==================== block 1
## src/rtl/inc_param_if.sv

```systemverilog
// Request/grant bundle between peripheral request lines, the CPU and inc_param.
// The priority table is carried on prio because "priority" is a reserved word.
interface inc_param_if #(
  parameter int N_REQ = 8,
  parameter int PRI_W = 3
);
  localparam int ID_W = $clog2(N_REQ);

  logic                     start;
  logic [1:0]               mode;
  logic [N_REQ-1:0]         inp;
  logic [N_REQ*PRI_W-1:0]   prio;
  logic [N_REQ-1:0]         mask;
  logic                     eoi;
  logic [N_REQ-1:0]         out;
  logic                     irq;
  logic [ID_W-1:0]          irq_id;
  logic [ID_W-1:0]          poll_state;

  modport master (
    output start, mode, inp, prio, mask, eoi,
    input  out, irq, irq_id, poll_state
  );

  modport slave (
    input  start, mode, inp, prio, mask, eoi,
    output out, irq, irq_id, poll_state
  );
endinterface

```

## src/rtl/inc_param.sv

```systemverilog
// N-channel interrupt controller: priority, polling or round-robin arbitration
// with per-channel mask, EOI release and an encoded grant id.
module inc_param #(
  parameter int N_REQ = 8,
  parameter int PRI_W = 3
) (
  input logic        clk,
  input logic        rst,
  inc_param_if.slave bus
);
  localparam int ID_W = $clog2(N_REQ);
  localparam logic [ID_W-1:0] LAST_ID = ID_W'(N_REQ - 1);
  localparam logic [ID_W:0]   N_EXT   = (ID_W + 1)'(N_REQ);

  typedef enum logic [1:0] {
    ST_IDLE,
    ST_GRANT,
    ST_RELEASE
  } state_t;

  state_t                   state_q, state_d;
  logic [N_REQ*PRI_W-1:0]   pri_q, pri_d;
  logic [N_REQ-1:0]         mask_q, mask_d;
  logic [N_REQ-1:0]         out_q, out_d;
  logic                     irq_q, irq_d;
  logic [ID_W-1:0]          irq_id_q, irq_id_d;
  logic [ID_W-1:0]          poll_q, poll_d;
  logic [ID_W-1:0]          rr_q, rr_d;
  logic                     poll_grant_q, poll_grant_d;

  logic [N_REQ-1:0]         act;
  logic [PRI_W-1:0]         pri_f [N_REQ];
  logic                     pri_found;
  logic [ID_W-1:0]          pri_win;
  logic [PRI_W-1:0]         pri_best;
  logic                     rr_found;
  logic [ID_W-1:0]          rr_win;
  logic [ID_W:0]            rr_idx;
  logic [ID_W-1:0]          poll_next;
  logic                     win_valid;
  logic [ID_W-1:0]          win_id;

  assign act = bus.inp & ~mask_q;

  for (genvar gi = 0; gi < N_REQ; gi++) begin : g_pri
    assign pri_f[gi] = pri_q[gi*PRI_W +: PRI_W];
  end

  // Strict less-than keeps the lowest index on equal priority levels.
  always_comb begin
    pri_found = 1'b0;
    pri_win   = '0;
    pri_best  = '1;
    for (int i = 0; i < N_REQ; i++) begin
      if (act[i] && (!pri_found || pri_f[i] < pri_best)) begin
        pri_found = 1'b1;
        pri_best  = pri_f[i];
        pri_win   = ID_W'(i);
      end
    end
  end

  // Wrap is done by subtraction so non-power-of-2 channel counts stay in range.
  always_comb begin
    rr_found = 1'b0;
    rr_win   = '0;
    rr_idx   = '0;
    for (int k = 1; k <= N_REQ; k++) begin
      rr_idx = {1'b0, rr_q} + (ID_W + 1)'(k);
      if (rr_idx >= N_EXT) begin
        rr_idx = rr_idx - N_EXT;
      end
      if (!rr_found && act[rr_idx[ID_W-1:0]]) begin
        rr_found = 1'b1;
        rr_win   = rr_idx[ID_W-1:0];
      end
    end
  end

  assign poll_next = (poll_q == LAST_ID) ? '0 : poll_q + 1'b1;

  always_comb begin
    unique case (bus.mode)
      2'b01: begin
        win_valid = act[poll_q];
        win_id    = poll_q;
      end
      2'b10: begin
        win_valid = rr_found;
        win_id    = rr_win;
      end
      default: begin
        win_valid = pri_found;
        win_id    = pri_win;
      end
    endcase
  end

  always_comb begin
    state_d      = state_q;
    pri_d        = pri_q;
    mask_d       = mask_q;
    out_d        = out_q;
    irq_d        = irq_q;
    irq_id_d     = irq_id_q;
    poll_d       = poll_q;
    rr_d         = rr_q;
    poll_grant_d = poll_grant_q;

    if (bus.start) begin
      pri_d    = bus.prio;
      mask_d   = bus.mask;
      state_d  = ST_IDLE;
      out_d    = '0;
      irq_d    = 1'b0;
      irq_id_d = '0;
    end else begin
      unique case (state_q)
        ST_IDLE: begin
          if (win_valid) begin
            state_d         = ST_GRANT;
            out_d           = '0;
            out_d[win_id]   = 1'b1;
            irq_d           = 1'b1;
            irq_id_d        = win_id;
            poll_grant_d    = (bus.mode == 2'b01);
            if (bus.mode == 2'b10) begin
              rr_d = win_id;
            end
          end else if (bus.mode == 2'b01) begin
            poll_d = poll_next;
          end
        end
        // Release looks at the raw request, so masking a granted channel keeps it.
        ST_GRANT: begin
          if (bus.eoi || !bus.inp[irq_id_q]) begin
            state_d  = ST_RELEASE;
            out_d    = '0;
            irq_d    = 1'b0;
            irq_id_d = '0;
            if (poll_grant_q) begin
              poll_d = poll_next;
            end
          end
        end
        ST_RELEASE: begin
          state_d = ST_IDLE;
        end
        default: begin
          state_d = ST_IDLE;
        end
      endcase
    end
  end

  always_ff @(posedge clk) begin
    if (rst) begin
      state_q      <= ST_IDLE;
      pri_q        <= '0;
      mask_q       <= '0;
      out_q        <= '0;
      irq_q        <= 1'b0;
      irq_id_q     <= '0;
      poll_q       <= '0;
      rr_q         <= LAST_ID;
      poll_grant_q <= 1'b0;
    end else begin
      state_q      <= state_d;
      pri_q        <= pri_d;
      mask_q       <= mask_d;
      out_q        <= out_d;
      irq_q        <= irq_d;
      irq_id_q     <= irq_id_d;
      poll_q       <= poll_d;
      rr_q         <= rr_d;
      poll_grant_q <= poll_grant_d;
    end
  end

  assign bus.out        = out_q;
  assign bus.irq        = irq_q;
  assign bus.irq_id     = irq_id_q;
  assign bus.poll_state = poll_q;
endmodule
```

## src/flat_wrapper.sv

```systemverilog
// flat-port wrapper written by rule: the top's interface ports become plain ports
module inc_param_flat 
#(
  parameter int N_REQ = 8,
  parameter int PRI_W = 3
)
  (clk, rst, bus_start, bus_mode, bus_inp, bus_prio, bus_mask, bus_eoi, bus_out, bus_irq, bus_irq_id, bus_poll_state);
  inc_param_if #(.N_REQ(N_REQ), .PRI_W(PRI_W)) bus_i ();
  input logic clk;
  input logic rst;
  input wire logic [$bits(bus_i.start)-1:0] bus_start;
  input wire logic [$bits(bus_i.mode)-1:0] bus_mode;
  input wire logic [$bits(bus_i.inp)-1:0] bus_inp;
  input wire logic [$bits(bus_i.prio)-1:0] bus_prio;
  input wire logic [$bits(bus_i.mask)-1:0] bus_mask;
  input wire logic [$bits(bus_i.eoi)-1:0] bus_eoi;
  output wire logic [$bits(bus_i.out)-1:0] bus_out;
  output wire logic [$bits(bus_i.irq)-1:0] bus_irq;
  output wire logic [$bits(bus_i.irq_id)-1:0] bus_irq_id;
  output wire logic [$bits(bus_i.poll_state)-1:0] bus_poll_state;
  assign bus_i.start = bus_start;
  assign bus_i.mode = bus_mode;
  assign bus_i.inp = bus_inp;
  assign bus_i.prio = bus_prio;
  assign bus_i.mask = bus_mask;
  assign bus_i.eoi = bus_eoi;
  assign bus_out = bus_i.out;
  assign bus_irq = bus_i.irq;
  assign bus_irq_id = bus_i.irq_id;
  assign bus_poll_state = bus_i.poll_state;
  inc_param #(.N_REQ(N_REQ), .PRI_W(PRI_W)) u_core (.clk(clk), .rst(rst), .bus(bus_i));
endmodule
```

## config.mk

```make
export PLATFORM = sky130hd
export DESIGN_NAME = inc_param_flat
export DESIGN_NICKNAME = d
export VERILOG_FILES = /design/src/rtl/inc_param_if.sv /design/src/rtl/inc_param.sv /design/src/flat_wrapper.sv
export SDC_FILE = /design/constraint.sdc
export NUM_CORES = 1
export LEC_CHECK = 0
export CAP_MARGIN = 10
export CORE_UTILIZATION = 50
export CTS_CLUSTER_DIAMETER = 200
export DETAILED_ROUTE_END_ITERATION = 7
export MAX_ROUTING_LAYER = met4
export PLACE_DENSITY_LB_ADDON = 0.08
export SYNTH_ARGS = -nofsm -noshare
export SYNTH_HDL_FRONTEND = slang
export SYNTH_SLANG_ARGS = --single-unit
```

## constraint.sdc

```tcl
create_clock -name clk -period 9.9 [get_ports clk]
set_clock_uncertainty 0.2 [all_clocks]
set_input_delay 0.99 -clock clk [delete_from_list [all_inputs] [get_ports clk]]
set_output_delay 0.99 -clock clk [all_outputs]
set_load 0.005 [all_outputs]
```

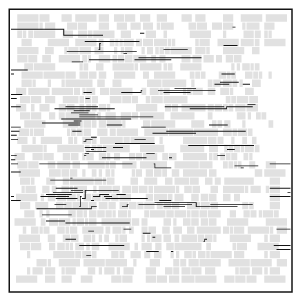
block_1/layer_met3.png
Drawn at 3 px/um. Cells faint in the background.
- main direction: horizontal
- longest straight run: 30.8 um
- wire length on this layer: 891 um

==> impl_metrics.csv <==
group,metric,value,unit
status,status,"finished, final reports clean",
layout,diodes,0,
global_routing,grt_first_pass_wirelength,20900,um
clock_network,clk_path_buf_depth,2,
clock_network,cts_resized,9,
worst_setup_path,setup.worst_path.start_class,"input port",
floorplanning,tap_cells,105,
timing,relSlewSlack,36.5,%
placement,place_area,5270,um2
power_and_ir_drop,cellLeakagePower,2.29,nW
timing,whs,0.259,ns
power_and_ir_drop,pwr_density_cell,137,nW/um2
logic_synthesis,netlist.area_leader.share,25.2,%
logic_synthesis,edf_count,0,
layout,syn2layout_area_growth,36.2,%
layout,ff_count,53,
detailed_routing,wl_met3,890,um
timing,finalSetupTns,0,ns
global_routing,grt-busiest-layer,"met2",
power_and_ir_drop,worst_ir_drop_vdd,0.0777,mV
worst_setup_path,arrival,9.82,ns
timing,hold_violations,0,
clock_network,cts_tree,"yes",
layout,num-nonclk-buffers,127,
global_routing,grtUsageMet3,3.40,%
detailed_routing,finalWirelength,13400,um
logic_synthesis,aoi_share,25.8,%
logic_synthesis,postSynthAreaPerCell,8.39,um2
global_routing,grt_overflow,0,
layout,layout-drive-gt1-share,24.1,%
layout,top_register,"u_core.pri_q",
layout,stdcell_area,5740,um2
logic_synthesis,synth_stat.cells,502,
layout,comb_area_share,56.7,%
layout,flop_area,1060,um2
timing,drv_slew,0,
logic_synthesis,yosysMostFrequentCell,"nor2_1",
timing,period_minus_slack,9.80,ns
logic_synthesis,area_leaders,"dfxtp_1 (25%), mux2i_1 (9.3%), mux4_2 (8.6%)",
detailed_routing,first_pass_iters,5,
layout,largest_register_ffs,24,
timing,period_used_share,99.0,%
layout,fin_util,70.2,%
run,maxCapViolations,0,
logic_synthesis,syn_inst,502,
detailed_routing,dr_wl_met2,6350,um
layout,comb_cells,406,
worst_setup_path,cp_slowest_cell,"clkdlybuf4s50_1",
worst_setup_path,critPathMaxFanout,3,
clock_network,clk_latency,0.32,ns
logic_synthesis,fp_nets,562,
worst_setup_path,crit_required,9.92,ns
floorplanning,die_x,93.8,um
power_and_ir_drop,seqPwrFrac,30.9,%
global_routing,antenna_found_initial,0,
power_and_ir_drop,comb_cell_power,0.407,mW
global_routing,grt_pass1_vias,4187,
power_and_ir_drop,switching_share,39.0,%
layout,comb_area,3250,um2
worst_setup_path,max_stage_delay,0.47,ns
placement,place_ws,-0.751,ns
layout,lay_top_count,"buf_4",
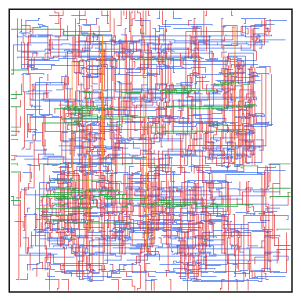
block_1/wires.png
Drawn at 3 px/um.
- metal 2: red (wire length 6350 um)
- metal 3: green (wire length 891 um)
- metal 4: orange (wire length 380 um)
- metal 1: blue (wire length 5750 um)

==> final timing paths <==
path / from / end / slack (ns) / depth (start not counted)
worst max-delay path: bus_inp[0] / u_core.bus.out[5] / 0.10 / 55
worst min-delay path: u_core.bus.out[7] / u_core.bus.out[7] / 0.26 / 2
worst max register to register: u_core.mask_q[0] / u_core.bus.out[5] / 0.77 / 54
worst min register to register: u_core.bus.out[7] / u_core.bus.out[7] / 0.26 / 2

==================== block 2
block_2/flops_by_reg.png
Drawn at 4 px/um. Other sequential cells in the stronger gray, the rest of the logic in the fainter gray.
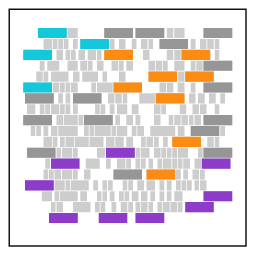
block_2/clk_routes.png
Drawn at 6 px/um.
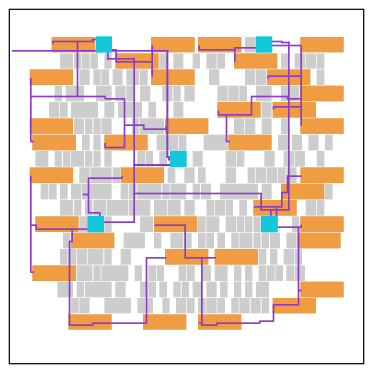
### src/rtl/uart_pkg.sv
// Shared UART definitions: receive FSM state encoding and default link timing.
package uart_pkg;

  typedef enum logic [2:0] {
    ST_IDLE   = 3'd0,
    ST_START  = 3'd1,
    ST_DATA   = 3'd2,
    ST_STOP   = 3'd3,
    ST_DONE   = 3'd4,
    ST_PARITY = 3'd5
  } uart_state_e;

  // 50 MHz system clock at 115200 baud, 8N1 framing.
  localparam int UART_CLKS_PER_BIT = 434;
  localparam int UART_DATA_BITS    = 8;

endpackage

### src/rtl/uart_rx_sync.sv
// Serial-line synchronizer with falling-edge detect; all flops reset to the idle (high) level.
module uart_rx_sync (
  input  logic clk,
  input  logic reset,
  input  logic iRx,
  output logic rxs,
  output logic fall
);

  logic meta_q;
  logic rxs_q;
  logic prev_q;

  always_ff @(posedge clk) begin
    if (reset) begin
      meta_q <= 1'b1;
      rxs_q  <= 1'b1;
      prev_q <= 1'b1;
    end else begin
      meta_q <= iRx;
      rxs_q  <= meta_q;
      prev_q <= rxs_q;
    end
  end

  assign rxs  = rxs_q;
  // Edge rather than level, so a held-low line (break) cannot retrigger.
  assign fall = prev_q & ~rxs_q;

endmodule

### src/rtl/uart_rx_ctrl.sv
// UART receive engine: centre-sampled, LSB-first deserializer with done strobe and frame error.
// Optional parity check is built when UART_RX_PARITY_EN is defined.
//
// state     | meaning
// ST_IDLE   | waiting for a falling edge on the synchronized line
// ST_START  | counting to the start-bit centre, rejecting glitches
// ST_DATA   | sampling data bits at each bit centre
// ST_PARITY | sampling the parity bit (parity build only)
// ST_STOP   | sampling the stop bit
// ST_DONE   | one-cycle strobe with updated data/error outputs
module uart_rx_ctrl
  import uart_pkg::*;
#(
  parameter int CLKS_PER_BIT = UART_CLKS_PER_BIT,
  parameter int DATA_BITS    = UART_DATA_BITS
`ifdef UART_RX_PARITY_EN
  ,
  parameter int PARITY_ODD   = 0
`endif
) (
  input  logic                 clk,
  input  logic                 reset,
  input  logic                 iRx,
  output logic [DATA_BITS-1:0] oData,
  output logic                 oRxDone,
  output logic                 oFrameErr,
  output logic                 oBusy
`ifdef UART_RX_PARITY_EN
  ,
  output logic                 oParityErr
`endif
);

  localparam int CW = $clog2(CLKS_PER_BIT);
  localparam int BW = $clog2(DATA_BITS + 1);
  localparam logic [CW-1:0] HALF_M1  = CW'(CLKS_PER_BIT / 2 - 1);
  localparam logic [CW-1:0] FULL_M1  = CW'(CLKS_PER_BIT - 1);
  localparam logic [BW-1:0] LAST_BIT = BW'(DATA_BITS - 1);

  logic rxs;
  logic fall;

  uart_rx_sync u_sync (
    .clk  (clk),
    .reset(reset),
    .iRx  (iRx),
    .rxs  (rxs),
    .fall (fall)
  );

  uart_state_e          state_q, state_d;
  logic [CW-1:0]        cnt_q, cnt_d;
  logic [BW-1:0]        bitcnt_q, bitcnt_d;
  logic [DATA_BITS-1:0] shift_q, shift_d;
  logic [DATA_BITS-1:0] data_q, data_d;
  logic                 ferr_q, ferr_d;
`ifdef UART_RX_PARITY_EN
  logic                 par_bad_q, par_bad_d;
  logic                 perr_q, perr_d;
`endif

  always_ff @(posedge clk) begin
    if (reset) begin
      state_q  <= ST_IDLE;
      cnt_q    <= '0;
      bitcnt_q <= '0;
      shift_q  <= '0;
      data_q   <= '0;
      ferr_q   <= 1'b0;
`ifdef UART_RX_PARITY_EN
      par_bad_q <= 1'b0;
      perr_q    <= 1'b0;
`endif
    end else begin
      state_q  <= state_d;
      cnt_q    <= cnt_d;
      bitcnt_q <= bitcnt_d;
      shift_q  <= shift_d;
      data_q   <= data_d;
      ferr_q   <= ferr_d;
`ifdef UART_RX_PARITY_EN
      par_bad_q <= par_bad_d;
      perr_q    <= perr_d;
`endif
    end
  end

  always_comb begin
    state_d  = state_q;
    cnt_d    = cnt_q;
    bitcnt_d = bitcnt_q;
    shift_d  = shift_q;
    data_d   = data_q;
    ferr_d   = ferr_q;
`ifdef UART_RX_PARITY_EN
    par_bad_d = par_bad_q;
    perr_d    = perr_q;
`endif
    case (state_q)
      ST_IDLE: begin
        cnt_d = '0;
        if (fall) state_d = ST_START;
      end
      ST_START: begin
        if (cnt_q == HALF_M1) begin
          cnt_d    = '0;
          bitcnt_d = '0;
          state_d  = rxs ? ST_IDLE : ST_DATA;
        end else begin
          cnt_d = cnt_q + CW'(1);
        end
      end
      ST_DATA: begin
        if (cnt_q == FULL_M1) begin
          cnt_d    = '0;
          shift_d  = {rxs, shift_q[DATA_BITS-1:1]};
          bitcnt_d = bitcnt_q + BW'(1);
          if (bitcnt_q == LAST_BIT) begin
`ifdef UART_RX_PARITY_EN
            state_d = ST_PARITY;
`else
            state_d = ST_STOP;
`endif
          end
        end else begin
          cnt_d = cnt_q + CW'(1);
        end
      end
`ifdef UART_RX_PARITY_EN
      ST_PARITY: begin
        if (cnt_q == FULL_M1) begin
          cnt_d     = '0;
          par_bad_d = (^shift_q) ^ rxs ^ 1'(PARITY_ODD);
          state_d   = ST_STOP;
        end else begin
          cnt_d = cnt_q + CW'(1);
        end
      end
`endif
      ST_STOP: begin
        if (cnt_q == FULL_M1) begin
          // Outputs load on the way into DONE so they are valid with the strobe.
          cnt_d   = '0;
          data_d  = shift_q;
          ferr_d  = ~rxs;
`ifdef UART_RX_PARITY_EN
          perr_d  = par_bad_q;
`endif
          state_d = ST_DONE;
        end else begin
          cnt_d = cnt_q + CW'(1);
        end
      end
      ST_DONE: state_d = ST_IDLE;
      default: state_d = ST_IDLE;
    endcase
  end

  assign oData     = data_q;
  assign oFrameErr = ferr_q;
  assign oRxDone   = (state_q == ST_DONE);
  assign oBusy     = (state_q != ST_IDLE);
`ifdef UART_RX_PARITY_EN
  assign oParityErr = perr_q;
`endif

endmodule
### config.mk
export PLATFORM = sky130hd
export DESIGN_NAME = uart_rx_ctrl
export DESIGN_NICKNAME = d
export VERILOG_FILES = /design/src/rtl/uart_pkg.sv /design/src/rtl/uart_rx_sync.sv /design/src/rtl/uart_rx_ctrl.sv
export SDC_FILE = /design/constraint.sdc
export NUM_CORES = 1
export LEC_CHECK = 0
export ABC_AREA = 1
export CORE_MARGIN = 3
export CORE_UTILIZATION = 62
export CTS_BUF_LIST = sky130_fd_sc_hd__clkbuf_4 sky130_fd_sc_hd__clkbuf_8 sky130_fd_sc_hd__clkbuf_16
export CTS_CLUSTER_SIZE = 8
export DETAILED_ROUTE_END_ITERATION = 6
export DONT_BUFFER_PORTS = 1
export GPL_TIMING_DRIVEN = 0
export PLACE_DENSITY_LB_ADDON = 0.15
export SYNTH_ARGS = -nofsm -noshare
export SYNTH_HDL_FRONTEND = slang
export SYNTH_SLANG_ARGS = --single-unit
export TNS_END_PERCENT = 10
### constraint.sdc
create_clock -name clk -period 2 [get_ports clk]
set_input_delay 0.4 -clock clk [delete_from_list [all_inputs] [get_ports clk]]
set_output_delay 0.4 -clock clk [all_outputs]
set_load 0.02 [all_outputs]
==> impl_metrics.csv <==
group,metric,value,unit
global_routing,grtUsageMet3,5.92,%
timing,drv_slew,0,
logic_synthesis,aoi_share,10.6,%
logic_synthesis,ys_area,1730,um2
layout,comb_area_share,47.2,%
placement,gp_congestion,0.860,
detailed_routing,routedWlPerCell,12.5,um
timing,finalSetupTns,0,ns
layout,clk_share,3.62,%
logic_synthesis,synth_stat.cells,241,
logic_synthesis,ys_top_logic_family,"simple AND/OR/NAND/NOR gates",
worst_setup_path,r2r_slack,0.39,ns
global_routing,grt-busiest-layer,"met2",
status,status,"finished, final reports clean",
layout,clock_buffers,8,
power_and_ir_drop,powerSeq,0.798,mW
layout,flop_area,721,um2
clock_network,clk_pin_slew,0.11,ns
logic_synthesis,yosysMostFrequentCell,"nand2_1",
clock_network,cts_max_level,2,
logic_synthesis,synth-xor-area-share,0.507,%
logic_synthesis,yosys_register_bits,36,
logic_synthesis,ys.warnings.count,0,
floorplanning,die_y,58.8,um
detailed_routing,drc,0,
clock_network,cts_resized,0,
power_and_ir_drop,switching_power,0.610,mW
logic_synthesis,async_flop_share,0,%
power_and_ir_drop,clkPwrFrac,26.2,%
layout,biggestCellCategory,"combinational gates",
worst_setup_path,worst-path-stages,3,
detailed_routing,finalWirelength,3490,um
global_routing,grt_usage,22.4,%
worst_setup_path,crit_path_end_kind,"output port",
logic_synthesis,ys_types,30,
detailed_routing,num_vias,1524,
worst_setup_path,cp_slowest_cell,"nor3_1",
detailed_routing,wl_met1,1650,um
global_routing,grt_overflow,0,
worst_setup_path,r2r_start,"cnt_q[1]",
layout,syn2layout_area_growth,6.01,%
placement,place_ws,0.396,ns
global_routing,gr-usage-met1,29.4,%
worst_setup_path,arrival,1.46,ns
logic_synthesis,edf_count,0,
worst_setup_path,setup.worst_path.start_class,"register",
clock_network,cts_sinks,36,
floorplanning,core_area,2570,um2
floorplanning,tap_cells,30,
logic_synthesis,postSynthAreaPerCell,7.17,um2
layout,inv_count,28,
timing,whs,0.142,ns
layout,layout-drive-gt1-share,11.6,%
power_and_ir_drop,seqPwrFrac,47.0,%
timing,max_freq,538,MHz
layout,comb_area,865,um2
logic_synthesis,adder_share,2.89,%
layout,fin_util,71.4,%
detailed_routing,first_pass_iters,5,
worst_setup_path,worstRegToRegCells,9,
floorplanning,num_io_pins,14,
detailed_routing,wl_met3,229,um
## Picture notes: block_2/flops_by_reg.png
- bitcnt_q: cyan (sequential cells 4; where north-west)
- cnt_q: purple (sequential cells 9)
- shift_q: orange (sequential cells 8)
- not colored: 15

## Picture notes: block_2/clk_routes.png
- clock wires: purple (length 477 um)
- clock drivers: cyan (count 5)
- flip-flops: orange (count 36)
- routed clock nets: 6

[sequential cells by signal (all words and copies together) (netlist names)]
register / flops
cnt_q: 9
oData: 8
shift_q: 8
bitcnt_q: 4
state_q: 3
oFrameErr: 1
u_sync.meta_q: 1
u_sync.prev_q: 1
u_sync.rxs: 1
[kinds of logic (layout without fill, tap and decap cells)]
family	Yosys count	after routing
DFF	36	36
and+or+nand+nor	130	130
xor gates and xnor gates	1	1
adders and majority gates	4	4
AOI/OAI and AO/OA	35	35
buffers and inverters	35	43

==================== block 3
block_3/flops_by_reg.png
Drawn at 4 px/um. Other sequential cells in the stronger gray, the rest of the logic in the fainter gray.
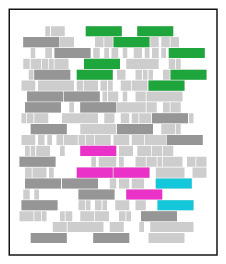
block_3/clk_routes.png
Drawn at 6 px/um.
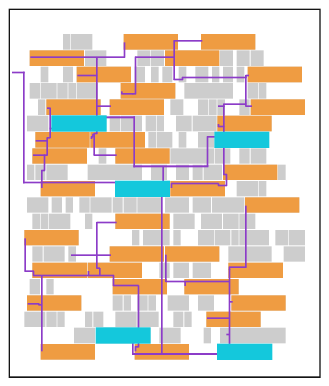
block_3/layer_met3.png
Drawn at 4 px/um. Cells faint in the background.
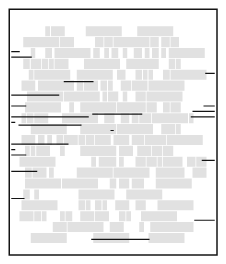
===== config.mk =====
export PLATFORM = sky130hd
export DESIGN_NAME = serial_addsub_ctrl
export DESIGN_NICKNAME = d
export VERILOG_FILES = /design/src/rtl/serial_addsub_ctrl.sv
export SDC_FILE = /design/constraint.sdc
export NUM_CORES = 1
export LEC_CHECK = 0
export CAP_MARGIN = 20
export CORE_ASPECT_RATIO = 1.2
export CORE_MARGIN = 2
export CORE_UTILIZATION = 55
export CTS_BUF_LIST = sky130_fd_sc_hd__clkbuf_16
export CTS_CLUSTER_SIZE = 8
export DETAILED_ROUTE_END_ITERATION = 12
export DONT_BUFFER_PORTS = 1
export PLACE_DENSITY_LB_ADDON = 0.2
export SKIP_CTS_REPAIR_TIMING = 1
export SKIP_LAST_GASP = 1
export SLEW_MARGIN = 20
export SYNTH_ARGS = -nofsm -noshare
export SYNTH_HDL_FRONTEND = slang
export SYNTH_SLANG_ARGS = --single-unit

===== constraint.sdc =====
create_clock -name clk -period 1.4 [get_ports clk]
set_clock_uncertainty 0.1 [all_clocks]
set_input_delay 0.42 -clock clk [delete_from_list [all_inputs] [get_ports clk]]
set_output_delay 0.42 -clock clk [all_outputs]
set_load 0.02 [all_outputs]

===== src/rtl/serial_addsub_ctrl.sv =====
// serial_addsub_ctrl: bit-serial add/subtract using one reused full-adder cell.
// Define SERIAL_SUB_EN to enable subtract; otherwise sub is ignored (add only).
module serial_addsub_ctrl #(
  parameter int WIDTH = 8
) (
  input  logic             clk,
  input  logic             rst_n,
  input  logic             start,
  input  logic [WIDTH-1:0] a,
  input  logic [WIDTH-1:0] b,
  input  logic             sub,
  output logic             busy,
  output logic             done,
  output logic [WIDTH-1:0] result,
  output logic             cout,
  output logic             ovf
);
  localparam int CW = $clog2(WIDTH + 1);
  typedef enum logic [1:0] {IDLE, RUN, DONE} state_t;
  state_t state, state_n;
  logic [WIDTH-1:0] a_sr, b_sr;
  logic [CW-1:0] cnt;
  logic carry, sub_eff, sub_in, accept, last, bx, s, c;
  logic [WIDTH:0] rs;
`ifdef SERIAL_SUB_EN
  logic sub_q;
  always_ff @(posedge clk or negedge rst_n)
    if (!rst_n) sub_q <= 1'b0;
    else if (accept) sub_q <= sub;
  assign sub_eff = sub_q;
  assign sub_in  = sub;
`else
  logic unused_sub;
  assign unused_sub = sub;
  assign sub_eff    = 1'b0;
  assign sub_in     = 1'b0;
`endif
  assign busy = state == RUN;
  assign done = state == DONE;
  always_comb begin
    accept  = start && state != RUN;
    last    = cnt == CW'(WIDTH - 1);
    bx      = b_sr[0] ^ sub_eff;
    s       = a_sr[0] ^ bx ^ carry;
    c       = (a_sr[0] & bx) | (carry & (a_sr[0] ^ bx));
    rs      = {s, result} >> 1;
    state_n = accept ? RUN : (state == RUN) ? (last ? DONE : RUN) : IDLE;
  end
  always_ff @(posedge clk or negedge rst_n) begin
    if (!rst_n) begin
      state  <= IDLE;
      a_sr   <= '0;
      b_sr   <= '0;
      cnt    <= '0;
      carry  <= 1'b0;
      result <= '0;
      cout   <= 1'b0;
      ovf    <= 1'b0;
    end else begin
      state <= state_n;
      if (accept) begin
        a_sr   <= a;
        b_sr   <= b;
        cnt    <= '0;
        carry  <= sub_in;
        result <= '0;
      end else if (state == RUN) begin
        a_sr   <= a_sr >> 1;
        b_sr   <= b_sr >> 1;
        result <= rs[WIDTH-1:0];
        carry  <= c;
        cnt    <= cnt + 1'b1;
        if (last) begin
          cout <= c;
          ovf  <= carry ^ c;
        end
      end
    end
  end
endmodule


==> impl_metrics.csv <==
group,metric,value,unit
logic_synthesis,ys_top_logic_family,"multiplexers",
timing,setup_viol,3,
detailed_routing,final_antenna_net_count,0,
worst_setup_path,timing.rr.end,"ovf",
clock_network,cts_tree,"yes",
timing,fin_ws,-0.126,ns
global_routing,grt_overflow,0,
detailed_routing,drt-vias-per-instance,5.23,
placement,gp_congestion,0.695,
logic_synthesis,adder_share,2.18,%
logic_synthesis,ys_sh_simple,13.4,%
status,violations,"setup timing",
clock_network,cts_sinks,33,
timing,rsz0062_at_grt,"true",
logic_synthesis,async_flop_share,100,%
clock_network,clk_path_buf_depth,2,
logic_synthesis,top_cells_by_count,"dfrtp_1 (33), o21ai_0 (24), nand2_1 (23), mux2i_1 (18), nand2b_1 (8)",
logic_synthesis,yosysMostFrequentCell,"dfrtp_1",
logic_synthesis,synthesis.area,1490,um2
floorplanning,fp_util,58.5,%
status,status,"finished with violations",
floorplanning,core_area,2550,um2
power_and_ir_drop,pwr_density_cell,2400,nW/um2
power_and_ir_drop,worst_ir_drop_vdd,1.66,mV
global_routing,grt_start_max_net_pins,34,
worst_setup_path,crit_type,"reg -> out",
Notes on block_3/flops_by_reg.png above:
- cnt: magenta (sequential cells 4)
- state: cyan (sequential cells 2)
- result: green (sequential cells 8)

Notes on block_3/clk_routes.png above:
- flip-flops: orange (count 33)
- clock wires: purple (length 410 um)
- clock drivers: cyan (count 5)
- routed clock nets: 6
- flops lie: all over the die

Notes on block_3/layer_met3.png above:
- wire length on this layer: 142 um
- nets with wire on the layer: 18
- share of all routed wire: 5.3%

## routing by layer
layer,wire [um],global-route usage (%),vias up
li1,-,-,487
met1,1150,22.5,462
met2,1350,32.1,23
met3,141,7.77,6
met4,53,12.0,0
met5,0,0,-
## flip-flops by register name (all words and copies together) (netlist names)
name	flops
state	2
result	8
cnt	4
b_sr	8
cout	1
ovf	1
carry	1
a_sr	8
## where the power goes
| group | total, mW | switching (mW) | internal [mW] |
|---|---|---|---|
| Clock | 1.20 | 0.372 | 0.825 |
| Combinational | 1.44 | 0.700 | 0.740 |
| Sequential | 1.76 | 0.409 | 1.35 |

==================== block 4
$ cat src/rtl/tl_ul_ram_responder.sv
// TileLink-UL responder over a flop-based word RAM. Latency one cycle.
// The single response buffer holds d_* until it fires, and a_ready drops while a response is stalled.
module tl_ul_ram_responder #(
    parameter int          DEPTH_WORDS = 64,
    parameter logic [31:0] BASE_ADDR   = 32'h8000_0000,
    parameter int          SOURCE_W    = 3
) (
    input  logic                clock,
    input  logic                reset,
    input  logic                a_valid,
    output logic                a_ready,
    input  logic [2:0]          a_opcode,
    input  logic [2:0]          a_param,
    input  logic [1:0]          a_size,
    input  logic [SOURCE_W-1:0] a_source,
    input  logic [31:0]         a_address,
    input  logic [3:0]          a_mask,
    input  logic [31:0]         a_data,
    input  logic                a_corrupt,
    output logic                d_valid,
    input  logic                d_ready,
    output logic [2:0]          d_opcode,
    output logic [1:0]          d_param,
    output logic [1:0]          d_size,
    output logic [SOURCE_W-1:0] d_source,
    output logic                d_sink,
    output logic                d_denied,
    output logic [31:0]         d_data,
    output logic                d_corrupt
);

    localparam int          IDX_W = (DEPTH_WORDS > 1) ? $clog2(DEPTH_WORDS) : 1;
    localparam logic [32:0] SPAN  = 33'(DEPTH_WORDS) * 33'd4;

    localparam logic [2:0] OP_PUT_FULL    = 3'd0;
    localparam logic [2:0] OP_PUT_PARTIAL = 3'd1;
    localparam logic [2:0] OP_GET         = 3'd4;
    localparam logic [2:0] OP_ACK         = 3'd0;
    localparam logic [2:0] OP_ACK_DATA    = 3'd1;

    logic [31:0] mem [DEPTH_WORDS];

    logic             a_fire;
    logic [31:0]      offset;
    logic [IDX_W-1:0] idx;
    logic             is_put;
    logic             is_get;
    logic             misaligned;
    logic             in_range;
    logic             denied;
    logic             wr_en;
    logic [2:0]       rsp_opcode;
    logic [31:0]      rsp_data;
    logic             rsp_corrupt;
    logic             unused_inputs;

    // d_ready feeds a_ready directly so a draining response never costs a bubble.
    assign a_ready = !reset && (!d_valid || d_ready);
    assign a_fire  = a_valid && a_ready;

    assign offset   = a_address - BASE_ADDR;
    assign idx      = offset[IDX_W+1:2];
    assign in_range = {1'b0, offset} < SPAN;

    always_comb begin
        is_put     = (a_opcode == OP_PUT_FULL) || (a_opcode == OP_PUT_PARTIAL);
        is_get     = (a_opcode == OP_GET);
        misaligned = 1'b0;
        case (a_size)
            2'd1:    misaligned = a_address[0];
            2'd2:    misaligned = |a_address[1:0];
            default: misaligned = 1'b0;
        endcase
        denied = !(is_put || is_get) || (a_size == 2'd3) || misaligned || !in_range;
    end

    // Poisoned write data is acknowledged normally but never reaches the array.
    assign wr_en = a_fire && is_put && !denied && !a_corrupt;

    always_comb begin
        rsp_opcode  = is_put ? OP_ACK : OP_ACK_DATA;
        rsp_data    = 32'd0;
        rsp_corrupt = denied && !is_put;
        if (is_get && !denied) begin
            rsp_data = mem[idx];
        end
    end

    always_ff @(posedge clock) begin
        if (wr_en) begin
            for (int b = 0; b < 4; b++) begin
                if (a_mask[b]) begin
                    mem[idx][b*8 +: 8] <= a_data[b*8 +: 8];
                end
            end
        end
    end

    always_ff @(posedge clock or posedge reset) begin
        if (reset) begin
            d_valid   <= 1'b0;
            d_opcode  <= 3'd0;
            d_size    <= 2'd0;
            d_source  <= '0;
            d_denied  <= 1'b0;
            d_data    <= 32'd0;
            d_corrupt <= 1'b0;
        end else if (a_fire) begin
            d_valid   <= 1'b1;
            d_opcode  <= rsp_opcode;
            d_size    <= a_size;
            d_source  <= a_source;
            d_denied  <= denied;
            d_data    <= rsp_data;
            d_corrupt <= rsp_corrupt;
        end else if (d_ready) begin
            d_valid   <= 1'b0;
        end
    end

    assign d_param = 2'd0;
    assign d_sink  = 1'b0;

    assign unused_inputs = ^{a_param, offset};

endmodule

$ cat config.mk
export PLATFORM = sky130hd
export DESIGN_NAME = tl_ul_ram_responder
export DESIGN_NICKNAME = d
export VERILOG_FILES = /design/src/rtl/tl_ul_ram_responder.sv
export SDC_FILE = /design/constraint.sdc
export NUM_CORES = 2
export LEC_CHECK = 0
export CAP_MARGIN = 20
export CORE_MARGIN = 3
export CORE_UTILIZATION = 50
export CTS_CLUSTER_DIAMETER = 40
export CTS_CLUSTER_SIZE = 40
export DETAILED_ROUTE_END_ITERATION = 10
export GPL_TIMING_DRIVEN = 1
export HOLD_SLACK_MARGIN = 0.12
export MAX_ROUTING_LAYER = met4
export PLACE_DENSITY = 0.75
export REMOVE_ABC_BUFFERS = 1
export SYNTH_ARGS = -nofsm -noshare
export SYNTH_HDL_FRONTEND = slang
export SYNTH_SLANG_ARGS = --single-unit
export TNS_END_PERCENT = 5
$ cat constraint.sdc
create_clock -name clock -period 2.2 [get_ports clock]
set_input_delay 0.44 -clock clock [delete_from_list [all_inputs] [get_ports clock]]
set_output_delay 0.44 -clock clock [all_outputs]
set_load 0.005 [all_outputs]
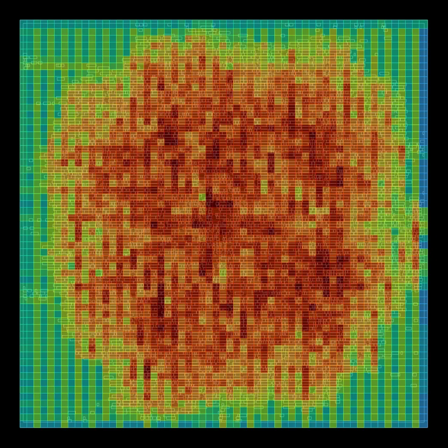
block_4/congestion.png
gr usage total: 32.9%
met1 GRT Util: 41.4%

==> impl_metrics.csv <==
group,metric,value,unit
status,status,"finished with violations",
status,violations,"setup timing",
worst_setup_path,path_delay_family,"simple AND/OR/NAND/NOR gates",
timing,setup_viol,2103,
layout,instances_no_fill,8096,
worst_setup_path,crit_required,2.77,ns
logic_synthesis,ys_area,81100,um2
timing,fin_ws,-0.324,ns
power_and_ir_drop,cellLeakagePower,35.0,nW
timing,relSlewSlack,29.9,%
global_routing,grt_overflow,0,
logic_synthesis,largest_area_cell,"edfxtp_1",
timing,hold_violations,0,
clock_network,cts_sinks,2089,
floorplanning,core_area,161000,um2
logic_synthesis,top_cells_by_count,"edfxtp_1 (2048), nor2_1 (340), o22ai_1 (286), mux2i_1 (217), nand2_1 (214)",
clock_network,cts_hold_buf,33,
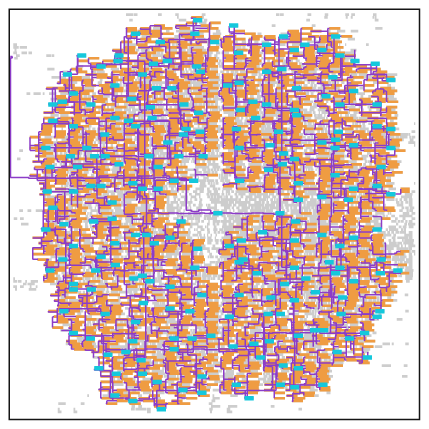
block_4/clk_routes.png
Drawn at 1 px/um.
- flip-flops: orange (count 2089)
- clock drivers: cyan (count 219)
- clock wires: purple (length 22.1 mm)
- routed clock nets: 220
- flops lie: all over the die

## cells by family after synthesis
logic type / Yosys count / share of synthesized area [%]
DFF: 2089 / 77.1
buffers and inverters: 333 / 1.86
adders and majority gates: 3 / 0.0463
muxes: 543 / 9.15
other: 1 / 0.00463
and+or+nand+nor: 664 / 3.46
AOI/OAI and AO/OA: 959 / 8.34
## registers in the layout, summed over array words and instances (netlist names)
name	cells
mem	2048
d_data	32
d_source	3
d_size	2
d_corrupt	1
d_denied	1
d_opcode	1
d_valid	1

==================== block 5
==> config.mk <==
export PLATFORM = sky130hd
export DESIGN_NAME = hazard_ctrl
export DESIGN_NICKNAME = d
export VERILOG_FILES = /design/src/rtl/hazard_ctrl.sv
export SDC_FILE = /design/constraint.sdc
export NUM_CORES = 1
export LEC_CHECK = 0
export CAP_MARGIN = 10
export CORE_MARGIN = 2
export CORE_UTILIZATION = 29
export CTS_BUF_LIST = sky130_fd_sc_hd__clkbuf_2
export CTS_CLUSTER_SIZE = 40
export DETAILED_ROUTE_END_ITERATION = 10
export PLACE_DENSITY = 0.79
export SLEW_MARGIN = 0
export SYNTH_ARGS = -nofsm -noshare
export SYNTH_HDL_FRONTEND = slang
export SYNTH_SLANG_ARGS = --single-unit
==> constraint.sdc <==
create_clock -name i_clk -period 1.3 [get_ports i_clk]
set_input_delay 0.195 -clock i_clk [delete_from_list [all_inputs] [get_ports i_clk]]
set_output_delay 0.195 -clock i_clk [all_outputs]
set_load 0.005 [all_outputs]
==> src/rtl/hazard_ctrl.sv <==
`default_nettype none
// ============================================================================
// Module   : hazard_ctrl
// Brief    : Pipeline hazard controller: load-use bubbles, memory-wait freeze
//            with timeout fault, taken-branch flush. Define HAZARD_PERF_CNT_EN
//            to build the saturating performance counters.
// Revision : 1.0 - initial release
// ============================================================================
module hazard_ctrl #(
  parameter int TIMEOUT = 64
) (
  input  logic        i_clk,
  input  logic        i_reset,
  input  logic [4:0]  i_id_rs1,
  input  logic [4:0]  i_id_rs2,
  input  logic        i_id_use_rs1,
  input  logic        i_id_use_rs2,
  input  logic        i_id_branch_taken,
  input  logic [4:0]  i_exe_rd,
  input  logic        i_exe_mem2reg,
  input  logic        i_exe_wreg,
  input  logic        i_mem_req,
  input  logic        i_mem_ready,
  output logic        o_pc_stall,
  output logic        o_if_id_stall,
  output logic        o_id_exe_bubble,
  output logic        o_if_id_flush,
  output logic        o_pipe_freeze,
  output logic        o_fault,
  output logic [31:0] o_load_stall_cnt,
  output logic [31:0] o_mem_stall_cnt,
  output logic [31:0] o_flush_cnt
);

  typedef enum logic [1:0] {
    RUN      = 2'd0,
    MEM_WAIT = 2'd1,
    FAULT    = 2'd2
  } state_t;

  localparam logic [7:0] TIMEOUT_LIM = 8'(TIMEOUT);

  state_t     state;
  state_t     state_next;
  state_t     decode_state;
  logic [7:0] wait_cnt;
  logic [7:0] wait_cnt_next;
  logic       hz;
  logic       ms;

  assign hz = i_exe_mem2reg & i_exe_wreg & (i_exe_rd != 5'd0) &
              ((i_id_use_rs1 & (i_id_rs1 == i_exe_rd)) |
               (i_id_use_rs2 & (i_id_rs2 == i_exe_rd)));
  assign ms = i_mem_req & ~i_mem_ready;

  // Outputs seen during a reset cycle must decode as RUN, whatever the state.
  assign decode_state = i_reset ? RUN : state;

  always_ff @(posedge i_clk) begin
    if (i_reset) begin
      state    <= RUN;
      wait_cnt <= 8'd0;
    end else begin
      state    <= state_next;
      wait_cnt <= wait_cnt_next;
    end
  end

  always_comb begin
    state_next      = decode_state;
    wait_cnt_next   = wait_cnt;
    o_pc_stall      = 1'b0;
    o_if_id_stall   = 1'b0;
    o_id_exe_bubble = 1'b0;
    o_if_id_flush   = 1'b0;
    o_pipe_freeze   = 1'b0;
    o_fault         = 1'b0;
    case (decode_state)
      RUN: begin
        if (ms) begin
          o_pipe_freeze = 1'b1;
          o_pc_stall    = 1'b1;
          o_if_id_stall = 1'b1;
          state_next    = MEM_WAIT;
          wait_cnt_next = 8'd1;
        end else if (hz) begin
          o_pc_stall      = 1'b1;
          o_if_id_stall   = 1'b1;
          o_id_exe_bubble = 1'b1;
        end else if (i_id_branch_taken) begin
          o_if_id_flush = 1'b1;
        end
      end
      MEM_WAIT: begin
        if (i_mem_ready) begin
          state_next    = RUN;
          wait_cnt_next = 8'd0;
        end else begin
          o_pipe_freeze = 1'b1;
          o_pc_stall    = 1'b1;
          o_if_id_stall = 1'b1;
          // The counter holds the number of wait cycles including this one.
          if (wait_cnt >= TIMEOUT_LIM) begin
            state_next = FAULT;
          end else begin
            wait_cnt_next = wait_cnt + 8'd1;
          end
        end
      end
      FAULT: begin
        o_pipe_freeze = 1'b1;
        o_pc_stall    = 1'b1;
        o_if_id_stall = 1'b1;
        o_fault       = 1'b1;
      end
      default: begin
        state_next    = RUN;
        wait_cnt_next = 8'd0;
      end
    endcase
  end

`ifdef HAZARD_PERF_CNT_EN
  logic [31:0] load_stall_cnt;
  logic [31:0] mem_stall_cnt;
  logic [31:0] flush_cnt;

  // Bubble and flush are only raised in RUN; freeze outside FAULT marks a memory stall.
  always_ff @(posedge i_clk) begin
    if (i_reset) begin
      load_stall_cnt <= 32'd0;
      mem_stall_cnt  <= 32'd0;
      flush_cnt      <= 32'd0;
    end else begin
      if (o_id_exe_bubble && (load_stall_cnt != 32'hFFFF_FFFF)) begin
        load_stall_cnt <= load_stall_cnt + 32'd1;
      end
      if (o_pipe_freeze && !o_fault && (mem_stall_cnt != 32'hFFFF_FFFF)) begin
        mem_stall_cnt <= mem_stall_cnt + 32'd1;
      end
      if (o_if_id_flush && (flush_cnt != 32'hFFFF_FFFF)) begin
        flush_cnt <= flush_cnt + 32'd1;
      end
    end
  end

  assign o_load_stall_cnt = load_stall_cnt;
  assign o_mem_stall_cnt  = mem_stall_cnt;
  assign o_flush_cnt      = flush_cnt;
`else
  assign o_load_stall_cnt = 32'd0;
  assign o_mem_stall_cnt  = 32'd0;
  assign o_flush_cnt      = 32'd0;
`endif

endmodule
`default_nettype wire

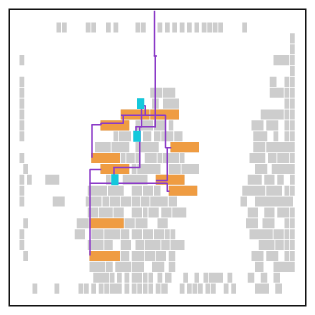
block_5/clk_routes.png
Drawn at 4 px/um.
- clock wires: purple (length 162 um)
- flip-flops: orange (count 10)
- clock drivers: cyan (count 3)
- routed clock nets: 4

==> impl_metrics.csv <==
group,metric,value,unit
logic_synthesis,syn_inst,182,
power_and_ir_drop,comb_cell_power,0.342,mW
layout,ff_count,10,
clock_network,clockRootBuffer,"clkbuf_2",
status,status,"finished with violations",
power_and_ir_drop,clkPwrFrac,21.4,%
logic_synthesis,async_flop_share,0,%
power_and_ir_drop,powerSeq,0.316,mW
placement,dpl.hpwl,2090,um
detailed_routing,drt-vias-per-instance,3.75,
timing,finalSetupTns,-2.23,ns
floorplanning,core_area,4690,um2
logic_synthesis,netlist.area_leader.share,52.2,%
floorplanning,die_y,73.7,um
timing,setup_viol,13,
global_routing,grt_start_max_net_pins,7,
timing,fin_ws,-0.272,ns
logic_synthesis,yosys_register_bits,10,
layout,instances_no_fill,293,
clock_network,cts_hold_buf,0,
logic_synthesis,ys_seq_share,14.2,%
logic_synthesis,largest_area_cell,"buf_4",
detailed_routing,topRoutingLayerUsed,"met4",
detailed_routing,routedWlPerCell,9.95,um
worst_setup_path,critPathMaxFanout,3,
placement,place_ws,-1.10,ns
status,violations,"setup timing",
layout,diodes,0,
layout,comb_area_share,56.4,%
power_and_ir_drop,clk-power,0.180,mW
logic_synthesis,adder_share,0.887,%
power_and_ir_drop,cellLeakagePower,0.867,nW
layout,biggestCellCategory,"combinational gates",
[flip-flops by register name, summed over array words and instances (netlist names)]
name / count
wait_cnt: 8
state: 2
[placed cells by master (no fill, tap or decap), types with 2 or more instances in the layout]
master and count:
conb_1 96, buf_4 20, buf_2 12, buf_6 11, xnor2_1 10, nor2_1 9
dfxtp_1 8, dlygate4sd2_1 6, nand2_2 5, xnor2_2 4, clkdlybuf4s50_1 4, nand4_1 3
nand2_1 3, a21oi_2 3, clkbuf_2 3, nor2_2 2, o21ai_2 2, o21bai_1 2
and4_1 2, nor2b_2 2, nand3_1 2, clkdlybuf4s15_1 2

==================== block 6
block_6/congestion.png
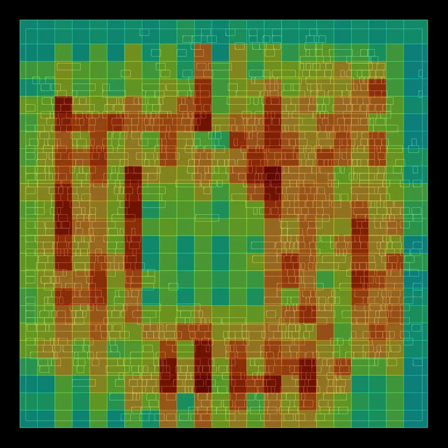
block_6/flops_by_reg.png
Drawn at 1.5 px/um. Other sequential cells in the stronger gray, the rest of the logic in the fainter gray.
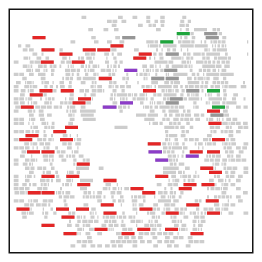
block_6/clk_routes.png
Drawn at 2 px/um.
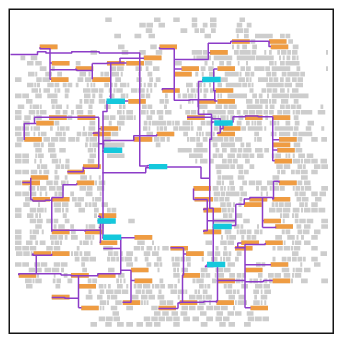
==> src/rtl/lag_link_binder.sv <==
// lag_link_binder: output-port link scheduler for the LAG router family.
// Maps flits from NPL physical lanes onto NL aggregated links with wormhole
// binding. A head flit claims a free link with credit, and the lane keeps that
// link until its tail flit leaves. Each link has its own credit counter.
// Optional feature macro: LAG_LINK_CREDIT_CHECK_EN. When defined, err[0]
// latches on credit overflow and err[1] latches on orphan body/tail flits.
// When undefined, err is tied to zero.
module lag_link_binder #(
    parameter int NPL     = 4,
    parameter int NL      = 2,
    parameter int FLIT_W  = 32,
    parameter int CREDITS = 4
) (
    input  logic                  clk,
    input  logic                  rst_n,
    input  logic [NPL*FLIT_W-1:0] pl_flit_in,
    input  logic [NPL-1:0]        pl_valid,
    output logic [NPL-1:0]        pl_ready,
    output logic [NL*FLIT_W-1:0]  link_flit_out,
    output logic [NL-1:0]         link_valid,
    input  logic [NL-1:0]         link_credit_in,
    output logic [NL-1:0]         link_busy,
    output logic [1:0]            err
);

    localparam int CW = $clog2(CREDITS + 1);
    localparam int PW = (NPL > 1) ? $clog2(NPL) : 1;
    localparam int LW = (NL > 1) ? $clog2(NL) : 1;
    localparam int HB = FLIT_W - 1;  // head bit
    localparam int TB = FLIT_W - 2;  // tail bit

    typedef enum logic {
        LANE_IDLE,
        LANE_BOUND
    } lane_state_e;

    lane_state_e       lane_state_q [NPL];
    lane_state_e       lane_state_d [NPL];
    logic [LW-1:0]     lane_link_q  [NPL];
    logic [LW-1:0]     lane_link_d  [NPL];
    logic [NL-1:0]     owned_q, owned_d;
    logic [CW-1:0]     credit_q     [NL];
    logic [CW-1:0]     credit_d     [NL];
    logic [PW-1:0]     rr_pl_q, rr_pl_d;
    logic [LW-1:0]     rr_link_q, rr_link_d;
    logic [NL-1:0]     link_valid_q, link_valid_d;
    logic [FLIT_W-1:0] link_flit_q  [NL];
    logic [FLIT_W-1:0] link_flit_d  [NL];

    logic [FLIT_W-1:0] lane_flit [NPL];
    logic [NPL-1:0]    cand;
    logic              found_pl, found_link, grant;
    logic [PW-1:0]     win_pl;
    logic [LW-1:0]     win_link;

    // Unpack lane flits and mark idle lanes presenting a head as candidates.
    always_comb begin
        for (int i = 0; i < NPL; i++) begin
            lane_flit[i] = pl_flit_in[i*FLIT_W +: FLIT_W];
            cand[i]      = (lane_state_q[i] == LANE_IDLE) && pl_valid[i] && lane_flit[i][HB];
        end
    end

    // Round-robin pick of one candidate lane and the first free link with credit.
    always_comb begin
        // NOTE: every signal gets a default before any condition, so no path
        // leaves it unassigned and no latch is inferred.
        found_pl   = 1'b0;
        found_link = 1'b0;
        win_pl     = '0;
        win_link   = '0;
        for (int k = 0; k < NPL; k++) begin
            if (!found_pl && cand[(int'(rr_pl_q) + k) % NPL]) begin
                found_pl = 1'b1;
                win_pl   = PW'((int'(rr_pl_q) + k) % NPL);
            end
        end
        for (int k = 0; k < NL; k++) begin
            if (!found_link && !owned_q[(int'(rr_link_q) + k) % NL]
                && (credit_q[(int'(rr_link_q) + k) % NL] != '0)) begin
                found_link = 1'b1;
                win_link   = LW'((int'(rr_link_q) + k) % NL);
            end
        end
        grant = found_pl && found_link;
    end

    // Lane acceptance: bound lanes need credit, orphans are swallowed, and an
    // idle head is taken only in the cycle it wins allocation.
    always_comb begin
        pl_ready = '0;
        for (int i = 0; i < NPL; i++) begin
            if (lane_state_q[i] == LANE_BOUND) begin
                pl_ready[i] = pl_valid[i] && (credit_q[lane_link_q[i]] != '0);
            end else if (pl_valid[i] && !lane_flit[i][HB]) begin
                pl_ready[i] = 1'b1;
            end else if (grant && (win_pl == PW'(i))) begin
                pl_ready[i] = 1'b1;
            end
        end
    end

    // Next state: forward accepted flits, bind/unbind lanes, move pointers,
    // and update per-link credits.
    always_comb begin
        lane_state_d = lane_state_q;
        lane_link_d  = lane_link_q;
        owned_d      = owned_q;
        rr_pl_d      = rr_pl_q;
        rr_link_d    = rr_link_q;
        link_flit_d  = link_flit_q;
        link_valid_d = '0;
        credit_d     = credit_q;

        for (int i = 0; i < NPL; i++) begin
            if ((lane_state_q[i] == LANE_BOUND) && pl_ready[i]) begin
                link_valid_d[lane_link_q[i]] = 1'b1;
                link_flit_d[lane_link_q[i]]  = lane_flit[i];
                if (lane_flit[i][TB]) begin
                    lane_state_d[i]          = LANE_IDLE;
                    owned_d[lane_link_q[i]]  = 1'b0;
                end
            end
        end

        if (grant) begin
            link_valid_d[win_link] = 1'b1;
            link_flit_d[win_link]  = lane_flit[win_pl];
            rr_pl_d   = (win_pl == PW'(NPL - 1)) ? '0 : win_pl + 1'b1;
            rr_link_d = (win_link == LW'(NL - 1)) ? '0 : win_link + 1'b1;
            // A single-flit packet leaves the lane idle and the link free.
            if (!lane_flit[win_pl][TB]) begin
                lane_state_d[win_pl] = LANE_BOUND;
                lane_link_d[win_pl]  = win_link;
                owned_d[win_link]    = 1'b1;
            end
        end

        for (int l = 0; l < NL; l++) begin
            if (link_credit_in[l] && !link_valid_d[l]) begin
                if (credit_q[l] != CW'(CREDITS)) credit_d[l] = credit_q[l] + 1'b1;
            end else if (!link_credit_in[l] && link_valid_d[l]) begin
                credit_d[l] = credit_q[l] - 1'b1;
            end
        end
    end

    // State registers for lanes, links, credits and arbitration pointers.
    always_ff @(posedge clk or negedge rst_n) begin
        if (!rst_n) begin
            // NOTE: these per-lane/per-link arrays are a handful of flops, not
            // RAM, so they are all reset; a packet cut by reset must be resent.
            for (int i = 0; i < NPL; i++) begin
                lane_state_q[i] <= LANE_IDLE;
                lane_link_q[i]  <= '0;
            end
            for (int l = 0; l < NL; l++) begin
                credit_q[l]    <= CW'(CREDITS);
                link_flit_q[l] <= '0;
            end
            owned_q      <= '0;
            rr_pl_q      <= '0;
            rr_link_q    <= '0;
            link_valid_q <= '0;
        end else begin
            // NOTE: non-blocking so every register samples pre-edge values.
            lane_state_q <= lane_state_d;
            lane_link_q  <= lane_link_d;
            credit_q     <= credit_d;
            link_flit_q  <= link_flit_d;
            owned_q      <= owned_d;
            rr_pl_q      <= rr_pl_d;
            rr_link_q    <= rr_link_d;
            link_valid_q <= link_valid_d;
        end
    end

    // Pack the registered link flits onto the output bus.
    always_comb begin
        for (int l = 0; l < NL; l++) begin
            link_flit_out[l*FLIT_W +: FLIT_W] = link_flit_q[l];
        end
    end

    assign link_valid = link_valid_q;
    assign link_busy  = owned_q;

`ifdef LAG_LINK_CREDIT_CHECK_EN
    logic [1:0] err_q, err_d;

    // Sticky error flags: overflow when a credit arrives at a full, idle link;
    // orphan when a non-head flit shows up on an idle lane.
    always_comb begin
        err_d = err_q;
        for (int l = 0; l < NL; l++) begin
            if (link_credit_in[l] && !link_valid_d[l] && (credit_q[l] == CW'(CREDITS))) begin
                err_d[0] = 1'b1;
            end
        end
        for (int i = 0; i < NPL; i++) begin
            if ((lane_state_q[i] == LANE_IDLE) && pl_valid[i] && !lane_flit[i][HB]) begin
                err_d[1] = 1'b1;
            end
        end
    end

    // Error flag register, cleared only by reset.
    always_ff @(posedge clk or negedge rst_n) begin
        if (!rst_n) err_q <= '0;
        else        err_q <= err_d;
    end

    assign err = err_q;
`else
    assign err = '0;
`endif

endmodule

==> config.mk <==
export PLATFORM = sky130hd
export DESIGN_NAME = lag_link_binder
export DESIGN_NICKNAME = d
export VERILOG_FILES = /design/src/rtl/lag_link_binder.sv
export SDC_FILE = /design/constraint.sdc
export NUM_CORES = 1
export LEC_CHECK = 0
export ABC_AREA = 0
export CAP_MARGIN = 25
export CORE_MARGIN = 2
export CORE_UTILIZATION = 30
export DETAILED_ROUTE_END_ITERATION = 16
export SETUP_SLACK_MARGIN = 0.05
export SLEW_MARGIN = 20
export SYNTH_ARGS = -nofsm -noshare
export SYNTH_HDL_FRONTEND = slang
export SYNTH_SLANG_ARGS = --single-unit
==> constraint.sdc <==
create_clock -name clk -period 2.6 [get_ports clk]
set_clock_uncertainty 0.1 [all_clocks]
set_input_delay 0.52 -clock clk [delete_from_list [all_inputs] [get_ports clk]]
set_output_delay 0.52 -clock clk [all_outputs]
set_load 0.05 [all_outputs]
==> impl_metrics.csv <==
group,metric,value,unit
timing,fin_ws,-0.208,ns
worst_setup_path,worst-path-stages,7,
timing,worst_slew_pin_slew,0.817,ns
logic_synthesis,ys_sh_simple,15.1,%
status,violations,"setup timing",
layout,clock_buffers,11,
worst_setup_path,crit_path_end_kind,"output port",
clock_network,clk_path_buf_depth,2,
clock_network,clockRootBuffer,"clkbuf_16",
logic_synthesis,largest_area_cell,"dfrtp_1",
timing,period_minus_slack,2.81,ns
layout,sh_seq_area,19.2,%
timing,period_used_share,108,%
floorplanning,die_y,161,um
status,status,"finished with violations",
logic_synthesis,ys_sh_mux,18.2,%
layout,diodes,1,
floorplanning,die-area,26000,um2
logic_synthesis,area_leaders,"dfrtp_1 (28%), mux2i_1 (13%), a21oi_1 (4.8%)",
worst_setup_path,max_stage_delay,0.37,ns
timing,setup_viol,4,
global_routing,grt_overflow,0,
worst_setup_path,r2r_slack,0.09,ns
floorplanning,fp_util,30.5,%
Notes on block_6/congestion.png above:
M3 GR Usage: 4.96%
DR WL/cell: 21.6 um
GR peak layer: met2
Finished Core Util: 45.7%

Notes on block_6/flops_by_reg.png above:
- credit_q: purple (sequential cells 6; where center)
- lane_state_q: green (sequential cells 4; where north-east)
- link_flit_out: red (sequential cells 64; where all over the die)
- not colored: 11

Notes on block_6/clk_routes.png above:
- clock wires: purple (length 1440 um)
- clock drivers: cyan (count 9)
- flip-flops: orange (count 85)
- flops lie: all over the die
- routed clock nets: 10

[per-layer routing]
layer / GRT usage, % / vias up / routed length [um]
met3: 4.96 / 48 / 2790
li1: - / 3814 / -
met2: 38.9 / 415 / 14600
met1: 31.1 / 4095 / 13500
met5: 0 / - / 0
met4: 7.39 / 0 / 579
[power breakdown]
group	switching [mW]	internal [mW]
registers	0.532	2.05
logic	5.61	4.18
clock network	0.592	0.896
total	6.74	7.12
[flip-flops by register name, summed over array words and instances, names as in the netlist]
name and cells:
rr_link_q 1, link_flit_out 64, credit_q 6, rr_pl_q 2
link_busy 2, link_valid 2, lane_state_q 4, lane_link_q 4

==================== block 7
block_7/wires.png
Drawn at 3 px/um.
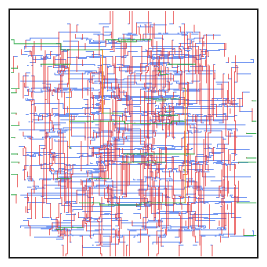
block_7/clk_routes.png
Drawn at 4 px/um.
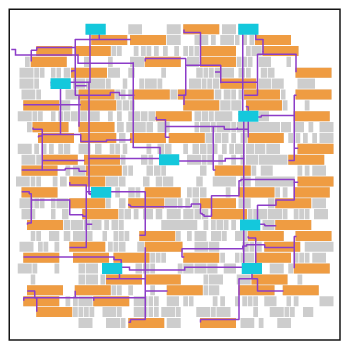
block_7/congestion.png
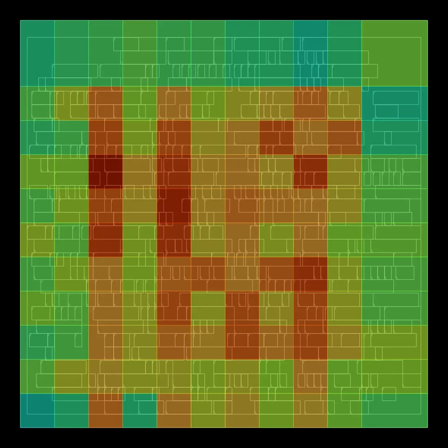
## src/rtl/audio_pkg.sv

```systemverilog
// Shared audio types for the effects chain: sample width and the stereo pair payload.
package audio_pkg;

   localparam int unsigned SAMPLE_W = 16;

   typedef struct packed {
      logic signed [SAMPLE_W-1:0] l;
      logic signed [SAMPLE_W-1:0] r;
   } stereo_sample_t;

endpackage

```

## src/rtl/i2s_clk_gen.sv

```systemverilog
// I2S master timing: BCLK divider, bit index k within the frame and LRCLK.
// fall_c marks the clk where BCLK falls; frame_start_c marks the fall where k wraps to 0.
module i2s_clk_gen #(
   parameter int unsigned SLOT_W   = 32,
   parameter int unsigned BCLK_DIV = 4,
   parameter int unsigned K_W      = $clog2(2 * SLOT_W)
) (
   input  logic           clk,
   input  logic           rst_n,
   output logic           bclk,
   output logic           lrclk,
   output logic           fall_c,
   output logic           frame_start_c,
   output logic [K_W-1:0] k
);

   localparam int unsigned      CNT_W    = (BCLK_DIV > 1) ? $clog2(BCLK_DIV) : 1;
   localparam logic [CNT_W-1:0] CNT_LAST = CNT_W'(BCLK_DIV - 1);
   localparam logic [K_W-1:0]   K_LAST   = K_W'(2 * SLOT_W - 1);
   localparam logic [K_W-1:0]   K_SLOT   = K_W'(SLOT_W);

   logic [CNT_W-1:0] cnt;
   logic [K_W-1:0]   k_nxt;
   logic             edge_c;

   always_comb begin
      edge_c        = (cnt == CNT_LAST);
      fall_c        = edge_c && bclk;
      frame_start_c = fall_c && (k == K_LAST);
      k_nxt         = (k == K_LAST) ? '0 : k + K_W'(1);
   end

   // Divider toggles BCLK; k and LRCLK move together on the falling edge.
   always_ff @(posedge clk or negedge rst_n) begin
      if (!rst_n) begin
         cnt   <= '0;
         bclk  <= 1'b0;
         lrclk <= 1'b0;
         k     <= '0;
      end else begin
         cnt <= edge_c ? '0 : cnt + CNT_W'(1);
         if (edge_c) bclk <= ~bclk;
         if (fall_c) begin
            k     <= k_nxt;
            lrclk <= (k_nxt >= K_SLOT);
         end
      end
   end

endmodule

```

## src/rtl/i2s_transmitter.sv

```systemverilog
// I2S (Philips) master transmitter: one-entry holding buffer, frame register, underrun flag.
// Optional I2S_TX_UNDERRUN_CNT_EN adds a saturating underrun_cnt output.
module i2s_transmitter
   import audio_pkg::*;
#(
   parameter int unsigned SLOT_W   = 32,
   parameter int unsigned BCLK_DIV = 4
) (
   input  logic                       clk,
   input  logic                       rst_n,
   input  logic signed [SAMPLE_W-1:0] left_in,
   input  logic signed [SAMPLE_W-1:0] right_in,
   input  logic                       in_valid,
   output logic                       in_ready,
   output logic                       i2s_bclk,
   output logic                       i2s_lrclk,
   output logic                       i2s_sdata,
   output logic                       underrun
`ifdef I2S_TX_UNDERRUN_CNT_EN
   ,
   output logic [15:0]                underrun_cnt
`endif
);

   localparam int unsigned    FRAME_W = 2 * SLOT_W;
   localparam int unsigned    K_W     = $clog2(FRAME_W);
   localparam logic [K_W-1:0] K_LAST  = K_W'(FRAME_W - 1);

   stereo_sample_t     hold_q;
   logic [FRAME_W-1:0] frame_q;
   logic [FRAME_W-1:0] frame_c;
   logic [K_W-1:0]     k;
   logic               fall_c;
   logic               commit_c;
   logic               accept_c;
   logic               armed_q;

   i2s_clk_gen #(
      .SLOT_W   (SLOT_W),
      .BCLK_DIV (BCLK_DIV),
      .K_W      (K_W)
   ) u_clk_gen (
      .clk           (clk),
      .rst_n         (rst_n),
      .bclk          (i2s_bclk),
      .lrclk         (i2s_lrclk),
      .fall_c        (fall_c),
      .frame_start_c (commit_c),
      .k             (k)
   );

   assign accept_c = in_valid && in_ready;

   // Next frame word: left/right left-justified in their slots, mute when the buffer is empty.
   always_comb begin
      frame_c = '0;
      if (!in_ready) begin
         frame_c[FRAME_W-1 -: SAMPLE_W] = hold_q.l;
         frame_c[SLOT_W-1  -: SAMPLE_W] = hold_q.r;
      end
   end

   // At index k the pin carries frame bit FRAME_W-1-k of the word about to be indexed,
   // which yields the one-bit delay and puts F[0] at k=0 of the following frame.
   always_ff @(posedge clk or negedge rst_n) begin
      if (!rst_n) begin
         hold_q    <= '0;
         in_ready  <= 1'b1;
         frame_q   <= '0;
         i2s_sdata <= 1'b0;
         underrun  <= 1'b0;
         armed_q   <= 1'b0;
      end else begin
         underrun <= commit_c && in_ready && armed_q;
         if (accept_c) armed_q <= 1'b1;
         if (fall_c) i2s_sdata <= frame_q[K_LAST - k];
         if (commit_c) frame_q <= frame_c;
         if (accept_c) begin
            hold_q.l <= left_in;
            hold_q.r <= right_in;
            in_ready <= 1'b0;
         end else if (commit_c) begin
            in_ready <= 1'b1;
         end
      end
   end

`ifdef I2S_TX_UNDERRUN_CNT_EN
   always_ff @(posedge clk or negedge rst_n) begin
      if (!rst_n) begin
         underrun_cnt <= '0;
      end else if (underrun && (underrun_cnt != 16'hFFFF)) begin
         underrun_cnt <= underrun_cnt + 16'd1;
      end
   end
`endif

endmodule

```

## config.mk

```make
export PLATFORM = sky130hd
export DESIGN_NAME = i2s_transmitter
export DESIGN_NICKNAME = d
export VERILOG_FILES = /design/src/rtl/audio_pkg.sv /design/src/rtl/i2s_clk_gen.sv /design/src/rtl/i2s_transmitter.sv
export SDC_FILE = /design/constraint.sdc
export NUM_CORES = 1
export LEC_CHECK = 0
export ABC_AREA = 1
export CAP_MARGIN = 25
export CORE_UTILIZATION = 55
export DETAILED_ROUTE_END_ITERATION = 6
export GPL_ROUTABILITY_DRIVEN = 1
export GPL_TIMING_DRIVEN = 1
export PLACE_DENSITY = 0.78
export SKIP_LAST_GASP = 1
export SLEW_MARGIN = 10
export SYNTH_ARGS = -nofsm -noshare
export SYNTH_HDL_FRONTEND = slang
export SYNTH_SLANG_ARGS = --single-unit
export TNS_END_PERCENT = 5
```

## constraint.sdc

```tcl
create_clock -name clk -period 1.65 [get_ports clk]
set_input_delay 0.2475 -clock clk [delete_from_list [all_inputs] [get_ports clk]]
set_output_delay 0.2475 -clock clk [all_outputs]
set_load 0.005 [all_outputs]
```

==> impl_metrics.csv <==
group,metric,value,unit
logic_synthesis,flop_cell,"dfrtp_1",
timing,setup_viol,0,
logic_synthesis,ys_seq_share,55.0,%
floorplanning,num_io_pins,40,
clock_network,clockRootBuffer,"clkbuf_8",
logic_synthesis,ys_sh_mux,0,%
global_routing,grt_first_pass_wirelength,12400,um
power_and_ir_drop,cellLeakagePower,2.14,nW
power_and_ir_drop,p_int,3.16,mW
layout,flop_area,1950,um2
layout,lay_top_cells,"nand2_1 (140), dfrtp_1 (77), nand3_1 (53), inv_1 (38), clkdlybuf4s50_1 (37)",
timing,relSlewSlack,71.7,%
detailed_routing,finalWirelength,7320,um
detailed_routing,num_vias,2738,
status,status,"finished, final reports clean",
placement,numPlacedInstances,510,
floorplanning,core_area,6060,um2
timing,rsz0062_at_grt,"true",
global_routing,grt_start_max_net_pins,37,
clock_network,cts_resized,1,
Notes on block_7/wires.png above:
- metal 3: green (wire length 288 um)
- metal 4: orange (wire length 87.0 um)
- metal 2: red (wire length 3530 um)
- metal 1: blue (wire length 3410 um)

Notes on block_7/clk_routes.png above:
- flip-flops: orange (count 78)
- clock wires: purple (length 964 um)
- clock drivers: cyan (count 9)
- flops lie: all over the die
- routed clock nets: 10

Notes on block_7/congestion.png above:
gr usage total: 25.1%
Finished Core Util: 71.7%
Global Route met2 Usage: 40.7%
GR peak layer: met2
met1 GRT Util: 33.0%

==> metal layers <==
layer | GRT usage [%] | share of wire (%) | up-vias
met3 | 5.60 | 3.9 | 9
met2 | 40.7 | 48 | 59
li1 | - | - | 1363
met4 | 9.12 | 1.2 | 0
met1 | 33.0 | 47 | 1307
met5 | 0 | 0 | -
==> final cells by class <==
cell class	instances	area share (%)
repair buffers	61	14.2
clock buffers	11	3.49
multi-input cells	259	30.1
clock inverters	5	1.33
inverters	42	3.75
flip-flops and latches	78	45.0
well taps	75	2.16

==================== block 8
block_8/wires.png
Drawn at 6 px/um.
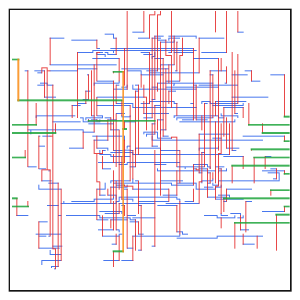
block_8/clk_routes.png
Drawn at 8 px/um.
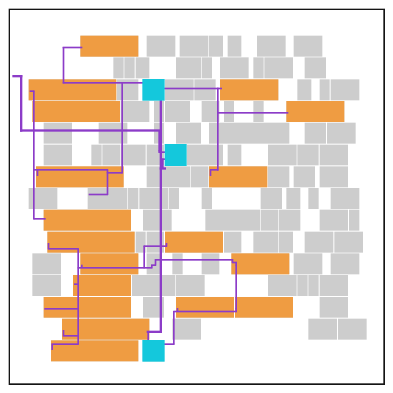
block_8/flops_by_reg.png
Drawn at 6 px/um. Other sequential cells in the stronger gray, the rest of the logic in the fainter gray.
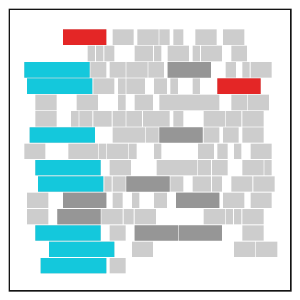
### src/rtl/con_mem_cycle_tracker_pkg.sv
// Purpose : shared types and constants for the memory-cycle tracker.
//   mem_tag_t  - per-cycle request tag {ac_ref, fetch, load_ar, load_arx}
//   ERR_*      - bit positions inside the sticky error vector
//   ptr_w()    - pointer width for a queue of a given depth (minimum 1)
package con_mem_cycle_tracker_pkg;

  typedef struct packed {
    logic ac_ref;    // cycle references fast memory (AC)
    logic fetch;     // instruction fetch cycle
    logic load_ar;   // returned word loads AR
    logic load_arx;  // returned word loads ARX
  } mem_tag_t;

  localparam int ERR_W        = 2;
  localparam int ERR_OVERFLOW = 1;
  localparam int ERR_SPURIOUS = 0;

  function automatic int ptr_w(input int depth);
    return (depth > 1) ? $clog2(depth) : 1;
  endfunction

endpackage

### src/rtl/con_mem_cycle_tracker_if.sv
// Purpose : request/completion bundle between MCL, CLK/CSH/APR and the tracker.
//   i_* signals flow into the tracker, o_* signals flow out of it.
//   slave  modport : the tracker itself
//   master modport : the environment driving requests and completions
interface con_mem_cycle_tracker_if #(
  parameter int DEPTH = 2
);
  import con_mem_cycle_tracker_pkg::*;

  localparam int CNTW = $clog2(DEPTH + 1);

  logic             i_mbox_cyc_req;
  mem_tag_t         i_req_tag;
  logic             i_mem_wait;
  logic             i_mb_xfer;
  logic             i_page_error;
  logic             i_csh_par_a;
  logic             i_csh_par_b;
  logic             i_fm_bit_36;
  logic             i_wr_even_par_data;

  logic             o_mem_cycle;
  logic             o_full;
  logic [CNTW-1:0]  o_count;
  logic             o_mbox_wait;
  logic             o_fm_xfer;
  logic             o_fetch_cycle;
  logic             o_ar_loaded;
  logic             o_arx_loaded;
  logic             o_ar_36;
  logic             o_arx_36;
  logic [ERR_W-1:0] o_err;

  modport slave (
    input  i_mbox_cyc_req, i_req_tag, i_mem_wait, i_mb_xfer, i_page_error,
           i_csh_par_a, i_csh_par_b, i_fm_bit_36, i_wr_even_par_data,
    output o_mem_cycle, o_full, o_count, o_mbox_wait, o_fm_xfer, o_fetch_cycle,
           o_ar_loaded, o_arx_loaded, o_ar_36, o_arx_36, o_err
  );

  modport master (
    output i_mbox_cyc_req, i_req_tag, i_mem_wait, i_mb_xfer, i_page_error,
           i_csh_par_a, i_csh_par_b, i_fm_bit_36, i_wr_even_par_data,
    input  o_mem_cycle, o_full, o_count, o_mbox_wait, o_fm_xfer, o_fetch_cycle,
           o_ar_loaded, o_arx_loaded, o_ar_36, o_arx_36, o_err
  );

endinterface

### src/rtl/con_mem_cycle_tracker_mem_tag_fifo.sv
// Purpose : in-order queue of request tags with flush.
//   clk, i_reset : clock, synchronous active-high reset
//   i_push/i_data: write a tag at the tail (caller never pushes into a full
//                  queue unless it pops in the same clock)
//   i_pop        : drop the head (caller never pops an empty queue)
//   i_flush      : empty the queue next clock, overrides push/pop
//   o_head       : current head tag, only meaningful while o_count != 0
//   o_count      : occupancy; o_full : occupancy == DEPTH
// Pointers wrap modulo DEPTH, so non power-of-two depths are legal.
module con_mem_cycle_tracker_mem_tag_fifo
  import con_mem_cycle_tracker_pkg::*;
#(
  parameter int DEPTH = 2
) (
  input  logic                         clk,
  input  logic                         i_reset,
  input  logic                         i_push,
  input  logic                         i_pop,
  input  logic                         i_flush,
  input  mem_tag_t                     i_data,
  output mem_tag_t                     o_head,
  output logic [$clog2(DEPTH+1)-1:0]   o_count,
  output logic                         o_full
);

  localparam int CNTW = $clog2(DEPTH + 1);
  localparam int PW   = ptr_w(DEPTH);

  mem_tag_t         r_mem [DEPTH];
  logic [PW-1:0]    r_rd_ptr;
  logic [PW-1:0]    r_wr_ptr;
  logic [CNTW-1:0]  r_count;

  function automatic logic [PW-1:0] next_ptr(input logic [PW-1:0] p);
    return (p == PW'(DEPTH - 1)) ? '0 : p + PW'(1);
  endfunction

  // NOTE: the storage array has no reset; r_count alone decides which slots
  // are valid, so resetting the data would only cost flops.
  always_ff @(posedge clk) begin
    if (i_push) r_mem[r_wr_ptr] <= i_data;
  end

  // NOTE: reset is synchronous and sampled here, so it wins over every other
  // input in the same clock.
  always_ff @(posedge clk) begin
    if (i_reset || i_flush) begin
      r_rd_ptr <= '0;
      r_wr_ptr <= '0;
      r_count  <= '0;
    end else begin
      if (i_push) r_wr_ptr <= next_ptr(r_wr_ptr);
      if (i_pop)  r_rd_ptr <= next_ptr(r_rd_ptr);
      case ({i_push, i_pop})
        2'b10:   r_count <= r_count + CNTW'(1);
        2'b01:   r_count <= r_count - CNTW'(1);
        default: r_count <= r_count;
      endcase
    end
  end

  // When full, push and pop share a slot index: the write lands in the slot
  // being vacated, and the head has already moved on by the next clock.
  assign o_head  = r_mem[r_rd_ptr];
  assign o_count = r_count;
  assign o_full  = (r_count == CNTW'(DEPTH));

endmodule

### src/rtl/con_mem_cycle_tracker.sv
// Purpose : tracks up to DEPTH outstanding MBOX / fast-memory cycles in order
//   and derives MBOX_WAIT, FM_XFER, FETCH_CYCLE, the AR/ARX loaded pulses and
//   bit-36 parity of the loaded word.
//   clk     : EBOX clock
//   i_reset : synchronous active-high master reset
//   bus     : request/completion bundle (slave side), see the interface file
module con_mem_cycle_tracker #(
  parameter int DEPTH = 2
) (
  input  logic                    clk,
  input  logic                    i_reset,
  con_mem_cycle_tracker_if.slave  bus
);
  import con_mem_cycle_tracker_pkg::*;

  localparam int CNTW = $clog2(DEPTH + 1);

  mem_tag_t         w_head;
  logic [CNTW-1:0]  w_count;
  logic             w_full;
  logic             w_mem_cycle;
  logic             w_fm_xfer;
  logic             w_retire;
  logic             w_push;
  logic             w_overflow;
  logic             w_spurious;

  logic             r_ar_loaded;
  logic             r_arx_loaded;
  logic             r_bit36;
  logic [ERR_W-1:0] r_err;

  // Head-driven decodes look only at the head entry and occupancy, so a tag
  // enqueued this clock cannot influence them until the next clock.
  assign w_mem_cycle = (w_count != '0);
  assign w_fm_xfer   = bus.i_mem_wait & w_mem_cycle & w_head.ac_ref;
  assign w_retire    = (w_fm_xfer | bus.i_mb_xfer) & w_mem_cycle & ~bus.i_page_error;

  // A retire in the same clock frees a slot, so a full queue still accepts.
  // A page error silently swallows any request in its clock.
  assign w_push      = bus.i_mbox_cyc_req & ~bus.i_page_error & (~w_full | w_retire);
  assign w_overflow  = bus.i_mbox_cyc_req & ~bus.i_page_error & w_full & ~w_retire;
  assign w_spurious  = bus.i_mb_xfer & ~w_mem_cycle;

  con_mem_cycle_tracker_mem_tag_fifo #(
    .DEPTH (DEPTH)
  ) u_fifo (
    .clk     (clk),
    .i_reset (i_reset),
    .i_push  (w_push),
    .i_pop   (w_retire),
    .i_flush (bus.i_page_error),
    .i_data  (bus.i_req_tag),
    .o_head  (w_head),
    .o_count (w_count),
    .o_full  (w_full)
  );

  always_ff @(posedge clk) begin
    if (i_reset) begin
      r_ar_loaded  <= 1'b0;
      r_arx_loaded <= 1'b0;
      r_bit36      <= 1'b0;
      r_err        <= '0;
    end else begin
      // A cycle with neither load bit set still loads AR (legacy default).
      r_ar_loaded  <= w_retire & (w_head.load_ar | ~w_head.load_arx);
      r_arx_loaded <= w_retire & w_head.load_arx & ~w_fm_xfer;
      if (w_retire) r_bit36 <= w_fm_xfer ? bus.i_fm_bit_36
                                         : (bus.i_csh_par_a | bus.i_csh_par_b);
      if (w_overflow) r_err[ERR_OVERFLOW] <= 1'b1;
      if (w_spurious) r_err[ERR_SPURIOUS] <= 1'b1;
    end
  end

  assign bus.o_mem_cycle   = w_mem_cycle;
  assign bus.o_full        = w_full;
  assign bus.o_count       = w_count;
  assign bus.o_mbox_wait   = bus.i_mem_wait & w_mem_cycle;
  assign bus.o_fm_xfer     = w_fm_xfer;
  assign bus.o_fetch_cycle = w_mem_cycle & w_head.fetch;
  assign bus.o_ar_loaded   = r_ar_loaded;
  assign bus.o_arx_loaded  = r_arx_loaded;
  // Without a load, AR bit 36 carries the diagnostic parity-force value.
  assign bus.o_ar_36       = r_ar_loaded  ? r_bit36 : ~bus.i_wr_even_par_data;
  assign bus.o_arx_36      = r_arx_loaded ? r_bit36 : 1'b1;
  assign bus.o_err         = r_err;

endmodule

### src/flat_wrapper.sv
// flat-port wrapper written by rule: the top's interface ports become plain ports
module con_mem_cycle_tracker_flat import con_mem_cycle_tracker_pkg::*;
#(
  parameter int DEPTH = 2
)
  (clk, i_reset, bus_i_mbox_cyc_req, bus_i_req_tag, bus_i_mem_wait, bus_i_mb_xfer, bus_i_page_error, bus_i_csh_par_a, bus_i_csh_par_b, bus_i_fm_bit_36, bus_i_wr_even_par_data, bus_o_mem_cycle, bus_o_full, bus_o_count, bus_o_mbox_wait, bus_o_fm_xfer, bus_o_fetch_cycle, bus_o_ar_loaded, bus_o_arx_loaded, bus_o_ar_36, bus_o_arx_36, bus_o_err);
  con_mem_cycle_tracker_if #(.DEPTH(DEPTH)) bus_i ();
  input  logic clk;
  input  logic i_reset;
  input wire logic [$bits(bus_i.i_mbox_cyc_req)-1:0] bus_i_mbox_cyc_req;
  input wire logic [$bits(bus_i.i_req_tag)-1:0] bus_i_req_tag;
  input wire logic [$bits(bus_i.i_mem_wait)-1:0] bus_i_mem_wait;
  input wire logic [$bits(bus_i.i_mb_xfer)-1:0] bus_i_mb_xfer;
  input wire logic [$bits(bus_i.i_page_error)-1:0] bus_i_page_error;
  input wire logic [$bits(bus_i.i_csh_par_a)-1:0] bus_i_csh_par_a;
  input wire logic [$bits(bus_i.i_csh_par_b)-1:0] bus_i_csh_par_b;
  input wire logic [$bits(bus_i.i_fm_bit_36)-1:0] bus_i_fm_bit_36;
  input wire logic [$bits(bus_i.i_wr_even_par_data)-1:0] bus_i_wr_even_par_data;
  output wire logic [$bits(bus_i.o_mem_cycle)-1:0] bus_o_mem_cycle;
  output wire logic [$bits(bus_i.o_full)-1:0] bus_o_full;
  output wire logic [$bits(bus_i.o_count)-1:0] bus_o_count;
  output wire logic [$bits(bus_i.o_mbox_wait)-1:0] bus_o_mbox_wait;
  output wire logic [$bits(bus_i.o_fm_xfer)-1:0] bus_o_fm_xfer;
  output wire logic [$bits(bus_i.o_fetch_cycle)-1:0] bus_o_fetch_cycle;
  output wire logic [$bits(bus_i.o_ar_loaded)-1:0] bus_o_ar_loaded;
  output wire logic [$bits(bus_i.o_arx_loaded)-1:0] bus_o_arx_loaded;
  output wire logic [$bits(bus_i.o_ar_36)-1:0] bus_o_ar_36;
  output wire logic [$bits(bus_i.o_arx_36)-1:0] bus_o_arx_36;
  output wire logic [$bits(bus_i.o_err)-1:0] bus_o_err;
  assign bus_i.i_mbox_cyc_req = bus_i_mbox_cyc_req;
  assign bus_i.i_req_tag = bus_i_req_tag;
  assign bus_i.i_mem_wait = bus_i_mem_wait;
  assign bus_i.i_mb_xfer = bus_i_mb_xfer;
  assign bus_i.i_page_error = bus_i_page_error;
  assign bus_i.i_csh_par_a = bus_i_csh_par_a;
  assign bus_i.i_csh_par_b = bus_i_csh_par_b;
  assign bus_i.i_fm_bit_36 = bus_i_fm_bit_36;
  assign bus_i.i_wr_even_par_data = bus_i_wr_even_par_data;
  assign bus_o_mem_cycle = bus_i.o_mem_cycle;
  assign bus_o_full = bus_i.o_full;
  assign bus_o_count = bus_i.o_count;
  assign bus_o_mbox_wait = bus_i.o_mbox_wait;
  assign bus_o_fm_xfer = bus_i.o_fm_xfer;
  assign bus_o_fetch_cycle = bus_i.o_fetch_cycle;
  assign bus_o_ar_loaded = bus_i.o_ar_loaded;
  assign bus_o_arx_loaded = bus_i.o_arx_loaded;
  assign bus_o_ar_36 = bus_i.o_ar_36;
  assign bus_o_arx_36 = bus_i.o_arx_36;
  assign bus_o_err = bus_i.o_err;
  con_mem_cycle_tracker #(.DEPTH(DEPTH)) u_core (.clk(clk), .i_reset(i_reset), .bus(bus_i));
endmodule
### config.mk
export PLATFORM = sky130hd
export DESIGN_NAME = con_mem_cycle_tracker_flat
export DESIGN_NICKNAME = d
export VERILOG_FILES = /design/src/rtl/con_mem_cycle_tracker_pkg.sv /design/src/rtl/con_mem_cycle_tracker_if.sv /design/src/rtl/con_mem_cycle_tracker_mem_tag_fifo.sv /design/src/rtl/con_mem_cycle_tracker.sv /design/src/flat_wrapper.sv
export SDC_FILE = /design/constraint.sdc
export NUM_CORES = 1
export LEC_CHECK = 0
export CORE_MARGIN = 2
export CORE_UTILIZATION = 48
export CTS_CLUSTER_DIAMETER = 40
export DETAILED_ROUTE_END_ITERATION = 10
export HOLD_SLACK_MARGIN = 0.03
export PLACE_DENSITY = 0.81
export SKIP_LAST_GASP = 1
export SYNTH_ARGS = -nofsm -noshare
export SYNTH_HDL_FRONTEND = slang
export SYNTH_SLANG_ARGS = --single-unit
### constraint.sdc
create_clock -name clk -period 3.8 [get_ports clk]
set_clock_uncertainty 0.05 [all_clocks]
set_input_delay 1.14 -clock clk [delete_from_list [all_inputs] [get_ports clk]]
set_output_delay 1.14 -clock clk [all_outputs]
set_load 0.01 [all_outputs]
==> impl_metrics.csv <==
group,metric,value,unit
status,status,"finished, final reports clean",
logic_synthesis,ys.warnings.count,0,
clock_network,cts_hold_buf,0,
detailed_routing,first_pass_iters,5,
layout,sh_seq_area,36.2,%
logic_synthesis,ys_top_logic_family,"simple AND/OR/NAND/NOR gates",
worst_setup_path,worstRegToRegCells,6,
floorplanning,die_x,46.7,um
detailed_routing,routedWlPerCell,13.2,um
logic_synthesis,ys_sh_simple,16.2,%
logic_synthesis,synth-xor-area-share,2.00,%
logic_synthesis,synthesis.area,875,um2
worst_setup_path,critPathMaxFanout,2,
clock_network,post_cts_buffers,0,
clock_network,clk_latency,0.30,ns
min_path,hold_end,"u_core.bus.o_err[1]",
worst_setup_path,timing.rr.end,"u_core.u_fifo.o_count[1]",
global_routing,grt_overflow,0,
clock_network,clk_path_buf_depth,2,
timing,finalSetupTns,0,ns
timing,whs,0.400,ns
logic_synthesis,aoi_share,14.0,%
floorplanning,core_area,1730,um2
worst_setup_path,r2r_slack,1.47,ns
clock_network,cts_resized,0,
logic_synthesis,postSynthAreaPerCell,10.9,um2
detailed_routing,drc,0,
logic_synthesis,netlist.area_leader.share,27.5,%
global_routing,grt_first_pass_wirelength,2770,um
run,maxCapViolations,0,
logic_synthesis,ys_seq_share,50.4,%
floorplanning,num_io_pins,27,
floorplanning,die-area,2180,um2
detailed_routing,topRoutingLayerUsed,"met4",
logic_synthesis,yosys_register_bits,18,
layout,comb_area_share,32.0,%
global_routing,grt-busiest-layer,"met2",
min_path,holdPathStages,2,
logic_synthesis,ys_sh_mux,10.9,%
logic_synthesis,syn_inst,80,
logic_synthesis,area_leaders,"edfxtp_1 (27%), dfxtp_1 (23%), mux2i_1 (9.2%)",
layout,fillers,150,
clock_network,clk_pin_slew,0.11,ns
logic_synthesis,yosysMostFrequentCell,"dfxtp_1",
logic_synthesis,edf_count,8,
timing,period_used_share,97.6,%
power_and_ir_drop,total_power,0.392,mW
placement,gp_congestion,0.791,
logic_synthesis,largest_area_cell,"edfxtp_1",
worst_setup_path,path_delay_family,"buffers and inverters",
layout,clock_buffers,4,
layout,clk_share,2.98,%
Notes on block_8/wires.png above:
- metal 4: orange (wire length 36.7 um)
- metal 2: red (wire length 876 um)
- metal 1: blue (wire length 782 um)
- metal 3: green (wire length 109 um)

Notes on block_8/clk_routes.png above:
- flip-flops: orange (count 18)
- clock drivers: cyan (count 3)
- clock wires: purple (length 235 um)
- routed clock nets: 4

Notes on block_8/flops_by_reg.png above:
- u_core.u_fifo.r_mem: cyan (sequential cells 8)
- u_core.bus.o_err: red (sequential cells 2)

==> cells in the final DEF (no fill, tap or decap), types with 2 or more instances in the layout <==
master	n
o21a_1	2
edfxtp_1	8
inv_1	6
clkdlybuf4s50_1	26
nor3_1	3
nand2_1	6
mux2i_1	8
nor2_1	7
o21ai_0	3
a21oi_1	3
buf_4	5
dfxtp_1	10
clkbuf_4	3
nor4_1	2
or3_1	4
==> power by group <==
part / internal [mW] / switching (mW) / leakage (nW)
Combinational: 0.0324 / 0.0244 / 0.275
Sequential: 0.208 / 0.00469 / 0.155
Clock: 0.0585 / 0.0636 / 0.0210
Total: 0.299 / 0.0927 / 0.451

==================== block 9
block_9/flops_by_reg.png
Drawn at 3 px/um. Other sequential cells in the stronger gray, the rest of the logic in the fainter gray.
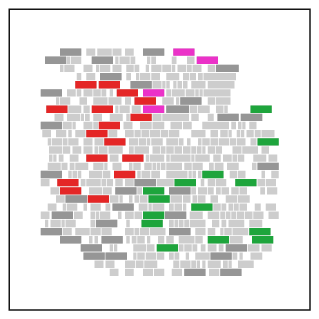
block_9/clk_routes.png
Drawn at 4 px/um.
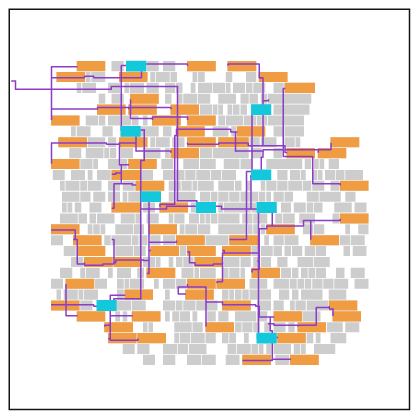
### src/rtl/score_bcd_converter.sv
// Iterative binary-to-BCD converter (double-dabble, one bit per displayClk) feeding
// the 4-digit seven-segment driver; result is held between updates.
module score_bcd_converter #(
  parameter int BIN_W    = 14,
  parameter int MAX_VAL  = 9999,
  parameter int BLANK_LZ = 0
) (
  input  logic             displayClk,
  input  logic             rst,
  input  logic [BIN_W-1:0] score_in,
  input  logic             score_valid,
  output logic             busy,
  output logic [15:0]      BCD_out,
  output logic             bcd_valid
);
  localparam int CW = $clog2(BIN_W + 1);
  localparam logic [BIN_W-1:0] MAXV = BIN_W'(MAX_VAL);

  typedef enum logic [1:0] {IDLE, CONVERT, DONE} state_t;

  state_t             state;
  logic [BIN_W-1:0]   bin_sr;
  logic [BIN_W-1:0]   pend_val;
  logic               pend;
  logic [15:0]        scratch;
  logic [CW-1:0]      cnt;

  logic [BIN_W-1:0]   sat;
  logic [15:0]        adj;
  logic [16+BIN_W-1:0] sh;
  logic [15:0]        blanked;

  assign sat  = (score_in > MAXV) ? MAXV : score_in;
  assign busy = (state != IDLE);

  always_comb begin
    adj = scratch;
    for (int i = 0; i < 4; i++)
      if (scratch[4*i +: 4] >= 4'd5) adj[4*i +: 4] = scratch[4*i +: 4] + 4'd3;
    sh = {adj, bin_sr} << 1;
  end

  // Zero digits above the first nonzero one render blank; the ones digit always shows.
  always_comb begin
    logic lead;
    blanked = scratch;
    lead    = 1'b1;
    for (int i = 3; i >= 1; i--) begin
      if (lead && scratch[4*i +: 4] == 4'd0) blanked[4*i +: 4] = 4'hF;
      else lead = 1'b0;
    end
  end

  always_ff @(posedge displayClk) begin
    if (rst) begin
      state     <= IDLE;
      bin_sr    <= '0;
      pend_val  <= '0;
      pend      <= 1'b0;
      scratch   <= '0;
      cnt       <= '0;
      BCD_out   <= '0;
      bcd_valid <= 1'b0;
    end else begin
      bcd_valid <= 1'b0;
      case (state)
        IDLE: begin
          if (score_valid) begin
            bin_sr  <= sat;
            scratch <= '0;
            cnt     <= CW'(BIN_W);
            state   <= CONVERT;
          end
        end
        CONVERT: begin
          {scratch, bin_sr} <= sh;
          cnt <= cnt - 1'b1;
          if (cnt == CW'(1)) state <= DONE;
          if (score_valid) begin
            pend     <= 1'b1;
            pend_val <= sat;
          end
        end
        DONE: begin
          BCD_out   <= (BLANK_LZ != 0) ? blanked : scratch;
          bcd_valid <= 1'b1;
          pend      <= 1'b0;
          scratch   <= '0;
          cnt       <= CW'(BIN_W);
          // A fresh strobe on this edge beats whatever was parked while busy.
          if (score_valid) begin
            bin_sr <= sat;
            state  <= CONVERT;
          end else if (pend) begin
            bin_sr <= pend_val;
            state  <= CONVERT;
          end else begin
            state <= IDLE;
          end
        end
        default: state <= IDLE;
      endcase
    end
  end
endmodule

### config.mk
export PLATFORM = sky130hd
export DESIGN_NAME = score_bcd_converter
export DESIGN_NICKNAME = d
export VERILOG_FILES = /design/src/rtl/score_bcd_converter.sv
export SDC_FILE = /design/constraint.sdc
export NUM_CORES = 1
export LEC_CHECK = 0
export ABC_AREA = 0
export CAP_MARGIN = 10
export CORE_MARGIN = 10
export CORE_UTILIZATION = 51
export DETAILED_ROUTE_END_ITERATION = 8
export PLACE_DENSITY = 0.79
export SYNTH_ARGS = -nofsm -noshare
export SYNTH_HDL_FRONTEND = slang
export SYNTH_SLANG_ARGS = --single-unit
### constraint.sdc
create_clock -name displayClk -period 1.6 [get_ports displayClk]
set_input_delay 0.32 -clock displayClk [delete_from_list [all_inputs] [get_ports displayClk]]
set_output_delay 0.32 -clock displayClk [all_outputs]
set_load 0.02 [all_outputs]
==> impl_metrics.csv <==
group,metric,value,unit
logic_synthesis,ys_top_logic_family,"AND-OR/OR-AND gates",
placement,gp_congestion,0.840,
global_routing,gr-usage-met1,19.5,%
status,status,"finished with violations",
detailed_routing,topRoutingLayerUsed,"met4",
clock_network,cts_sinks,68,
power_and_ir_drop,worst_ir_drop_vdd,0.647,mV
timing,relSlewSlack,75.9,%
global_routing,grt_first_pass_wirelength,13700,um
layout,comb_cells,261,
logic_synthesis,netlist.area_leader.share,42.0,%
timing,period_minus_slack,1.65,ns
timing,setup_viol,7,
logic_synthesis,edf_count,0,
timing,fin_ws,-0.0468,ns
status,violations,"setup timing",
floorplanning,die_y,99.7,um
worst_setup_path,arrival,1.87,ns
power_and_ir_drop,pwr-share-comb,22.8,%
power_and_ir_drop,switching_share,29.8,%
power_and_ir_drop,cellLeakagePower,1.73,nW
global_routing,grtUsageMet3,2.98,%
power_and_ir_drop,p_int,3.01,mW
## Picture notes: block_9/flops_by_reg.png
- bin_sr: green (sequential cells 14)
- scratch: red (sequential cells 16)
- cnt: magenta (sequential cells 4; where north)
- not colored: 34

## Picture notes: block_9/clk_routes.png
- clock drivers: cyan (count 9)
- clock wires: purple (length 924 um)
- flip-flops: orange (count 68)
- routed clock nets: 10

==> stage by stage <==
step	setup TNS (ns)	std cells	area (um2)	hold slack [ns]	util [%]
5_1_grt	-1.07	519	4410	0.477	72.7
3_5_place_dp	-11.65	496	3940	0.449	65.0
2_1_floorplan	-0.0884	367	3270	0.432	-
4_1_cts	-0.347	518	4290	0.432	70.7
6_report	-0.160	519	4410	0.464	72.7
3_3_place_gp	-10.15	496	3940	0.444	65.0
==> registers in the layout, indices dropped and copies added (netlist names) <==
signal     flops
state          2
BCD_out       16
pend           1
cnt            4
bcd_valid      1
bin_sr        14
pend_val      14
scratch       16

==================== block 10
block_10/clk_routes.png
Drawn at 1 px/um.
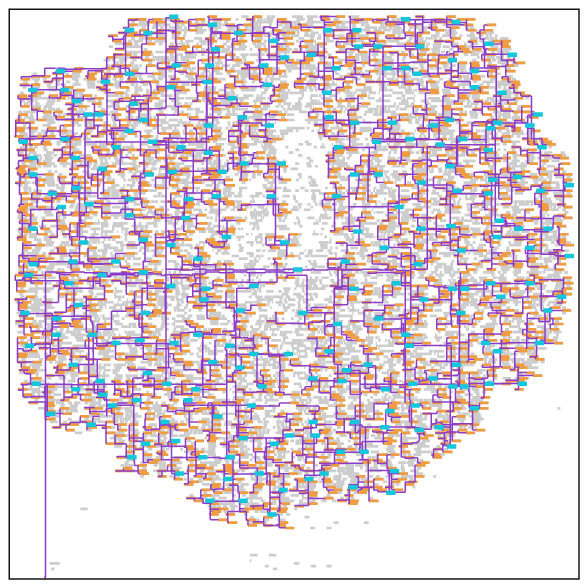
`config.mk`:
```
export PLATFORM = sky130hd
export DESIGN_NAME = mcpu_ram_controller
export DESIGN_NICKNAME = d
export VERILOG_FILES = /design/src/rtl/mcpu_pkg.sv /design/src/rtl/mcpu_ram_array.sv /design/src/rtl/mcpu_ram_controller.sv
export SDC_FILE = /design/constraint.sdc
export NUM_CORES = 2
export LEC_CHECK = 0
export CAP_MARGIN = 10
export CELL_PAD_IN_SITES_DETAIL_PLACEMENT = 0
export CELL_PAD_IN_SITES_GLOBAL_PLACEMENT = 1
export CORE_MARGIN = 4
export CORE_UTILIZATION = 35
export DETAILED_ROUTE_END_ITERATION = 8
export PLACE_DENSITY = 0.62
export SYNTH_ARGS = -nofsm -noshare
export SYNTH_HDL_FRONTEND = slang
export SYNTH_SLANG_ARGS = --single-unit
```
`constraint.sdc`:
```
create_clock -name clk -period 2.8 [get_ports clk]
set_input_delay 0.42 -clock clk [delete_from_list [all_inputs] [get_ports clk]]
set_output_delay 0.42 -clock clk [all_outputs]
set_load 0.05 [all_outputs]
```
`src/rtl/mcpu_pkg.sv`:
```
// Shared defaults for the MicroCPU unified memory: word width, address width
// and the derived number of words.
package mcpu_pkg;

   localparam int MCPU_WORD_SIZE  = 8;
   localparam int MCPU_ADDR_WIDTH = 8;
   localparam int MCPU_RAM_SIZE   = 1 << MCPU_ADDR_WIDTH;

endpackage

```
`src/rtl/mcpu_ram_array.sv`:
```
// Storage array with one clocked write port, asynchronous clear and two
// combinational read ports; the array itself is exported for the top level.
module mcpu_ram_array
   import mcpu_pkg::*;
#(
   parameter int WORD_SIZE  = MCPU_WORD_SIZE,
   parameter int ADDR_WIDTH = MCPU_ADDR_WIDTH,
   parameter int RAM_SIZE   = 1 << ADDR_WIDTH
) (
   input  logic                  clk,
   input  logic                  rst_n,
   input  logic                  we,
   input  logic [ADDR_WIDTH-1:0] wr_addr,
   input  logic [WORD_SIZE-1:0]  wr_data,
   input  logic [ADDR_WIDTH-1:0] rd_addr_a,
   output logic [WORD_SIZE-1:0]  rd_data_a,
   input  logic [ADDR_WIDTH-1:0] rd_addr_b,
   output logic [WORD_SIZE-1:0]  rd_data_b,
   output logic [WORD_SIZE-1:0]  mem [RAM_SIZE-1:0]
);

   // Reset clears every word at once, so a write pending at reset is lost.
   always_ff @(posedge clk or negedge rst_n) begin
      if (!rst_n) begin
         mem <= '{default: '0};
      end else if (we) begin
         mem[wr_addr] <= wr_data;
      end
   end

   assign rd_data_a = mem[rd_addr_a];
   assign rd_data_b = mem[rd_addr_b];

endmodule

```
`src/rtl/mcpu_ram_controller.sv`:
```
// Unified instruction/data memory: data port with read enable gating and an
// always-enabled instruction fetch port sharing one array.
module mcpu_ram_controller
   import mcpu_pkg::*;
#(
   parameter int WORD_SIZE  = MCPU_WORD_SIZE,
   parameter int ADDR_WIDTH = MCPU_ADDR_WIDTH,
   parameter int RAM_SIZE   = 1 << ADDR_WIDTH
) (
   input  logic                  clk,
   input  logic                  rst_n,
   input  logic                  we,
   input  logic [WORD_SIZE-1:0]  datawr,
   input  logic                  re,
   input  logic [ADDR_WIDTH-1:0] addr,
   output logic [WORD_SIZE-1:0]  datard,
   input  logic [ADDR_WIDTH-1:0] instraddr,
   output logic [WORD_SIZE-1:0]  instrrd
);

   logic [WORD_SIZE-1:0] mem [RAM_SIZE-1:0];
   logic [WORD_SIZE-1:0] data_word;

   mcpu_ram_array #(
      .WORD_SIZE  (WORD_SIZE),
      .ADDR_WIDTH (ADDR_WIDTH),
      .RAM_SIZE   (RAM_SIZE)
   ) u_array (
      .clk       (clk),
      .rst_n     (rst_n),
      .we        (we),
      .wr_addr   (addr),
      .wr_data   (datawr),
      .rd_addr_a (addr),
      .rd_data_a (data_word),
      .rd_addr_b (instraddr),
      .rd_data_b (instrrd),
      .mem       (mem)
   );

   // The data port drives zero whenever it is not being read.
   assign datard = re ? data_word : '0;

endmodule

```
==> impl_metrics.csv <==
group,metric,value,unit
worst_setup_path,r2r_slack,1.79,ns
worst_setup_path,cp-startpoint,"u_array.mem[674]",
worst_setup_path,worstPathCellList,"mux4_2, mux2i_1, o22ai_2, nor4_4, buf_4, nand4_1, o31a_4, buf_12",
worst_setup_path,crit_type,"reg -> out",
logic_synthesis,synthesis.area,110000,um2
layout,stdcell_area,140000,um2
layout,largest_register_ffs,2048,
logic_synthesis,top_cells_by_count,"mux2_2 (2059), dfrtp_1 (2048), mux4_2 (1176), clkbuf_1 (391), nand2_1 (182)",
global_routing,grt_overflow,0,
worst_setup_path,timing.rr.end,"u_array.mem[1658]",
layout,instances_no_fill,12500,
worst_setup_path,crit_required,2.38,ns
logic_synthesis,ys_area,110000,um2
power_and_ir_drop,switching_power,19.4,mW
clock_network,cts_tree,"yes",
detailed_routing,final_antenna_net_count,0,
global_routing,grt_usage,26.2,%
floorplanning,die-area,323000,um2
worst_setup_path,setup.worst_path.start_class,"register",
worst_setup_path,critPathMaxFanout,3,
worst_setup_path,max_stage_delay,0.64,ns
global_routing,grt_first_pass_wirelength,610000,um
status,status,"finished with violations",
worst_setup_path,arrival,4.00,ns
detailed_routing,drc,0,
layout,comb_cells,4149,
global_routing,grt_start_max_net_pins,144,
layout,comb_area_share,40.6,%
worst_setup_path,endpoint,"datard[2]",
power_and_ir_drop,switching_share,26.2,%
global_routing,grtUsageMet3,4.33,%
clock_network,cts_max_level,4,
logic_synthesis,aoi_share,1.61,%
logic_synthesis,async_flop_share,100,%
logic_synthesis,largest_area_cell,"dfrtp_1",
layout,clk_share,5.68,%
power_and_ir_drop,clkPwrFrac,43.2,%
placement,dpl.hpwl,312000,um
logic_synthesis,postSynthAreaPerCell,16.1,um2
worst_setup_path,r2r_start,"u_array.mem[1658]",
logic_synthesis,fp_nets,6844,
global_routing,grt_pass1_vias,78000,
power_and_ir_drop,cellLeakagePower,63.6,nW
worst_setup_path,worst-path-stages,8,
timing,whs,0.178,ns
placement,numPlacedInstances,12100,
timing,relSlewSlack,11.0,%
clock_network,clockRootBuffer,"clkbuf_16",
layout,inv_count,6,
logic_synthesis,ys_seq_share,46.6,%
layout,num-nonclk-buffers,1749,
logic_synthesis,yosysMostFrequentCell,"mux2_2",
power_and_ir_drop,pwr-share-comb,13.6,%
run,warning_count,54,
layout,fillers,27400,
placement,port_buffers,43,
logic_synthesis,yosys_register_bits,2048,
timing,fin_ws,-1.62,ns
layout,diodes,3,
logic_synthesis,netlist.area_leader.share,46.6,%
status,violations,"setup timing",
run,maxCapViolations,0,
floorplanning,fp_util,35.2,%
logic_synthesis,adder_share,0,%
logic_synthesis,ys.warnings.count,0,
floorplanning,die_x,568,um
power_and_ir_drop,power-top-group,"registers",
timing,setup_viol,16,
Notes on block_10/clk_routes.png above:
- clock wires: purple (length 29.7 mm)
- clock drivers: cyan (count 231)
- flip-flops: orange (count 2048)
- routed clock nets: 232

cells in the final DEF, fill, tap and decap left out, types with 42 or more instances in the layout:
| cell | instances |
|---|---|
| clkbuf_1 | 46 |
| buf_6 | 42 |
| nand2_1 | 177 |
| buf_4 | 1257 |
| a22oi_1 | 57 |
| nor2_2 | 161 |
| dfrtp_1 | 2048 |
| buf_12 | 413 |
| clkbuf_8 | 78 |
| mux4_2 | 1176 |
| mux2i_1 | 153 |
| mux2_2 | 2057 |
| clkbuf_16 | 233 |
per-layer routing:
metal	vias up	wire [um]
met3	745	27200
met1	41000	180000
met5	-	23
met4	4	23000
met2	2573	196000
li1	29700	-

==================== block 11
--- src/rtl/dm9000a_bus_arbiter.sv ---
// Round-robin owner arbiter that hands the whole DM9000A primitive engine bank to one client sequencer.
// Optional ownership watchdog built in with `define DM9000A_ARB_WDOG_EN.
//
// state      | meaning
// ST_IDLE    | no owner, engine commands forced low, scanning requests from rr_ptr
// ST_GRANT   | one client owns every engine; its commands are muxed through
// ST_RELEASE | owner gone, commands held low for one cycle, rr_ptr advanced
module dm9000a_bus_arbiter #(
  parameter int NCLI     = 3,
  parameter int IDX_W    = 2,
  parameter int WDOG_CYC = 65535
) (
  input  logic                iDm9000aClk,
  input  logic                iRst,
  input  logic [NCLI-1:0]     iReq,
  output logic [NCLI-1:0]     oGrant,
  output logic [IDX_W-1:0]    oOwner,

  input  logic [NCLI-1:0]     iCli_Iow_RunStart,
  input  logic [16*NCLI-1:0]  iCli_Iow_Reg,
  input  logic [16*NCLI-1:0]  iCli_Iow_Data,
  input  logic [NCLI-1:0]     iCli_IOWR_RunStart,
  input  logic [NCLI-1:0]     iCli_IOWR_IndexOrData,
  input  logic [16*NCLI-1:0]  iCli_IOWR_OutData,
  input  logic [NCLI-1:0]     iCli_Ior_RunStart,
  input  logic [16*NCLI-1:0]  iCli_Ior_iReg,
  input  logic [NCLI-1:0]     iCli_usDelay_RunStart,
  input  logic [11*NCLI-1:0]  iCli_usDelay_DelayTime,

  output logic                out_to_Dm9000a_Iow_RunStart,
  output logic [15:0]         out_to_Dm9000a_Iow_Reg,
  output logic [15:0]         out_to_Dm9000a_Iow_Data,
  output logic                out_to_Dm9000a_IOWR_RunStart,
  output logic                out_to_Dm9000a_IOWR_IndexOrData,
  output logic [15:0]         out_to_Dm9000a_IOWR_OutData,
  output logic                out_to_Dm9000a_Ior_RunStart,
  output logic [15:0]         out_to_Dm9000a_Ior_iReg,
  output logic                out_to_Dm9000a_usDelay_RunStart,
  output logic [10:0]         out_to_Dm9000a_usDelay_DelayTime,

  input  logic                in_from_Dm9000a_Iow_RunEnd,
  input  logic                in_from_Dm9000a_Ior_RunEnd,
  input  logic                in_from_Dm9000a_IOWR_RunEnd,
  input  logic                in_from_Dm9000a_usDelay_RunEnd,
  input  logic [15:0]         in_from_Dm9000a_Ior_ReturnValue,

  output logic [NCLI-1:0]     oCli_Iow_RunEnd,
  output logic [NCLI-1:0]     oCli_Ior_RunEnd,
  output logic [NCLI-1:0]     oCli_IOWR_RunEnd,
  output logic [NCLI-1:0]     oCli_usDelay_RunEnd,
  output logic [15:0]         oCli_Ior_ReturnValue,
  output logic                oWdogErr
);

  localparam int CW = IDX_W + 1;

  typedef enum logic [1:0] {ST_IDLE, ST_GRANT, ST_RELEASE} state_t;

  state_t            state_q, state_d;
  logic [IDX_W-1:0]  owner_q, owner_d;
  logic [IDX_W-1:0]  rr_ptr_q, rr_ptr_d;
  logic [NCLI-1:0]   grant_q, grant_d;
  logic [NCLI-1:0]   req_eff;
  logic              owner_req;
  logic              force_rel;
  logic              pick_found;
  logic [IDX_W-1:0]  pick_idx;
  logic [CW-1:0]     cand;

`ifdef DM9000A_ARB_WDOG_EN
  localparam logic [15:0] WDOG_LIM = 16'(WDOG_CYC);

  logic [15:0]       wdog_cnt_q, wdog_cnt_d, wdog_inc;
  logic              wdog_err_q, wdog_err_d;
  logic [NCLI-1:0]   blocked_q, blocked_d;

  // A client evicted by the watchdog stays masked until it lets go of iReq.
  always_comb begin
    wdog_inc   = (wdog_cnt_q == 16'hFFFF) ? wdog_cnt_q : wdog_cnt_q + 16'd1;
    force_rel  = (state_q == ST_GRANT) && (wdog_inc >= WDOG_LIM);
    wdog_cnt_d = wdog_cnt_q;
    if (state_q == ST_IDLE) begin
      wdog_cnt_d = '0;
    end else if (state_q == ST_GRANT) begin
      wdog_cnt_d = wdog_inc;
    end
    wdog_err_d = wdog_err_q | force_rel;
    blocked_d  = blocked_q & iReq;
    if (force_rel) begin
      blocked_d = blocked_d | grant_q;
    end
    req_eff = iReq & ~blocked_q;
  end

  always_ff @(posedge iDm9000aClk) begin
    if (iRst) begin
      wdog_cnt_q <= '0;
      wdog_err_q <= 1'b0;
      blocked_q  <= '0;
    end else begin
      wdog_cnt_q <= wdog_cnt_d;
      wdog_err_q <= wdog_err_d;
      blocked_q  <= blocked_d;
    end
  end

  assign oWdogErr = wdog_err_q;
`else
  assign force_rel = 1'b0;
  assign req_eff   = iReq;
  assign oWdogErr  = 1'b0;
`endif

  // First requester at or after rr_ptr, wrapping modulo NCLI.
  always_comb begin
    pick_found = 1'b0;
    pick_idx   = '0;
    cand       = '0;
    for (int i = 0; i < NCLI; i++) begin
      cand = {1'b0, rr_ptr_q} + CW'(i);
      if (cand >= CW'(NCLI)) begin
        cand = cand - CW'(NCLI);
      end
      if (!pick_found && req_eff[cand[IDX_W-1:0]]) begin
        pick_found = 1'b1;
        pick_idx   = cand[IDX_W-1:0];
      end
    end
  end

  assign owner_req = |(iReq & grant_q);

  always_comb begin
    state_d  = state_q;
    owner_d  = owner_q;
    rr_ptr_d = rr_ptr_q;
    grant_d  = grant_q;
    unique case (state_q)
      ST_IDLE: begin
        if (pick_found) begin
          state_d = ST_GRANT;
          owner_d = pick_idx;
          grant_d = NCLI'(1) << pick_idx;
        end
      end
      ST_GRANT: begin
        if (!owner_req || force_rel) begin
          state_d = ST_RELEASE;
          grant_d = '0;
        end
      end
      ST_RELEASE: begin
        rr_ptr_d = (owner_q == IDX_W'(NCLI - 1)) ? '0 : owner_q + 1'b1;
        state_d  = ST_IDLE;
      end
      default: begin
        state_d = ST_IDLE;
        grant_d = '0;
      end
    endcase
  end

  always_ff @(posedge iDm9000aClk) begin
    if (iRst) begin
      state_q  <= ST_IDLE;
      owner_q  <= '0;
      rr_ptr_q <= '0;
      grant_q  <= '0;
    end else begin
      state_q  <= state_d;
      owner_q  <= owner_d;
      rr_ptr_q <= rr_ptr_d;
      grant_q  <= grant_d;
    end
  end

  assign oGrant = grant_q;
  assign oOwner = owner_q;

  // grant_q is one-hot in GRANT and zero elsewhere, so it doubles as the mux select.
  always_comb begin
    out_to_Dm9000a_Iow_RunStart      = 1'b0;
    out_to_Dm9000a_Iow_Reg           = '0;
    out_to_Dm9000a_Iow_Data          = '0;
    out_to_Dm9000a_IOWR_RunStart     = 1'b0;
    out_to_Dm9000a_IOWR_IndexOrData  = 1'b0;
    out_to_Dm9000a_IOWR_OutData      = '0;
    out_to_Dm9000a_Ior_RunStart      = 1'b0;
    out_to_Dm9000a_Ior_iReg          = '0;
    out_to_Dm9000a_usDelay_RunStart  = 1'b0;
    out_to_Dm9000a_usDelay_DelayTime = '0;
    for (int k = 0; k < NCLI; k++) begin
      if (grant_q[k]) begin
        out_to_Dm9000a_Iow_RunStart      = iCli_Iow_RunStart[k];
        out_to_Dm9000a_Iow_Reg           = iCli_Iow_Reg[16*k +: 16];
        out_to_Dm9000a_Iow_Data          = iCli_Iow_Data[16*k +: 16];
        out_to_Dm9000a_IOWR_RunStart     = iCli_IOWR_RunStart[k];
        out_to_Dm9000a_IOWR_IndexOrData  = iCli_IOWR_IndexOrData[k];
        out_to_Dm9000a_IOWR_OutData      = iCli_IOWR_OutData[16*k +: 16];
        out_to_Dm9000a_Ior_RunStart      = iCli_Ior_RunStart[k];
        out_to_Dm9000a_Ior_iReg          = iCli_Ior_iReg[16*k +: 16];
        out_to_Dm9000a_usDelay_RunStart  = iCli_usDelay_RunStart[k];
        out_to_Dm9000a_usDelay_DelayTime = iCli_usDelay_DelayTime[11*k +: 11];
      end
    end
  end

  assign oCli_Iow_RunEnd      = grant_q & {NCLI{in_from_Dm9000a_Iow_RunEnd}};
  assign oCli_Ior_RunEnd      = grant_q & {NCLI{in_from_Dm9000a_Ior_RunEnd}};
  assign oCli_IOWR_RunEnd     = grant_q & {NCLI{in_from_Dm9000a_IOWR_RunEnd}};
  assign oCli_usDelay_RunEnd  = grant_q & {NCLI{in_from_Dm9000a_usDelay_RunEnd}};
  assign oCli_Ior_ReturnValue = in_from_Dm9000a_Ior_ReturnValue;

endmodule

--- config.mk ---
export PLATFORM = sky130hd
export DESIGN_NAME = dm9000a_bus_arbiter
export DESIGN_NICKNAME = d
export VERILOG_FILES = /design/src/rtl/dm9000a_bus_arbiter.sv
export SDC_FILE = /design/constraint.sdc
export NUM_CORES = 1
export LEC_CHECK = 0
export ABC_AREA = 1
export CAP_MARGIN = 20
export CORE_AREA = 5 5 146 148
export DETAILED_ROUTE_END_ITERATION = 7
export DIE_AREA = 0 0 151 153
export PLACE_DENSITY = 0.57
export RECOVER_POWER = 50
export SYNTH_ARGS = -nofsm -noshare
export SYNTH_HDL_FRONTEND = slang
export SYNTH_SLANG_ARGS = --single-unit
--- constraint.sdc ---
create_clock -name iDm9000aClk -period 1.72 [get_ports iDm9000aClk]
set_input_delay 0.344 -clock iDm9000aClk [delete_from_list [all_inputs] [get_ports iDm9000aClk]]
set_output_delay 0.344 -clock iDm9000aClk [all_outputs]
set_load 0.05 [all_outputs]
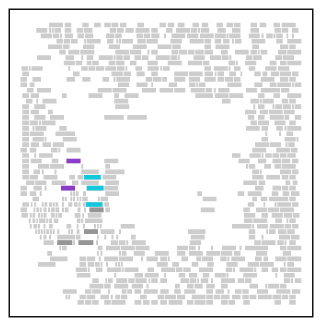
block_11/flops_by_reg.png
Drawn at 2 px/um. Other sequential cells in the stronger gray, the rest of the logic in the fainter gray.
- oGrant: cyan (sequential cells 3)
- oOwner: purple (sequential cells 2)
- not colored: 4

==> impl_metrics.csv <==
group,metric,value,unit
clock_network,cts_sinks,9,
run,warning_count,32,
global_routing,gr-usage-met1,15.7,%
worst_setup_path,worstRegToRegCells,11,
worst_setup_path,path_delay_family,"buffers and inverters",
logic_synthesis,edf_count,0,
timing,fin_skew,0.000431,ns
logic_synthesis,largest_area_cell,"a22oi_1",
layout,syn2layout_area_growth,281,%
clock_network,cts_max_level,1,
logic_synthesis,fp_nets,689,
worst_setup_path,cp-startpoint,"oGrant[0]",
status,violations,"setup timing",
power_and_ir_drop,seqPwrFrac,2.9,%
worst_setup_path,arrival,1.54,ns
power_and_ir_drop,p_int,6.96,mW
timing,fin_ws,-0.168,ns
detailed_routing,wl_met1,6820,um
timing,whs,0.528,ns
layout,comb_area,3100,um2
logic_synthesis,top_cells_by_count,"nand2_1 (122), a22oi_1 (80), o21ai_0 (67), inv_1 (27), clkbuf_1 (18)",
detailed_routing,num_vias,4410,
detailed_routing,drc,0,
timing,setup_viol,80,
logic_synthesis,yosysMostFrequentCell,"nand2_1",
status,status,"finished with violations",
cells by family (layout without fill, tap and decap cells):
kind of cell    Yosys count  after routing  synth area share, %
flops                     9              9                 7.53
other cells               1              1                0.157
fa+ha+maj                 4              4                 2.09
buf+inv                  83            435                 18.7
compound gates          173            173                 45.3
simple gates            150            150                 26.2
cell usage in the layout, fill, tap and decap left out, types with 5 or more instances in the layout:
master	n
buf_6	7
inv_1	21
clkbuf_16	5
o21ai_4	80
buf_12	113
a22oi_2	76
nor2_1	7
buf_4	21
buf_16	7
nand2_1	121
nand2_2	6
nand3_1	7
clkdlybuf4s50_1	247

==================== block 12
block_12/layer_met3.png
Drawn at 3 px/um. Cells faint in the background.
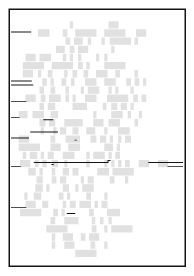
block_12/flops_by_reg.png
Drawn at 3 px/um. Other sequential cells in the stronger gray, the rest of the logic in the fainter gray.
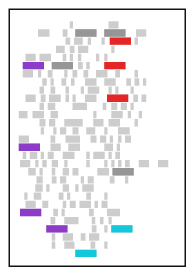
--- config.mk ---
export PLATFORM = sky130hd
export DESIGN_NAME = floor_request_scheduler
export DESIGN_NICKNAME = d
export VERILOG_FILES = /design/src/rtl/floor_request_scheduler.sv
export SDC_FILE = /design/constraint.sdc
export NUM_CORES = 1
export LEC_CHECK = 0
export ABC_AREA = 1
export ABC_CLOCK_PERIOD_IN_PS = 2300
export CAP_MARGIN = 20
export CELL_PAD_IN_SITES_DETAIL_PLACEMENT = 1
export CELL_PAD_IN_SITES_GLOBAL_PLACEMENT = 1
export CORE_ASPECT_RATIO = 1.5
export CORE_MARGIN = 2
export CORE_UTILIZATION = 25
export CTS_CLUSTER_SIZE = 10
export DETAILED_ROUTE_END_ITERATION = 7
export GPL_TIMING_DRIVEN = 0
export PLACE_DENSITY = 0.64
export SLEW_MARGIN = 10
export SYNTH_ARGS = -nofsm -noshare
export SYNTH_HDL_FRONTEND = slang
export SYNTH_SLANG_ARGS = --single-unit
export TNS_END_PERCENT = 5
--- constraint.sdc ---
create_clock -name clk -period 2.3 [get_ports clk]
set_input_delay 0.69 -clock clk [delete_from_list [all_inputs] [get_ports clk]]
set_output_delay 0.69 -clock clk [all_outputs]
set_load 0.01 [all_outputs]
--- src/rtl/floor_request_scheduler.sv ---
// SCAN-policy lift call scheduler: latches call buttons, steers the floor stepper and times the door dwell.
// Optional build macro EMERGENCY_RECALL_EN adds the fire_recall input and a RECALL state.
module floor_request_scheduler #(
   parameter int NUM_FLOORS  = 4,
   parameter int FLOOR_W     = 2,
   parameter int DWELL_TICKS = 3
) (
   input  logic                  clk,
   input  logic                  reset,
   input  logic                  tick,
   input  logic [NUM_FLOORS-1:0] call_btn,
   input  logic [FLOOR_W-1:0]    present_floor,
`ifdef EMERGENCY_RECALL_EN
   input  logic                  fire_recall,
`endif
   output logic [FLOOR_W-1:0]    requested_floor,
   output logic [NUM_FLOORS-1:0] pending,
   output logic                  dir_up,
   output logic                  door_open,
   output logic                  busy
);

   localparam int DW = $clog2(DWELL_TICKS + 1);

   typedef enum logic [2:0] {
      ST_IDLE      = 3'd0,
      ST_MOVE_UP   = 3'd1,
      ST_MOVE_DOWN = 3'd2,
      ST_DOOR      = 3'd3
`ifdef EMERGENCY_RECALL_EN
      ,ST_RECALL   = 3'd4
`endif
   } state_t;

   state_t                  state_q, state_d;
   logic [NUM_FLOORS-1:0]   pending_q, pending_d;
   logic [FLOOR_W-1:0]      requested_q, requested_d;
   logic                    dir_up_q, dir_up_d;
   logic                    door_open_q, door_open_d;
   logic [DW-1:0]           dwell_q, dwell_d;

   int                      pf_i;
   logic [NUM_FLOORS-1:0]   here_mask, above_mask, below_mask;
   logic [NUM_FLOORS-1:0]   set_mask, clr_mask;
   logic [FLOOR_W-1:0]      near_up, near_dn;
   logic                    pend_here, call_here, any_above, any_below;
   logic                    ahead, behind;

   assign pf_i = int'(present_floor);

   // An out-of-range present_floor matches no floor, so it can never open the door.
   always_comb begin
      here_mask  = '0;
      above_mask = '0;
      below_mask = '0;
      near_up    = '0;
      near_dn    = '0;
      for (int i = 0; i < NUM_FLOORS; i++) begin
         here_mask[i]  = (i == pf_i);
         above_mask[i] = (i > pf_i);
         below_mask[i] = (i < pf_i);
      end
      for (int i = NUM_FLOORS - 1; i >= 0; i--) begin
         if (pending_q[i] && above_mask[i]) near_up = FLOOR_W'(i);
      end
      for (int i = 0; i < NUM_FLOORS; i++) begin
         if (pending_q[i] && below_mask[i]) near_dn = FLOOR_W'(i);
      end
   end

   assign pend_here = |(pending_q & here_mask);
   assign call_here = |(call_btn & here_mask);
   assign any_above = |(pending_q & above_mask);
   assign any_below = |(pending_q & below_mask);
   assign ahead     = dir_up_q ? any_above : any_below;
   assign behind    = dir_up_q ? any_below : any_above;

   always_comb begin
      state_d  = state_q;
      dir_up_d = dir_up_q;
      dwell_d  = dwell_q;
      set_mask = call_btn;
      clr_mask = '0;

      case (state_q)
         ST_IDLE: begin
            if (pend_here) begin
               state_d = ST_DOOR;
            end else if (ahead) begin
               state_d = dir_up_q ? ST_MOVE_UP : ST_MOVE_DOWN;
            end else if (behind) begin
               dir_up_d = !dir_up_q;
               state_d  = dir_up_q ? ST_MOVE_DOWN : ST_MOVE_UP;
            end
         end
         ST_MOVE_UP: begin
            if (pend_here)       state_d = ST_DOOR;
            else if (!any_above) state_d = ST_IDLE;
         end
         ST_MOVE_DOWN: begin
            if (pend_here)       state_d = ST_DOOR;
            else if (!any_below) state_d = ST_IDLE;
         end
         ST_DOOR: begin
            // A call at the open door extends the dwell instead of re-latching.
            set_mask = call_btn & ~here_mask;
            if (call_here) begin
               dwell_d = DW'(DWELL_TICKS);
            end else if (dwell_q == '0) begin
               if (ahead) begin
                  state_d = dir_up_q ? ST_MOVE_UP : ST_MOVE_DOWN;
               end else if (behind) begin
                  dir_up_d = !dir_up_q;
                  state_d  = dir_up_q ? ST_MOVE_DOWN : ST_MOVE_UP;
               end else begin
                  state_d = ST_IDLE;
               end
            end else if (tick) begin
               dwell_d = dwell_q - DW'(1);
            end
         end
         default: state_d = ST_IDLE;
      endcase

      // Entering DOOR serves the floor and starts a fresh dwell; a same-clk tick is dropped.
      if (state_d == ST_DOOR && state_q != ST_DOOR) begin
         dwell_d  = DW'(DWELL_TICKS);
         clr_mask = here_mask;
      end

      pending_d = (pending_q | set_mask) & ~clr_mask;

      case (state_d)
         ST_MOVE_UP:   requested_d = near_up;
         ST_MOVE_DOWN: requested_d = near_dn;
         default:      requested_d = present_floor;
      endcase
      door_open_d = (state_d == ST_DOOR);

`ifdef EMERGENCY_RECALL_EN
      if (fire_recall) begin
         state_d     = ST_RECALL;
         pending_d   = '0;
         dir_up_d    = 1'b0;
         dwell_d     = '0;
         requested_d = '0;
         door_open_d = (present_floor == '0);
      end
`endif
   end

   always_ff @(posedge clk) begin
      if (reset) begin
         state_q     <= ST_IDLE;
         pending_q   <= '0;
         requested_q <= '0;
         dir_up_q    <= 1'b1;
         door_open_q <= 1'b0;
         dwell_q     <= '0;
      end else begin
         state_q     <= state_d;
         pending_q   <= pending_d;
         requested_q <= requested_d;
         dir_up_q    <= dir_up_d;
         door_open_q <= door_open_d;
         dwell_q     <= dwell_d;
      end
   end

   assign requested_floor = requested_q;
   assign pending         = pending_q;
   assign dir_up          = dir_up_q;
   assign door_open       = door_open_q;
   assign busy            = (state_q != ST_IDLE);

endmodule
==> impl_metrics.csv <==
group,metric,value,unit
global_routing,grt_pass1_vias,1214,
clock_network,cts_hold_buf,0,
layout,stdcell_area,1370,um2
status,status,"finished, final reports clean",
clock_network,cts_buffers,3,
worst_setup_path,worstPathCellList,"inv_1, nand3_1, clkdlybuf4s50_1",
layout,fin_util,32.3,%
logic_synthesis,netlist.area_leader.share,23.7,%
floorplanning,fp_util,25.9,%
layout,largest_register_ffs,4,
worst_setup_path,endpoint,"busy",
power_and_ir_drop,pwr_density_cell,565,nW/um2
run,maxCapViolations,0,
placement,numPlacedInstances,220,
placement,place_ws,-0.319,ns
detailed_routing,dr_wl_met2,1690,um
logic_synthesis,ys.warnings.count,0,
## Picture notes: block_12/layer_met3.png
- main direction: horizontal
- longest straight run: 24.6 um

## Picture notes: block_12/flops_by_reg.png
- dwell_q: cyan (sequential cells 2)
- state_q: red (sequential cells 3)
- pending: purple (sequential cells 4)

## cell type report
type | instances | area [um2]
multi-input combinational | 110 | 689
fill | 551 | 2880
sequential | 13 | 260
inverter | 33 | 128
timing repair buffer | 17 | 164
tap | 46 | 57.6
clock buffer | 4 | 45.0
buffer | 3 | 26.3
## what timing repair did
item | 4_1_cts | 5_1_grt
endpoints found under the setup margin | 2 | 0
resized | 4 | 0
setup buffers | 1 | 0
hold endpoints to repair | 0 | 0

==================== block 13
## config.mk

```make
export PLATFORM = sky130hd
export DESIGN_NAME = quantum_scheduler
export DESIGN_NICKNAME = d
export VERILOG_FILES = /design/src/rtl/quantum_scheduler.sv
export SDC_FILE = /design/constraint.sdc
export NUM_CORES = 1
export LEC_CHECK = 0
export CORE_ASPECT_RATIO = 2
export CORE_MARGIN = 5
export CORE_UTILIZATION = 50
export DETAILED_ROUTE_END_ITERATION = 10
export PLACE_DENSITY = 0.69
export SLEW_MARGIN = 20
export SYNTH_ARGS = -nofsm -noshare
export SYNTH_HDL_FRONTEND = slang
export SYNTH_SLANG_ARGS = --single-unit
```

## constraint.sdc

```tcl
create_clock -name clock -period 3.3 [get_ports clock]
set_clock_uncertainty 0.2 [all_clocks]
set_input_delay 0.33 -clock clock [delete_from_list [all_inputs] [get_ports clock]]
set_output_delay 0.33 -clock clock [all_outputs]
set_load 0.005 [all_outputs]
```

## src/rtl/quantum_scheduler.sv

```systemverilog
// Preemptive round-robin scheduler: counts retired instructions against a quantum
// and sequences save / select / load context switches between active program slots.
module quantum_scheduler #(
  parameter  int NPROG       = 4,
  parameter  int QW          = 16,
  parameter  int DEF_QUANTUM = 100,
  localparam int PW          = $clog2(NPROG)
) (
  input  logic          clock,
  input  logic          reset_n,
  input  logic          instr_done,
  input  logic          end_program,
  input  logic          next_program,
  input  logic          defquantum,
  input  logic [QW-1:0] quantum_in,
  input  logic          act_valid,
  input  logic [PW-1:0] act_id,
  input  logic          save_done,
  input  logic          load_done,
  output logic          spc,
  output logic          lpc,
  output logic          stall,
  output logic          change_program,
  output logic [PW-1:0] cur_prog,
  output logic          all_done
);

  typedef enum logic [2:0] {
    IDLE   = 3'd0,
    RUN    = 3'd1,
    SAVE   = 3'd2,
    SELECT = 3'd3,
    LOAD   = 3'd4
  } state_t;

  state_t             state;
  logic [NPROG-1:0]   active;
  logic [NPROG-1:0]   active_nxt;
  logic [PW-1:0]      start;
  logic [QW-1:0]      counter;
  logic [QW-1:0]      quantum;
  logic [QW:0]        cnt_plus1;
  logic               expire;
  logic               found;
  logic [PW-1:0]      winner;
  logic [PW-1:0]      scan_idx;

  // Compare in QW+1 bits so a quantum lowered below the running count still expires.
  assign cnt_plus1 = {1'b0, counter} + {{QW{1'b0}}, 1'b1};
  assign expire    = instr_done && (cnt_plus1 >= {1'b0, quantum});

  // Cyclic first-set-bit search from start; walking down lets the nearest slot win.
  always_comb begin
    // NOTE: every variable written here gets a default first, so no latch is inferred.
    found    = 1'b0;
    winner   = cur_prog;
    scan_idx = start;
    for (int i = NPROG - 1; i >= 0; i--) begin
      scan_idx = start + PW'(i);
      if (active[scan_idx]) begin
        found  = 1'b1;
        winner = scan_idx;
      end
    end
  end

  // Activation is applied after termination so a same-edge set wins over the clear.
  always_comb begin
    active_nxt = active;
    if (state == RUN && end_program) active_nxt[cur_prog] = 1'b0;
    if (act_valid)                   active_nxt[act_id]   = 1'b1;
  end

  always_ff @(posedge clock) begin
    // NOTE: sequential state uses non-blocking assignments only.
    if (!reset_n) begin
      state    <= IDLE;
      active   <= '0;
      cur_prog <= '0;
      start    <= '0;
      counter  <= '0;
      quantum  <= QW'(DEF_QUANTUM);
    end else begin
      active <= active_nxt;
      if (defquantum && quantum_in != '0) quantum <= quantum_in;

      case (state)
        IDLE: begin
          if (active != '0) begin
            state <= SELECT;
            start <= cur_prog;
          end
        end
        RUN: begin
          if (instr_done) counter <= counter + QW'(1);
          if (end_program) begin
            state <= SELECT;
            start <= cur_prog + PW'(1);
          end else if (next_program || expire) begin
            state <= SAVE;
          end
        end
        SAVE: begin
          if (save_done) begin
            state <= SELECT;
            start <= cur_prog + PW'(1);
          end
        end
        SELECT: begin
          if (found) begin
            cur_prog <= winner;
            state    <= LOAD;
          end else begin
            state <= IDLE;
          end
        end
        LOAD: begin
          if (load_done) begin
            counter <= '0;
            state   <= RUN;
          end
        end
        default: state <= IDLE;
      endcase
    end
  end

  assign stall          = (state != RUN);
  assign spc            = (state == SAVE);
  assign lpc            = (state == LOAD);
  assign change_program = (state == SELECT) && found && (winner != cur_prog);
  assign all_done       = (state == SELECT) && !found;

endmodule

```

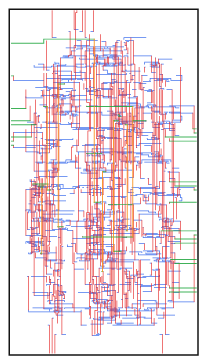
block_13/wires.png
Drawn at 3 px/um.
- metal 4: orange (wire length 307 um)
- metal 3: green (wire length 237 um)
- metal 2: red (wire length 3750 um)
- metal 1: blue (wire length 2310 um)

==> impl_metrics.csv <==
group,metric,value,unit
global_routing,gr-usage-met1,17.9,%
worst_setup_path,worst-path-stages,11,
worst_setup_path,setup.worst_path.start_class,"register",
timing,fin_ws,0.255,ns
layout,clk_share,4.11,%
timing,rsz0062_at_grt,"false",
worst_setup_path,crit_path_end_kind,"register",
logic_synthesis,edf_count,0,
logic_synthesis,syn_inst,356,
layout,ff_count,43,
layout,layout-drive-gt1-share,7.05,%
global_routing,grt_use_met2,39.7,%
detailed_routing,num_vias,2505,
global_routing,grtUsageMet3,3.91,%
detailed_routing,final_antenna_net_count,0,
layout,comb_area,1710,um2
power_and_ir_drop,pwr_density_cell,450,nW/um2
power_and_ir_drop,clkPwrFrac,32.9,%
layout,lay_top_count,"nand2_1",
layout,buf_share,11.4,%
power_and_ir_drop,switching_share,28.7,%
placement,place_area,3080,um2
timing,finalSetupTns,0,ns
floorplanning,die_x,62.4,um
layout,num-nonclk-buffers,38,
clock_network,cts_hold_buf,0,
logic_synthesis,largest_area_cell,"dfxtp_1",
clock_network,clk_latency,0.30,ns
logic_synthesis,yosysMostFrequentCell,"nand2_1",
worst_setup_path,crit_type,"reg -> reg",
worst_setup_path,critPathMaxFanout,6,
placement,place_ws,0.135,ns
global_routing,grt_start_max_net_pins,32,
min_path,hold_end,"quantum[8]",
logic_synthesis,netlist.area_leader.share,31.4,%
floorplanning,fp_util,51.1,%
status,status,"finished, final reports clean",
global_routing,grt_overflow,0,
clock_network,clockRootBuffer,"clkbuf_8",
clock_network,cts_sinks,43,
worst_setup_path,path_delay_family,"simple AND/OR/NAND/NOR gates",
logic_synthesis,synthesis.area,2740,um2
power_and_ir_drop,switching_power,0.416,mW
power_and_ir_drop,pwr-share-comb,24.9,%
timing,setup_viol,0,
min_path,hp-class,"reg -> reg",
logic_synthesis,postSynthAreaPerCell,7.71,um2
global_routing,grt_usage,19.9,%
power_and_ir_drop,worst_ir_drop_vdd,0.391,mV
floorplanning,die_y,115,um
power_and_ir_drop,power-top-group,"registers",
logic_synthesis,ys_seq_share,31.4,%
timing,relSlewSlack,69.1,%
logic_synthesis,ys_types,54,
timing,max_freq,328,MHz
layout,sh_seq_area,26.7,%
power_and_ir_drop,powerSeq,0.612,mW
floorplanning,num_io_pins,34,
floorplanning,die-area,7160,um2
global_routing,grt_pass1_vias,2632,
logic_synthesis,top_cells_by_count,"nand2_1 (49), dfxtp_1 (43), nor2_1 (40), a21oi_1 (36), inv_1 (22)",
logic_synthesis,yosys_register_bits,43,
logic_synthesis,area_leaders,"dfxtp_1 (31%), ha_1 (9.6%), nand2_1 (6.7%)",
layout,biggestCellCategory,"combinational gates",
timing,hold_violations,0,
min_path,holdPathStages,2,
layout,fillers,536,
logic_synthesis,ys.warnings.count,0,
## flip-flops by register name, summed over array words and instances (netlist names)
name      flops
cur_prog      2
quantum      16
start         2
counter      16
state         3
active        4
## cell families after synthesis
family                     count (synthesis)  synth area share, %
AOI/OAI and AO/OA                         79                 18.2
xor gates and xnor gates                  19                 6.06
adders and majority gates                 21                 9.58
buffers and inverters                     42                 6.75
DFF                                       43                 31.4
muxes                                      5                 1.87
and+or+nand+nor                          147                 26.2
## worst min-delay path: stages, from the launching register on
cell and delay [ns]:
dfxtp_1 0.31, nand2_1 0.05, a21oi_1 0.05

==================== block 14
$ cat config.mk
export PLATFORM = sky130hd
export DESIGN_NAME = freq_meter
export DESIGN_NICKNAME = d
export VERILOG_FILES = /design/src/rtl/freq_meter_pkg.sv /design/src/rtl/sync_edge_detect.sv /design/src/rtl/freq_meter.sv
export SDC_FILE = /design/constraint.sdc
export NUM_CORES = 1
export LEC_CHECK = 0
export ABC_AREA = 1
export CAP_MARGIN = 10
export CORE_MARGIN = 1.5
export CORE_UTILIZATION = 38
export CTS_CLUSTER_DIAMETER = 60
export DETAILED_ROUTE_END_ITERATION = 10
export PLACE_DENSITY = 0.58
export SETUP_SLACK_MARGIN = 0.02
export SLEW_MARGIN = 40
export SYNTH_ARGS = -nofsm -noshare
export SYNTH_HDL_FRONTEND = slang
export SYNTH_SLANG_ARGS = --single-unit
$ cat constraint.sdc
create_clock -name clk -period 4.8 [get_ports clk]
set_clock_uncertainty 0.05 [all_clocks]
set_input_delay 0.96 -clock clk [delete_from_list [all_inputs] [get_ports clk]]
set_output_delay 0.96 -clock clk [all_outputs]
set_load 0.05 [all_outputs]
$ cat src/rtl/freq_meter_pkg.sv
// Shared types and default sizing for the frequency meter.
package freq_meter_pkg;

    typedef enum logic [1:0] {
        IDLE,
        GATE,
        REPORT
    } meter_state_t;

    localparam int GATE_CYCLES_DEFAULT = 100_000_000;
    localparam int COUNT_W_DEFAULT     = 32;

endpackage

$ cat src/rtl/sync_edge_detect.sv
// Synchronizes an asynchronous level into the clk domain and emits a registered
// one-cycle pulse on each rising edge (usable for button inputs as well).
module sync_edge_detect #(
    parameter int SYNC_STAGES = 2
) (
    input  logic clk,
    input  logic reset,
    input  logic i_sig,
    output logic o_edge
);

    logic [SYNC_STAGES-1:0] r_sync;
    logic                   r_delay;
    logic                   r_edge;

    // Edge pulse is registered, so a rise shows up SYNC_STAGES+1 clk edges later.
    always_ff @(posedge clk or posedge reset) begin
        if (reset) begin
            r_sync  <= '0;
            r_delay <= 1'b0;
            r_edge  <= 1'b0;
        end else begin
            r_sync  <= {r_sync[SYNC_STAGES-2:0], i_sig};
            r_delay <= r_sync[SYNC_STAGES-1];
            r_edge  <= r_sync[SYNC_STAGES-1] & ~r_delay;
        end
    end

    assign o_edge = r_edge;

endmodule

$ cat src/rtl/freq_meter.sv
// Counts rising edges of i_sig_in over a GATE_CYCLES window of clk cycles.
// Define FREQ_METER_PERIOD_EN to add o_period_out (last edge-to-edge interval).
module freq_meter
    import freq_meter_pkg::*;
#(
    parameter int GATE_CYCLES = GATE_CYCLES_DEFAULT,
    parameter int COUNT_W     = COUNT_W_DEFAULT,
    parameter int SYNC_STAGES = 2
) (
    input  logic               clk,
    input  logic               reset,
    input  logic               i_sig_in,
    input  logic               i_start,
    input  logic               i_continuous,
    output logic               o_busy,
    output logic [COUNT_W-1:0] o_count_out,
    output logic               o_count_valid,
    output logic               o_overflow
`ifdef FREQ_METER_PERIOD_EN
    ,
    output logic [COUNT_W-1:0] o_period_out
`endif
);

    localparam int                 GATE_W    = (GATE_CYCLES > 1) ? $clog2(GATE_CYCLES) : 1;
    localparam logic [GATE_W-1:0]  GATE_LAST = GATE_W'(GATE_CYCLES - 1);
    localparam logic [COUNT_W-1:0] COUNT_MAX = '1;

    meter_state_t       r_state;
    meter_state_t       w_next_state;
    logic [GATE_W-1:0]  r_gate_ctr;
    logic [COUNT_W-1:0] r_edge_ctr;
    logic [COUNT_W-1:0] r_count_out;
    logic               r_ovf;
    logic               r_overflow;
    logic               w_edge;
    logic               w_last;
    logic               w_edge_sat;

    sync_edge_detect #(
        .SYNC_STAGES(SYNC_STAGES)
    ) u_sync_edge (
        .clk    (clk),
        .reset  (reset),
        .i_sig  (i_sig_in),
        .o_edge (w_edge)
    );

    assign w_last     = (r_state == GATE) && (r_gate_ctr == GATE_LAST);
    assign w_edge_sat = w_edge && (r_edge_ctr == COUNT_MAX);

    always_ff @(posedge clk or posedge reset) begin
        if (reset) r_state <= IDLE;
        else       r_state <= w_next_state;
    end

    // start arriving outside IDLE is simply not looked at, so it is never queued.
    always_comb begin
        w_next_state = r_state;
        case (r_state)
            IDLE:    if (i_start || i_continuous) w_next_state = GATE;
            GATE:    if (w_last) w_next_state = REPORT;
            REPORT:  w_next_state = i_continuous ? GATE : IDLE;
            default: w_next_state = IDLE;
        endcase
    end

    // Counters are held at zero outside GATE, which also clears them on every entry.
    always_ff @(posedge clk or posedge reset) begin
        if (reset) begin
            r_gate_ctr  <= '0;
            r_edge_ctr  <= '0;
            r_ovf       <= 1'b0;
            r_count_out <= '0;
            r_overflow  <= 1'b0;
        end else if (r_state != GATE) begin
            r_gate_ctr <= '0;
            r_edge_ctr <= '0;
            r_ovf      <= 1'b0;
        end else begin
            r_gate_ctr <= r_gate_ctr + GATE_W'(1);
            if (w_edge) begin
                if (w_edge_sat) r_ovf <= 1'b1;
                else            r_edge_ctr <= r_edge_ctr + COUNT_W'(1);
            end
            if (w_last) begin
                r_count_out <= (w_edge && !w_edge_sat) ? r_edge_ctr + COUNT_W'(1) : r_edge_ctr;
                r_overflow  <= r_ovf | w_edge_sat;
            end
        end
    end

    assign o_busy        = (r_state != IDLE);
    assign o_count_valid = (r_state == REPORT);
    assign o_count_out   = r_count_out;
    assign o_overflow    = r_overflow;

`ifdef FREQ_METER_PERIOD_EN
    logic [COUNT_W-1:0] r_period_ctr;
    logic [COUNT_W-1:0] r_period_last;
    logic [COUNT_W-1:0] r_period_out;
    logic               r_seen_edge;

    // r_period_ctr restarts at 1 on each edge, so at the next edge it equals the interval.
    always_ff @(posedge clk or posedge reset) begin
        if (reset) begin
            r_period_ctr  <= '0;
            r_period_last <= '0;
            r_period_out  <= '0;
            r_seen_edge   <= 1'b0;
        end else if (r_state != GATE) begin
            r_period_ctr  <= '0;
            r_period_last <= '0;
            r_seen_edge   <= 1'b0;
        end else begin
            if (w_edge) begin
                r_seen_edge  <= 1'b1;
                r_period_ctr <= COUNT_W'(1);
                if (r_seen_edge) r_period_last <= r_period_ctr;
            end else if (r_period_ctr != COUNT_MAX) begin
                r_period_ctr <= r_period_ctr + COUNT_W'(1);
            end
            if (w_last)
                r_period_out <= (w_edge && r_seen_edge) ? r_period_ctr : r_period_last;
        end
    end

    assign o_period_out = r_period_out;
`endif

endmodule

==> impl_metrics.csv <==
group,metric,value,unit
status,status,"finished, final reports clean",
timing,setup_viol,0,
floorplanning,num_rows,43,
timing,relSlewSlack,55.6,%
global_routing,grt_first_pass_wirelength,21800,um
clock_network,clk_path_buf_depth,2,
floorplanning,fp_util,38.7,%
worst_setup_path,setup.worst_path.start_class,"register",
clock_network,clockRootBuffer,"clkbuf_16",
worst_setup_path,crit_path_end_kind,"output port",
logic_synthesis,ys_sh_mux,0,%
floorplanning,core_area,13800,um2
logic_synthesis,flop_cell,"dfrtp_1",
detailed_routing,drt-vias-per-instance,4.86,
layout,comb_cells,550,
detailed_routing,topRoutingLayerUsed,"met4",
timing,drv_slew,0,
detailed_routing,dr_wl_met2,5410,um
global_routing,grt_start_max_net_pins,82,
worst_setup_path,arrival,1.70,ns
clock_network,cts_resized,0,
layout,layout-drive-gt1-share,6.11,%
logic_synthesis,ys_area,5330,um2
placement,dpl.hpwl,8970,um
logic_synthesis,aoi_share,5.50,%
global_routing,grt_overflow,0,
placement,gp_congestion,0.867,
timing,finalSetupTns,0,ns
min_path,holdPathStages,0,
timing,hold_violations,0,
logic_synthesis,largest_area_cell,"dfrtp_1",
layout,diodes,0,
layout,fin_nets,771,
clock_network,cts_tree,"yes",
layout,sh_seq_area,39.9,%
logic_synthesis,ys_seq_share,46.5,%
worst_setup_path,r2r_start,"r_edge_ctr[0]",
logic_synthesis,ys_sh_simple,38.0,%
detailed_routing,wl_met1,6720,um
worst_setup_path,crit_required,3.79,ns
worst_setup_path,worstPathCellList,"inv_1, nor2_1, clkdlybuf4s50_1",
logic_synthesis,synth_stat.cells,729,
floorplanning,die_x,121,um
logic_synthesis,ys_types,29,
floorplanning,die-area,14700,um2
layout,instances_no_fill,949,
worst_setup_path,max_stage_delay,0.81,ns
power by group:
group          switching [mW]  internal [mW]
Combinational          0.0716         0.0371
Sequential             0.0262          0.853
Clock                   0.334          0.514
worst max-delay path, delay by kind of cell, from the launching register on:
kind	cells	cell delay, ns
DFF	1	0.38
buffers and inverters	2	0.89
and+or+nand+nor	1	0.09
sequential cells by signal (all words and copies together), names as in the netlist:
register and flops:
o_count_out 32, r_edge_ctr 32, r_gate_ctr 27, r_state 2, u_sync_edge.r_sync 2, o_overflow 1, r_ovf 1, u_sync_edge.o_edge 1
u_sync_edge.r_delay 1
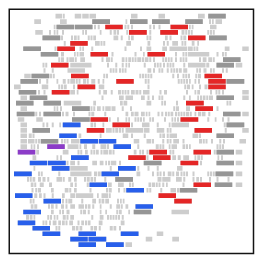
block_14/flops_by_reg.png
Drawn at 2 px/um. Other sequential cells in the stronger gray, the rest of the logic in the fainter gray.
- r_edge_ctr: red (sequential cells 32)
- r_state: purple (sequential cells 2)
- r_gate_ctr: blue (sequential cells 27)
- not colored: 38

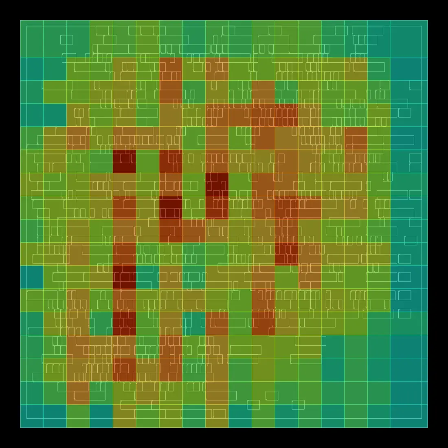
block_14/congestion.png
DR WL/cell: 13.4 um
GR peak layer: met1
Global Route met2 Usage: 26.8%
met1 GRT Util: 28.2%



==> layout pictures side by side <==
Sequential cells grouped by signal name.
shot_01.png
Drawn at 3 px/um. Other sequential cells in the stronger gray, the rest of the logic in the fainter gray.
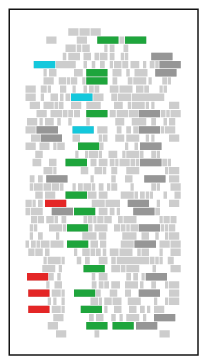
shot_02.png
Drawn at 1 px/um. Other sequential cells in the stronger gray, the rest of the logic in the fainter gray.
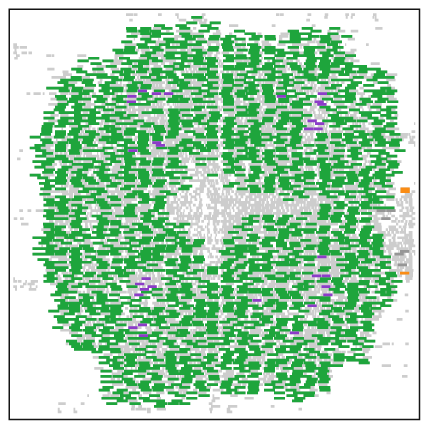
shot_03.png
Drawn at 3 px/um. Other sequential cells in the stronger gray, the rest of the logic in the fainter gray.
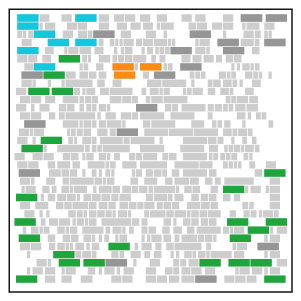
shot_04.png
Drawn at 3 px/um. Other sequential cells in the stronger gray, the rest of the logic in the fainter gray.
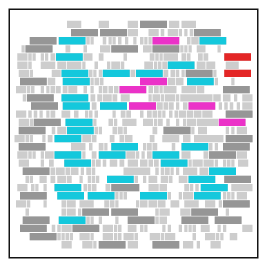
shot_05.png
Drawn at 4 px/um. Other cells in gray.
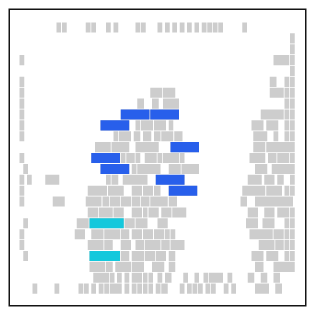
For block 13, see shot_01.png.
For block 5, see shot_05.png.
For block 7, see shot_04.png.
For block 4, see shot_02.png.
For block 1, see shot_03.png.
The one with the fewest cells is shot_05.png.
The one with the most sequential cells is shot_02.png.


==> layout pictures side by side <==
Routed clock nets over the placement.
Plate I
Drawn at 2 px/um.
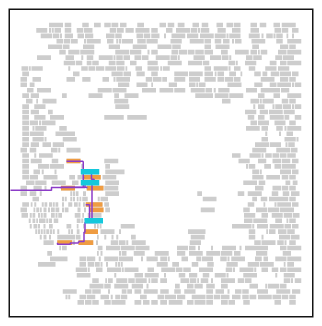
Plate II
Drawn at 4 px/um.
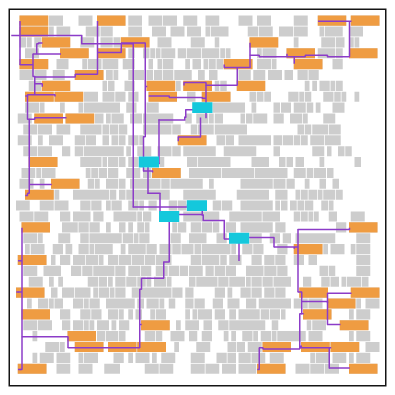
Plate III
Drawn at 3 px/um.
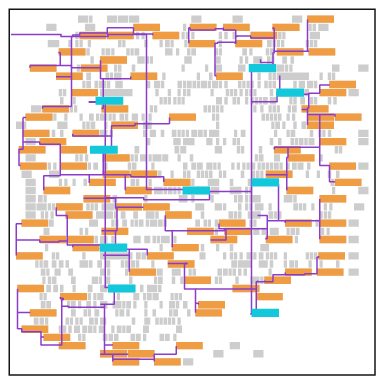
Plate IV
Drawn at 4 px/um.
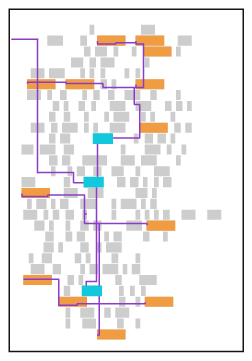
Plate V
Drawn at 4 px/um.
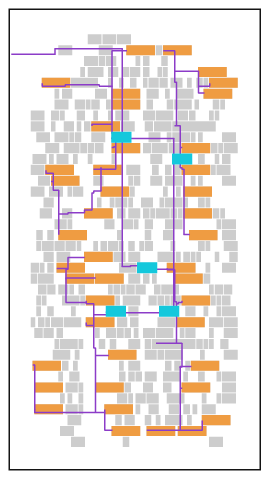
- Plate V = block 13
- Plate III = block 14
- Plate IV = block 12
- Plate II = block 1
- Plate I = block 11

Power is estimated from default activity; no workload was simulated.
